######## dmem_arbiter ########
==> dmem_arbiter/layer_met1.png <==
Scale bar: 20 µm.
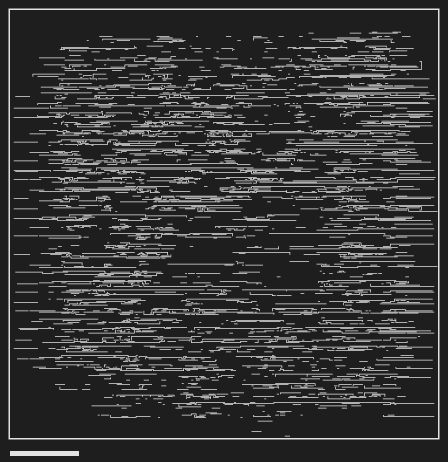
==> dmem_arbiter/metal_density.png <==
Scale bar: 20 µm. 25 x 25 tiles, from black (low) to pale yellow (high), scaled to the fullest tile. Values are wire area over tile area, all layers added.
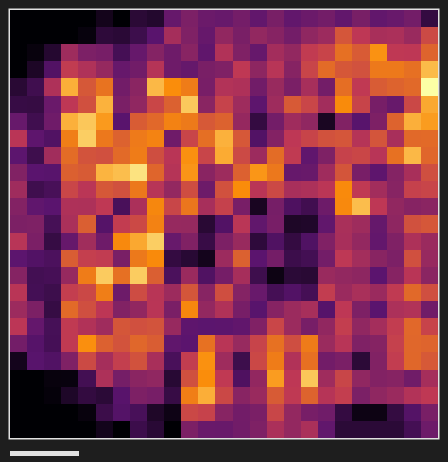
==> src/rtl/dmem_arbiter_pkg.sv <==
// rtl/dmem_arbiter_pkg.sv - shared types and strobe encodings for the data-memory arbiter
package dmem_arbiter_pkg;

    typedef enum logic [1:0] {
        IDLE   = 2'd0,
        ACCESS = 2'd1,
        RESP   = 2'd2
    } state_e;

    localparam logic [1:0] STROBE_NONE = 2'b00;
    localparam logic [1:0] STROBE_BYTE = 2'b01;
    localparam logic [1:0] STROBE_WORD = 2'b11;

    // Request captured in the accept cycle; err is resolved before the latch.
    typedef struct packed {
        logic        owner;
        logic        we;
        logic        word;
        logic        err;
        logic [31:0] addr;
        logic [31:0] wdata;
    } req_t;

endpackage

==> src/rtl/dmem_req_check.sv <==
// rtl/dmem_req_check.sv - combinational alignment and range check for one memory request
module dmem_req_check #(
    parameter int unsigned MEM_DEPTH = 64
) (
    input  logic [31:0] addr_i,
    input  logic        word_i,
    output logic        err_o
);

    // Last touched byte in 33 bits so addresses near 2^32 cannot wrap back into range.
    logic [32:0] last_byte;

    assign last_byte = {1'b0, addr_i} + (word_i ? 33'd3 : 33'd0);
    assign err_o     = (word_i && (addr_i[1:0] != 2'b00)) || (last_byte >= 33'(MEM_DEPTH));

endmodule

==> src/rtl/dmem_arbiter.sv <==
// rtl/dmem_arbiter.sv - two-port data-memory arbiter/sequencer, round-robin when DMEM_ARB_RR_EN is defined
import dmem_arbiter_pkg::*;

module dmem_arbiter #(
    parameter int unsigned MEM_DEPTH = 64
) (
    input  logic        clk,
    input  logic        rst_n,
    input  logic        req0_valid,
    output logic        req0_ready,
    input  logic        req0_we,
    input  logic        req0_word,
    input  logic [31:0] req0_addr,
    input  logic [31:0] req0_wdata,
    input  logic        req1_valid,
    output logic        req1_ready,
    input  logic        req1_we,
    input  logic        req1_word,
    input  logic [31:0] req1_addr,
    input  logic [31:0] req1_wdata,
    output logic        rsp0_valid,
    output logic        rsp0_err,
    output logic        rsp1_valid,
    output logic        rsp1_err,
    output logic [31:0] rsp_rdata,
    output logic [1:0]  mem_read,
    output logic [1:0]  mem_write,
    output logic [31:0] mem_address,
    output logic [31:0] mem_word_in,
    input  logic [31:0] mem_word_out
);

    // Assertion is immediate; release is delayed two clocks to avoid metastable exits from reset.
    logic [1:0] rst_sync_q;
    logic       rst_int_n;

    always_ff @(posedge clk or negedge rst_n) begin
        if (!rst_n) rst_sync_q <= 2'b00;
        else        rst_sync_q <= {rst_sync_q[0], 1'b1};
    end

    assign rst_int_n = rst_sync_q[1];

    state_e      state_q, state_d;
    req_t        req_q, req_d;
    logic        sel1;
    logic        grant;
    logic        win_word;
    logic [31:0] win_addr;
    logic        win_err;

`ifdef DMEM_ARB_RR_EN
    logic prio_q, prio_d;

    always_comb begin
        prio_d = prio_q;
        if (grant && req0_valid && req1_valid) prio_d = ~prio_q;
    end

    always_ff @(posedge clk or negedge rst_int_n) begin
        if (!rst_int_n) prio_q <= 1'b0;
        else            prio_q <= prio_d;
    end

    assign sel1 = req1_valid && (!req0_valid || prio_q);
`else
    assign sel1 = req1_valid && !req0_valid;
`endif

    assign grant      = rst_int_n && (state_q == IDLE) && (req0_valid || req1_valid);
    assign req0_ready = grant && !sel1;
    assign req1_ready = grant && sel1;
    assign win_word   = sel1 ? req1_word : req0_word;
    assign win_addr   = sel1 ? req1_addr : req0_addr;

    dmem_req_check #(.MEM_DEPTH(MEM_DEPTH)) u_check (
        .addr_i (win_addr),
        .word_i (win_word),
        .err_o  (win_err)
    );

    always_comb begin
        req_d   = req_q;
        state_d = state_q;
        case (state_q)
            IDLE: begin
                if (grant) begin
                    req_d.owner = sel1;
                    req_d.we    = sel1 ? req1_we : req0_we;
                    req_d.word  = win_word;
                    req_d.err   = win_err;
                    req_d.addr  = win_addr;
                    req_d.wdata = sel1 ? req1_wdata : req0_wdata;
                    state_d     = win_err ? RESP : ACCESS;
                end
            end
            ACCESS:  state_d = RESP;
            RESP:    state_d = IDLE;
            default: state_d = IDLE;
        endcase
    end

    always_ff @(posedge clk or negedge rst_int_n) begin
        if (!rst_int_n) begin
            state_q <= IDLE;
            req_q   <= '0;
        end else begin
            state_q <= state_d;
            req_q   <= req_d;
        end
    end

    always_comb begin
        mem_read    = STROBE_NONE;
        mem_write   = STROBE_NONE;
        mem_address = 32'd0;
        mem_word_in = 32'd0;
        rsp0_valid  = 1'b0;
        rsp1_valid  = 1'b0;
        rsp0_err    = 1'b0;
        rsp1_err    = 1'b0;
        rsp_rdata   = 32'd0;
        if (state_q == ACCESS) begin
            if (req_q.we) mem_write = req_q.word ? STROBE_WORD : STROBE_BYTE;
            else          mem_read  = req_q.word ? STROBE_WORD : STROBE_BYTE;
            mem_address = req_q.addr;
            mem_word_in = req_q.wdata;
        end
        if (state_q == RESP) begin
            rsp0_valid = !req_q.owner;
            rsp1_valid = req_q.owner;
            rsp0_err   = !req_q.owner && req_q.err;
            rsp1_err   = req_q.owner && req_q.err;
            if (!req_q.we && !req_q.err)
                rsp_rdata = req_q.word ? mem_word_out : {24'd0, mem_word_out[7:0]};
        end
    end

endmodule

==> config.mk <==
export PLATFORM = sky130hd
export DESIGN_NAME = dmem_arbiter
export DESIGN_NICKNAME = d
export VERILOG_FILES = /design/src/rtl/dmem_arbiter_pkg.sv /design/src/rtl/dmem_req_check.sv /design/src/rtl/dmem_arbiter.sv
export SDC_FILE = /design/constraint.sdc
export NUM_CORES = 1
export LEC_CHECK = 0
export CORE_MARGIN = 5
export CORE_UTILIZATION = 40
export DETAILED_ROUTE_END_ITERATION = 16
export GPL_TIMING_DRIVEN = 0
export PLACE_DENSITY = 0.8
export SETUP_SLACK_MARGIN = 0.02
export SLEW_MARGIN = 20
export SYNTH_ARGS = -nofsm -noshare
export SYNTH_HDL_FRONTEND = slang
export SYNTH_SLANG_ARGS = --single-unit
==> constraint.sdc <==
create_clock -name clk -period 4.6 [get_ports clk]
set_input_delay 0.69 -clock clk [delete_from_list [all_inputs] [get_ports clk]]
set_output_delay 0.69 -clock clk [all_outputs]
set_load 0.02 [all_outputs]
==> results.txt <==
Reports from this run.

- The number of nets in the synthesized netlist is 769.
- The multi-input gate share of total cell area reads 0.377.
- The biggest fanout along the worst timing path reads 10.
- The category of the most critical setup path is input pin to flip-flop.
- The count of final max-slew check failures reads 0.
- The smallest setup slack after layout reads 0.307 ns.
- The number of remaining DRC errors is 0.
- The capturing element type of the critical path is a flip-flop.
- The reg-to-reg endpoint is req_q[3].
- Entering global routing, the biggest net connects 58 pins.
- In the layout the tool counted multi-input logic cells amounting to 486.
- The registers reported with the highest flop counts are req_q: 68 flops, rst_sync_q: 2 flops, state_q: 2 flops.
- The run finished with clean final reports.
- The sequential cell fraction of total power is 0.401.
- In the Yosys report the total cell count is 600.
- The pin closest to its max-slew limit shows a slew of 0.722 ns.
- The insertion delay at the late pin of the worst-skew pair is 0.33 ns.
About dmem_arbiter/layer_met1.png:
- wire length on this layer: 8590 µm
- main direction: horizontal
- nets with wire on the layer: 959
routed vias: 5613
final WL: 19900 µm
met1 global-route usage: 0.314

About dmem_arbiter/metal_density.png:
- tiles over half the peak: 34%
- densest ninth of the die: upper right
- emptiest ninth of the die: lower left
- nearly empty tiles: 4.5%

-- routing by layer --
layer | share of wire | vias to the layer above | global-route usage
met1 | 0.43 | 2686 | 0.314
met5 | 0 | - | 0
met3 | 0.052 | 31 | 0.0485
met4 | 0.020 | 0 | 0.0729
li1 | - | 2680 | -
met2 | 0.50 | 216 | 0.430
-- worst max-delay path, delay by kind of cell --
family	cells	cell delay, ns
adder cells (fa/ha/maj)	1	0.41
multiplexers	2	0.66
buffers and inverters	3	0.81
AND/OR/NAND/NOR	3	1.40
AND-OR/OR-AND	3	0.53

######## alu_muldiv_seq ########
==> alu_muldiv_seq/cell_density.png <==
Scale bar: 20 µm. 12 x 12 tiles, from black (low) to pale yellow (high), 0 to 100% covered.
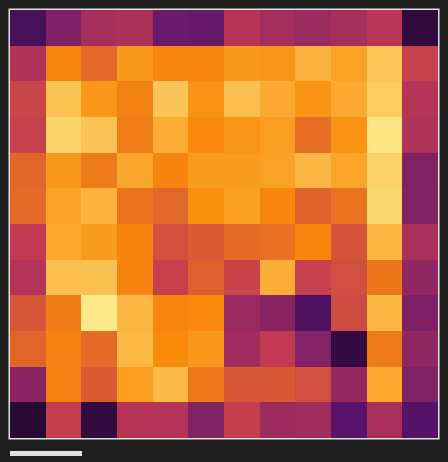
==> alu_muldiv_seq/metal_density.png <==
Scale bar: 20 µm. 24 x 24 tiles, from black (low) to pale yellow (high), scaled to the fullest tile. Values are wire area over tile area, all layers added.
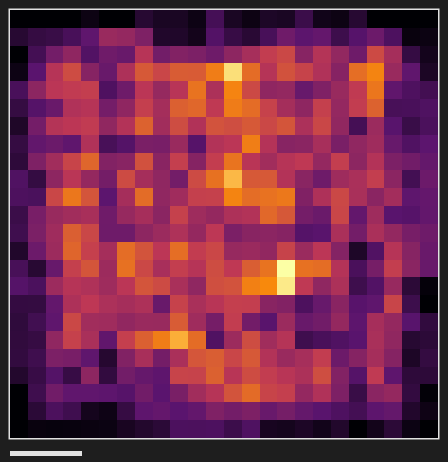
===== src/rtl/alu_muldiv_seq.sv =====
// ============================================================================
// alu_muldiv_seq : 16-bit unsigned multiply/divide sequencer on a shared ALU
// Revision 1.0
// ============================================================================
`default_nettype none

module alu_muldiv_seq (
  input  logic        clk,
  input  logic        rst,
  input  logic        start,
  input  logic        op,
  input  logic [15:0] operand_a,
  input  logic [15:0] operand_b,
  output logic        busy,
  output logic        done,
  output logic [15:0] result_lo,
  output logic [15:0] result_hi,
  output logic [15:0] alu_src1,
  output logic [15:0] alu_src2,
  output logic [3:0]  alu_ctrl,
  input  logic [15:0] alu_result
);

  localparam logic [3:0] ALU_ADD = 4'b0010;
  localparam logic [3:0] ALU_SUB = 4'b0110;
  localparam logic [3:0] ALU_SLT = 4'b0111;

  typedef enum logic [2:0] {
    S_IDLE = 3'd0,
    S_MUL  = 3'd1,
    S_DCMP = 3'd2,
    S_DSUB = 3'd3,
    S_DONE = 3'd4
  } state_t;

  state_t      state;
  state_t      state_nxt;

  logic [15:0] a_q;
  logic [15:0] b_q;
  logic [15:0] acc;
  logic [15:0] rem;
  logic [15:0] rem_s_q;
  logic [15:0] q;
  logic [3:0]  cnt;
  logic        top;
  logic        lt;

  logic [15:0] rem_s;
  logic [15:0] rem_new;
  logic [15:0] q_new;
  logic [15:0] a_shift;
  logic        take;

  // Restoring-division step values; top covers the 17th bit lost by the shift.
  always_comb begin
    rem_s   = {rem[14:0], a_q[cnt]};
    take    = top | ~lt;
    rem_new = take ? alu_result : rem_s_q;
    q_new   = q | (16'(take) << cnt);
    a_shift = a_q << cnt;
  end

  always_ff @(posedge clk) begin
    if (rst) begin
      state <= S_IDLE;
    end else begin
      state <= state_nxt;
    end
  end

  always_comb begin
    state_nxt = state;
    busy      = 1'b0;
    done      = 1'b0;
    alu_ctrl  = ALU_ADD;
    alu_src1  = 16'h0000;
    alu_src2  = 16'h0000;
    case (state)
      S_IDLE: begin
        if (start) begin
          if (!op)                    state_nxt = S_MUL;
          else if (operand_b == 16'h0) state_nxt = S_DONE;
          else                        state_nxt = S_DCMP;
        end
      end
      S_MUL: begin
        busy     = 1'b1;
        alu_ctrl = ALU_ADD;
        alu_src1 = acc;
        alu_src2 = b_q[cnt] ? a_shift : 16'h0000;
        if (cnt == 4'd15) state_nxt = S_DONE;
      end
      S_DCMP: begin
        busy      = 1'b1;
        alu_ctrl  = ALU_SLT;
        alu_src1  = rem_s;
        alu_src2  = b_q;
        state_nxt = S_DSUB;
      end
      S_DSUB: begin
        busy      = 1'b1;
        alu_ctrl  = ALU_SUB;
        alu_src1  = rem_s_q;
        alu_src2  = b_q;
        state_nxt = (cnt == 4'd0) ? S_DONE : S_DCMP;
      end
      S_DONE: begin
        done      = 1'b1;
        state_nxt = S_IDLE;
      end
      default: state_nxt = S_IDLE;
    endcase
  end

  // Results are captured on entry to DONE so they are already valid while done is high.
  always_ff @(posedge clk) begin
    if (rst) begin
      a_q       <= 16'h0000;
      b_q       <= 16'h0000;
      acc       <= 16'h0000;
      rem       <= 16'h0000;
      rem_s_q   <= 16'h0000;
      q         <= 16'h0000;
      cnt       <= 4'd0;
      top       <= 1'b0;
      lt        <= 1'b0;
      result_lo <= 16'h0000;
      result_hi <= 16'h0000;
    end else begin
      case (state)
        S_IDLE: begin
          if (start) begin
            a_q <= operand_a;
            b_q <= operand_b;
            acc <= 16'h0000;
            rem <= 16'h0000;
            q   <= 16'h0000;
            cnt <= op ? 4'd15 : 4'd0;
            if (op && (operand_b == 16'h0)) begin
              result_lo <= 16'hFFFF;
              result_hi <= operand_a;
            end
          end
        end
        S_MUL: begin
          acc <= alu_result;
          cnt <= cnt + 4'd1;
          if (cnt == 4'd15) begin
            result_lo <= alu_result;
            result_hi <= 16'h0000;
          end
        end
        S_DCMP: begin
          rem_s_q <= rem_s;
          top     <= rem[15];
          lt      <= alu_result[0];
        end
        S_DSUB: begin
          rem <= rem_new;
          q   <= q_new;
          cnt <= cnt - 4'd1;
          if (cnt == 4'd0) begin
            result_lo <= q_new;
            result_hi <= rem_new;
          end
        end
        default: begin
        end
      endcase
    end
  end

endmodule

`default_nettype wire


===== config.mk =====
export PLATFORM = sky130hd
export DESIGN_NAME = alu_muldiv_seq
export DESIGN_NICKNAME = d
export VERILOG_FILES = /design/src/rtl/alu_muldiv_seq.sv
export SDC_FILE = /design/constraint.sdc
export NUM_CORES = 1
export LEC_CHECK = 0
export ABC_AREA = 1
export CORE_MARGIN = 2
export CORE_UTILIZATION = 55
export DETAILED_ROUTE_END_ITERATION = 16
export PLACE_DENSITY = 0.8
export SLEW_MARGIN = 20
export SYNTH_ARGS = -nofsm -noshare
export SYNTH_HDL_FRONTEND = slang
export SYNTH_SLANG_ARGS = --single-unit

===== constraint.sdc =====
create_clock -name clk -period 5.2 [get_ports clk]
set_clock_uncertainty 0.2 [all_clocks]
set_input_delay 0.52 -clock clk [delete_from_list [all_inputs] [get_ports clk]]
set_output_delay 0.52 -clock clk [all_outputs]
set_load 0.05 [all_outputs]

==> results.txt <==
Reports from this run.

- The post-CTS repair timing setup buffer count is 0.
- Fill cells in the final layout number 1148.
- Prior to clock tree synthesis, the placed netlist has a worst setup slack of 1.36 ns.
- The transition time of the tightest slew-check pin reads 0.965 ns.
- The count of non-CTS buffers in the layout reads 132.
- The wire length on met1 reads 10200 µm.
- The core utilization at floorplan reads 0.570.
- Traced cell by cell, the critical path runs through inv_1 -> nor2_1 -> inv_1 -> or2_2 -> nand3_1 -> nand2_1 -> inv_1 -> nand2_1 -> nand2_1 -> clkdlybuf4s50_1.
- The flow ran to the end, and the final reports show no timing, DRC or antenna violations.
- The tree built by TritonCTS fans out to 137 sinks.
- The number of buffers inserted during clock tree synthesis is 17.
- The met2 wire length is 10100 µm.
- CTS built an H-tree with a depth of 4.
- The most frequent cell after synthesis is nand2_1.
- The global-route met2 utilization reads 0.485.
- The flop share of the area reads 0.303.
- The insertion delay at the late pin of the worst-skew pair is 0.42 ns.
- The maximum number of pins on one net before global-route repair is 71.
- The layout has 22 clock buffers.
- The number of standard cells in the final layout excluding fillers is 1426.
- The clock-pin slew on the worst setup and hold paths reads 0.06 ns.
- The path type of the worst min-delay path is flip-flop to flip-flop.
- The final critical path time including I/O delays and setup is 4.34 ns.
- The sequential cell area reads 0.00274 mm².
- The number of global-route vias before repair is 6935.
- The proportion of final cell area spent on non-clock buffers is 0.142.
- Once detail routing completed, the nets flagged for antenna violations numbered 0.
- The adder and majority gate portion of the synthesized area reads 0.00622.
- The fraction of cell area in multi-input combinational cells is reported as 0.426.
- The startpoint identified for the worst hold timing path is top.
- The clock tree root driver cell reads clkbuf_16.
Notes on alu_muldiv_seq/cell_density.png above:
- tiles over 75% full: 34%
- emptiest ninth of the die: lower right
- mean over tiles: 63%
- fullest tile: 95%

Notes on alu_muldiv_seq/metal_density.png above:
- fullest tile: 0.75
- tiles over half the peak: 23%
- nearly empty tiles: 3.3%
- mean over tiles: 0.27

power by group:
| group | internal (mW) | switching [mW] |
|---|---|---|
| clock | 0.819 | 0.468 |
| sequential | 1.32 | 0.203 |
| combinational | 0.888 | 2.18 |
| total | 3.03 | 2.85 |
metrics by stage:
stage               power, mW   util  area (µm²)
finish                   5.89  0.711        9040
global placement         4.54  0.661        8410
floorplan                3.74      -        7250
CTS                      5.86  0.711        9040
global route             6.22  0.711        9040
detailed placement       4.56  0.661        8410

######## instr_issue_flat ########
`src/rtl/reg2mem_pkg.sv`:
```
// Shared definitions for reg2mem and its instruction sequencer.
package reg2mem_pkg;
  localparam int IW_DEF = 10;
  localparam int DW_DEF = 4;

  // Opcode lives in instruction[9:8]
  localparam logic [1:0] STORE_DATA    = 2'd0;
  localparam logic [1:0] MOVE_TO_MEM   = 2'd1;
  localparam logic [1:0] MOVE_FROM_MEM = 2'd2;
  localparam logic [1:0] LOAD_DATA     = 2'd3;

  // Read of mem[0]: writes nothing, so it is safe to drive between instructions
  localparam logic [IW_DEF-1:0] IDLE_INSTR = 10'b11_0000_0000;

  typedef enum logic [1:0] {IDLE, HOLD, NEXT, DONE} issue_state_e;
endpackage

```
`src/rtl/instr_issue_if.sv`:
```
// Load/control/result bundle between a host and the instr_issue sequencer.
interface instr_issue_if import reg2mem_pkg::*; #(
  parameter int DEPTH = 8,
  parameter int IW    = IW_DEF,
  parameter int DW    = DW_DEF
);
  localparam int CW = $clog2(DEPTH) + 1;

  logic          load_en;
  logic [IW-1:0] load_instr;
  logic          clear;
  logic          start;
  logic [IW-1:0] instruction;
  logic [DW-1:0] res_in;
  logic [DW-1:0] res_out;
  logic          res_valid;
  logic          busy;
  logic          done;
  logic [CW-1:0] count;

  modport master (
    output load_en, load_instr, clear, start, res_in,
    input  instruction, res_out, res_valid, busy, done, count
  );

  modport slave (
    input  load_en, load_instr, clear, start, res_in,
    output instruction, res_out, res_valid, busy, done, count
  );
endinterface

```
`src/rtl/instr_buf.sv`:
```
// Instruction storage: synchronous write, combinational read, no reset.
module instr_buf #(
  parameter int DEPTH = 8,
  parameter int IW    = 10,
  parameter int AW    = $clog2(DEPTH)
) (
  input  logic          clk,
  input  logic          we,
  input  logic [AW-1:0] waddr,
  input  logic [IW-1:0] wdata,
  input  logic [AW-1:0] raddr,
  output logic [IW-1:0] rdata
);
  logic [DEPTH-1:0][IW-1:0] mem;

  // Contents deliberately survive reset and runs so a program can be replayed
  always_ff @(posedge clk) begin
    if (we) mem[waddr] <= wdata;
  end

  assign rdata = mem[raddr];
endmodule

```
`src/rtl/instr_issue.sv`:
```
// Issues a preloaded reg2mem program, holding each instruction for
// HOLD_CYCLES and capturing the result of every LOAD_DATA.
module instr_issue import reg2mem_pkg::*; #(
  parameter int DEPTH       = 8,
  parameter int HOLD_CYCLES = 4,
  parameter int IW          = IW_DEF,
  parameter int DW          = DW_DEF
) (
  input  logic           clk,
  input  logic           rst_n,
  instr_issue_if.slave   bus
);
  localparam int AW = $clog2(DEPTH);
  localparam int CW = AW + 1;
  localparam int HW = $clog2(HOLD_CYCLES + 1);

  issue_state_e  state;
  logic [AW-1:0] ptr;
  logic [HW-1:0] hold_cnt;
  logic [IW-1:0] cur_instr;
  logic          buf_we;

  // Loads only land while idle; start and clear both take priority over a load
  assign buf_we = (state == IDLE) && bus.load_en && !bus.clear && !bus.start &&
                  (bus.count != CW'(DEPTH));

  instr_buf #(.DEPTH(DEPTH), .IW(IW), .AW(AW)) u_buf (
    .clk   (clk),
    .we    (buf_we),
    .waddr (bus.count[AW-1:0]),
    .wdata (bus.load_instr),
    .raddr (ptr),
    .rdata (cur_instr)
  );

  // Sequencer FSM with all outputs registered; instruction trails state by one edge
  always_ff @(posedge clk or negedge rst_n) begin
    if (!rst_n) begin
      state           <= IDLE;
      ptr             <= '0;
      hold_cnt        <= '0;
      bus.instruction <= IW'(IDLE_INSTR);
      bus.res_out     <= '0;
      bus.res_valid   <= 1'b0;
      bus.busy        <= 1'b0;
      bus.done        <= 1'b0;
      bus.count       <= '0;
    end else begin
      bus.res_valid   <= 1'b0;
      bus.done        <= (state == DONE);
      bus.instruction <= (state == HOLD) ? cur_instr : IW'(IDLE_INSTR);
      case (state)
        IDLE: begin
          if (bus.start) begin
            bus.busy <= 1'b1;
            ptr      <= '0;
            hold_cnt <= '0;
            state    <= (bus.count != '0) ? HOLD : DONE;
          end else if (bus.clear) begin
            bus.count <= '0;
          end else if (bus.load_en && bus.count != CW'(DEPTH)) begin
            bus.count <= bus.count + 1'b1;
          end
        end
        HOLD: begin
          if (hold_cnt == HW'(HOLD_CYCLES - 1)) begin
            hold_cnt <= '0;
            state    <= NEXT;
            // res_in has settled through reg2mem's read path by the last hold cycle
            if (cur_instr[IW-1 -: 2] == LOAD_DATA) begin
              bus.res_out   <= bus.res_in;
              bus.res_valid <= 1'b1;
            end
          end else begin
            hold_cnt <= hold_cnt + 1'b1;
          end
        end
        NEXT: begin
          if ({1'b0, ptr} == bus.count - CW'(1)) begin
            state <= DONE;
          end else begin
            ptr   <= ptr + 1'b1;
            state <= HOLD;
          end
        end
        DONE: begin
          bus.busy <= 1'b0;
          state    <= IDLE;
        end
        default: state <= IDLE;
      endcase
    end
  end
endmodule

```
`src/flat_wrapper.sv`:
```
// flat-port wrapper written by rule: the top's interface ports become plain ports
module instr_issue_flat import reg2mem_pkg::*;
#(
  parameter int DEPTH       = 8,
  parameter int HOLD_CYCLES = 4,
  parameter int IW          = IW_DEF,
  parameter int DW          = DW_DEF
)
  (clk, rst_n, bus_load_en, bus_load_instr, bus_clear, bus_start, bus_res_in, bus_instruction, bus_res_out, bus_res_valid, bus_busy, bus_done, bus_count);
  instr_issue_if #(.DEPTH(DEPTH), .IW(IW), .DW(DW)) bus_i ();
  input  logic clk;
  input  logic rst_n;
  input wire logic [$bits(bus_i.load_en)-1:0] bus_load_en;
  input wire logic [$bits(bus_i.load_instr)-1:0] bus_load_instr;
  input wire logic [$bits(bus_i.clear)-1:0] bus_clear;
  input wire logic [$bits(bus_i.start)-1:0] bus_start;
  input wire logic [$bits(bus_i.res_in)-1:0] bus_res_in;
  output wire logic [$bits(bus_i.instruction)-1:0] bus_instruction;
  output wire logic [$bits(bus_i.res_out)-1:0] bus_res_out;
  output wire logic [$bits(bus_i.res_valid)-1:0] bus_res_valid;
  output wire logic [$bits(bus_i.busy)-1:0] bus_busy;
  output wire logic [$bits(bus_i.done)-1:0] bus_done;
  output wire logic [$bits(bus_i.count)-1:0] bus_count;
  assign bus_i.load_en = bus_load_en;
  assign bus_i.load_instr = bus_load_instr;
  assign bus_i.clear = bus_clear;
  assign bus_i.start = bus_start;
  assign bus_i.res_in = bus_res_in;
  assign bus_instruction = bus_i.instruction;
  assign bus_res_out = bus_i.res_out;
  assign bus_res_valid = bus_i.res_valid;
  assign bus_busy = bus_i.busy;
  assign bus_done = bus_i.done;
  assign bus_count = bus_i.count;
  instr_issue #(.DEPTH(DEPTH), .HOLD_CYCLES(HOLD_CYCLES), .IW(IW), .DW(DW)) u_core (.clk(clk), .rst_n(rst_n), .bus(bus_i));
endmodule
```
`config.mk`:
```
export PLATFORM = sky130hd
export DESIGN_NAME = instr_issue_flat
export DESIGN_NICKNAME = d
export VERILOG_FILES = /design/src/rtl/reg2mem_pkg.sv /design/src/rtl/instr_issue_if.sv /design/src/rtl/instr_buf.sv /design/src/rtl/instr_issue.sv /design/src/flat_wrapper.sv
export SDC_FILE = /design/constraint.sdc
export NUM_CORES = 1
export LEC_CHECK = 0
export ABC_AREA = 0
export CELL_PAD_IN_SITES_DETAIL_PLACEMENT = 1
export CELL_PAD_IN_SITES_GLOBAL_PLACEMENT = 1
export CORE_UTILIZATION = 52
export DETAILED_ROUTE_END_ITERATION = 10
export GPL_TIMING_DRIVEN = 1
export MAX_ROUTING_LAYER = met4
export PLACE_DENSITY_LB_ADDON = 0.1
export SLEW_MARGIN = 10
export SYNTH_ARGS = -nofsm -noshare
export SYNTH_HDL_FRONTEND = slang
export SYNTH_SLANG_ARGS = --single-unit
export TNS_END_PERCENT = 30
```
`constraint.sdc`:
```
create_clock -name clk -period 7.5 [get_ports clk]
set_input_delay 1.5 -clock clk [delete_from_list [all_inputs] [get_ports clk]]
set_output_delay 1.5 -clock clk [all_outputs]
set_load 0.01 [all_outputs]
```
==> instr_issue_flat/cell_density.png <==
Scale bar: 20 µm. 9 x 9 tiles, from black (low) to pale yellow (high), 0 to 100% covered.
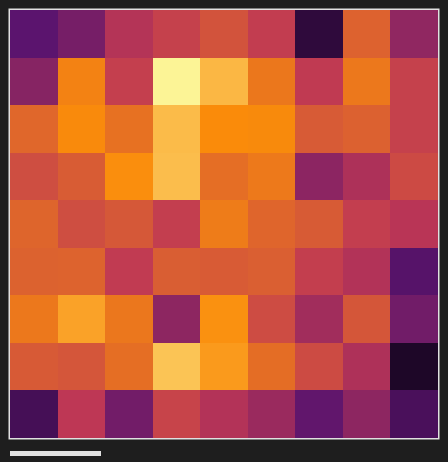
- fullest tile: 98%
- mean over tiles: 56%
- densest ninth of the die: top centre
- emptiest ninth of the die: lower right
- tiles over 75% full: 11%
initial core utilization: 0.536
core occupancy in the finished layout: 0.617
core footprint: 0.00818 mm²

==> instr_issue_flat/metal_density.png <==
Scale bar: 20 µm. 19 x 19 tiles, from black (low) to pale yellow (high), scaled to the fullest tile. Values are wire area over tile area, all layers added.
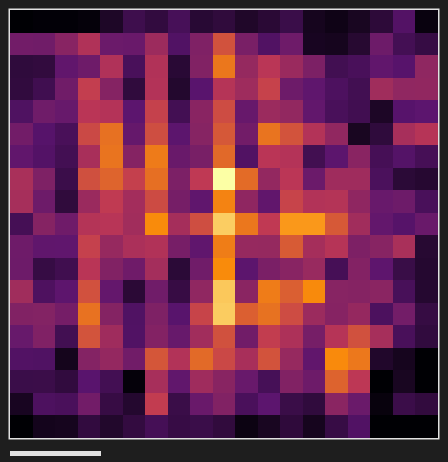
- mean over tiles: 0.15
- tiles over half the peak: 17%
- fullest tile: 0.46
- nearly empty tiles: 3.3%
- densest ninth of the die: centre

==> results.txt <==
Reports from this run.

- The logic gate share of total power reads 0.273.
- The area of the mapped netlist is 0.00438 mm².
- The cell count after placement is 391.
- The post-CTS repair timing setup buffer count reads 0.
- The count of different cell masters after synthesis reads 45.
- The combinational family with the most area after synthesis reads multiplexers.
- Yosys mapped a number of flops with a built-in enable equal to 80.
- Per STA, the highest per-stage delay on the worst path measures 0.79 ns.
- Summing all multiplexer cells gives an area fraction of 0.139.
- The launch instance of the worst min-delay path reads u_core.hold_cnt[2].
- Broken down by cell family, the worst path's largest delay share belongs to simple AND/OR/NAND/NOR gates.
- The post-synthesis simple-gate area fraction is 0.0711.
- The fraction of final layout cells sized beyond drive strength 1 reads 0.149.
- The clock tree root driver cell reads clkbuf_8.
- The AND-OR/OR-AND share of the synthesized area is 0.0374.
- The placed wire-length estimate after detailed placement reads 5800 µm.
- The TritonCTS sink count reads 109.
- At the pin with the least slew margin, the transition time is 1.07 ns.
- The worst setup path is captured at a flip-flop.
- The max-slew check reports its worst relative slack as 0.286.
- The flow ran to the end, and the final reports show no timing, DRC or antenna violations.
- The number of antenna cells inserted reads 0.
- The highest metal layer with signal wires reads met4.
==> instr_issue_flat/congestion.png <==
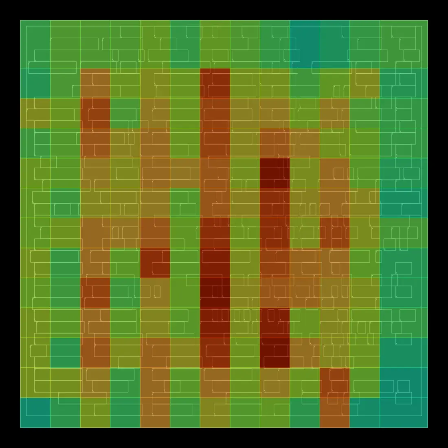
met1 global-route usage: 0.243
GR Layer Usage met2: 0.389
peak-usage layer in the global routing report: met2
met3 track demand over resource: 0.0429
Wirelength per Cell: 21.2 µm

[worst reg2reg max path, cell delays in order, from the launching register on]
cell,delay [ns]
dfrtp_1,0.57
or3_1,0.47
nor2_1,0.14
and3_1,0.22
nand2_1,0.16
nor2_1,0.79
[area by class of cell]
| type | instances | area (µm²) |
|---|---|---|
| Fill cell | 745 | 3130 |
| Sequential cell | 109 | 3130 |
| Multi-Input combinational cell | 130 | 1160 |
| Timing Repair Buffer | 43 | 420 |
| Tap cell | 105 | 131 |
| Clock buffer | 10 | 128 |
| Clock inverter | 6 | 56.3 |
| Inverter | 4 | 15.0 |

######## csa_stream_accumulator ########
--- src/rtl/csa_stream_accumulator.sv ---
// Serial multi-operand adder: one 3:2 compressor row folds a stream of NOPS operands
// into a carry-save pair, then a single carry-propagate add resolves the total.
// Build option: define CSA_ACC_OVERFLOW_EN to keep GUARD extra bits and report cout.
module csa_stream_accumulator #(
  parameter int unsigned WIDTH = 16,
  parameter int unsigned NOPS  = 9,
  parameter int unsigned GUARD = $clog2(NOPS)
) (
  input  logic             clk,
  input  logic             rst,
  input  logic             in_valid,
  output logic             in_ready,
  input  logic [WIDTH-1:0] in_data,
  output logic             out_valid,
  input  logic             out_ready,
  output logic [WIDTH-1:0] sum,
  output logic             cout
);

`ifdef CSA_ACC_OVERFLOW_EN
  localparam int unsigned GW = GUARD;
`else
  // Wrapping build: guard bits are dropped and the pair is exactly WIDTH bits.
  localparam int unsigned GW = 0 * GUARD;
`endif
  localparam int unsigned IW = WIDTH + GW;
  localparam int unsigned CW = $clog2(NOPS + 1);
  localparam logic [CW-1:0] LAST_IDX = CW'(NOPS - 1);

  typedef enum logic [1:0] {
    ACCUM   = 2'd0,
    RESOLVE = 2'd1,
    DONE    = 2'd2
  } state_t;

  state_t        state;
  state_t        state_nxt;
  logic [IW-1:0] s_vec;
  logic [IW-1:0] c_vec;
  logic [CW-1:0] cnt;
  logic [IW-1:0] x_c;
  logic [IW-1:0] s_nxt_c;
  logic [IW-1:0] c_nxt_c;
  logic [IW-1:0] total_c;
  logic          in_fire_c;
  logic          out_fire_c;

  // Handshakes qualified by state only, so no in_valid/out_ready -> ready/valid path.
  always_comb begin
    in_fire_c  = 1'b0;
    out_fire_c = 1'b0;
    in_fire_c  = in_valid  && (state == ACCUM);
    out_fire_c = out_ready && (state == DONE);
  end

  // State register
  always_ff @(posedge clk) begin
    if (rst) begin
      state <= ACCUM;
    end else begin
      state <= state_nxt;
    end
  end

  // Next-state logic
  always_comb begin
    state_nxt = state;
    case (state)
      ACCUM: begin
        if (in_fire_c && (cnt == LAST_IDX)) begin
          state_nxt = RESOLVE;
        end
      end
      RESOLVE: begin
        state_nxt = DONE;
      end
      DONE: begin
        if (out_fire_c) begin
          state_nxt = ACCUM;
        end
      end
      default: begin
        state_nxt = ACCUM;
      end
    endcase
  end

  // Handshake outputs decoded from the state register
  always_comb begin
    in_ready  = 1'b0;
    out_valid = 1'b0;
    case (state)
      ACCUM:   in_ready  = 1'b1;
      DONE:    out_valid = 1'b1;
      default: begin
        in_ready  = 1'b0;
        out_valid = 1'b0;
      end
    endcase
  end

  // One 3:2 compressor row plus the final carry-propagate adder
  always_comb begin
    x_c     = IW'(in_data);
    s_nxt_c = s_vec ^ c_vec ^ x_c;
    c_nxt_c = ((s_vec & c_vec) | (s_vec & x_c) | (c_vec & x_c)) << 1;
    total_c = s_vec + c_vec;
  end

  // Redundant accumulator and operand counter
  always_ff @(posedge clk) begin
    if (rst) begin
      s_vec <= '0;
      c_vec <= '0;
      cnt   <= '0;
    end else if (in_fire_c) begin
      s_vec <= s_nxt_c;
      c_vec <= c_nxt_c;
      cnt   <= cnt + CW'(1);
    end else if (out_fire_c) begin
      s_vec <= '0;
      c_vec <= '0;
      cnt   <= '0;
    end
  end

  // Result register: loaded only in RESOLVE, so it survives until the next result
  always_ff @(posedge clk) begin
    if (rst) begin
      sum <= '0;
    end else if (state == RESOLVE) begin
      sum <= total_c[WIDTH-1:0];
    end
  end

`ifdef CSA_ACC_OVERFLOW_EN
  always_ff @(posedge clk) begin
    if (rst) begin
      cout <= 1'b0;
    end else if (state == RESOLVE) begin
      cout <= |total_c[IW-1:WIDTH];
    end
  end
`else
  assign cout = 1'b0;
`endif

endmodule

--- config.mk ---
export PLATFORM = sky130hd
export DESIGN_NAME = csa_stream_accumulator
export DESIGN_NICKNAME = d
export VERILOG_FILES = /design/src/rtl/csa_stream_accumulator.sv
export SDC_FILE = /design/constraint.sdc
export NUM_CORES = 1
export LEC_CHECK = 0
export CORE_MARGIN = 2
export CORE_UTILIZATION = 40
export DETAILED_ROUTE_END_ITERATION = 7
export SETUP_SLACK_MARGIN = 0.15
export SLEW_MARGIN = 25
export SYNTH_ARGS = -nofsm -noshare
export SYNTH_HDL_FRONTEND = slang
export SYNTH_SLANG_ARGS = --single-unit
--- constraint.sdc ---
create_clock -name clk -period 2 [get_ports clk]
set_input_delay 0.2 -clock clk [delete_from_list [all_inputs] [get_ports clk]]
set_output_delay 0.2 -clock clk [all_outputs]
set_load 0.02 [all_outputs]
==> csa_stream_accumulator/cell_density.png <==
Scale bar: 20 µm. 9 x 9 tiles, from black (low) to pale yellow (high), 0 to 100% covered.
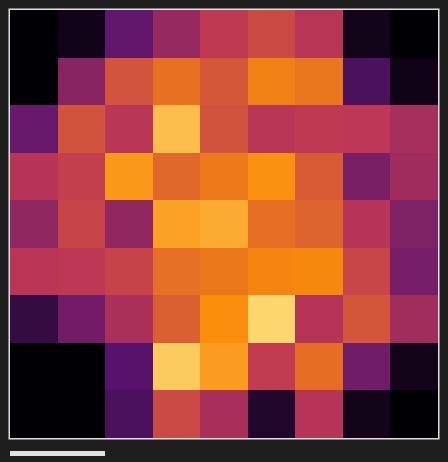
- emptiest ninth of the die: lower left
- densest ninth of the die: centre
- tiles over 75% full: 11%
- mean over tiles: 45%
core footprint: 0.00718 mm²
core occupancy in the finished layout: 0.520
initial core utilization: 0.409

==> csa_stream_accumulator/congestion.png <==
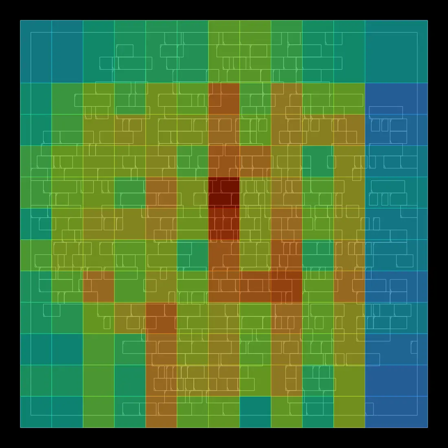
peak-usage layer in the global routing report: met1
met3 track demand over resource: 0.0274
global-route total usage across every layer: 0.170

==> results.txt <==
Reports from this run.

- After synthesis the netlist holds a flip-flop and latch count of 53.
- The placed standard-cell area is 0.00342 mm².
- The library cell with the largest summed area after synthesis reads dfxtp_1.
- The setup slack after placement reads 0.0381 ns.
- In the Yosys report the total cell count is 315.
- Buffers added to address setup during post-CTS repair amount to 0.
- The count of antenna-violating nets left after detailed routing is 0.
- The flow ran to the end, and the final reports show no timing, DRC or antenna violations.
- The number of antenna cells inserted reads 0.
- Setup repair after global routing could not meet its margin everywhere.
- The cell class contributing the biggest share of worst-path delay is adder cells.
- Per the post-synthesis stats, the area per cell is 9.32 µm².
- The total number of vias reads 2402.
- The top cell type in the final layout, fill and taps aside, is nor2_1.
- The count of endpoints failing setup in the final report reads 0.
- The start point of the critical path is c_vec[1].
- The initial antenna violation count is 0.
- The biggest fanout along the worst timing path reads 4.
- In this run the full chip footprint comes out at 0.00804 mm².
- The worst hold path was traced through 2 stages.
- The number of nets in the final layout is 407.
- CTS built an H-tree with a depth of 2.
- The number of buffers inserted during clock tree synthesis is 5.
- The top power consumer group reads sequential cells.
- The insertion delay at the late pin of the worst-skew pair reads 0.31 ns.
- By area the synthesized netlist is led by dfxtp_1, fa_1, a22oi_1.
- The category of the most critical setup path is flip-flop to flip-flop.
- The number of global-route vias before repair came to 2162.
- The placement report lists the number of port buffers as 37.
- The clock-pin slew on the worst setup and hold paths is 0.10 ns.
## layer usage
metal	up-vias	routed length (µm)	track usage
li1	1207	-	-
met1	1135	3250	0.259
met2	56	2880	0.255
met3	4	307	0.0274
met4	0	66	0.0326
met5	-	0	0
## final cells by class
class                           count  area [µm²]  share of cell area
Inverter                            2        7.51             0.00201
Multi-Input combinational cell    237        1910               0.512
Sequential cell                    53        1090               0.291
Clock buffer                        5        68.8              0.0184
Clock inverter                      3        17.5             0.00469
Tap cell                           99         124              0.0332
Timing Repair Buffer               56         519               0.139

######## decoder_pipe ########
==> decoder_pipe/cell_density.png <==
Scale bar: 20 µm. 12 x 12 tiles, from black (low) to pale yellow (high), 0 to 100% covered.
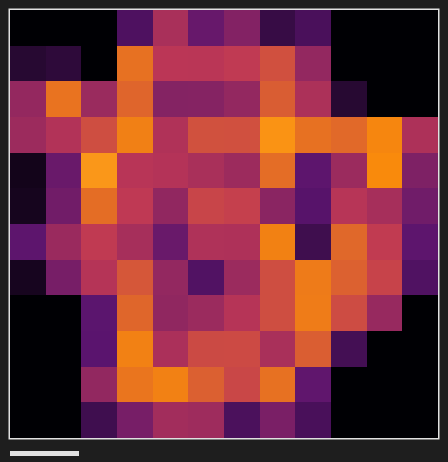
==> decoder_pipe/layer_met1.png <==
Scale bar: 20 µm.
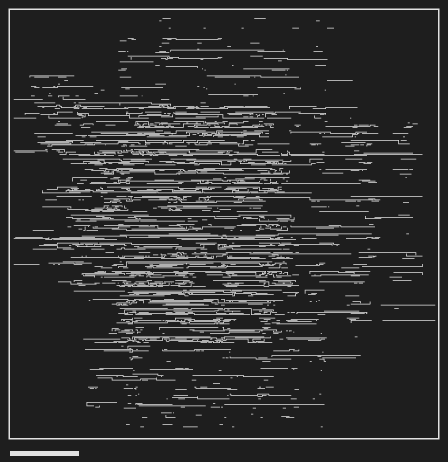
==> decoder_pipe/layer_met2.png <==
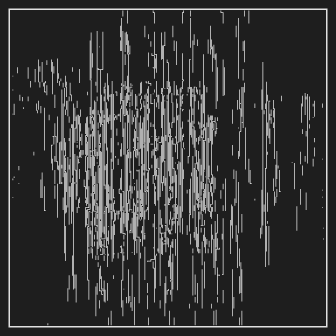
File: src/rtl/decoder_pipe.sv
// decoder_pipe: per-item binary decoder (one-hot / thermometer / accumulate) feeding a DEPTH-entry output FIFO.
module decoder_pipe #(
  parameter int WIDTH = 5,
  parameter int DEPTH = 2
) (
  input  logic                  iClk,
  input  logic                  iRst,
  input  logic                  iValid,
  output logic                  oReady,
  input  logic [WIDTH-1:0]      iData,
  input  logic [1:0]            iMode,
  input  logic                  iClear,
  output logic                  oValid,
  input  logic                  iReady,
  output logic [2**WIDTH-1:0]   oData
);
  localparam int N  = 2**WIDTH;
  localparam int PW = $clog2(DEPTH);
  localparam int CW = $clog2(DEPTH + 1);
  localparam logic [CW-1:0] FULL = CW'(DEPTH);
  localparam logic [PW-1:0] LAST = PW'(DEPTH - 1);
  logic [N-1:0]  mem_q [DEPTH];
  logic [N-1:0]  acc_q, acc_d, acc_upd, onehot, low, high, word;
  logic [PW-1:0] wr_q, wr_d, rd_q, rd_d;
  logic [CW-1:0] cnt_q, cnt_d;
  logic          push, pop;
  assign oReady = (cnt_q < FULL) && !iRst;
  assign oValid = cnt_q != '0;
  assign oData  = mem_q[rd_q];
  always_comb begin
    onehot = '0;
    low    = '0;
    high   = '0;
    for (int k = 0; k < N; k++) begin
      onehot[k] = k == int'(iData);
      low[k]    = k <= int'(iData);
      high[k]   = k >= int'(iData);
    end
    acc_upd = (iClear ? '0 : acc_q) | onehot;
    word    = iMode == 2'b00 ? onehot : iMode == 2'b01 ? low : iMode == 2'b10 ? high : acc_upd;
    push    = iValid && oReady;
    pop     = oValid && iReady;
    acc_d   = push && iMode == 2'b11 ? acc_upd : acc_q;
    wr_d    = push ? (wr_q == LAST ? '0 : wr_q + 1'b1) : wr_q;
    rd_d    = pop ? (rd_q == LAST ? '0 : rd_q + 1'b1) : rd_q;
    cnt_d   = cnt_q + CW'(push) - CW'(pop);
  end
  always_ff @(posedge iClk) begin
    if (iRst) begin
      cnt_q <= '0;
      wr_q  <= '0;
      rd_q  <= '0;
      acc_q <= '0;
    end else begin
      cnt_q <= cnt_d;
      wr_q  <= wr_d;
      rd_q  <= rd_d;
      acc_q <= acc_d;
      if (push) mem_q[wr_q] <= word;
    end
  end
endmodule
File: config.mk
export PLATFORM = sky130hd
export DESIGN_NAME = decoder_pipe
export DESIGN_NICKNAME = d
export VERILOG_FILES = /design/src/rtl/decoder_pipe.sv
export SDC_FILE = /design/constraint.sdc
export NUM_CORES = 1
export LEC_CHECK = 0
export CAP_MARGIN = 15
export CORE_UTILIZATION = 32
export DETAILED_ROUTE_END_ITERATION = 10
export GPL_TIMING_DRIVEN = 0
export HOLD_SLACK_MARGIN = 0.03
export MAX_ROUTING_LAYER = met4
export RECOVER_POWER = 25
export SLEW_MARGIN = 0
export SYNTH_ARGS = -nofsm -noshare
export SYNTH_HDL_FRONTEND = slang
export SYNTH_SLANG_ARGS = --single-unit
File: constraint.sdc
create_clock -name iClk -period 4.2 [get_ports iClk]
set_clock_uncertainty 0.1 [all_clocks]
set_input_delay 0.63 -clock iClk [delete_from_list [all_inputs] [get_ports iClk]]
set_output_delay 0.63 -clock iClk [all_outputs]
set_load 0.01 [all_outputs]
==> results.txt <==
Reports from this run.

- The flop share of the area reads 0.465.
- The region available for standard cell placement spans 0.0146 mm².
- The number of buffers inserted during clock tree synthesis reads 9.
- The cell count after placement reads 660.
- The number of enable-type register cells in the synthesized netlist is 64.
- The AND-OR/OR-AND share of the synthesized area is 0.185.
- The number of standard cells in the final layout excluding fillers is 676.
- The multi-input logic cell count is 282.
- The fraction of synthesis flops using an asynchronous set or reset pin is 0.
- The final critical path time including I/O delays and setup is 3.34 ns.
- Along the worst hold path, the cell count comes to 2.
- The run finished with clean final reports.
- Port buffering added 42 buffers.
- The count of non-CTS buffers in the layout reads 85.
- The layout has 1430 filler cells.
- The placed standard-cell area reads 0.00547 mm².
- The met2 wire length reads 6260 µm.
- The multi-input gate share of total cell area reads 0.329.
About decoder_pipe/cell_density.png:
- emptiest ninth of the die: lower right
- nearly empty tiles: 20%
- mean over tiles: 36%
- fullest tile: 77%
- tiles over 75% full: 1.4%

About decoder_pipe/layer_met1.png:
- wire length on this layer: 6260 µm
- main direction: horizontal
met1 global-route usage: 0.253
routed vias: 3825
final WL: 13800 µm

About decoder_pipe/layer_met2.png:
- nets with wire on the layer: 427
- wire length on this layer: 6260 µm
- main direction: vertical

per-layer routing:
layer,vias to the layer above,track usage
li1,1730,-
met1,1872,0.253
met2,202,0.275
met3,21,0.0382
met4,0,0.0758
met5,-,-
critical path: stages:
cell and delay [ns]:
dlygate4sd3_1 0.54, nor3b_1 0.42, inv_1 0.24, nor2_1 0.66
clkbuf_2 0.70
power breakdown:
part	leakage, nW	switching [mW]	internal [mW]
logic	0.943	0.336	0.332
clock network	0.137	0.376	0.461
registers	0.894	0.0208	1.14

######## uart_rx ########
==> uart_rx/layer_met1.png <==
Scale bar: 20 µm.
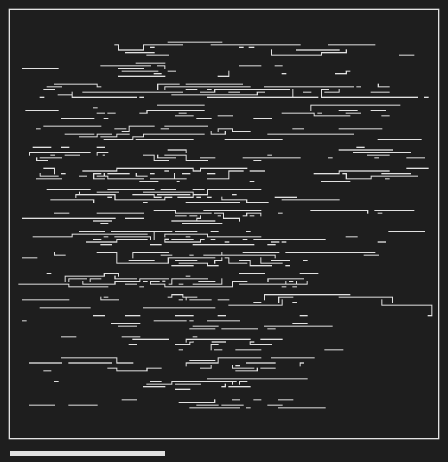
**src/rtl/uart_pkg.sv**
```systemverilog
// Shared definitions for the UART receive path: FSM states, default bit timing
// and the bit-counter width helper.
package uart_pkg;

    typedef enum logic [2:0] {
        ST_IDLE      = 3'd0,
        ST_START     = 3'd1,
        ST_DATA      = 3'd2,
        ST_STOP      = 3'd3,
        ST_WAIT_IDLE = 3'd4
    } rx_state_e;

    localparam int UART_BIT_CLKS_DEFAULT = 174;

    // Width needed to count 0..n-1; never narrower than one bit.
    function automatic int cnt_width(input int n);
        return (n <= 2) ? 1 : $clog2(n);
    endfunction

endpackage

```
**src/rtl/uart_sync.sv**
```systemverilog
// Two-flop synchroniser for an asynchronous single-bit input, with a
// configurable reset level so idle-high and idle-low lines both start quiet.
module uart_sync
    import uart_pkg::*;
#(
    parameter logic RESET_VAL = 1'b1
) (
    input  logic clk,
    input  logic rst_n,
    input  logic d,
    output logic q
);

    logic meta_q, meta_d;
    logic sync_q, sync_d;

    always_comb begin
        meta_d = d;
        sync_d = meta_q;
    end

    always_ff @(posedge clk or negedge rst_n) begin
        if (!rst_n) begin
            meta_q <= RESET_VAL;
            sync_q <= RESET_VAL;
        end else begin
            meta_q <= meta_d;
            sync_q <= sync_d;
        end
    end

    assign q = sync_q;

endmodule

```
**src/rtl/uart_rx.sv**
```systemverilog
// 8N1 serial receiver: mid-bit 2-of-3 majority sampling, start-bit validation,
// and a one-entry valid/ready holding register with framing/overrun pulses.
module uart_rx
    import uart_pkg::*;
#(
    parameter int BIT_CLKS = UART_BIT_CLKS_DEFAULT
) (
    input  logic       clk,
    input  logic       reset,
    input  logic       rx_in,
    output logic [7:0] rx_data,
    output logic       rx_valid,
    input  logic       rx_ready,
    output logic       frame_err,
    output logic       overrun,
    output logic       busy
);

    localparam int CW = cnt_width(BIT_CLKS);
    localparam int H  = BIT_CLKS / 2;
    localparam logic [CW-1:0] CNT_PRE  = CW'(H - 1);
    localparam logic [CW-1:0] CNT_MID  = CW'(H);
    localparam logic [CW-1:0] CNT_DEC  = CW'(H + 1);
    localparam logic [CW-1:0] CNT_LAST = CW'(BIT_CLKS - 1);

    logic rxs;

    uart_sync #(.RESET_VAL(1'b1)) u_sync (
        .clk   (clk),
        .rst_n (reset),
        .d     (rx_in),
        .q     (rxs)
    );

    rx_state_e     state_q, state_d;
    logic [CW-1:0] cnt_q, cnt_d;
    logic [2:0]    idx_q, idx_d;
    logic [7:0]    shift_q, shift_d;
    logic          s0_q, s0_d, s1_q, s1_d;
    logic [7:0]    data_q, data_d;
    logic          valid_q, valid_d;
    logic          fe_q, fe_d;
    logic          ov_q, ov_d;

    logic at_dec, at_wrap, vote, deliver;

    assign at_dec  = (cnt_q == CNT_DEC);
    assign at_wrap = (cnt_q == CNT_LAST);
    // Third vote is the live sample at the decision count.
    assign vote    = (s0_q & s1_q) | (s0_q & rxs) | (s1_q & rxs);

    always_comb begin
        state_d = state_q;
        cnt_d   = cnt_q;
        idx_d   = idx_q;
        shift_d = shift_q;
        s0_d    = s0_q;
        s1_d    = s1_q;
        deliver = 1'b0;
        fe_d    = 1'b0;

        if (state_q != ST_IDLE && state_q != ST_WAIT_IDLE) begin
            cnt_d = at_wrap ? '0 : cnt_q + 1'b1;
            if (cnt_q == CNT_PRE) s0_d = rxs;
            if (cnt_q == CNT_MID) s1_d = rxs;
        end

        case (state_q)
            ST_IDLE: begin
                // The detection cycle itself is count 0 of the start bit.
                cnt_d = '0;
                if (!rxs) begin
                    state_d = ST_START;
                    cnt_d   = CW'(1);
                end
            end
            ST_START: begin
                if (at_dec && vote) begin
                    state_d = ST_IDLE;
                    cnt_d   = '0;
                end else if (at_wrap) begin
                    state_d = ST_DATA;
                    idx_d   = 3'd0;
                end
            end
            ST_DATA: begin
                if (at_dec) shift_d = {vote, shift_q[7:1]};
                if (at_wrap) begin
                    if (idx_q == 3'd7) state_d = ST_STOP;
                    else               idx_d   = idx_q + 3'd1;
                end
            end
            ST_STOP: begin
                // Leave early so a back-to-back start edge is not missed.
                if (at_dec) begin
                    cnt_d = '0;
                    if (vote) begin
                        deliver = 1'b1;
                        state_d = ST_IDLE;
                    end else begin
                        fe_d    = 1'b1;
                        state_d = ST_WAIT_IDLE;
                    end
                end
            end
            ST_WAIT_IDLE: begin
                cnt_d = '0;
                if (rxs) state_d = ST_IDLE;
            end
            default: begin
                state_d = ST_IDLE;
                cnt_d   = '0;
            end
        endcase
    end

    always_comb begin
        data_d  = data_q;
        valid_d = valid_q;
        ov_d    = 1'b0;
        if (deliver) begin
            if (!valid_q || rx_ready) begin
                data_d  = shift_q;
                valid_d = 1'b1;
            end else begin
                ov_d = 1'b1;
            end
        end else if (valid_q && rx_ready) begin
            valid_d = 1'b0;
        end
    end

    always_ff @(posedge clk or negedge reset) begin
        if (!reset) begin
            state_q <= ST_IDLE;
            cnt_q   <= '0;
            idx_q   <= 3'd0;
            shift_q <= 8'h00;
            s0_q    <= 1'b1;
            s1_q    <= 1'b1;
            data_q  <= 8'h00;
            valid_q <= 1'b0;
            fe_q    <= 1'b0;
            ov_q    <= 1'b0;
        end else begin
            state_q <= state_d;
            cnt_q   <= cnt_d;
            idx_q   <= idx_d;
            shift_q <= shift_d;
            s0_q    <= s0_d;
            s1_q    <= s1_d;
            data_q  <= data_d;
            valid_q <= valid_d;
            fe_q    <= fe_d;
            ov_q    <= ov_d;
        end
    end

    assign rx_data   = data_q;
    assign rx_valid  = valid_q;
    assign frame_err = fe_q;
    assign overrun   = ov_q;
    assign busy      = (state_q != ST_IDLE);

endmodule

```
**config.mk**
```make
export PLATFORM = sky130hd
export DESIGN_NAME = uart_rx
export DESIGN_NICKNAME = d
export VERILOG_FILES = /design/src/rtl/uart_pkg.sv /design/src/rtl/uart_sync.sv /design/src/rtl/uart_rx.sv
export SDC_FILE = /design/constraint.sdc
export NUM_CORES = 1
export LEC_CHECK = 0
export CAP_MARGIN = 20
export CORE_UTILIZATION = 61
export DETAILED_ROUTE_END_ITERATION = 16
export DONT_BUFFER_PORTS = 1
export PLACE_DENSITY = 0.88
export SYNTH_ARGS = -nofsm -noshare
export SYNTH_HDL_FRONTEND = slang
export SYNTH_HIERARCHICAL = 1
export SYNTH_SLANG_ARGS = --single-unit
```
**constraint.sdc**
```tcl
create_clock -name clk -period 2.2 [get_ports clk]
set_input_delay 0.22 -clock clk [delete_from_list [all_inputs] [get_ports clk]]
set_output_delay 0.22 -clock clk [all_outputs]
set_load 0.05 [all_outputs]
```
==> results.txt <==
Reports from this run.

- The die is 55.3 µm wide.
- The number of flip-flops and latches in the synthesized netlist is 37.
- The main flop type is dfrtp_1.
- The top cell types in the final layout, fill and taps aside, are dfrtp_1, mux2_2, nor2_1.
- The run finished with clean final reports.
- The length of the first detailed-routing pass in iterations is 4.
- Of the total standard cell area in the layout, the multi-input combinational portion is 0.410.
- Buffers placed on the I/O ports in this run total 0.
- The reg-to-reg endpoint is rx_data[7].
- The cell-mix breakdown from Yosys lists the compound-gate area share as 0.0592.
- The post-layout instance area is 0.00185 mm².
- The area fraction in mux cells reads 0.141.
- The leading cell type in the layout, fill and taps excluded is dfrtp_1.
- The cell count of the worst hold path is 2.
- Once layout is complete, the cells apart from fillers number 172.
- The run reported a max-capacitance violation count of 0.
- The overall power after layout is 1.08 mW.
- The library cell with the largest summed area after synthesis reads dfrtp_1.
- Switching power as a fraction of the total was reported as 0.215.
- The total of hold buffers inserted after clock tree synthesis reads 3.
- The launch instance of the worst min-delay path reads rx_ready.
- The synth_stat.txt file lists the number of cells as 135.
- The overall die area is 0.00306 mm².
- The count of different cell masters after synthesis is 38.
- The biggest fanout along the worst timing path reads 8.
- The fraction of synthesis flops using an asynchronous set or reset pin is 1.00.
- The flop share of the area reads 0.503.
- The number of antenna cells inserted is 0.
- The number of nets in the final layout is 152.
Notes on uart_rx/layer_met1.png above:
- share of all routed wire: 43%
- nets with wire on the layer: 135
- longest straight run: 14.3 µm
- main direction: horizontal
final WL: 2970 µm
routed vias: 1080

==> worst max-delay path by stage <==
stage / to / cells after the start / startpoint / slack, ns
floorplan: shift_q[0] / 8 / cnt_q[0] / 0.42
global placement: rx_data[3] / 6 / cnt_q[0] / 0.51
detailed placement: rx_data[2] / 6 / cnt_q[0] / 0.40
CTS: rx_data[7] / 6 / cnt_q[0] / 0.38
global route: rx_data[2] / 6 / cnt_q[0] / 0.27
finish: rx_data[7] / 6 / cnt_q[0] / 0.37

######## issue_scoreboard ########
--- src/rtl/vi_pkg.sv ---
// Shared definitions for the issue-stage scoreboard: functional unit codes,
// pipeline latencies and bypass source select encodings.
package vi_pkg;

  typedef enum logic [1:0] {
    UNIT_ALU  = 2'd0,
    UNIT_MUL  = 2'd1,
    UNIT_LD   = 2'd2,
    UNIT_NONE = 2'd3
  } unit_e;

  typedef enum logic [2:0] {
    BYP_RF    = 3'd0,
    BYP_EXE   = 3'd1,
    BYP_MUL   = 3'd2,
    BYP_CACHE = 3'd3,
    BYP_WB    = 3'd4
  } byp_e;

  // Cycles from issue until the result appears in its producing stage.
  localparam int unsigned LAT_ALU = 1;
  localparam int unsigned LAT_LD  = 2;
  localparam int unsigned LAT_MUL = 5;

  // Stage holding the result of a unit once its counter reaches 1.
  function automatic byp_e byp_for_unit(input unit_e u);
    case (u)
      UNIT_ALU: return BYP_EXE;
      UNIT_MUL: return BYP_MUL;
      UNIT_LD:  return BYP_CACHE;
      default:  return BYP_RF;
    endcase
  endfunction

endpackage

--- src/rtl/wb_slot_ring.sv ---
// Writeback-port reservation ring. Bit k set means the single writeback port
// is claimed by an in-flight instruction; an instruction of latency L may
// only issue if bit L is clear. The vector shifts right once per unfrozen
// cycle.
//   clk, rst      : clock, synchronous active-high reset
//   freeze        : hold the vector (core frozen on a memory miss)
//   reserve       : claim a slot this cycle
//   reserve_slot  : latency of the reserving instruction (pre-shift index)
//   check_slot    : latency of the candidate instruction
//   slot_taken    : check_slot is already claimed (index 0 never reports)
module wb_slot_ring #(
  parameter int unsigned DEPTH = 5
) (
  input  logic       clk,
  input  logic       rst,
  input  logic       freeze,
  input  logic       reserve,
  input  logic [2:0] reserve_slot,
  input  logic [2:0] check_slot,
  output logic       slot_taken
);

  logic [DEPTH:0] resv_q;
  logic [DEPTH:0] set_mask;
  logic [DEPTH:0] check_sh;

  always_comb begin
    set_mask = '0;
    if (reserve) begin
      set_mask = {{DEPTH{1'b0}}, 1'b1} << reserve_slot;
    end
    check_sh   = resv_q >> check_slot;
    slot_taken = check_sh[0] && (check_slot != 3'd0);
  end

  // The new reservation is merged before the shift, so it lands one below
  // its latency index after this edge.
  always_ff @(posedge clk) begin
    if (rst) begin
      resv_q <= '0;
    end else if (!freeze) begin
      resv_q <= (resv_q | set_mask) >> 1;
    end
  end

endmodule

--- src/rtl/issue_scoreboard.sv ---
// Issue-stage hazard scheduler. Tracks the destination register of every
// in-flight ALU, multiplier and load instruction, stalls issue on RAW, WAW
// and writeback-port conflicts, and selects the bypass source per operand.
//   clk_i, rsn_i                 : clock, synchronous active-high reset
//   issue_valid_i                : decoded instruction present
//   issue_unit_i                 : 0=ALU 1=MUL 2=LD 3=no writeback
//   issue_rd_i, issue_rd_we_i    : destination register and its write enable
//   issue_rs{1,2}_i, _use_i      : source registers and read enables
//   mem_miss_i                   : load stuck in CACHE, whole core frozen
//   issue_ready_o                : instruction may issue this cycle
//   stall_core_o                 : valid instruction held back
//   byp_sel_{a,b}_o              : 0=RF 1=EXE 2=MULT5 3=CACHE 4=WB
module issue_scoreboard
  import vi_pkg::*;
#(
  parameter int unsigned NREG    = 32,
  parameter int unsigned ALU_LAT = LAT_ALU,
  parameter int unsigned LD_LAT  = LAT_LD,
  parameter int unsigned MUL_LAT = LAT_MUL
) (
  input  logic       clk_i,
  input  logic       rsn_i,
  input  logic       issue_valid_i,
  input  logic [1:0] issue_unit_i,
  input  logic [4:0] issue_rd_i,
  input  logic       issue_rd_we_i,
  input  logic [4:0] issue_rs1_i,
  input  logic [4:0] issue_rs2_i,
  input  logic       issue_rs1_use_i,
  input  logic       issue_rs2_use_i,
  input  logic       mem_miss_i,
  output logic       issue_ready_o,
  output logic       stall_core_o,
  output logic [2:0] byp_sel_a_o,
  output logic [2:0] byp_sel_b_o
);

  logic [NREG-1:0] busy_q;
  unit_e           unit_q [NREG];
  logic [2:0]      cnt_q  [NREG];

  unit_e      new_unit;
  logic [2:0] new_lat;
  logic       writes_rd;
  logic       raw_a;
  logic       raw_b;
  logic       waw;
  logic       slot_taken;
  logic       wb_conflict;
  logic       accept;

  function automatic logic [2:0] lat_of(input unit_e u);
    case (u)
      UNIT_ALU: return 3'(ALU_LAT);
      UNIT_MUL: return 3'(MUL_LAT);
      UNIT_LD:  return 3'(LD_LAT);
      default:  return 3'd0;
    endcase
  endfunction

  // Sources still more than one stage from their result would already have
  // stalled issue, so only cnt 1 (producing stage) and 0 (WB) forward.
  function automatic byp_e byp_of(input logic [4:0] s);
    if (!busy_q[s]) begin
      return BYP_RF;
    end else if (cnt_q[s] == 3'd1) begin
      return byp_for_unit(unit_q[s]);
    end else if (cnt_q[s] == 3'd0) begin
      return BYP_WB;
    end else begin
      return BYP_RF;
    end
  endfunction

  always_comb begin
    new_unit  = unit_e'(issue_unit_i);
    new_lat   = lat_of(new_unit);
    writes_rd = issue_rd_we_i && (issue_rd_i != 5'd0) && (new_unit != UNIT_NONE);
    raw_a     = issue_rs1_use_i && (issue_rs1_i != 5'd0) &&
                busy_q[issue_rs1_i] && (cnt_q[issue_rs1_i] > 3'd1);
    raw_b     = issue_rs2_use_i && (issue_rs2_i != 5'd0) &&
                busy_q[issue_rs2_i] && (cnt_q[issue_rs2_i] > 3'd1);
    waw       = writes_rd && busy_q[issue_rd_i] && (cnt_q[issue_rd_i] >= new_lat);
    wb_conflict = writes_rd && slot_taken;
  end

  assign issue_ready_o = !mem_miss_i && !raw_a && !raw_b && !waw && !wb_conflict;
  assign stall_core_o  = issue_valid_i && !issue_ready_o;
  assign accept        = issue_valid_i && issue_ready_o;
  assign byp_sel_a_o   = byp_of(issue_rs1_i);
  assign byp_sel_b_o   = byp_of(issue_rs2_i);

  wb_slot_ring #(
    .DEPTH(MUL_LAT)
  ) u_wb_slot_ring (
    .clk          (clk_i),
    .rst          (rsn_i),
    .freeze       (mem_miss_i),
    .reserve      (accept && writes_rd),
    .reserve_slot (new_lat),
    .check_slot   (new_lat),
    .slot_taken   (slot_taken)
  );

  // A new issue is written after the countdown so that re-issuing a register
  // whose entry retires on this same edge leaves it busy with the new count.
  always_ff @(posedge clk_i) begin
    if (rsn_i) begin
      busy_q <= '0;
      for (int unsigned i = 0; i < NREG; i++) begin
        cnt_q[i]  <= '0;
        unit_q[i] <= UNIT_ALU;
      end
    end else if (!mem_miss_i) begin
      for (int unsigned i = 1; i < NREG; i++) begin
        if (busy_q[i]) begin
          if (cnt_q[i] == 3'd0) begin
            busy_q[i] <= 1'b0;
          end else begin
            cnt_q[i] <= cnt_q[i] - 3'd1;
          end
        end
      end
      if (accept && writes_rd) begin
        busy_q[issue_rd_i] <= 1'b1;
        unit_q[issue_rd_i] <= new_unit;
        cnt_q[issue_rd_i]  <= new_lat;
      end
    end
  end

endmodule

--- config.mk ---
export PLATFORM = sky130hd
export DESIGN_NAME = issue_scoreboard
export DESIGN_NICKNAME = d
export VERILOG_FILES = /design/src/rtl/vi_pkg.sv /design/src/rtl/wb_slot_ring.sv /design/src/rtl/issue_scoreboard.sv
export SDC_FILE = /design/constraint.sdc
export NUM_CORES = 1
export LEC_CHECK = 0
export CAP_MARGIN = 25
export CORE_MARGIN = 2
export CORE_UTILIZATION = 59
export CTS_BUF_LIST = sky130_fd_sc_hd__clkbuf_4 sky130_fd_sc_hd__clkbuf_8
export CTS_CLUSTER_DIAMETER = 120
export CTS_CLUSTER_SIZE = 12
export DETAILED_ROUTE_END_ITERATION = 16
export GPL_ROUTABILITY_DRIVEN = 0
export PLACE_DENSITY = 0.79
export SLEW_MARGIN = 20
export SYNTH_ARGS = -nofsm -noshare
export SYNTH_HDL_FRONTEND = slang
export SYNTH_SLANG_ARGS = --single-unit
--- constraint.sdc ---
create_clock -name clk_i -period 4.7 [get_ports clk_i]
set_input_delay 0.705 -clock clk_i [delete_from_list [all_inputs] [get_ports clk_i]]
set_output_delay 0.705 -clock clk_i [all_outputs]
set_load 0.02 [all_outputs]
==> results.txt <==
Reports from this run.

- The remaining max-slew budget at the tightest pin reads 0.323.
- The reg-to-reg endpoint is cnt_q[8][2].
- According to the floorplan report, the total die area is 0.0255 mm².
- The run finished with clean final reports.
- For this design, the slowest cell found on the critical path is clkdlybuf4s50_1.
- The largest register by flop count reads cnt_q.
- The clock-pin slew on the worst setup and hold paths is 0.11 ns.
- 32 I/O pins were placed.
- In the final design database the tool counted 1463 nets.
- The length of the first detailed-routing pass in iterations reads 6.
- The setup TNS reads 0 ns.
- The register share after synthesis is 0.386.
- For the pin with the worst max-slew slack, the measured transition is 1.01 ns.
- The TritonCTS sink count reads 196.
- In the per-layer breakdown of the detailed-route log, met1 shows 15600 µm.
- The number of buffers between clock root and the deepest sink reads 2.
- The cell count along the critical path reads 8.
- The share of the clock period used by the worst path after layout is 0.968.
- The initial antenna violation count reads 3.
- The area reported by Yosys stat reads 0.0143 mm².
- Setup repair after global routing left no endpoint under its margin.
==> repair_timing <==
action / in CTS / in global routing
buffers inserted: 0 / 0
gates resized: 2 / 4
endpoints found under the setup margin: 2 / 2
==> power breakdown <==
part           internal (mW)  leakage, nW  switching [mW]
combinational          0.332         3.84           0.433
sequential              1.95         1.92          0.0919
clock                  0.607        0.214           0.631
total                   2.89         5.98            1.16
==> final cells by class <==
cell class | instances | area share
multi-input combinational | 969 | 0.514
sequential | 196 | 0.351
timing repair buffer | 118 | 0.0648
tap | 324 | 0.0257
inverter | 72 | 0.0172
clock buffer | 20 | 0.0167
clock inverter | 11 | 0.0110
==> issue_scoreboard/metal_density.png <==
Scale bar: 50 µm. 32 x 32 tiles, from black (low) to pale yellow (high), scaled to the fullest tile. Values are wire area over tile area, all layers added.
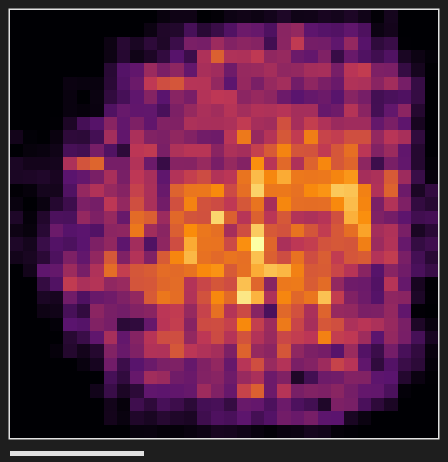
- densest ninth of the die: centre
- emptiest ninth of the die: upper left
- mean over tiles: 0.33
- fullest tile: 1.1
- tiles over half the peak: 21%
- nearly empty tiles: 18%
Wirelength per Cell: 27.0 µm
global-route total usage across every layer: 0.363
routed vias: 12300
final WL: 46100 µm


######## pipe_tracker ########
File: config.mk
export PLATFORM = sky130hd
export DESIGN_NAME = pipe_tracker
export DESIGN_NICKNAME = d
export VERILOG_FILES = /design/src/rtl/pipe_tracker_pkg.sv /design/src/rtl/pipe_stage_reg.sv /design/src/rtl/pipe_tracker.sv
export SDC_FILE = /design/constraint.sdc
export NUM_CORES = 1
export LEC_CHECK = 0
export ABC_CLOCK_PERIOD_IN_PS = 2000
export CAP_MARGIN = 15
export CORE_MARGIN = 10
export CORE_UTILIZATION = 42
export CTS_CLUSTER_SIZE = 25
export DETAILED_ROUTE_END_ITERATION = 8
export GPL_TIMING_DRIVEN = 0
export MAX_ROUTING_LAYER = met4
export PLACE_DENSITY = 0.85
export SYNTH_ARGS = -nofsm -noshare
export SYNTH_HDL_FRONTEND = slang
export SYNTH_SLANG_ARGS = --single-unit
File: constraint.sdc
create_clock -name clk -period 2 [get_ports clk]
set_input_delay 0.5 -clock clk [delete_from_list [all_inputs] [get_ports clk]]
set_output_delay 0.5 -clock clk [all_outputs]
set_load 0.05 [all_outputs]
File: src/rtl/pipe_tracker_pkg.sv
// Shared CPU pipeline constants: instruction width, bubble word, stage indices.
// No logic; constants only.
// Imported by the tracker and its stage register.
package pipe_tracker_pkg;
  localparam int IW = 16;
  localparam logic [15:0] BUBBLE = 16'h0000;

  localparam int IF_ID      = 0;
  localparam int ID_EX      = 1;
  localparam int EX_M       = 2;
  localparam int M_WB       = 3;
  localparam int NUM_STAGES = 4;
endpackage

File: src/rtl/pipe_stage_reg.sv
// One {instruction, valid} pipeline register with flush/hold/bubble/advance control.
// Latency: one cycle from in_* to outputs when advancing.
// Backpressure: hold keeps contents; flush wins over hold; bubble inserts an empty slot.
module pipe_stage_reg
  import pipe_tracker_pkg::*;
#(
  parameter int          IW     = pipe_tracker_pkg::IW,
  parameter logic [IW-1:0] BUBBLE = pipe_tracker_pkg::BUBBLE[IW-1:0]
) (
  input  logic          clk,
  input  logic          reset,
  input  logic          flush,
  input  logic          hold,
  input  logic          bubble,
  input  logic [IW-1:0] in_instruction,
  input  logic          in_valid,
  output logic [IW-1:0] instruction,
  output logic          valid
);

  // Priority per edge: reset, flush, hold, bubble, advance.
  always_ff @(posedge clk) begin
    if (!reset || flush) begin
      instruction <= BUBBLE;
      valid       <= 1'b0;
    end else if (hold) begin
      instruction <= instruction;
      valid       <= valid;
    end else if (bubble) begin
      instruction <= BUBBLE;
      valid       <= 1'b0;
    end else begin
      instruction <= in_instruction;
      valid       <= in_valid;
    end
  end

endmodule

File: src/rtl/pipe_tracker.sv
// Four-stage in-order pipeline tracker (IF/ID, ID/EX, EX/M, M/WB) with retire/stall counters.
// Latency: one cycle per unheld stage; fetch to WB in 4 edges.
// Backpressure: a lock holds its stage and everything upstream; fetch_stall tells the PC to wait.
module pipe_tracker
  import pipe_tracker_pkg::*;
#(
  parameter int            IW     = pipe_tracker_pkg::IW,
  parameter logic [IW-1:0] BUBBLE = pipe_tracker_pkg::BUBBLE[IW-1:0]
) (
  input  logic          clk,
  input  logic          reset,
  input  logic [IW-1:0] if_instruction,
  input  logic          if_valid,
  input  logic          if_id_lock,
  input  logic          id_ex_lock,
  input  logic          ex_m_lock,
  input  logic          m_wb_lock,
  input  logic          if_id_flush,
  input  logic          id_ex_flush,
  input  logic          ex_m_flush,
  input  logic          m_wb_flush,
  output logic [IW-1:0] id_instruction,
  output logic [IW-1:0] ex_instruction,
  output logic [IW-1:0] m_instruction,
  output logic [IW-1:0] wb_instruction,
  output logic          id_valid,
  output logic          ex_valid,
  output logic          m_valid,
  output logic          wb_valid,
  output logic          fetch_stall,
  output logic          retire,
  output logic [15:0]   retire_count,
  output logic [15:0]   stall_count
);

  logic                  hold_wb, hold_m, hold_ex, hold_id;
  logic [NUM_STAGES-1:0] hold;
  logic [NUM_STAGES-1:0] flush;
  logic [NUM_STAGES-1:0] bubble;
  logic [IW-1:0]         src_instruction [NUM_STAGES];
  logic                  src_valid       [NUM_STAGES];
  logic [IW-1:0]         stage_instruction [NUM_STAGES];
  logic                  stage_valid       [NUM_STAGES];

  // Holds ripple upstream; a flush does not break the chain.
  assign hold_wb = m_wb_lock;
  assign hold_m  = ex_m_lock  | hold_wb;
  assign hold_ex = id_ex_lock | hold_m;
  assign hold_id = if_id_lock | hold_ex;
  assign hold    = {hold_wb, hold_m, hold_ex, hold_id};
  assign flush   = {m_wb_flush, ex_m_flush, id_ex_flush, if_id_flush};

  // A stage gets a bubble when its upstream neighbour is held; IF/ID has no upstream register.
  assign bubble = {hold[EX_M], hold[ID_EX], hold[IF_ID], 1'b0};

  // Each stage's advance source: the fetch port for IF/ID, otherwise the previous register.
  always_comb begin
    src_instruction[IF_ID] = if_valid ? if_instruction : BUBBLE;
    src_valid[IF_ID]       = if_valid;
    for (int i = 1; i < NUM_STAGES; i++) begin
      src_instruction[i] = stage_instruction[i-1];
      src_valid[i]       = stage_valid[i-1];
    end
  end

  for (genvar g = 0; g < NUM_STAGES; g++) begin : g_stage
    pipe_stage_reg #(.IW(IW), .BUBBLE(BUBBLE)) u_reg (
      .clk            (clk),
      .reset          (reset),
      .flush          (flush[g]),
      .hold           (hold[g]),
      .bubble         (bubble[g]),
      .in_instruction (src_instruction[g]),
      .in_valid       (src_valid[g]),
      .instruction    (stage_instruction[g]),
      .valid          (stage_valid[g])
    );
  end

  assign id_instruction = stage_instruction[IF_ID];
  assign ex_instruction = stage_instruction[ID_EX];
  assign m_instruction  = stage_instruction[EX_M];
  assign wb_instruction = stage_instruction[M_WB];
  assign id_valid       = stage_valid[IF_ID];
  assign ex_valid       = stage_valid[ID_EX];
  assign m_valid        = stage_valid[EX_M];
  assign wb_valid       = stage_valid[M_WB];

  // A flush of IF/ID overrides its hold, so the PC may move on.
  assign fetch_stall = hold_id & ~if_id_flush;

  // Retire pulse and wrapping retire counter, both registered on the edge WB drains.
  always_ff @(posedge clk) begin
    if (!reset) begin
      retire       <= 1'b0;
      retire_count <= 16'h0000;
    end else begin
      retire <= stage_valid[M_WB] & ~m_wb_lock & ~m_wb_flush;
      if (stage_valid[M_WB] && !m_wb_lock && !m_wb_flush) begin
        retire_count <= retire_count + 16'd1;
      end
    end
  end

  // Saturating count of cycles the fetch stage was stalled.
  always_ff @(posedge clk) begin
    if (!reset) begin
      stall_count <= 16'h0000;
    end else if (fetch_stall && stall_count != 16'hFFFF) begin
      stall_count <= stall_count + 16'd1;
    end
  end

endmodule

==> pipe_tracker/layer_met1.png <==
Scale bar: 20 µm.
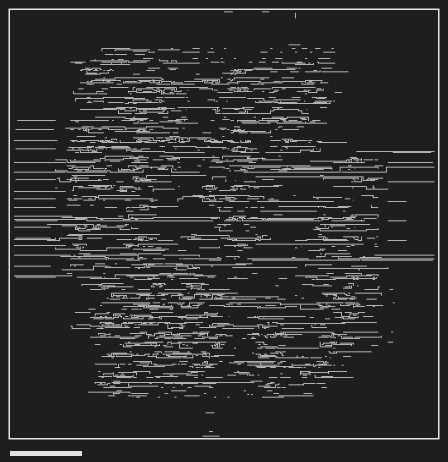
- nets with wire on the layer: 609
- longest straight run: 39.6 µm
- share of all routed wire: 43%
- wire length on this layer: 5460 µm

==> report_power, final <==
group / internal, mW / switching (mW)
Combinational: 0.0901 / 0.141
Sequential: 2.01 / 0.00546
Clock: 0.603 / 0.739
==> cell usage after synthesis (all sizes together) (8+ instances only) <==
library cell,count
a21oi,63
a22oi,17
buf,9
clkbuf,26
dfxtp,101
nand2,53
nand2b,11
nand3,27
nand3b,17
nand4,8
nor2,47
nor3b,19
or4,11
==> registers in the layout, summed over array words and instances, names as in the netlist <==
signal / cells
retire: 1
retire_count: 16
g_stage.u_reg.instruction: 64
stall_count: 16
g_stage.u_reg.valid: 4
==> results.txt <==
Reports from this run.

- The area growth from synthesis to layout reads 39.5%.
- The leading cell type in the layout, fill and taps excluded is dlygate4sd2_1.
- The routing usage on met1 reads 0.203.
- The placeable core area is 0.00964 mm².
- The row count is 36.
- The path type of the worst min-delay path reads flip-flop to flip-flop.
- The clock tree root driver cell reads clkbuf_8.
- The share of the Yosys chip area taken by registers is 0.491.
- In this run the critical path is formed by buf_12 -> or4_4 -> nand2b_4 -> clkinvlp_4 -> buf_8.
- Setup repair after global routing could not meet its margin everywhere.
- The count of endpoints failing hold in the final timing report is 0.
- The final reports fail on negative setup slack.
- The number of buffers between clock root and the deepest sink reads 2.
- The run finished, with violations left.
- Excluding fillers, the count of instances in the completed layout stands at 756.
- In the final run the clock tree shows a worst skew of 0.0141 ns.
- The start point of the critical path is m_wb_lock.
- Per the detail_route report, routed wire per instance is 16.7 µm.
- The smallest setup slack after layout is -0.0672 ns.
- The overall power after layout is 3.59 mW.
- The count of pins on the block boundary is 129.
- Note, the detailed placer reported a final HPWL of 9610 µm.
- The report puts the hold buffer count at CTS at 0.
- The floorplan step records an initial core utilization of 0.427.
- The fill cell instance count of the final layout is 926.
- The cell-mix breakdown from Yosys lists the compound-gate area share as 0.136.
- The sequential cell area reads 0.00204 mm².
- The maximum clock frequency is 484 MHz.
- The count of endpoints failing setup in the final report reads 1.
- The number of flip-flops and latches in the synthesized netlist reads 101.
- There are 101 flip-flops and latches.
- Of the total synthesized cell area, the portion taken by full adders, half adders and majority gates is 0.00608.
- The share of the clock period used by the worst path after layout reads 1.03.

######## game_display_driver ########
### config.mk
export PLATFORM = sky130hd
export DESIGN_NAME = game_display_driver
export DESIGN_NICKNAME = d
export VERILOG_FILES = /design/src/rtl/game_display_driver_pkg.sv /design/src/rtl/game_display_driver_seg_decoder.sv /design/src/rtl/game_display_driver.sv
export SDC_FILE = /design/constraint.sdc
export NUM_CORES = 1
export LEC_CHECK = 0
export CAP_MARGIN = 30
export CORE_MARGIN = 4
export CORE_UTILIZATION = 64
export DETAILED_ROUTE_END_ITERATION = 10
export DONT_BUFFER_PORTS = 1
export GPL_ROUTABILITY_DRIVEN = 0
export GPL_TIMING_DRIVEN = 0
export PLACE_DENSITY = 0.8
export SLEW_MARGIN = 25
export SYNTH_ARGS = -nofsm -noshare
export SYNTH_HDL_FRONTEND = slang
export SYNTH_SLANG_ARGS = --single-unit
### constraint.sdc
create_clock -name clk_d -period 4.55 [get_ports clk_d]
set_clock_uncertainty 0.05 [all_clocks]
set_input_delay 0.455 -clock clk_d [delete_from_list [all_inputs] [get_ports clk_d]]
set_output_delay 0.455 -clock clk_d [all_outputs]
set_load 0.05 [all_outputs]
### src/rtl/game_display_driver_pkg.sv
// rtl/game_display_driver_pkg.sv - shared game status codes and 7-segment glyph constants
// Package contents:
//   game_status_t    two-bit game status shared with the game controller
//   SEG_*            active-high glyphs, bit order {dp,g,f,e,d,c,b,a}
//   CODE_*           decoder input codes for the non-numeric glyphs
package game_display_driver_pkg;

    typedef enum logic [1:0] {
        CHOSE_BOARD  = 2'b00,
        GAMING       = 2'b01,
        GAME_INITIAL = 2'b10,
        WINNED       = 2'b11
    } game_status_t;

    localparam logic [7:0] SEG_0     = 8'h3F;
    localparam logic [7:0] SEG_1     = 8'h06;
    localparam logic [7:0] SEG_2     = 8'h5B;
    localparam logic [7:0] SEG_3     = 8'h4F;
    localparam logic [7:0] SEG_4     = 8'h66;
    localparam logic [7:0] SEG_5     = 8'h6D;
    localparam logic [7:0] SEG_6     = 8'h7D;
    localparam logic [7:0] SEG_7     = 8'h07;
    localparam logic [7:0] SEG_8     = 8'h7F;
    localparam logic [7:0] SEG_9     = 8'h6F;
    localparam logic [7:0] SEG_C     = 8'h39;
    localparam logic [7:0] SEG_P     = 8'h73;
    localparam logic [7:0] SEG_DASH  = 8'h40;
    localparam logic [7:0] SEG_D     = 8'h5E;
    localparam logic [7:0] SEG_BLANK = 8'h00;

    // Decoder codes 0..9 are the decimal digits; letters and blank follow.
    localparam logic [3:0] CODE_C     = 4'd10;
    localparam logic [3:0] CODE_P     = 4'd11;
    localparam logic [3:0] CODE_DASH  = 4'd12;
    localparam logic [3:0] CODE_D     = 4'd13;
    localparam logic [3:0] CODE_BLANK = 4'd14;

endpackage

### src/rtl/game_display_driver_seg_decoder.sv
// rtl/game_display_driver_seg_decoder.sv - 4-bit code to 7-segment glyph decoder
// Ports:
//   code   in  4  0..9 digits, 10 'C', 11 'P', 12 '-', 13 'd', 14/15 blank
//   glyph  out 8  active-high segments {dp,g,f,e,d,c,b,a}, dp always 0
module game_display_driver_seg_decoder
    import game_display_driver_pkg::*;
(
    input  logic [3:0] code,
    output logic [7:0] glyph
);

    always_comb begin
        glyph = SEG_BLANK;
        case (code)
            4'd0:       glyph = SEG_0;
            4'd1:       glyph = SEG_1;
            4'd2:       glyph = SEG_2;
            4'd3:       glyph = SEG_3;
            4'd4:       glyph = SEG_4;
            4'd5:       glyph = SEG_5;
            4'd6:       glyph = SEG_6;
            4'd7:       glyph = SEG_7;
            4'd8:       glyph = SEG_8;
            4'd9:       glyph = SEG_9;
            CODE_C:     glyph = SEG_C;
            CODE_P:     glyph = SEG_P;
            CODE_DASH:  glyph = SEG_DASH;
            CODE_D:     glyph = SEG_D;
            default:    glyph = SEG_BLANK;
        endcase
    end

endmodule

### src/rtl/game_display_driver.sv
// rtl/game_display_driver.sv - 8-digit multiplexed 7-segment and flow-LED driver for the game
// Ports:
//   clk_d        in  1  system clock, rising edge
//   rst          in  1  asynchronous active-low reset
//   game_status  in  2  CHOSE_BOARD / GAMING / GAME_INITIAL / WINNED
//   board_num    in  5  selected board 0..31
//   step_number  in  6  moves taken 0..63
//   seg_an       out 8  one-hot digit select, bit 0 = rightmost
//   seg_out      out 8  segments {dp,g,f,e,d,c,b,a}
//   flow_led     out 8  running light while WINNED
module game_display_driver
    import game_display_driver_pkg::*;
#(
    parameter int unsigned SCAN_DIV  = 50000,
    parameter int unsigned BLINK_DIV = 12500000,
    parameter int unsigned FLOW_DIV  = 6250000
) (
    input  logic       clk_d,
    input  logic       rst,
    input  logic [1:0] game_status,
    input  logic [4:0] board_num,
    input  logic [5:0] step_number,
    output logic [7:0] seg_an,
    output logic [7:0] seg_out,
    output logic [7:0] flow_led
);

    localparam int SCAN_W  = $clog2(SCAN_DIV);
    localparam int BLINK_W = $clog2(BLINK_DIV);
    localparam int FLOW_W  = $clog2(FLOW_DIV);

    logic [SCAN_W-1:0]  scan_cnt;
    logic [2:0]         digit_idx;
    logic [BLINK_W-1:0] blink_cnt;
    logic               blink_on;
    logic [FLOW_W-1:0]  flow_cnt;
    logic               prev_win;

    logic       is_win;
    logic       win_entry;
    logic       blink_wrap;
    logic       blink_on_next;
    logic       blank;
    logic [3:0] digit_code;
    logic [7:0] glyph;

    assign is_win     = (game_status == WINNED);
    assign win_entry  = is_win && !prev_win;
    assign blink_wrap = (blink_cnt == BLINK_W'(BLINK_DIV - 1));

    // The display is gated by the blink phase being loaded on this edge, so
    // the dark half-period lines up exactly with the blink_on register.
    always_comb begin
        blink_on_next = 1'b1;
        if (is_win && !win_entry) begin
            blink_on_next = blink_wrap ? !blink_on : blink_on;
        end
        blank = is_win && !blink_on_next;
    end

    always_comb begin
        digit_code = CODE_BLANK;
        case (digit_idx)
            3'd7: begin
                case (game_status_t'(game_status))
                    CHOSE_BOARD:  digit_code = CODE_C;
                    GAMING:       digit_code = CODE_P;
                    GAME_INITIAL: digit_code = CODE_DASH;
                    WINNED:       digit_code = CODE_D;
                    default:      digit_code = CODE_BLANK;
                endcase
            end
            3'd5:    digit_code = 4'(board_num / 5'd10);
            3'd4:    digit_code = 4'(board_num % 5'd10);
            3'd1:    digit_code = 4'(step_number / 6'd10);
            3'd0:    digit_code = 4'(step_number % 6'd10);
            default: digit_code = CODE_BLANK;
        endcase
    end

    game_display_driver_seg_decoder u_seg_decoder (
        .code  (digit_code),
        .glyph (glyph)
    );

    always_ff @(posedge clk_d or negedge rst) begin
        if (!rst) begin
            scan_cnt  <= '0;
            digit_idx <= '0;
            blink_cnt <= '0;
            blink_on  <= 1'b1;
            flow_cnt  <= '0;
            prev_win  <= 1'b0;
            seg_an    <= '0;
            seg_out   <= '0;
            flow_led  <= '0;
        end else begin
            prev_win <= is_win;

            // Scanning never stops, even while blanked, so the position is
            // independent of status changes.
            if (scan_cnt == SCAN_W'(SCAN_DIV - 1)) begin
                scan_cnt  <= '0;
                digit_idx <= digit_idx + 3'd1;
            end else begin
                scan_cnt <= scan_cnt + 1'b1;
            end

            blink_on <= blink_on_next;
            if (!is_win || win_entry || blink_wrap) begin
                blink_cnt <= '0;
            end else begin
                blink_cnt <= blink_cnt + 1'b1;
            end

            if (!is_win) begin
                flow_led <= '0;
                flow_cnt <= '0;
            end else if (win_entry) begin
                flow_led <= 8'h01;
                flow_cnt <= '0;
            end else if (flow_cnt == FLOW_W'(FLOW_DIV - 1)) begin
                flow_led <= {flow_led[6:0], flow_led[7]};
                flow_cnt <= '0;
            end else begin
                flow_cnt <= flow_cnt + 1'b1;
            end

            seg_an  <= blank ? 8'h00 : (8'h01 << digit_idx);
            seg_out <= blank ? 8'h00 : glyph;
        end
    end

endmodule

==> game_display_driver/layer_met1.png <==
Scale bar: 20 µm.
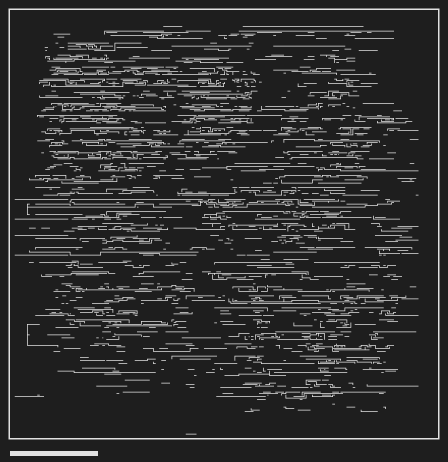
- share of all routed wire: 46%
- wire length on this layer: 4570 µm
- longest straight run: 35.0 µm
- nets with wire on the layer: 543

==> results.txt <==
Reports from this run.

- The startpoint of the most critical register-to-register path reads digit_idx[0].
- Yosys mapped the design onto 64 distinct sky130hd cell types.
- The routing layer with the top usage in global route reads met2.
- The wire length on met1 is 4570 µm.
- The synth_stat.txt file lists the number of cells as 534.
- The clock-cell share of area reads 0.0372.
- The proportion of final cell area spent on non-clock buffers is 0.0258.
- The count of antenna-violating nets left after detailed routing is 0.
- The setup slack after placement is 0.222 ns.
- The sequential power reads 0.890 mW.
- In this build the clock could be raised as far as 233 MHz.
- The register share after synthesis reads 0.452.
- The number of buffers between clock root and the deepest sink is 2.
- Hold analysis shows the worst path with a depth of 1.
- The number of nets in the final layout is 580.
- The global-route track usage on met3 reads 0.0490.
- For reference, the top cells by area after synthesis are dfrtp_1, nor2_1, xor2_1.
- The area fraction in mux cells reads 0.0360.
- The largest total area in the synthesized netlist belongs to dfrtp_1.
- The routing usage on met1 reads 0.312.
- The number of maximum-capacitance violations is 0.
- The run finished with clean final reports.
- The number of DRC violations after detailed-routing iteration 0 reads 217.
- The signal on the critical path passes through inv_1 -> ha_1 -> nor2b_1 -> buf_4 -> nor2_1 -> a21oi_1 -> ha_1 -> and4_1 -> or4_1 -> a21oi_1 -> nor4_1 -> o41ai_2 -> nand2_2 -> ha_1 -> or2_2 -> or3_1 -> nand3_1.
- The final timing summary puts the cycle share of the worst path at 0.941.
- STA reports the tightest min-delay check as being of type input pin to flip-flop.
- The global-route usage over all layers reads 0.225.
- The timing report shows that the slowest cell on the worst path is or4_1.
- The horizontal die size is 96.7 µm.
- The transition time of the tightest slew-check pin is 0.769 ns.
- The adder and majority gate portion of the synthesized area reads 0.0487.
- The area growth from synthesis to layout is 7.60%.
- The clock network power reported by the tool is 0.554 mW.
- The clock tree root driver cell reads clkbuf_8.
## synthesized netlist by cell type, drive strengths merged, types with 8 or more instances
cell type  number
nor2           93
ha             18
nand3          30
dfrtp          90
nor3            9
mux2i          17
nor4            8
a21oi           9
xnor2          22
inv            18
clkbuf          9
nand4           9
and3           20
xor2           32
buf            10
o21ai          12
nand2          40
nor2b           8
## registers in the layout (all words and copies together) (netlist names)
signal	cells
blink_cnt	24
flow_cnt	23
scan_cnt	16
flow_led	8
seg_an	8
seg_out	7
digit_idx	3
blink_on	1
prev_win	1

######## led_blink_bank ########
--- config.mk ---
export PLATFORM = sky130hd
export DESIGN_NAME = led_blink_bank
export DESIGN_NICKNAME = d
export VERILOG_FILES = /design/src/rtl/led_blink_bank.sv
export SDC_FILE = /design/constraint.sdc
export NUM_CORES = 1
export LEC_CHECK = 0
export CORE_MARGIN = 4
export CORE_UTILIZATION = 60
export CTS_BUF_LIST = sky130_fd_sc_hd__clkbuf_16
export DETAILED_ROUTE_END_ITERATION = 6
export PLACE_DENSITY = 0.76
export SYNTH_ARGS = -nofsm -noshare
export SYNTH_HDL_FRONTEND = slang
export SYNTH_SLANG_ARGS = --single-unit
--- constraint.sdc ---
create_clock -name clk -period 22.6 [get_ports clk]
set_input_delay 4.52 -clock clk [delete_from_list [all_inputs] [get_ports clk]]
set_output_delay 4.52 -clock clk [all_outputs]
set_load 0.05 [all_outputs]
--- src/rtl/led_blink_bank.sv ---
// led_blink_bank: multi-channel programmable LED flasher sharing one time-base prescaler (define LED_SYNC_EN to add the sync realign input)
module led_blink_bank #(
    parameter int N_CH     = 8,
    parameter int TICK_DIV = 50000,
    parameter int PER_W    = 12
) (
    input  logic                                    clk,
    input  logic                                    aclr,
`ifdef LED_SYNC_EN
    input  logic                                    sync,
`endif
    input  logic                                    cfg_we,
    input  logic [$clog2(N_CH > 1 ? N_CH : 2)-1:0]  cfg_ch,
    input  logic [1:0]                              cfg_mode,
    input  logic [PER_W-1:0]                        cfg_per,
    input  logic [PER_W-1:0]                        cfg_high,
    output logic [N_CH-1:0]                         led,
    output logic [N_CH-1:0]                         busy,
    output logic                                    tick
);
    localparam int CH_W = $bits(cfg_ch);
    localparam int PC_W = $clog2(TICK_DIV);

    typedef enum logic [1:0] {M_OFF, M_ON, M_BLINK, M_ONESHOT} mode_e;

    logic [PC_W-1:0]  pc_q, pc_d;
    mode_e            mode_q [N_CH];
    mode_e            mode_d [N_CH];
    logic [PER_W-1:0] per_q  [N_CH];
    logic [PER_W-1:0] per_d  [N_CH];
    logic [PER_W-1:0] high_q [N_CH];
    logic [PER_W-1:0] high_d [N_CH];
    logic [PER_W-1:0] ph_q   [N_CH];
    logic [PER_W-1:0] ph_d   [N_CH];
    logic [PER_W-1:0] pe     [N_CH];
    logic [N_CH-1:0]  act_q, act_d;
    logic [N_CH-1:0]  led_q, led_d;
    logic [N_CH-1:0]  busy_q, busy_d;
    logic             wr_ok;

    assign led  = led_q;
    assign busy = busy_q;

    // Prescaler and per-channel next state; a write beats sync, and sync beats tick
    always_comb begin
        tick  = pc_q == PC_W'(TICK_DIV - 1);
        pc_d  = tick ? '0 : pc_q + 1'b1;
        wr_ok = cfg_we && ({1'b0, cfg_ch} < (CH_W + 1)'(N_CH));
`ifdef LED_SYNC_EN
        if (sync) pc_d = '0;
`endif
        for (int i = 0; i < N_CH; i++) begin
            mode_d[i] = mode_q[i];
            per_d[i]  = per_q[i];
            high_d[i] = high_q[i];
            ph_d[i]   = ph_q[i];
            act_d[i]  = act_q[i];
            pe[i]     = (per_q[i] == '0) ? PER_W'(1) : per_q[i];
            if (tick && (mode_q[i] == M_BLINK || (mode_q[i] == M_ONESHOT && act_q[i]))) begin
                ph_d[i] = (ph_q[i] == pe[i] - 1'b1) ? '0 : ph_q[i] + 1'b1;
                if (mode_q[i] == M_ONESHOT && ph_q[i] == pe[i] - 1'b1) act_d[i] = 1'b0;
            end
`ifdef LED_SYNC_EN
            if (sync) ph_d[i] = '0;
`endif
            if (wr_ok && {1'b0, cfg_ch} == (CH_W + 1)'(i)) begin
                mode_d[i] = mode_e'(cfg_mode);
                per_d[i]  = cfg_per;
                high_d[i] = cfg_high;
                ph_d[i]   = '0;
                act_d[i]  = cfg_mode == 2'd3;
            end
            led_d[i]  = mode_q[i] == M_ON ||
                        ((mode_q[i] == M_BLINK || (mode_q[i] == M_ONESHOT && act_q[i])) && ph_q[i] < high_q[i]);
            busy_d[i] = act_q[i];
        end
    end

    // State and registered outputs; reset clears every channel and aborts pulses at once
    always_ff @(posedge clk or posedge aclr) begin
        if (aclr) begin
            pc_q   <= '0;
            mode_q <= '{default: M_OFF};
            per_q  <= '{default: '0};
            high_q <= '{default: '0};
            ph_q   <= '{default: '0};
            act_q  <= '0;
            led_q  <= '0;
            busy_q <= '0;
        end else begin
            pc_q   <= pc_d;
            mode_q <= mode_d;
            per_q  <= per_d;
            high_q <= high_d;
            ph_q   <= ph_d;
            act_q  <= act_d;
            led_q  <= led_d;
            busy_q <= busy_d;
        end
    end
endmodule

==> led_blink_bank/congestion.png <==
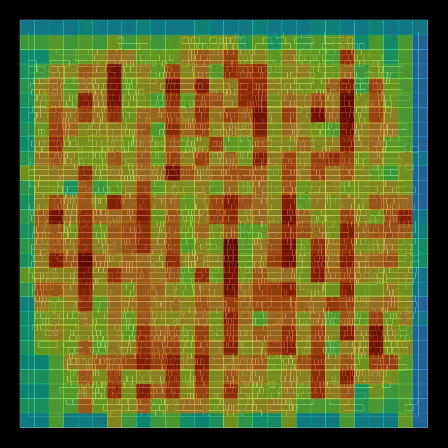
peak-usage layer in the global routing report: met2
GR Layer Usage met2: 0.466

==> results.txt <==
Reports from this run.

- The final timing report lists a hold violation count of 0.
- The post-layout instance area reads 0.0226 mm².
- The number of nets in the synthesized netlist reads 2339.
- Setup repair after global routing left no endpoint under its margin.
- Detailed-route iteration 0 reported a violation count of 1519.
- The category of the most critical setup path is flip-flop to output port.
- The fill cell instance count of the final layout is 2747.
- The post-cts repair resize count reads 0.
- Among all cell types in the netlist, the one instantiated most often is dfrtp_1.
- The routing usage on met1 reads 0.382.
- The final critical path time including I/O delays and setup is 7.34 ns.
- After layout, the buffer instance count without clock buffers stands at 64.
- The capturing element type of the critical path reads an output port.
- The register share after synthesis reads 0.417.
- The buffer_ports step reported a buffer count of 48.
- Per the placement report, the placed cell count is 2620.
- The flow ran to the end, and the final reports show no timing, DRC or antenna violations.
- Based on the critical path, the design can be clocked at up to 136 MHz.
- The number of nets in the final layout reads 2349.
- Dividing the final minimum period by the clock period gives 0.325.
- By area the synthesized netlist is led by dfrtp_1, mux2_2, ha_1.
- The fraction of synthesized cell area taken by the top area cell type is 0.417.
- The leakage power is 10.2 nW.
- STA lists the startpoint of the worst hold path as act_q[6].
- The TritonCTS sink count is 344.
- The minimum setup slack among reg-to-reg paths is 18.75 ns.
- The count of buffer and inverter cells on the critical path is 2.
- The post-CTS repair timing setup buffer count is 0.
- Once layout is complete, the cells apart from fillers number 2692.
- Between clock sinks in the finished design, the worst skew comes to 0.0200 ns.
- For this floorplan the total number of well-tap instances is 448.
-- cell families (layout without fill, tap and decap cells) --
kind of cell / after synthesis / after routing
simple gates: 850 / 850
compound gates: 425 / 425
flops: 344 / 344
buf+inv: 226 / 264
mux: 143 / 143
xor+xnor: 109 / 109
fa+ha+maj: 105 / 105
other cells: 0 / 4
-- sequential cells by signal (all words and copies together), names as in the netlist --
name	flops
mode_q	16
ph_q	96
high_q	96
busy	8
pc_q	16
led	8
act_q	8
per_q	96
-- power breakdown --
part / switching (mW) / internal, mW
clock: 0.255 / 0.336
combinational: 0.220 / 0.178
sequential: 0.0904 / 0.705
total: 0.565 / 1.22

######## fir_serial_disp ########
==> fir_serial_disp/cell_density.png <==
Scale bar: 20 µm. 11 x 11 tiles, from black (low) to pale yellow (high), 0 to 100% covered.
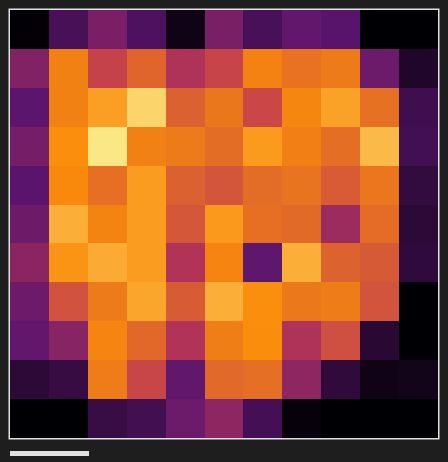
==> fir_serial_disp/layer_met1.png <==
Scale bar: 20 µm.
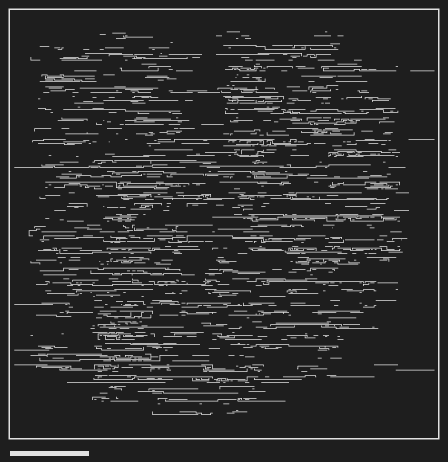
$ cat src/rtl/fir_disp_pkg.sv
// Shared types and elaboration-time helpers for the serial FIR display front-end.
package fir_disp_pkg;

    typedef enum logic [1:0] {
        IDLE = 2'd0,
        MAC  = 2'd1,
        BCD  = 2'd2
    } state_t;

    localparam logic [3:0] BLANK = 4'hF;

    // Decimal digits needed to show the largest value of a bin_w-bit unsigned number.
    function automatic int bcd_digits(input int bin_w);
        longint v;
        int     n;
        v = (64'sd1 << bin_w) - 64'sd1;
        n = 32'sd1;
        v = v / 64'sd10;
        while (v > 64'sd0) begin
            v = v / 64'sd10;
            n = n + 32'sd1;
        end
        return n;
    endfunction

    function automatic longint pow10(input int n);
        longint r;
        r = 64'sd1;
        for (int i = 0; i < n; i++) begin
            r = r * 64'sd10;
        end
        return r;
    endfunction

endpackage

$ cat src/rtl/bin2bcd_serial.sv
// Serial double-dabble converter: one add-3/shift step per clock, BIN_W steps per conversion.
module bin2bcd_serial
    import fir_disp_pkg::*;
#(
    parameter int BIN_W = 10,
    parameter int BCD_D = bcd_digits(BIN_W)
) (
    input  logic                 clk_1kHz,
    input  logic                 i_rst_n,
    input  logic                 start,
    input  logic [BIN_W-1:0]     bin,
    output logic                 done,
    output logic [BCD_D*4-1:0]   bcd
);

    localparam int SR_W = BCD_D * 4 + BIN_W;
    localparam int CW   = $clog2(BIN_W + 1);

    function automatic logic [SR_W-1:0] dd_step(input logic [SR_W-1:0] v);
        logic [SR_W-1:0] t;
        t = v;
        for (int d = 0; d < BCD_D; d++) begin
            if (t[BIN_W + d*4 +: 4] >= 4'd5) begin
                t[BIN_W + d*4 +: 4] = t[BIN_W + d*4 +: 4] + 4'd3;
            end
        end
        return {t[SR_W-2:0], 1'b0};
    endfunction

    logic [SR_W-1:0] sr_r;
    logic [SR_W-1:0] step_in_s;
    logic [SR_W-1:0] step_out_s;
    logic [CW-1:0]   cnt_r;
    logic            busy_r;

    // The start edge performs the first step directly on the freshly loaded operand.
    always_comb begin
        step_in_s = sr_r;
        if (start) begin
            step_in_s = {{(BCD_D*4){1'b0}}, bin};
        end else begin
            step_in_s = sr_r;
        end
        step_out_s = dd_step(step_in_s);
    end

    // Shift register, step counter and one-cycle done pulse.
    always_ff @(posedge clk_1kHz or negedge i_rst_n) begin
        if (!i_rst_n) begin
            sr_r   <= {SR_W{1'b0}};
            cnt_r  <= {CW{1'b0}};
            busy_r <= 1'b0;
            done   <= 1'b0;
        end else begin
            done <= 1'b0;
            if (start) begin
                sr_r   <= step_out_s;
                cnt_r  <= CW'(1);
                busy_r <= 1'b1;
            end else if (busy_r) begin
                sr_r  <= step_out_s;
                cnt_r <= cnt_r + CW'(1);
                if (cnt_r == CW'(BIN_W - 1)) begin
                    busy_r <= 1'b0;
                    done   <= 1'b1;
                end
            end
        end
    end

    assign bcd = sr_r[SR_W-1 -: BCD_D*4];

endmodule

$ cat src/rtl/fir_serial_disp.sv
// Time-shared single-MAC FIR with sample handshake, serial BCD conversion and a
// multiplexed digit scanner; all logic runs from the 1 kHz divider clock.
module fir_serial_disp
    import fir_disp_pkg::*;
#(
    parameter int                     DATA_W     = 3,
    parameter int                     TAPS       = 8,
    parameter int                     COEF_W     = 4,
    parameter logic [TAPS*COEF_W-1:0] COEFS      = {4'd1, 4'd2, 4'd3, 4'd4, 4'd4, 4'd3, 4'd2, 4'd1},
    parameter int                     NUM_DIGITS = 4,
    localparam int                    ACC_W      = DATA_W + COEF_W + $clog2(TAPS)
) (
    input  logic                  clk_1kHz,
    input  logic                  i_rst_n,
    input  logic                  i_mode,
    input  logic                  i_sample_valid,
    input  logic [DATA_W-1:0]     i_sample,
    output logic                  o_sample_ready,
    output logic                  o_busy,
    output logic                  o_y_valid,
    output logic [ACC_W-1:0]      o_y,
    output logic                  o_overflow,
    output logic [NUM_DIGITS-1:0] o_cs,
    output logic [3:0]            o_digit
);

    localparam int          KW    = $clog2(TAPS);
    localparam int          BCD_D = bcd_digits(ACC_W);
    localparam int          PAD_W = ((NUM_DIGITS > BCD_D) ? NUM_DIGITS : BCD_D) * 4;
    localparam logic [63:0] LIMIT = 64'(pow10(NUM_DIGITS) - 64'sd1);

    state_t                 state_r, next_s;
    logic [DATA_W-1:0]      x_r [TAPS];
    logic [ACC_W-1:0]       acc_r;
    logic [KW-1:0]          k_r;
    logic                   mode_r;
    logic                   bcd_start_r;
    logic                   bcd_done_s;
    logic [BCD_D*4-1:0]     bcd_s;
    logic [PAD_W-1:0]       bcd_pad_s;
    logic [COEF_W-1:0]      coef_s;
    logic [ACC_W-1:0]       prod_s;
    logic                   ovf_s;
    logic                   seen_s;
    logic [3:0]             dig_s;
    logic [3:0]             disp_s [NUM_DIGITS];
    logic [3:0]             disp_r [NUM_DIGITS];
    logic [NUM_DIGITS-1:0]  cs_r;
    logic [3:0]             digit_s;

    bin2bcd_serial #(
        .BIN_W (ACC_W),
        .BCD_D (BCD_D)
    ) u_bcd (
        .clk_1kHz (clk_1kHz),
        .i_rst_n  (i_rst_n),
        .start    (bcd_start_r),
        .bin      (acc_r),
        .done     (bcd_done_s),
        .bcd      (bcd_s)
    );

    // State register.
    always_ff @(posedge clk_1kHz or negedge i_rst_n) begin
        if (!i_rst_n) begin
            state_r <= IDLE;
        end else begin
            state_r <= next_s;
        end
    end

    // Next-state logic.
    always_comb begin
        next_s = state_r;
        case (state_r)
            IDLE:    if (i_sample_valid) next_s = MAC; else next_s = IDLE;
            MAC:     if (k_r == KW'(TAPS - 1)) next_s = BCD; else next_s = MAC;
            BCD:     if (bcd_done_s) next_s = IDLE; else next_s = BCD;
            default: next_s = IDLE;
        endcase
    end

    assign o_sample_ready = (state_r == IDLE);
    assign o_busy         = (state_r != IDLE);

    // Coefficient select and product for the tap addressed by k_r.
    always_comb begin
        coef_s = {COEF_W{1'b0}};
        if (mode_r) begin
            coef_s = {{(COEF_W-1){1'b0}}, 1'b1};
        end else begin
            coef_s = COEFS[k_r*COEF_W +: COEF_W];
        end
        prod_s = ACC_W'(x_r[k_r]) * ACC_W'(coef_s);
    end

    // Overflow saturation and leading-zero blanking of the converted result.
    always_comb begin
        bcd_pad_s = PAD_W'(bcd_s);
        ovf_s     = (64'(acc_r) > LIMIT);
        seen_s    = 1'b0;
        dig_s     = 4'd0;
        for (int i = NUM_DIGITS - 1; i >= 0; i--) begin
            dig_s = bcd_pad_s[i*4 +: 4];
            if (ovf_s) begin
                disp_s[i] = 4'd9;
            end else if (seen_s || (dig_s != 4'd0) || (i == 0)) begin
                seen_s    = 1'b1;
                disp_s[i] = dig_s;
            end else begin
                disp_s[i] = BLANK;
            end
        end
    end

    // Delay line, MAC accumulator and result/display registers.
    always_ff @(posedge clk_1kHz or negedge i_rst_n) begin
        if (!i_rst_n) begin
            for (int i = 0; i < TAPS; i++) begin
                x_r[i] <= {DATA_W{1'b0}};
            end
            acc_r       <= {ACC_W{1'b0}};
            k_r         <= {KW{1'b0}};
            mode_r      <= 1'b0;
            bcd_start_r <= 1'b0;
            o_y         <= {ACC_W{1'b0}};
            o_y_valid   <= 1'b0;
            o_overflow  <= 1'b0;
            for (int i = 0; i < NUM_DIGITS; i++) begin
                disp_r[i] <= (i == 0) ? 4'd0 : BLANK;
            end
        end else begin
            o_y_valid   <= 1'b0;
            bcd_start_r <= 1'b0;
            case (state_r)
                IDLE: begin
                    if (i_sample_valid) begin
                        for (int i = TAPS - 1; i > 0; i--) begin
                            x_r[i] <= x_r[i-1];
                        end
                        x_r[0] <= i_sample;
                        mode_r <= i_mode;
                        acc_r  <= {ACC_W{1'b0}};
                        k_r    <= {KW{1'b0}};
                    end
                end
                MAC: begin
                    acc_r <= acc_r + prod_s;
                    k_r   <= k_r + KW'(1);
                    if (k_r == KW'(TAPS - 1)) begin
                        bcd_start_r <= 1'b1;
                    end
                end
                BCD: begin
                    if (bcd_done_s) begin
                        o_y        <= acc_r;
                        o_y_valid  <= 1'b1;
                        o_overflow <= ovf_s;
                        disp_r     <= disp_s;
                    end
                end
                default: begin
                    acc_r <= {ACC_W{1'b0}};
                end
            endcase
        end
    end

    // Digit scanner rotates every clock regardless of filter activity.
    always_ff @(posedge clk_1kHz or negedge i_rst_n) begin
        if (!i_rst_n) begin
            cs_r <= NUM_DIGITS'(1);
        end else begin
            cs_r <= {cs_r[NUM_DIGITS-2:0], cs_r[NUM_DIGITS-1]};
        end
    end

    assign o_cs = cs_r;

    // Digit mux for the currently selected position.
    always_comb begin
        digit_s = BLANK;
        for (int i = 0; i < NUM_DIGITS; i++) begin
            if (cs_r[i]) begin
                digit_s = disp_r[i];
            end else begin
                digit_s = digit_s;
            end
        end
    end

    assign o_digit = digit_s;

endmodule

$ cat config.mk
export PLATFORM = sky130hd
export DESIGN_NAME = fir_serial_disp
export DESIGN_NICKNAME = d
export VERILOG_FILES = /design/src/rtl/fir_disp_pkg.sv /design/src/rtl/bin2bcd_serial.sv /design/src/rtl/fir_serial_disp.sv
export SDC_FILE = /design/constraint.sdc
export NUM_CORES = 1
export LEC_CHECK = 0
export ABC_AREA = 0
export ABC_CLOCK_PERIOD_IN_PS = 4430
export CAP_MARGIN = 5
export CORE_MARGIN = 5
export CORE_UTILIZATION = 54
export CTS_BUF_LIST = sky130_fd_sc_hd__clkbuf_2 sky130_fd_sc_hd__clkbuf_4 sky130_fd_sc_hd__clkbuf_8
export CTS_CLUSTER_SIZE = 28
export DETAILED_ROUTE_END_ITERATION = 12
export PLACE_DENSITY = 0.71
export RECOVER_POWER = 100
export SYNTH_ARGS = -nofsm -noshare
export SYNTH_HDL_FRONTEND = slang
export SYNTH_SLANG_ARGS = --single-unit
$ cat constraint.sdc
create_clock -name clk_1kHz -period 4.43 [get_ports clk_1kHz]
set_clock_uncertainty 0.05 [all_clocks]
set_input_delay 0.6645 -clock clk_1kHz [delete_from_list [all_inputs] [get_ports clk_1kHz]]
set_output_delay 0.6645 -clock clk_1kHz [all_outputs]
set_load 0.02 [all_outputs]
==> results.txt <==
Reports from this run.

- The cell count of the worst hold path is 0.
- The fraction of power consumed by the clock network reads 0.163.
- Warnings raised by the tools during the run amount to 33.
- The count of final max-slew check failures is 146.
- The multi-input gate share of total cell area reads 0.418.
- TritonCTS built the clock tree.
- The synthesized area per cell is 10.9 µm².
- The endpoint arrival time on the critical path is 4.28 ns.
- The initial antenna violation count came to 0.
- The fraction of synthesis flops using an asynchronous set or reset pin reads 1.00.
- STA lists the maximum fanout along the critical path as 10.
- The multi-input gate area in the final layout reads 0.00240 mm².
- The height of the die reads 108 µm.
- The H-tree was split into 3 levels.
- The transition time of the tightest slew-check pin is 1.97 ns.
- The final report lists the setup-violating endpoint count as 0.
- The overall die area is 0.0117 mm².
- The tool flagged a number of max-cap violations equal to 3.
- Per the cell usage report, the commonest logic cell in the layout is dfrtp_1.
- The run finished, with violations left.
- The checks that failed: max-capacitance violations, max-slew violations.
- The synthesis run identifies the leading combinational cell family as simple AND/OR/NAND/NOR gates.
- The sequential cell area reads 0.00259 mm².
- The path type of the worst min-delay path reads flip-flop to flip-flop.
About fir_serial_disp/cell_density.png:
- mean over tiles: 48%
- emptiest ninth of the die: lower right
- tiles over 75% full: 16%
- fullest tile: 95%
core footprint: 0.00959 mm²
initial core utilization: 0.545
core occupancy in the finished layout: 0.600

About fir_serial_disp/layer_met1.png:
- share of all routed wire: 47%
- longest straight run: 25.3 µm
- wire length on this layer: 4580 µm
- main direction: horizontal
- nets with wire on the layer: 492
routed vias: 3468
final WL: 9660 µm
met1 global-route usage: 0.248

## layer usage
| layer | vias to the layer above | wire length (µm) |
|---|---|---|
| li1 | 1716 | - |
| met1 | 1703 | 4580 |
| met2 | 43 | 4680 |
| met3 | 6 | 313 |
| met4 | 0 | 89 |
| met5 | - | 0 |
## sequential cells by signal, summed over array words and instances (netlist names)
signal,cells
u_bcd.done,1
k_r,3
o_y,10
u_bcd.busy_r,1
x_r,24
state_r,2
bcd_start_r,1
o_y_valid,1
mode_r,1
o_cs,4
disp_r,16
acc_r,10
u_bcd.sr_r,25
u_bcd.cnt_r,4

######## time_preset_editor ########
==> time_preset_editor/metal_density.png <==
Scale bar: 50 µm. 27 x 27 tiles, from black (low) to pale yellow (high), scaled to the fullest tile. Values are wire area over tile area, all layers added.
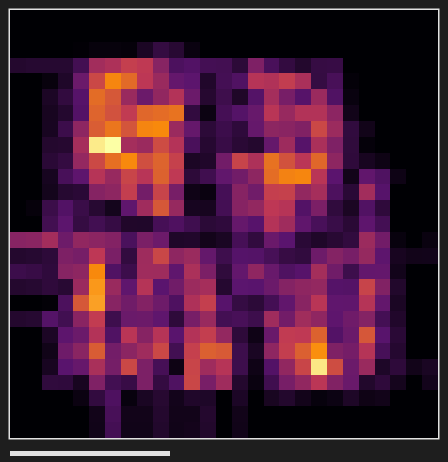
==> time_preset_editor/layer_met2.png <==
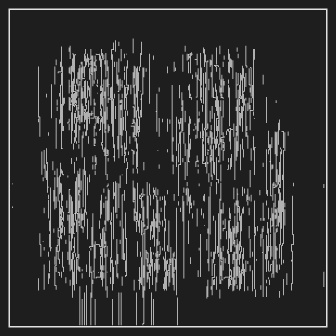
File: src/rtl/time_preset_editor.sv
// Interactive editor for the 2-digit BCD restart preset of the chess clock.
// Edit steps ones -> tens -> commit; up/down change the selected digit with auto-repeat.
module time_preset_editor #(
  parameter int p_BLINK_DIV    = 12_500_000,
  parameter int p_REPEAT_DELAY = 25_000_000,
  parameter int p_REPEAT_RATE  = 5_000_000,
  parameter int p_DEFAULT_TENS = 0,
  parameter int p_DEFAULT_ONES = 5
) (
  input  logic            i_clk,
  input  logic            i_rst,
  input  logic            i_edit,
  input  logic            i_cancel,
  input  logic            i_up,
  input  logic            i_down,
  output logic [1:0][3:0] o_value,
  output logic [1:0][3:0] o_edit_value,
  output logic [1:0]      o_blank,
  output logic            o_editing,
  output logic            o_commit
);

  localparam int BW  = (p_BLINK_DIV > 1) ? $clog2(p_BLINK_DIV) : 1;
  localparam int DW  = (p_REPEAT_DELAY > 1) ? $clog2(p_REPEAT_DELAY) : 1;
  localparam int RW  = (p_REPEAT_RATE > 1) ? $clog2(p_REPEAT_RATE) : 1;
  localparam int HW  = (DW > RW) ? DW : RW;

  localparam logic [BW-1:0] BLINK_LAST = BW'(p_BLINK_DIV - 1);
  localparam logic [HW-1:0] DELAY_LAST = HW'(p_REPEAT_DELAY - 1);
  localparam logic [HW-1:0] RATE_LAST  = HW'(p_REPEAT_RATE - 1);

  localparam logic [1:0][3:0] DEFAULT_VALUE = {4'(p_DEFAULT_TENS), 4'(p_DEFAULT_ONES)};
  localparam logic [1:0][3:0] MIN_VALUE     = {4'd0, 4'd1};

  localparam logic [1:0] S_IDLE = 2'd0;
  localparam logic [1:0] S_ONES = 2'd1;
  localparam logic [1:0] S_TENS = 2'd2;

  function automatic logic [3:0] bcd_inc(input logic [3:0] d);
    return (d >= 4'd9) ? 4'd0 : d + 4'd1;
  endfunction

  function automatic logic [3:0] bcd_dec(input logic [3:0] d);
    return (d == 4'd0 || d > 4'd9) ? 4'd9 : d - 4'd1;
  endfunction

  logic [1:0]          state_q, state_d;
  logic [1:0][3:0]     value_q, value_d;
  logic [1:0][3:0]     edit_q, edit_d;
  logic                commit_q, commit_d;
  logic                editing_q, editing_d;
  logic [1:0]          blank_q, blank_d;
  logic                phase_q, phase_d;
  logic [BW-1:0]       blink_cnt_q, blink_cnt_d;

  // Button bookkeeping, index 0 = up, 1 = down.
  logic [1:0]          prev_q, prev_d;
  logic [1:0]          armed_q, armed_d;
  logic [1:0]          rep_q, rep_d;
  logic [1:0][HW-1:0]  hold_cnt_q, hold_cnt_d;
  logic [1:0]          step;
  logic [1:0]          btn;
  logic                both;
  logic                moved;
  logic                applied;

  // A button pressed together with the other one stays disarmed until released,
  // so releasing one of a held pair never produces a step on the survivor.
  always_comb begin
    // NOTE: every signal gets a default before any branch so no latch is inferred.
    btn        = {i_down, i_up};
    both       = i_up & i_down;
    prev_d     = btn;
    armed_d    = armed_q;
    rep_d      = '0;
    hold_cnt_d = '0;
    step       = '0;
    for (int b = 0; b < 2; b++) begin
      if (!btn[b])   armed_d[b] = 1'b1;
      else if (both) armed_d[b] = 1'b0;

      if (btn[b] && !both && armed_q[b]) begin
        if (!prev_q[b]) begin
          step[b] = 1'b1;
        end else if (rep_q[b] ? (hold_cnt_q[b] == RATE_LAST) : (hold_cnt_q[b] == DELAY_LAST)) begin
          step[b]  = 1'b1;
          rep_d[b] = 1'b1;
        end else begin
          hold_cnt_d[b] = hold_cnt_q[b] + 1'b1;
          rep_d[b]      = rep_q[b];
        end
      end
    end
  end

  always_comb begin
    state_d  = state_q;
    value_d  = value_q;
    edit_d   = edit_q;
    commit_d = 1'b0;
    moved    = 1'b0;
    applied  = 1'b0;

    case (state_q)
      S_IDLE: if (i_edit) begin
        state_d = S_ONES;
        moved   = 1'b1;
      end
      S_ONES: if (i_cancel) begin
        state_d = S_IDLE;
        edit_d  = value_q;
        moved   = 1'b1;
      end else if (i_edit) begin
        state_d = S_TENS;
        moved   = 1'b1;
      end
      S_TENS: if (i_cancel) begin
        state_d = S_IDLE;
        edit_d  = value_q;
        moved   = 1'b1;
      end else if (i_edit) begin
        state_d  = S_IDLE;
        moved    = 1'b1;
        commit_d = 1'b1;
        // A zero preset would make the clocks expire on restart, so it becomes 01.
        if (edit_q == '0) begin
          value_d = MIN_VALUE;
          edit_d  = MIN_VALUE;
        end else begin
          value_d = edit_q;
        end
      end
      default: begin
        state_d = S_IDLE;
        edit_d  = value_q;
      end
    endcase

    if (!moved && state_q != S_IDLE && step != 2'b00) begin
      applied = 1'b1;
      if (state_q == S_ONES) edit_d[0] = step[0] ? bcd_inc(edit_q[0]) : bcd_dec(edit_q[0]);
      else                   edit_d[1] = step[0] ? bcd_inc(edit_q[1]) : bcd_dec(edit_q[1]);
    end

    // The edited digit is shown solid right after entering a state or changing it.
    if (moved || applied || state_q == S_IDLE) begin
      blink_cnt_d = '0;
      phase_d     = 1'b0;
    end else if (blink_cnt_q == BLINK_LAST) begin
      blink_cnt_d = '0;
      phase_d     = ~phase_q;
    end else begin
      blink_cnt_d = blink_cnt_q + 1'b1;
      phase_d     = phase_q;
    end

    case (state_d)
      S_ONES:  blank_d = {1'b0, phase_d};
      S_TENS:  blank_d = {phase_d, 1'b0};
      default: blank_d = 2'b00;
    endcase
    editing_d = (state_d != S_IDLE);
  end

  // NOTE: state is updated with non-blocking assignments so all flops sample together.
  always_ff @(posedge i_clk or negedge i_rst) begin
    if (!i_rst) begin
      state_q     <= S_IDLE;
      value_q     <= DEFAULT_VALUE;
      edit_q      <= DEFAULT_VALUE;
      commit_q    <= 1'b0;
      editing_q   <= 1'b0;
      blank_q     <= 2'b00;
      phase_q     <= 1'b0;
      blink_cnt_q <= '0;
      prev_q      <= 2'b00;
      armed_q     <= 2'b11;
      rep_q       <= 2'b00;
      hold_cnt_q  <= '0;
    end else begin
      state_q     <= state_d;
      value_q     <= value_d;
      edit_q      <= edit_d;
      commit_q    <= commit_d;
      editing_q   <= editing_d;
      blank_q     <= blank_d;
      phase_q     <= phase_d;
      blink_cnt_q <= blink_cnt_d;
      prev_q      <= prev_d;
      armed_q     <= armed_d;
      rep_q       <= rep_d;
      hold_cnt_q  <= hold_cnt_d;
    end
  end

  assign o_value      = value_q;
  assign o_edit_value = edit_q;
  assign o_blank      = blank_q;
  assign o_editing    = editing_q;
  assign o_commit     = commit_q;

endmodule

File: config.mk
export PLATFORM = sky130hd
export DESIGN_NAME = time_preset_editor
export DESIGN_NICKNAME = d
export VERILOG_FILES = /design/src/rtl/time_preset_editor.sv
export SDC_FILE = /design/constraint.sdc
export NUM_CORES = 1
export LEC_CHECK = 0
export ABC_AREA = 1
export CORE_MARGIN = 10
export CORE_UTILIZATION = 46
export CTS_CLUSTER_SIZE = 20
export DETAILED_ROUTE_END_ITERATION = 16
export GPL_TIMING_DRIVEN = 0
export SLEW_MARGIN = 15
export SYNTH_ARGS = -nofsm -noshare
export SYNTH_HDL_FRONTEND = slang
export SYNTH_SLANG_ARGS = --single-unit
File: constraint.sdc
create_clock -name i_clk -period 2.4 [get_ports i_clk]
set_clock_uncertainty 0.2 [all_clocks]
set_input_delay 0.48 -clock i_clk [delete_from_list [all_inputs] [get_ports i_clk]]
set_output_delay 0.48 -clock i_clk [all_outputs]
set_load 0.005 [all_outputs]
==> results.txt <==
Reports from this run.

- The flow ran to the end, and the final reports show no timing, DRC or antenna violations.
- Overall routing resource usage recorded by global route was 0.152.
- After layout, the buffer instance count without clock buffers stands at 35.
- The row count reads 41.
- The routability congestion estimate is 0.883.
- The start point of the critical path reads o_edit_value[4].
- The initial antenna violation count is 0.
- The TritonCTS sink count reads 103.
- The maximum level of the CTS H-tree reads 3.
- The count of inserted tapcells reads 172.
- The total power divided by cell area reads 728 mW/mm².
- The maximum clock frequency reads 453 MHz.
- The final critical path time including I/O delays and setup is 2.21 ns.
- The number of maximum-capacitance violations is 0.
- The multi-input gate area in the final layout reads 0.00299 mm².
- The logic gate share of total power is 0.288.
- The endpoint arrival time on the critical path is 2.25 ns.
- The path type of the worst min-delay path is flip-flop to flip-flop.
- The number of buffers between clock root and the deepest sink is 2.
- The number of nets in the synthesized netlist is 823.
- The area of the mapped netlist reads 0.00599 mm².
- The flop share of the area is 0.377.
- The adder and majority gate portion of the synthesized area reads 0.0355.
- The number of enable-type register cells in the synthesized netlist reads 0.
- The routing layer with the top usage in global route reads met2.
- The post-layout utilization of the core is 0.541.
- The fill cell instance count of the final layout is 1237.
- The most area-hungry cell class in the final design is multi-input combinational cells.
- Of the available clock period, the critical path in the final layout requires 0.920.
- The destination of the worst hold path is hold_cnt_q[0].
- The slowest cell on the critical path reads dfrtp_1.
- The share of the core area taken by cells at floorplan is 0.472.
- Per the synth stats, the proportion of register bits with asynchronous set or reset is 1.00.
- The number of nets in the final layout is 861.
- Once the clock tree was built, the setup fixing pass inserted 0 buffers.
- The area growth from synthesis to layout is 14.5%.
- Yosys attributes the largest share of cell area to dfrtp_1, nand2_1, nor2_1.
About time_preset_editor/metal_density.png:
- tiles over half the peak: 9.9%
- mean over tiles: 0.12
- nearly empty tiles: 29%
- fullest tile: 0.57

About time_preset_editor/layer_met2.png:
- nets with wire on the layer: 666
- longest straight run: 39.6 µm
- main direction: vertical

[power groups by stage]
stage                     Sequential, mW  Clock, mW  Combinational (mW)
after detailed placement            2.01          0                1.37
after floorplan                     1.99          0               0.908
after CTS                           1.98       1.62                1.38
final                               1.98       1.57                1.43
after global routing                2.00       1.67                1.64
after global placement              2.01          0                1.34
[critical path, delay by kind of cell, from the launching register on]
| kind | cells | cell delay, ns |
|---|---|---|
| adder cells (fa/ha/maj) | 1 | 0.15 |
| buffers and inverters | 2 | 0.31 |
| flip-flops | 1 | 0.50 |
| AND-OR/OR-AND | 1 | 0.14 |
| AND/OR/NAND/NOR | 7 | 0.80 |

######## dm_arbiter_flat ########
==> dm_arbiter_flat/cell_density.png <==
Scale bar: 50 µm. 15 x 15 tiles, from black (low) to pale yellow (high), 0 to 100% covered.
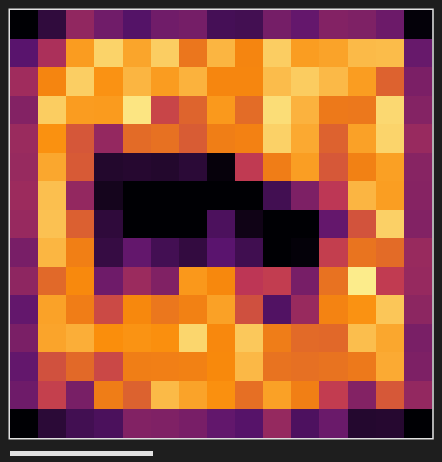
==> dm_arbiter_flat/congestion.png <==
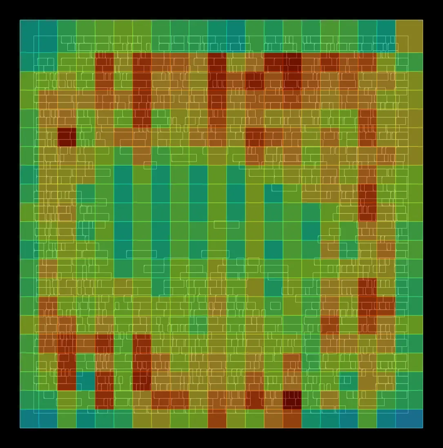
==> dm_arbiter_flat/metal_density.png <==
Scale bar: 50 µm. 30 x 30 tiles, from black (low) to pale yellow (high), scaled to the fullest tile. Values are wire area over tile area, all layers added.
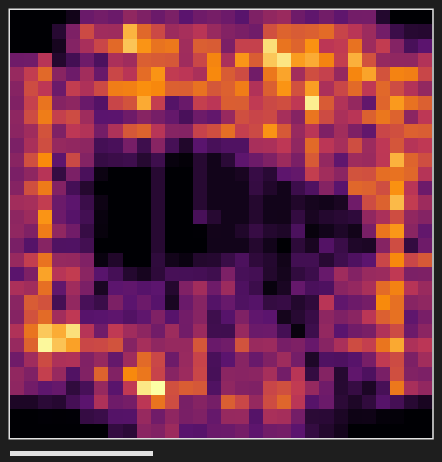
[src/rtl/dm_arbiter_if.sv]
// Requester-side and data-memory-side signals of the dm_arbiter.
// The arbiter uses the slave view; the requesters and memory use the master view.
interface dm_arbiter_if;
    logic        req0, req1;
    logic        we0, we1;
    logic [1:0]  size0, size1;
    logic [31:0] addr0, addr1;
    logic [31:0] wdata0, wdata1;
    logic [31:0] pc0, pc1;
    logic        gnt0, gnt1;
    logic        rvalid0, rvalid1;
    logic [31:0] rdata;
    logic        err;
    logic        mem_read, mem_write;
    logic [31:0] mem_addr, mem_wdata, mem_pc;
    logic [1:0]  mem_size;
    logic [31:0] mem_rdata;

    modport slave (
        input  req0, req1, we0, we1, size0, size1, addr0, addr1,
               wdata0, wdata1, pc0, pc1, mem_rdata,
        output gnt0, gnt1, rvalid0, rvalid1, rdata, err,
               mem_read, mem_write, mem_addr, mem_wdata, mem_pc, mem_size
    );

    modport master (
        output req0, req1, we0, we1, size0, size1, addr0, addr1,
               wdata0, wdata1, pc0, pc1, mem_rdata,
        input  gnt0, gnt1, rvalid0, rvalid1, rdata, err,
               mem_read, mem_write, mem_addr, mem_wdata, mem_pc, mem_size
    );
endinterface

[src/rtl/dm_arbiter.sv]
// Round-robin arbiter/sequencer sharing the single-port data memory between the
// MEM stage (master 0) and the debug/DMA loader (master 1): IDLE -> ACCESS -> RESP.
module dm_arbiter #(
    parameter int unsigned ADDR_HI = 14
) (
    input  logic        clk,
    input  logic        reset,
    dm_arbiter_if.slave bus
);

    typedef enum logic [1:0] {
        IDLE   = 2'd0,
        ACCESS = 2'd1,
        RESP   = 2'd2
    } state_t;

    state_t      state_q, state_d;
    logic        last_q, last_d;
    logic        id_q, id_d;
    logic        we_q, we_d;
    logic        bad_q, bad_d;
    logic [1:0]  size_q, size_d;
    logic [31:0] addr_q, addr_d;
    logic [31:0] wdata_q, wdata_d;
    logic [31:0] pc_q, pc_d;
    logic [31:0] rdata_q, rdata_d;

    logic        win_valid, win;
    logic        sel_we;
    logic [1:0]  sel_size;
    logic [31:0] sel_addr, sel_wdata, sel_pc;

    function automatic logic access_bad(input logic [1:0] size, input logic [31:0] addr);
        logic misaligned;
        logic out_of_range;
        misaligned   = (size == 2'd0 && addr[1:0] != 2'b00) || (size == 2'd1 && addr[0]);
        out_of_range = (addr >> ADDR_HI) != 32'd0;
        return (size == 2'd3) || misaligned || out_of_range;
    endfunction

    // last_q = 1 means master 1 held the previous grant, so master 0 wins a tie.
    always_comb begin
        win_valid = bus.req0 | bus.req1;
        win       = (bus.req0 && bus.req1) ? ~last_q : bus.req1;
        sel_we    = win ? bus.we1    : bus.we0;
        sel_size  = win ? bus.size1  : bus.size0;
        sel_addr  = win ? bus.addr1  : bus.addr0;
        sel_wdata = win ? bus.wdata1 : bus.wdata0;
        sel_pc    = win ? bus.pc1    : bus.pc0;
    end

    // NOTE: every signal written here gets a default first, so no path can
    // leave one unassigned and infer a latch.
    always_comb begin
        state_d       = state_q;
        last_d        = last_q;
        id_d          = id_q;
        we_d          = we_q;
        bad_d         = bad_q;
        size_d        = size_q;
        addr_d        = addr_q;
        wdata_d       = wdata_q;
        pc_d          = pc_q;
        rdata_d       = rdata_q;
        bus.gnt0      = 1'b0;
        bus.gnt1      = 1'b0;
        bus.rvalid0   = 1'b0;
        bus.rvalid1   = 1'b0;
        bus.err       = 1'b0;
        bus.mem_read  = 1'b0;
        bus.mem_write = 1'b0;

        case (state_q)
            IDLE: begin
                if (win_valid) begin
                    bus.gnt0 = ~win;
                    bus.gnt1 = win;
                    id_d     = win;
                    last_d   = win;
                    we_d     = sel_we;
                    size_d   = sel_size;
                    addr_d   = sel_addr;
                    wdata_d  = sel_wdata;
                    pc_d     = sel_pc;
                    bad_d    = access_bad(sel_size, sel_addr);
                    state_d  = ACCESS;
                end
            end
            ACCESS: begin
                bus.mem_write = we_q & ~bad_q;
                bus.mem_read  = ~we_q & ~bad_q;
                // A rejected access never reaches the memory, so report zero data.
                rdata_d       = bad_q ? 32'd0 : bus.mem_rdata;
                state_d       = RESP;
            end
            RESP: begin
                bus.rvalid0 = ~id_q;
                bus.rvalid1 = id_q;
                bus.err     = bad_q;
                state_d     = IDLE;
            end
            default: state_d = IDLE;
        endcase
    end

    // NOTE: non-blocking assignments make every flop sample its pre-edge _d
    // value regardless of statement order.
    always_ff @(posedge clk or negedge reset) begin
        if (!reset) begin
            state_q <= IDLE;
            last_q  <= 1'b1;
            id_q    <= 1'b0;
            we_q    <= 1'b0;
            bad_q   <= 1'b0;
            size_q  <= 2'd0;
            addr_q  <= 32'd0;
            wdata_q <= 32'd0;
            pc_q    <= 32'd0;
            rdata_q <= 32'd0;
        end else begin
            state_q <= state_d;
            last_q  <= last_d;
            id_q    <= id_d;
            we_q    <= we_d;
            bad_q   <= bad_d;
            size_q  <= size_d;
            addr_q  <= addr_d;
            wdata_q <= wdata_d;
            pc_q    <= pc_d;
            rdata_q <= rdata_d;
        end
    end

    assign bus.rdata     = rdata_q;
    assign bus.mem_addr  = addr_q;
    assign bus.mem_wdata = wdata_q;
    assign bus.mem_pc    = pc_q;
    assign bus.mem_size  = size_q;

endmodule

[src/flat_wrapper.sv]
// flat-port wrapper written by rule: the top's interface ports become plain ports
module dm_arbiter_flat 
#(
    parameter int unsigned ADDR_HI = 14
)
  (clk, reset, bus_req0, bus_req1, bus_we0, bus_we1, bus_size0, bus_size1, bus_addr0, bus_addr1, bus_wdata0, bus_wdata1, bus_pc0, bus_pc1, bus_mem_rdata, bus_gnt0, bus_gnt1, bus_rvalid0, bus_rvalid1, bus_rdata, bus_err, bus_mem_read, bus_mem_write, bus_mem_addr, bus_mem_wdata, bus_mem_pc, bus_mem_size);
  dm_arbiter_if bus_i ();
  input  logic clk;
  input  logic reset;
  input wire logic [$bits(bus_i.req0)-1:0] bus_req0;
  input wire logic [$bits(bus_i.req1)-1:0] bus_req1;
  input wire logic [$bits(bus_i.we0)-1:0] bus_we0;
  input wire logic [$bits(bus_i.we1)-1:0] bus_we1;
  input wire logic [$bits(bus_i.size0)-1:0] bus_size0;
  input wire logic [$bits(bus_i.size1)-1:0] bus_size1;
  input wire logic [$bits(bus_i.addr0)-1:0] bus_addr0;
  input wire logic [$bits(bus_i.addr1)-1:0] bus_addr1;
  input wire logic [$bits(bus_i.wdata0)-1:0] bus_wdata0;
  input wire logic [$bits(bus_i.wdata1)-1:0] bus_wdata1;
  input wire logic [$bits(bus_i.pc0)-1:0] bus_pc0;
  input wire logic [$bits(bus_i.pc1)-1:0] bus_pc1;
  input wire logic [$bits(bus_i.mem_rdata)-1:0] bus_mem_rdata;
  output wire logic [$bits(bus_i.gnt0)-1:0] bus_gnt0;
  output wire logic [$bits(bus_i.gnt1)-1:0] bus_gnt1;
  output wire logic [$bits(bus_i.rvalid0)-1:0] bus_rvalid0;
  output wire logic [$bits(bus_i.rvalid1)-1:0] bus_rvalid1;
  output wire logic [$bits(bus_i.rdata)-1:0] bus_rdata;
  output wire logic [$bits(bus_i.err)-1:0] bus_err;
  output wire logic [$bits(bus_i.mem_read)-1:0] bus_mem_read;
  output wire logic [$bits(bus_i.mem_write)-1:0] bus_mem_write;
  output wire logic [$bits(bus_i.mem_addr)-1:0] bus_mem_addr;
  output wire logic [$bits(bus_i.mem_wdata)-1:0] bus_mem_wdata;
  output wire logic [$bits(bus_i.mem_pc)-1:0] bus_mem_pc;
  output wire logic [$bits(bus_i.mem_size)-1:0] bus_mem_size;
  assign bus_i.req0 = bus_req0;
  assign bus_i.req1 = bus_req1;
  assign bus_i.we0 = bus_we0;
  assign bus_i.we1 = bus_we1;
  assign bus_i.size0 = bus_size0;
  assign bus_i.size1 = bus_size1;
  assign bus_i.addr0 = bus_addr0;
  assign bus_i.addr1 = bus_addr1;
  assign bus_i.wdata0 = bus_wdata0;
  assign bus_i.wdata1 = bus_wdata1;
  assign bus_i.pc0 = bus_pc0;
  assign bus_i.pc1 = bus_pc1;
  assign bus_i.mem_rdata = bus_mem_rdata;
  assign bus_gnt0 = bus_i.gnt0;
  assign bus_gnt1 = bus_i.gnt1;
  assign bus_rvalid0 = bus_i.rvalid0;
  assign bus_rvalid1 = bus_i.rvalid1;
  assign bus_rdata = bus_i.rdata;
  assign bus_err = bus_i.err;
  assign bus_mem_read = bus_i.mem_read;
  assign bus_mem_write = bus_i.mem_write;
  assign bus_mem_addr = bus_i.mem_addr;
  assign bus_mem_wdata = bus_i.mem_wdata;
  assign bus_mem_pc = bus_i.mem_pc;
  assign bus_mem_size = bus_i.mem_size;
  dm_arbiter #(.ADDR_HI(ADDR_HI)) u_core (.clk(clk), .reset(reset), .bus(bus_i));
endmodule
[config.mk]
export PLATFORM = sky130hd
export DESIGN_NAME = dm_arbiter_flat
export DESIGN_NICKNAME = d
export VERILOG_FILES = /design/src/rtl/dm_arbiter_if.sv /design/src/rtl/dm_arbiter.sv /design/src/flat_wrapper.sv
export SDC_FILE = /design/constraint.sdc
export NUM_CORES = 1
export LEC_CHECK = 0
export CORE_AREA = 5 5 143 145
export DETAILED_ROUTE_END_ITERATION = 10
export DIE_AREA = 0 0 148 150
export PLACE_DENSITY = 0.73
export SETUP_SLACK_MARGIN = 0.2
export SKIP_CTS_REPAIR_TIMING = 1
export SLEW_MARGIN = 15
export SYNTH_ARGS = -nofsm -noshare
export SYNTH_HDL_FRONTEND = slang
export SYNTH_SLANG_ARGS = --single-unit
export TNS_END_PERCENT = 100
[constraint.sdc]
create_clock -name clk -period 1.55 [get_ports clk]
set_input_delay 0.2325 -clock clk [delete_from_list [all_inputs] [get_ports clk]]
set_output_delay 0.2325 -clock clk [all_outputs]
set_load 0.02 [all_outputs]
==> results.txt <==
Reports from this run.

- After layout, the worst setup slack is -0.230 ns.
- The number of buffers inserted during clock tree synthesis is 17.
- Ranked by total cell area, the synthesized netlist is headed by dfrtp_1, nand2_1, a22oi_1.
- The worst hold margin is 0.283 ns.
- The count of non-CTS buffers in the layout is 439.
- At the worst endpoint, the required time is 1.32 ns.
- The count of endpoints failing hold in the final timing report reads 0.
- A synthesized cell averages 9.15 µm².
- The startpoint of the most critical register-to-register path is u_core.state_q[0].
- Per the finish-stage timing summary, setup violations number 93.
- The script computed the net switching share of total power as 0.385.
- The depth of the most critical reg-to-reg path is 5.
- The reg-to-reg endpoint is u_core.bus.mem_addr[13].
- The TritonCTS clock tree is yes.
- The number of cells in the yosys synthesis report reads 651.
- The overall die area reads 0.0222 mm².
- The tree is rooted in a clkbuf_16.
- The final reports fail on negative setup slack.
- The slowest cell on the critical path is dfrtp_2.
- The placement summary gives the final routability congestion estimate as 0.834.
- The AND-OR/OR-AND share of the synthesized area reads 0.156.
- The routing usage on met1 is 0.230.
- The setup slack after placement is -0.718 ns.
- Yosys reports the multiplexer fraction of the synthesized area as 0.
- The reported net switching power is 8.03 mW.
- The share of synthesized area in the top cell type comes to 0.567.
- The power in combinational cells is 10.9 mW.
- As logged by OpenROAD, the buffers inserted on ports number 370.
- The count of mapped cells out of synthesis reads 651.
- The post-synthesis simple-gate area fraction is 0.231.
- The analysis attributes to cell leakage a power of 6.46 nW.
- The post-detailed-routing wire length is 26400 µm.
- The flow ran to the end, but the final reports show violations.
- The layout has 20 clock buffers.
- The post-synth register bit count is 136.
- The met2 wire length reads 13500 µm.
Notes on dm_arbiter_flat/cell_density.png above:
- mean over tiles: 52%
- tiles over 75% full: 28%
- nearly empty tiles: 7.6%
- fullest tile: 96%
core occupancy in the finished layout: 0.622
initial core utilization: 0.312
core footprint: 0.0191 mm²

Notes on dm_arbiter_flat/congestion.png above:
global-route total usage across every layer: 0.197
peak-usage layer in the global routing report: met2
Wirelength per Cell: 20.1 µm

Notes on dm_arbiter_flat/metal_density.png above:
- fullest tile: 0.56
- nearly empty tiles: 8.1%
- mean over tiles: 0.19
- emptiest ninth of the die: centre
- tiles over half the peak: 26%

==> flip-flops by register name, summed over array words and instances (netlist names) <==
signal                flops
u_core.bus.rdata         32
u_core.bus.mem_wdata     32
u_core.last_q             1
u_core.state_q            2
u_core.bus.mem_size       2
u_core.id_q               1
u_core.bus.mem_pc        32
u_core.we_q               1
u_core.bad_q              1
u_core.bus.mem_addr      32
==> worst max-delay path, delay by kind of cell (launching register included) <==
kind	cells	cell delay [ns]
and+or+nand+nor	1	0.22
DFF	1	0.44
buffers and inverters	3	0.47

######## rx_slip_controller_flat ########
==> rx_slip_controller_flat/metal_density.png <==
Scale bar: 20 µm. 11 x 22 tiles, from black (low) to pale yellow (high), scaled to the fullest tile. Values are wire area over tile area, all layers added.
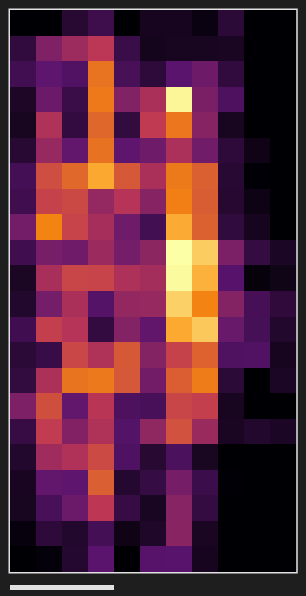
==> config.mk <==
export PLATFORM = sky130hd
export DESIGN_NAME = rx_slip_controller_flat
export DESIGN_NICKNAME = d
export VERILOG_FILES = /design/src/rtl/rx_slip_controller_if.sv /design/src/rtl/rx_slip_controller.sv /design/src/flat_wrapper.sv
export SDC_FILE = /design/constraint.sdc
export NUM_CORES = 1
export LEC_CHECK = 0
export ABC_AREA = 1
export ABC_CLOCK_PERIOD_IN_PS = 2400
export CAP_MARGIN = 40
export CORE_ASPECT_RATIO = 2
export CORE_UTILIZATION = 35
export CTS_BUF_LIST = sky130_fd_sc_hd__clkbuf_4
export DETAILED_ROUTE_END_ITERATION = 16
export GPL_ROUTABILITY_DRIVEN = 0
export SKIP_LAST_GASP = 1
export SYNTH_ARGS = -nofsm -noshare
export SYNTH_HDL_FRONTEND = slang
export SYNTH_SLANG_ARGS = --single-unit
export TNS_END_PERCENT = 5
==> constraint.sdc <==
create_clock -name i_clk -period 2.4 [get_ports i_clk]
set_clock_uncertainty 0.2 [all_clocks]
set_input_delay 0.48 -clock i_clk [delete_from_list [all_inputs] [get_ports i_clk]]
set_output_delay 0.48 -clock i_clk [all_outputs]
set_load 0.005 [all_outputs]
==> src/rtl/rx_slip_controller_if.sv <==
// Header, slip and status signals between the RX gearbox, the lock FSM and
// the slip controller. The slave modport is the controller's view.
interface rx_slip_controller_if #(
  parameter int HDR_WIDTH      = 2,
  parameter int BLOCK_BITS     = 66,
  parameter int LOSS_CNT_WIDTH = 16
);
  localparam int OFF_W = $clog2(BLOCK_BITS);

  // i_hdr_valid is a one-cycle strobe with no backpressure: a header offered
  // on a clock edge is consumed on that edge; o_hdr_valid follows the same rule.
  logic [HDR_WIDTH-1:0]      i_hdr;
  logic                      i_hdr_valid;
  logic [HDR_WIDTH-1:0]      o_hdr;
  logic                      o_hdr_valid;
  logic                      i_slip_req;
  logic                      i_block_lock;
  logic                      o_gb_slip;
  logic [OFF_W-1:0]          o_slip_offset;
  logic                      o_sync_fail;
  logic                      i_clear_fail;
  logic [LOSS_CNT_WIDTH-1:0] o_lock_loss_cnt;
  logic [2:0]                o_state;

  modport slave (
    input  i_hdr, i_hdr_valid, i_slip_req, i_block_lock, i_clear_fail,
    output o_hdr, o_hdr_valid, o_gb_slip, o_slip_offset, o_sync_fail,
           o_lock_loss_cnt, o_state
  );

  modport master (
    output i_hdr, i_hdr_valid, i_slip_req, i_block_lock, i_clear_fail,
    input  o_hdr, o_hdr_valid, o_gb_slip, o_slip_offset, o_sync_fail,
           o_lock_loss_cnt, o_state
  );
endinterface

==> src/rtl/rx_slip_controller.sv <==
// Bit-slip sequencer between the 10GBASE-R RX gearbox and the block lock FSM:
// header forwarding, slip pulses with settle holdoff, sweep and lock-loss tracking.
module rx_slip_controller #(
  parameter int HDR_WIDTH      = 2,
  parameter int BLOCK_BITS     = 66,
  parameter int SLIP_HOLDOFF   = 4,
  parameter int MAX_SWEEPS     = 2,
  parameter int LOSS_CNT_WIDTH = 16
) (
  input  logic                  i_clk,
  input  logic                  i_reset_n,
  rx_slip_controller_if.slave   bus
);
  localparam int OFF_W   = $clog2(BLOCK_BITS);
  localparam int SWEEP_W = $clog2(MAX_SWEEPS + 1);
  localparam int HOLD_W  = $clog2(SLIP_HOLDOFF + 1);

  localparam logic [OFF_W-1:0]          OFF_LAST    = OFF_W'(BLOCK_BITS - 1);
  localparam logic [SWEEP_W-1:0]        SWEEP_LIMIT = SWEEP_W'(MAX_SWEEPS);
  localparam logic [HOLD_W-1:0]         HOLD_LAST   = HOLD_W'(SLIP_HOLDOFF - 1);
  localparam logic [LOSS_CNT_WIDTH-1:0] LOSS_MAX    = '1;

  typedef enum logic [2:0] {
    ST_HUNT    = 3'd0,
    ST_SLIP    = 3'd1,
    ST_HOLDOFF = 3'd2,
    ST_LOCKED  = 3'd3,
    ST_FAIL    = 3'd4
  } state_t;

  state_t                    state, state_nxt;
  logic [HDR_WIDTH-1:0]      hdr;
  logic                      hdr_valid, hdr_valid_nxt;
  logic                      gb_slip, sync_fail;
  logic [OFF_W-1:0]          offset;
  logic [SWEEP_W-1:0]        sweep;
  logic [HOLD_W-1:0]         hold_cnt;
  logic [LOSS_CNT_WIDTH-1:0] loss_cnt;
  logic                      offset_wrap;
  logic [SWEEP_W-1:0]        sweep_inc;

  assign offset_wrap = (offset == OFF_LAST);
  assign sweep_inc   = sweep + SWEEP_W'(1);

  always_ff @(posedge i_clk or negedge i_reset_n) begin
    if (!i_reset_n) state <= ST_HUNT;
    else            state <= state_nxt;
  end

  always_comb begin
    state_nxt = state;
    case (state)
      ST_HUNT: begin
        if (bus.i_slip_req)        state_nxt = ST_SLIP;
        else if (bus.i_block_lock) state_nxt = ST_LOCKED;
      end
      // The wrap decision uses the pre-increment offset, so the sweep that
      // just completed is the one counted against the limit.
      ST_SLIP: begin
        if (offset_wrap && (sweep_inc == SWEEP_LIMIT)) state_nxt = ST_FAIL;
        else                                            state_nxt = ST_HOLDOFF;
      end
      ST_HOLDOFF: begin
        if (bus.i_hdr_valid && (hold_cnt == HOLD_LAST)) state_nxt = ST_HUNT;
      end
      ST_LOCKED: begin
        if (bus.i_slip_req)         state_nxt = ST_SLIP;
        else if (!bus.i_block_lock) state_nxt = ST_HUNT;
      end
      ST_FAIL: begin
        if (bus.i_clear_fail) state_nxt = ST_HUNT;
      end
      default: state_nxt = ST_HUNT;
    endcase
  end

  // Header strobe is gated by the state the header arrived in, so the header
  // seen during the slip cycle is dropped along with the holdoff headers.
  always_comb begin
    hdr_valid_nxt = 1'b0;
    if ((state == ST_HUNT) || (state == ST_LOCKED)) hdr_valid_nxt = bus.i_hdr_valid;
  end

  always_ff @(posedge i_clk or negedge i_reset_n) begin
    if (!i_reset_n) begin
      hdr       <= '0;
      hdr_valid <= 1'b0;
      gb_slip   <= 1'b0;
      sync_fail <= 1'b0;
      offset    <= '0;
      sweep     <= '0;
      hold_cnt  <= '0;
      loss_cnt  <= '0;
    end else begin
      hdr       <= bus.i_hdr;
      hdr_valid <= hdr_valid_nxt;
      gb_slip   <= (state_nxt == ST_SLIP);
      sync_fail <= (state_nxt == ST_FAIL);
      case (state)
        ST_HUNT: begin
          if (state_nxt == ST_LOCKED) sweep <= '0;
        end
        ST_SLIP: begin
          hold_cnt <= '0;
          if (offset_wrap) begin
            offset <= '0;
            sweep  <= sweep_inc;
          end else begin
            offset <= offset + OFF_W'(1);
          end
        end
        ST_HOLDOFF: begin
          if (bus.i_hdr_valid) hold_cnt <= hold_cnt + HOLD_W'(1);
        end
        ST_LOCKED: begin
          if (bus.i_slip_req) begin
            sweep <= '0;
            if (loss_cnt != LOSS_MAX) loss_cnt <= loss_cnt + LOSS_CNT_WIDTH'(1);
          end
        end
        ST_FAIL: begin
          if (bus.i_clear_fail) sweep <= '0;
        end
        default: ;
      endcase
    end
  end

  assign bus.o_hdr           = hdr;
  assign bus.o_hdr_valid     = hdr_valid;
  assign bus.o_gb_slip       = gb_slip;
  assign bus.o_slip_offset   = offset;
  assign bus.o_sync_fail     = sync_fail;
  assign bus.o_lock_loss_cnt = loss_cnt;
  assign bus.o_state         = state;
endmodule

==> src/flat_wrapper.sv <==
// flat-port wrapper written by rule: the top's interface ports become plain ports
module rx_slip_controller_flat 
#(
  parameter int HDR_WIDTH      = 2,
  parameter int BLOCK_BITS     = 66,
  parameter int SLIP_HOLDOFF   = 4,
  parameter int MAX_SWEEPS     = 2,
  parameter int LOSS_CNT_WIDTH = 16
)
  (i_clk, i_reset_n, bus_i_hdr, bus_i_hdr_valid, bus_i_slip_req, bus_i_block_lock, bus_i_clear_fail, bus_o_hdr, bus_o_hdr_valid, bus_o_gb_slip, bus_o_slip_offset, bus_o_sync_fail, bus_o_lock_loss_cnt, bus_o_state);
  rx_slip_controller_if #(.HDR_WIDTH(HDR_WIDTH), .BLOCK_BITS(BLOCK_BITS), .LOSS_CNT_WIDTH(LOSS_CNT_WIDTH)) bus_i ();
  input  logic i_clk;
  input  logic i_reset_n;
  input wire logic [$bits(bus_i.i_hdr)-1:0] bus_i_hdr;
  input wire logic [$bits(bus_i.i_hdr_valid)-1:0] bus_i_hdr_valid;
  input wire logic [$bits(bus_i.i_slip_req)-1:0] bus_i_slip_req;
  input wire logic [$bits(bus_i.i_block_lock)-1:0] bus_i_block_lock;
  input wire logic [$bits(bus_i.i_clear_fail)-1:0] bus_i_clear_fail;
  output wire logic [$bits(bus_i.o_hdr)-1:0] bus_o_hdr;
  output wire logic [$bits(bus_i.o_hdr_valid)-1:0] bus_o_hdr_valid;
  output wire logic [$bits(bus_i.o_gb_slip)-1:0] bus_o_gb_slip;
  output wire logic [$bits(bus_i.o_slip_offset)-1:0] bus_o_slip_offset;
  output wire logic [$bits(bus_i.o_sync_fail)-1:0] bus_o_sync_fail;
  output wire logic [$bits(bus_i.o_lock_loss_cnt)-1:0] bus_o_lock_loss_cnt;
  output wire logic [$bits(bus_i.o_state)-1:0] bus_o_state;
  assign bus_i.i_hdr = bus_i_hdr;
  assign bus_i.i_hdr_valid = bus_i_hdr_valid;
  assign bus_i.i_slip_req = bus_i_slip_req;
  assign bus_i.i_block_lock = bus_i_block_lock;
  assign bus_i.i_clear_fail = bus_i_clear_fail;
  assign bus_o_hdr = bus_i.o_hdr;
  assign bus_o_hdr_valid = bus_i.o_hdr_valid;
  assign bus_o_gb_slip = bus_i.o_gb_slip;
  assign bus_o_slip_offset = bus_i.o_slip_offset;
  assign bus_o_sync_fail = bus_i.o_sync_fail;
  assign bus_o_lock_loss_cnt = bus_i.o_lock_loss_cnt;
  assign bus_o_state = bus_i.o_state;
  rx_slip_controller #(.HDR_WIDTH(HDR_WIDTH), .BLOCK_BITS(BLOCK_BITS), .SLIP_HOLDOFF(SLIP_HOLDOFF), .MAX_SWEEPS(MAX_SWEEPS), .LOSS_CNT_WIDTH(LOSS_CNT_WIDTH)) u_core (.i_clk(i_clk), .i_reset_n(i_reset_n), .bus(bus_i));
endmodule
==> results.txt <==
Reports from this run.

- The run finished with clean final reports.
- The core utilization at floorplan reads 0.361.
- STA classifies the critical path startpoint as a flip-flop.
- The synthesized area per cell is 7.94 µm².
- The post-CTS hold buffer count recorded in the log is 1.
- The number of global-route vias before repair reads 1798.
- Of the cells placed in the final design, the portion with a size suffix greater than 1 is 0.0445.
- In this run the worst setup path terminates at bus_o_state[1].
- The finished cells cover 0.00247 mm².
- The floorplan has 38 rows.
- The TritonCTS clock tree is yes.
- Counting the buffers created by CTS gives 5.
- The count of mapped cells out of synthesis is 246.
- The maximum number of pins on one net before global-route repair is 37.
- The count of final max-slew check failures is 0.
- The number of cells in the yosys synthesis report reads 246.
- The worst IR drop on VDD is 581 µV.
- Including well taps, the total number of placed cells is 343.
- The AND-OR/OR-AND share of the synthesized area reads 0.0474.
- Yosys mapped a number of flops with a built-in enable equal to 0.
- The sequential cell fraction of total power reads 0.427.
- The number of clock buffers in the layout is 5.
- The first global-routing pass estimated 7690 µm of wire.
- The number of remaining DRC errors reads 0.
- The number of maximum-capacitance violations reads 0.
- The final critical path time including I/O delays and setup reads 2.07 ns.
- According to the cell report, the number of logic gates is 176.
- The warning tally printed by Yosys for this design is 0.
- The type recorded for the worst min-delay path is flip-flop to flip-flop.
- The main flop type is dfrtp_1.
- The number of warning messages in the logs is 27.
- The count of antenna-violating nets left after detailed routing is 0.
- The sequential power reported by the tool is 0.864 mW.
- The launch instance of the worst min-delay path reads u_core.hold_cnt[2].
- The post-synthesis simple-gate area fraction reads 0.294.
- Leaving out buffers and inverters, the combinational logic in the layout accounts for 901 µm².
- The maximum level of the CTS H-tree reads 2.
- The leakage power is 1.14 nW.
- From left edge to right edge, the die measures 54.8 µm.
- The global-route usage over all layers is 0.182.
- The overall die area is 0.00591 mm².
- The post-layout utilization of the core reads 0.456.
- The start point of the critical path is u_core.bus.o_state[1].
- The commonest cells after synthesis are nand2_1, dfrtp_1, inv_1, nor2_1, nand3_1.
About rx_slip_controller_flat/metal_density.png:
- mean over tiles: 0.12
- fullest tile: 0.42
- emptiest ninth of the die: lower right
- tiles over half the peak: 20%
- nearly empty tiles: 17%
- densest ninth of the die: centre

cells in the final DEF, fill, tap and decap left out, types with 2 or more instances in the layout:
cell and instances:
a21oi_1 3, buf_4 2, clkbuf_4 5, clkdlybuf4s50_1 37
dfrtp_1 36, ha_1 6, inv_1 31, nand2_1 78
nand3_1 15, nand3b_1 2, nand4_1 3, nor2_1 26
nor3_1 7, nor3b_1 2, o21ai_0 10, o31ai_1 2
xnor2_1 7, xor2_1 11
metal layers:
metal	part of all wire	up-vias
met3	0.027	11
met1	0.35	807
met4	0.034	0
met5	0	-
li1	-	862
met2	0.58	38


==> layout pictures side by side <==
Wire density map.
shot_01.png
Scale bar: 20 µm. 19 x 19 tiles, from black (low) to pale yellow (high), scaled to the fullest tile. Values are wire area over tile area, all layers added.
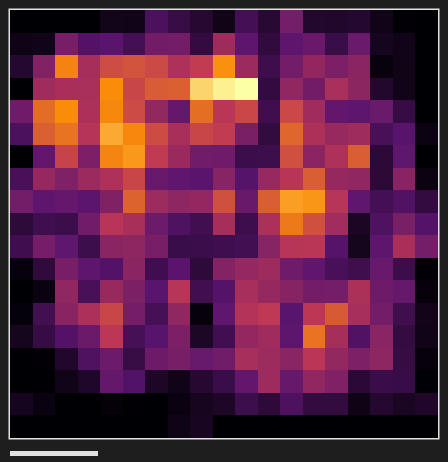
shot_02.png
Scale bar: 50 µm. 39 x 39 tiles, from black (low) to pale yellow (high), scaled to the fullest tile. Values are wire area over tile area, all layers added.
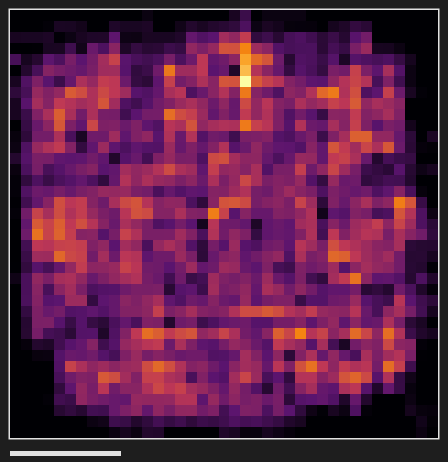
shot_03.png
Scale bar: 20 µm. 18 x 18 tiles, from black (low) to pale yellow (high), scaled to the fullest tile. Values are wire area over tile area, all layers added.
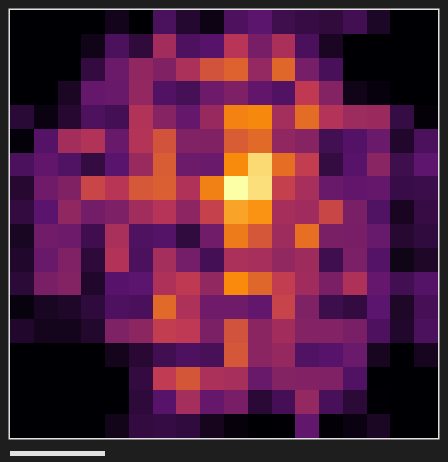
shot_04.png
Scale bar: 20 µm. 24 x 24 tiles, from black (low) to pale yellow (high), scaled to the fullest tile. Values are wire area over tile area, all layers added.
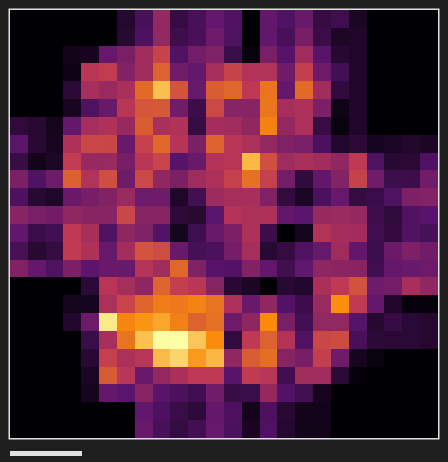
shot_05.png
Scale bar: 20 µm. 25 x 25 tiles, from black (low) to pale yellow (high), scaled to the fullest tile. Values are wire area over tile area, all layers added.
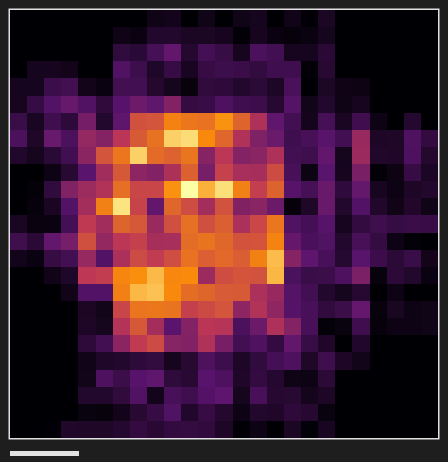
shot_06.png
Scale bar: 20 µm. 22 x 22 tiles, from black (low) to pale yellow (high), scaled to the fullest tile. Values are wire area over tile area, all layers added.
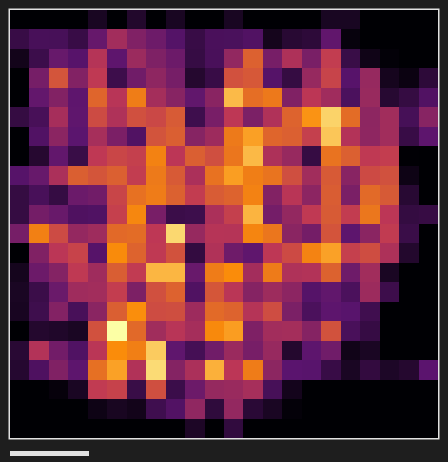
- largest die: shot_02.png
- smallest die: shot_03.png
fir_serial_disp -> shot_06.png
pipe_tracker -> shot_04.png
led_blink_bank -> shot_02.png
decoder_pipe -> shot_05.png
csa_stream_accumulator -> shot_03.png
game_display_driver -> shot_01.png

Key to shot_05.png:
- nearly empty tiles: 25%
- mean over tiles: 0.14
- tiles over half the peak: 15%
- densest ninth of the die: centre
- fullest tile: 0.70


==> notes/layouts.md <==
Pictures saved along the way, in no particular order.

Cell area per tile.
(a)
Scale bar: 20 µm. 12 x 12 tiles, from black (low) to pale yellow (high), 0 to 100% covered.
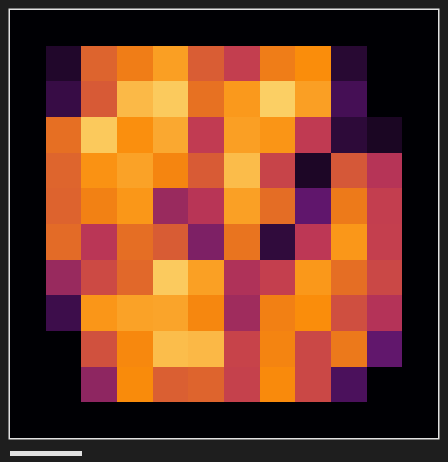
(b)
Scale bar: 20 µm. 10 x 10 tiles, from black (low) to pale yellow (high), 0 to 100% covered.
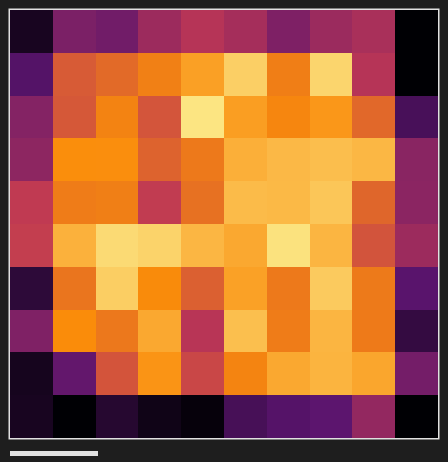
(c)
Scale bar: 20 µm. 5 x 11 tiles, from black (low) to pale yellow (high), 0 to 100% covered.
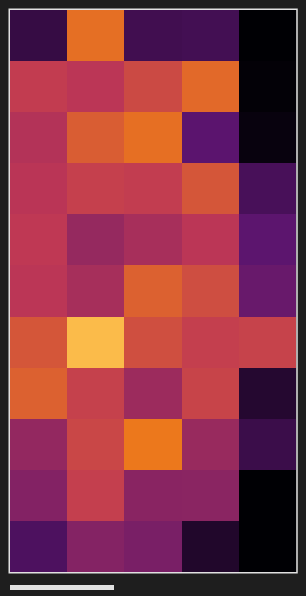
(d)
Scale bar: 20 µm. 11 x 11 tiles, from black (low) to pale yellow (high), 0 to 100% covered.
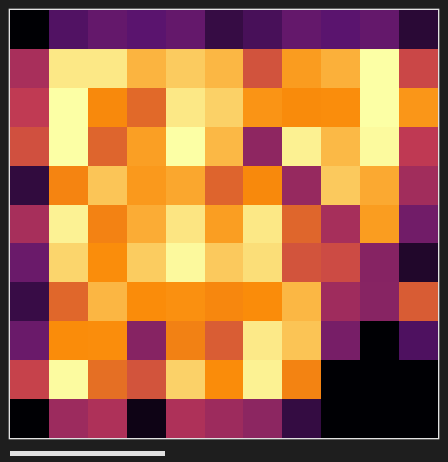
(e)
Scale bar: 50 µm. 16 x 16 tiles, from black (low) to pale yellow (high), 0 to 100% covered.
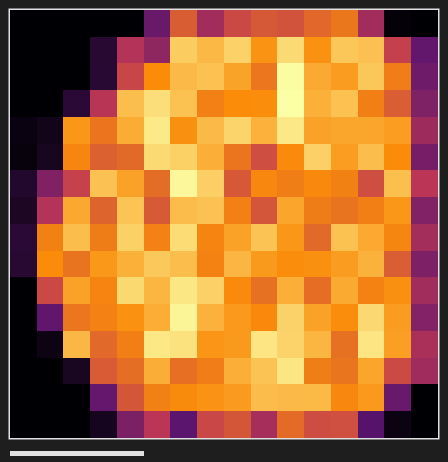
(f)
Scale bar: 50 µm. 13 x 13 tiles, from black (low) to pale yellow (high), 0 to 100% covered.
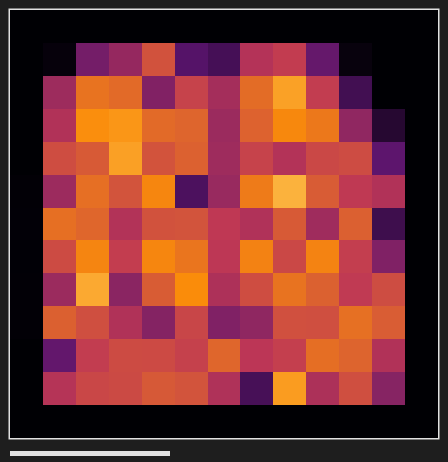
| picture | from |
|---|---|
| (c) | rx_slip_controller_flat |
| (e) | issue_scoreboard |
| (b) | game_display_driver |
| (d) | uart_rx |
| (a) | pipe_tracker |
| (f) | time_preset_editor |
- smallest die: (d)

Key to (c):
- fullest tile: 85%
- nearly empty tiles: 7.3%
- mean over tiles: 41%

No activity file was given, so power comes from the tool's default toggle rates.
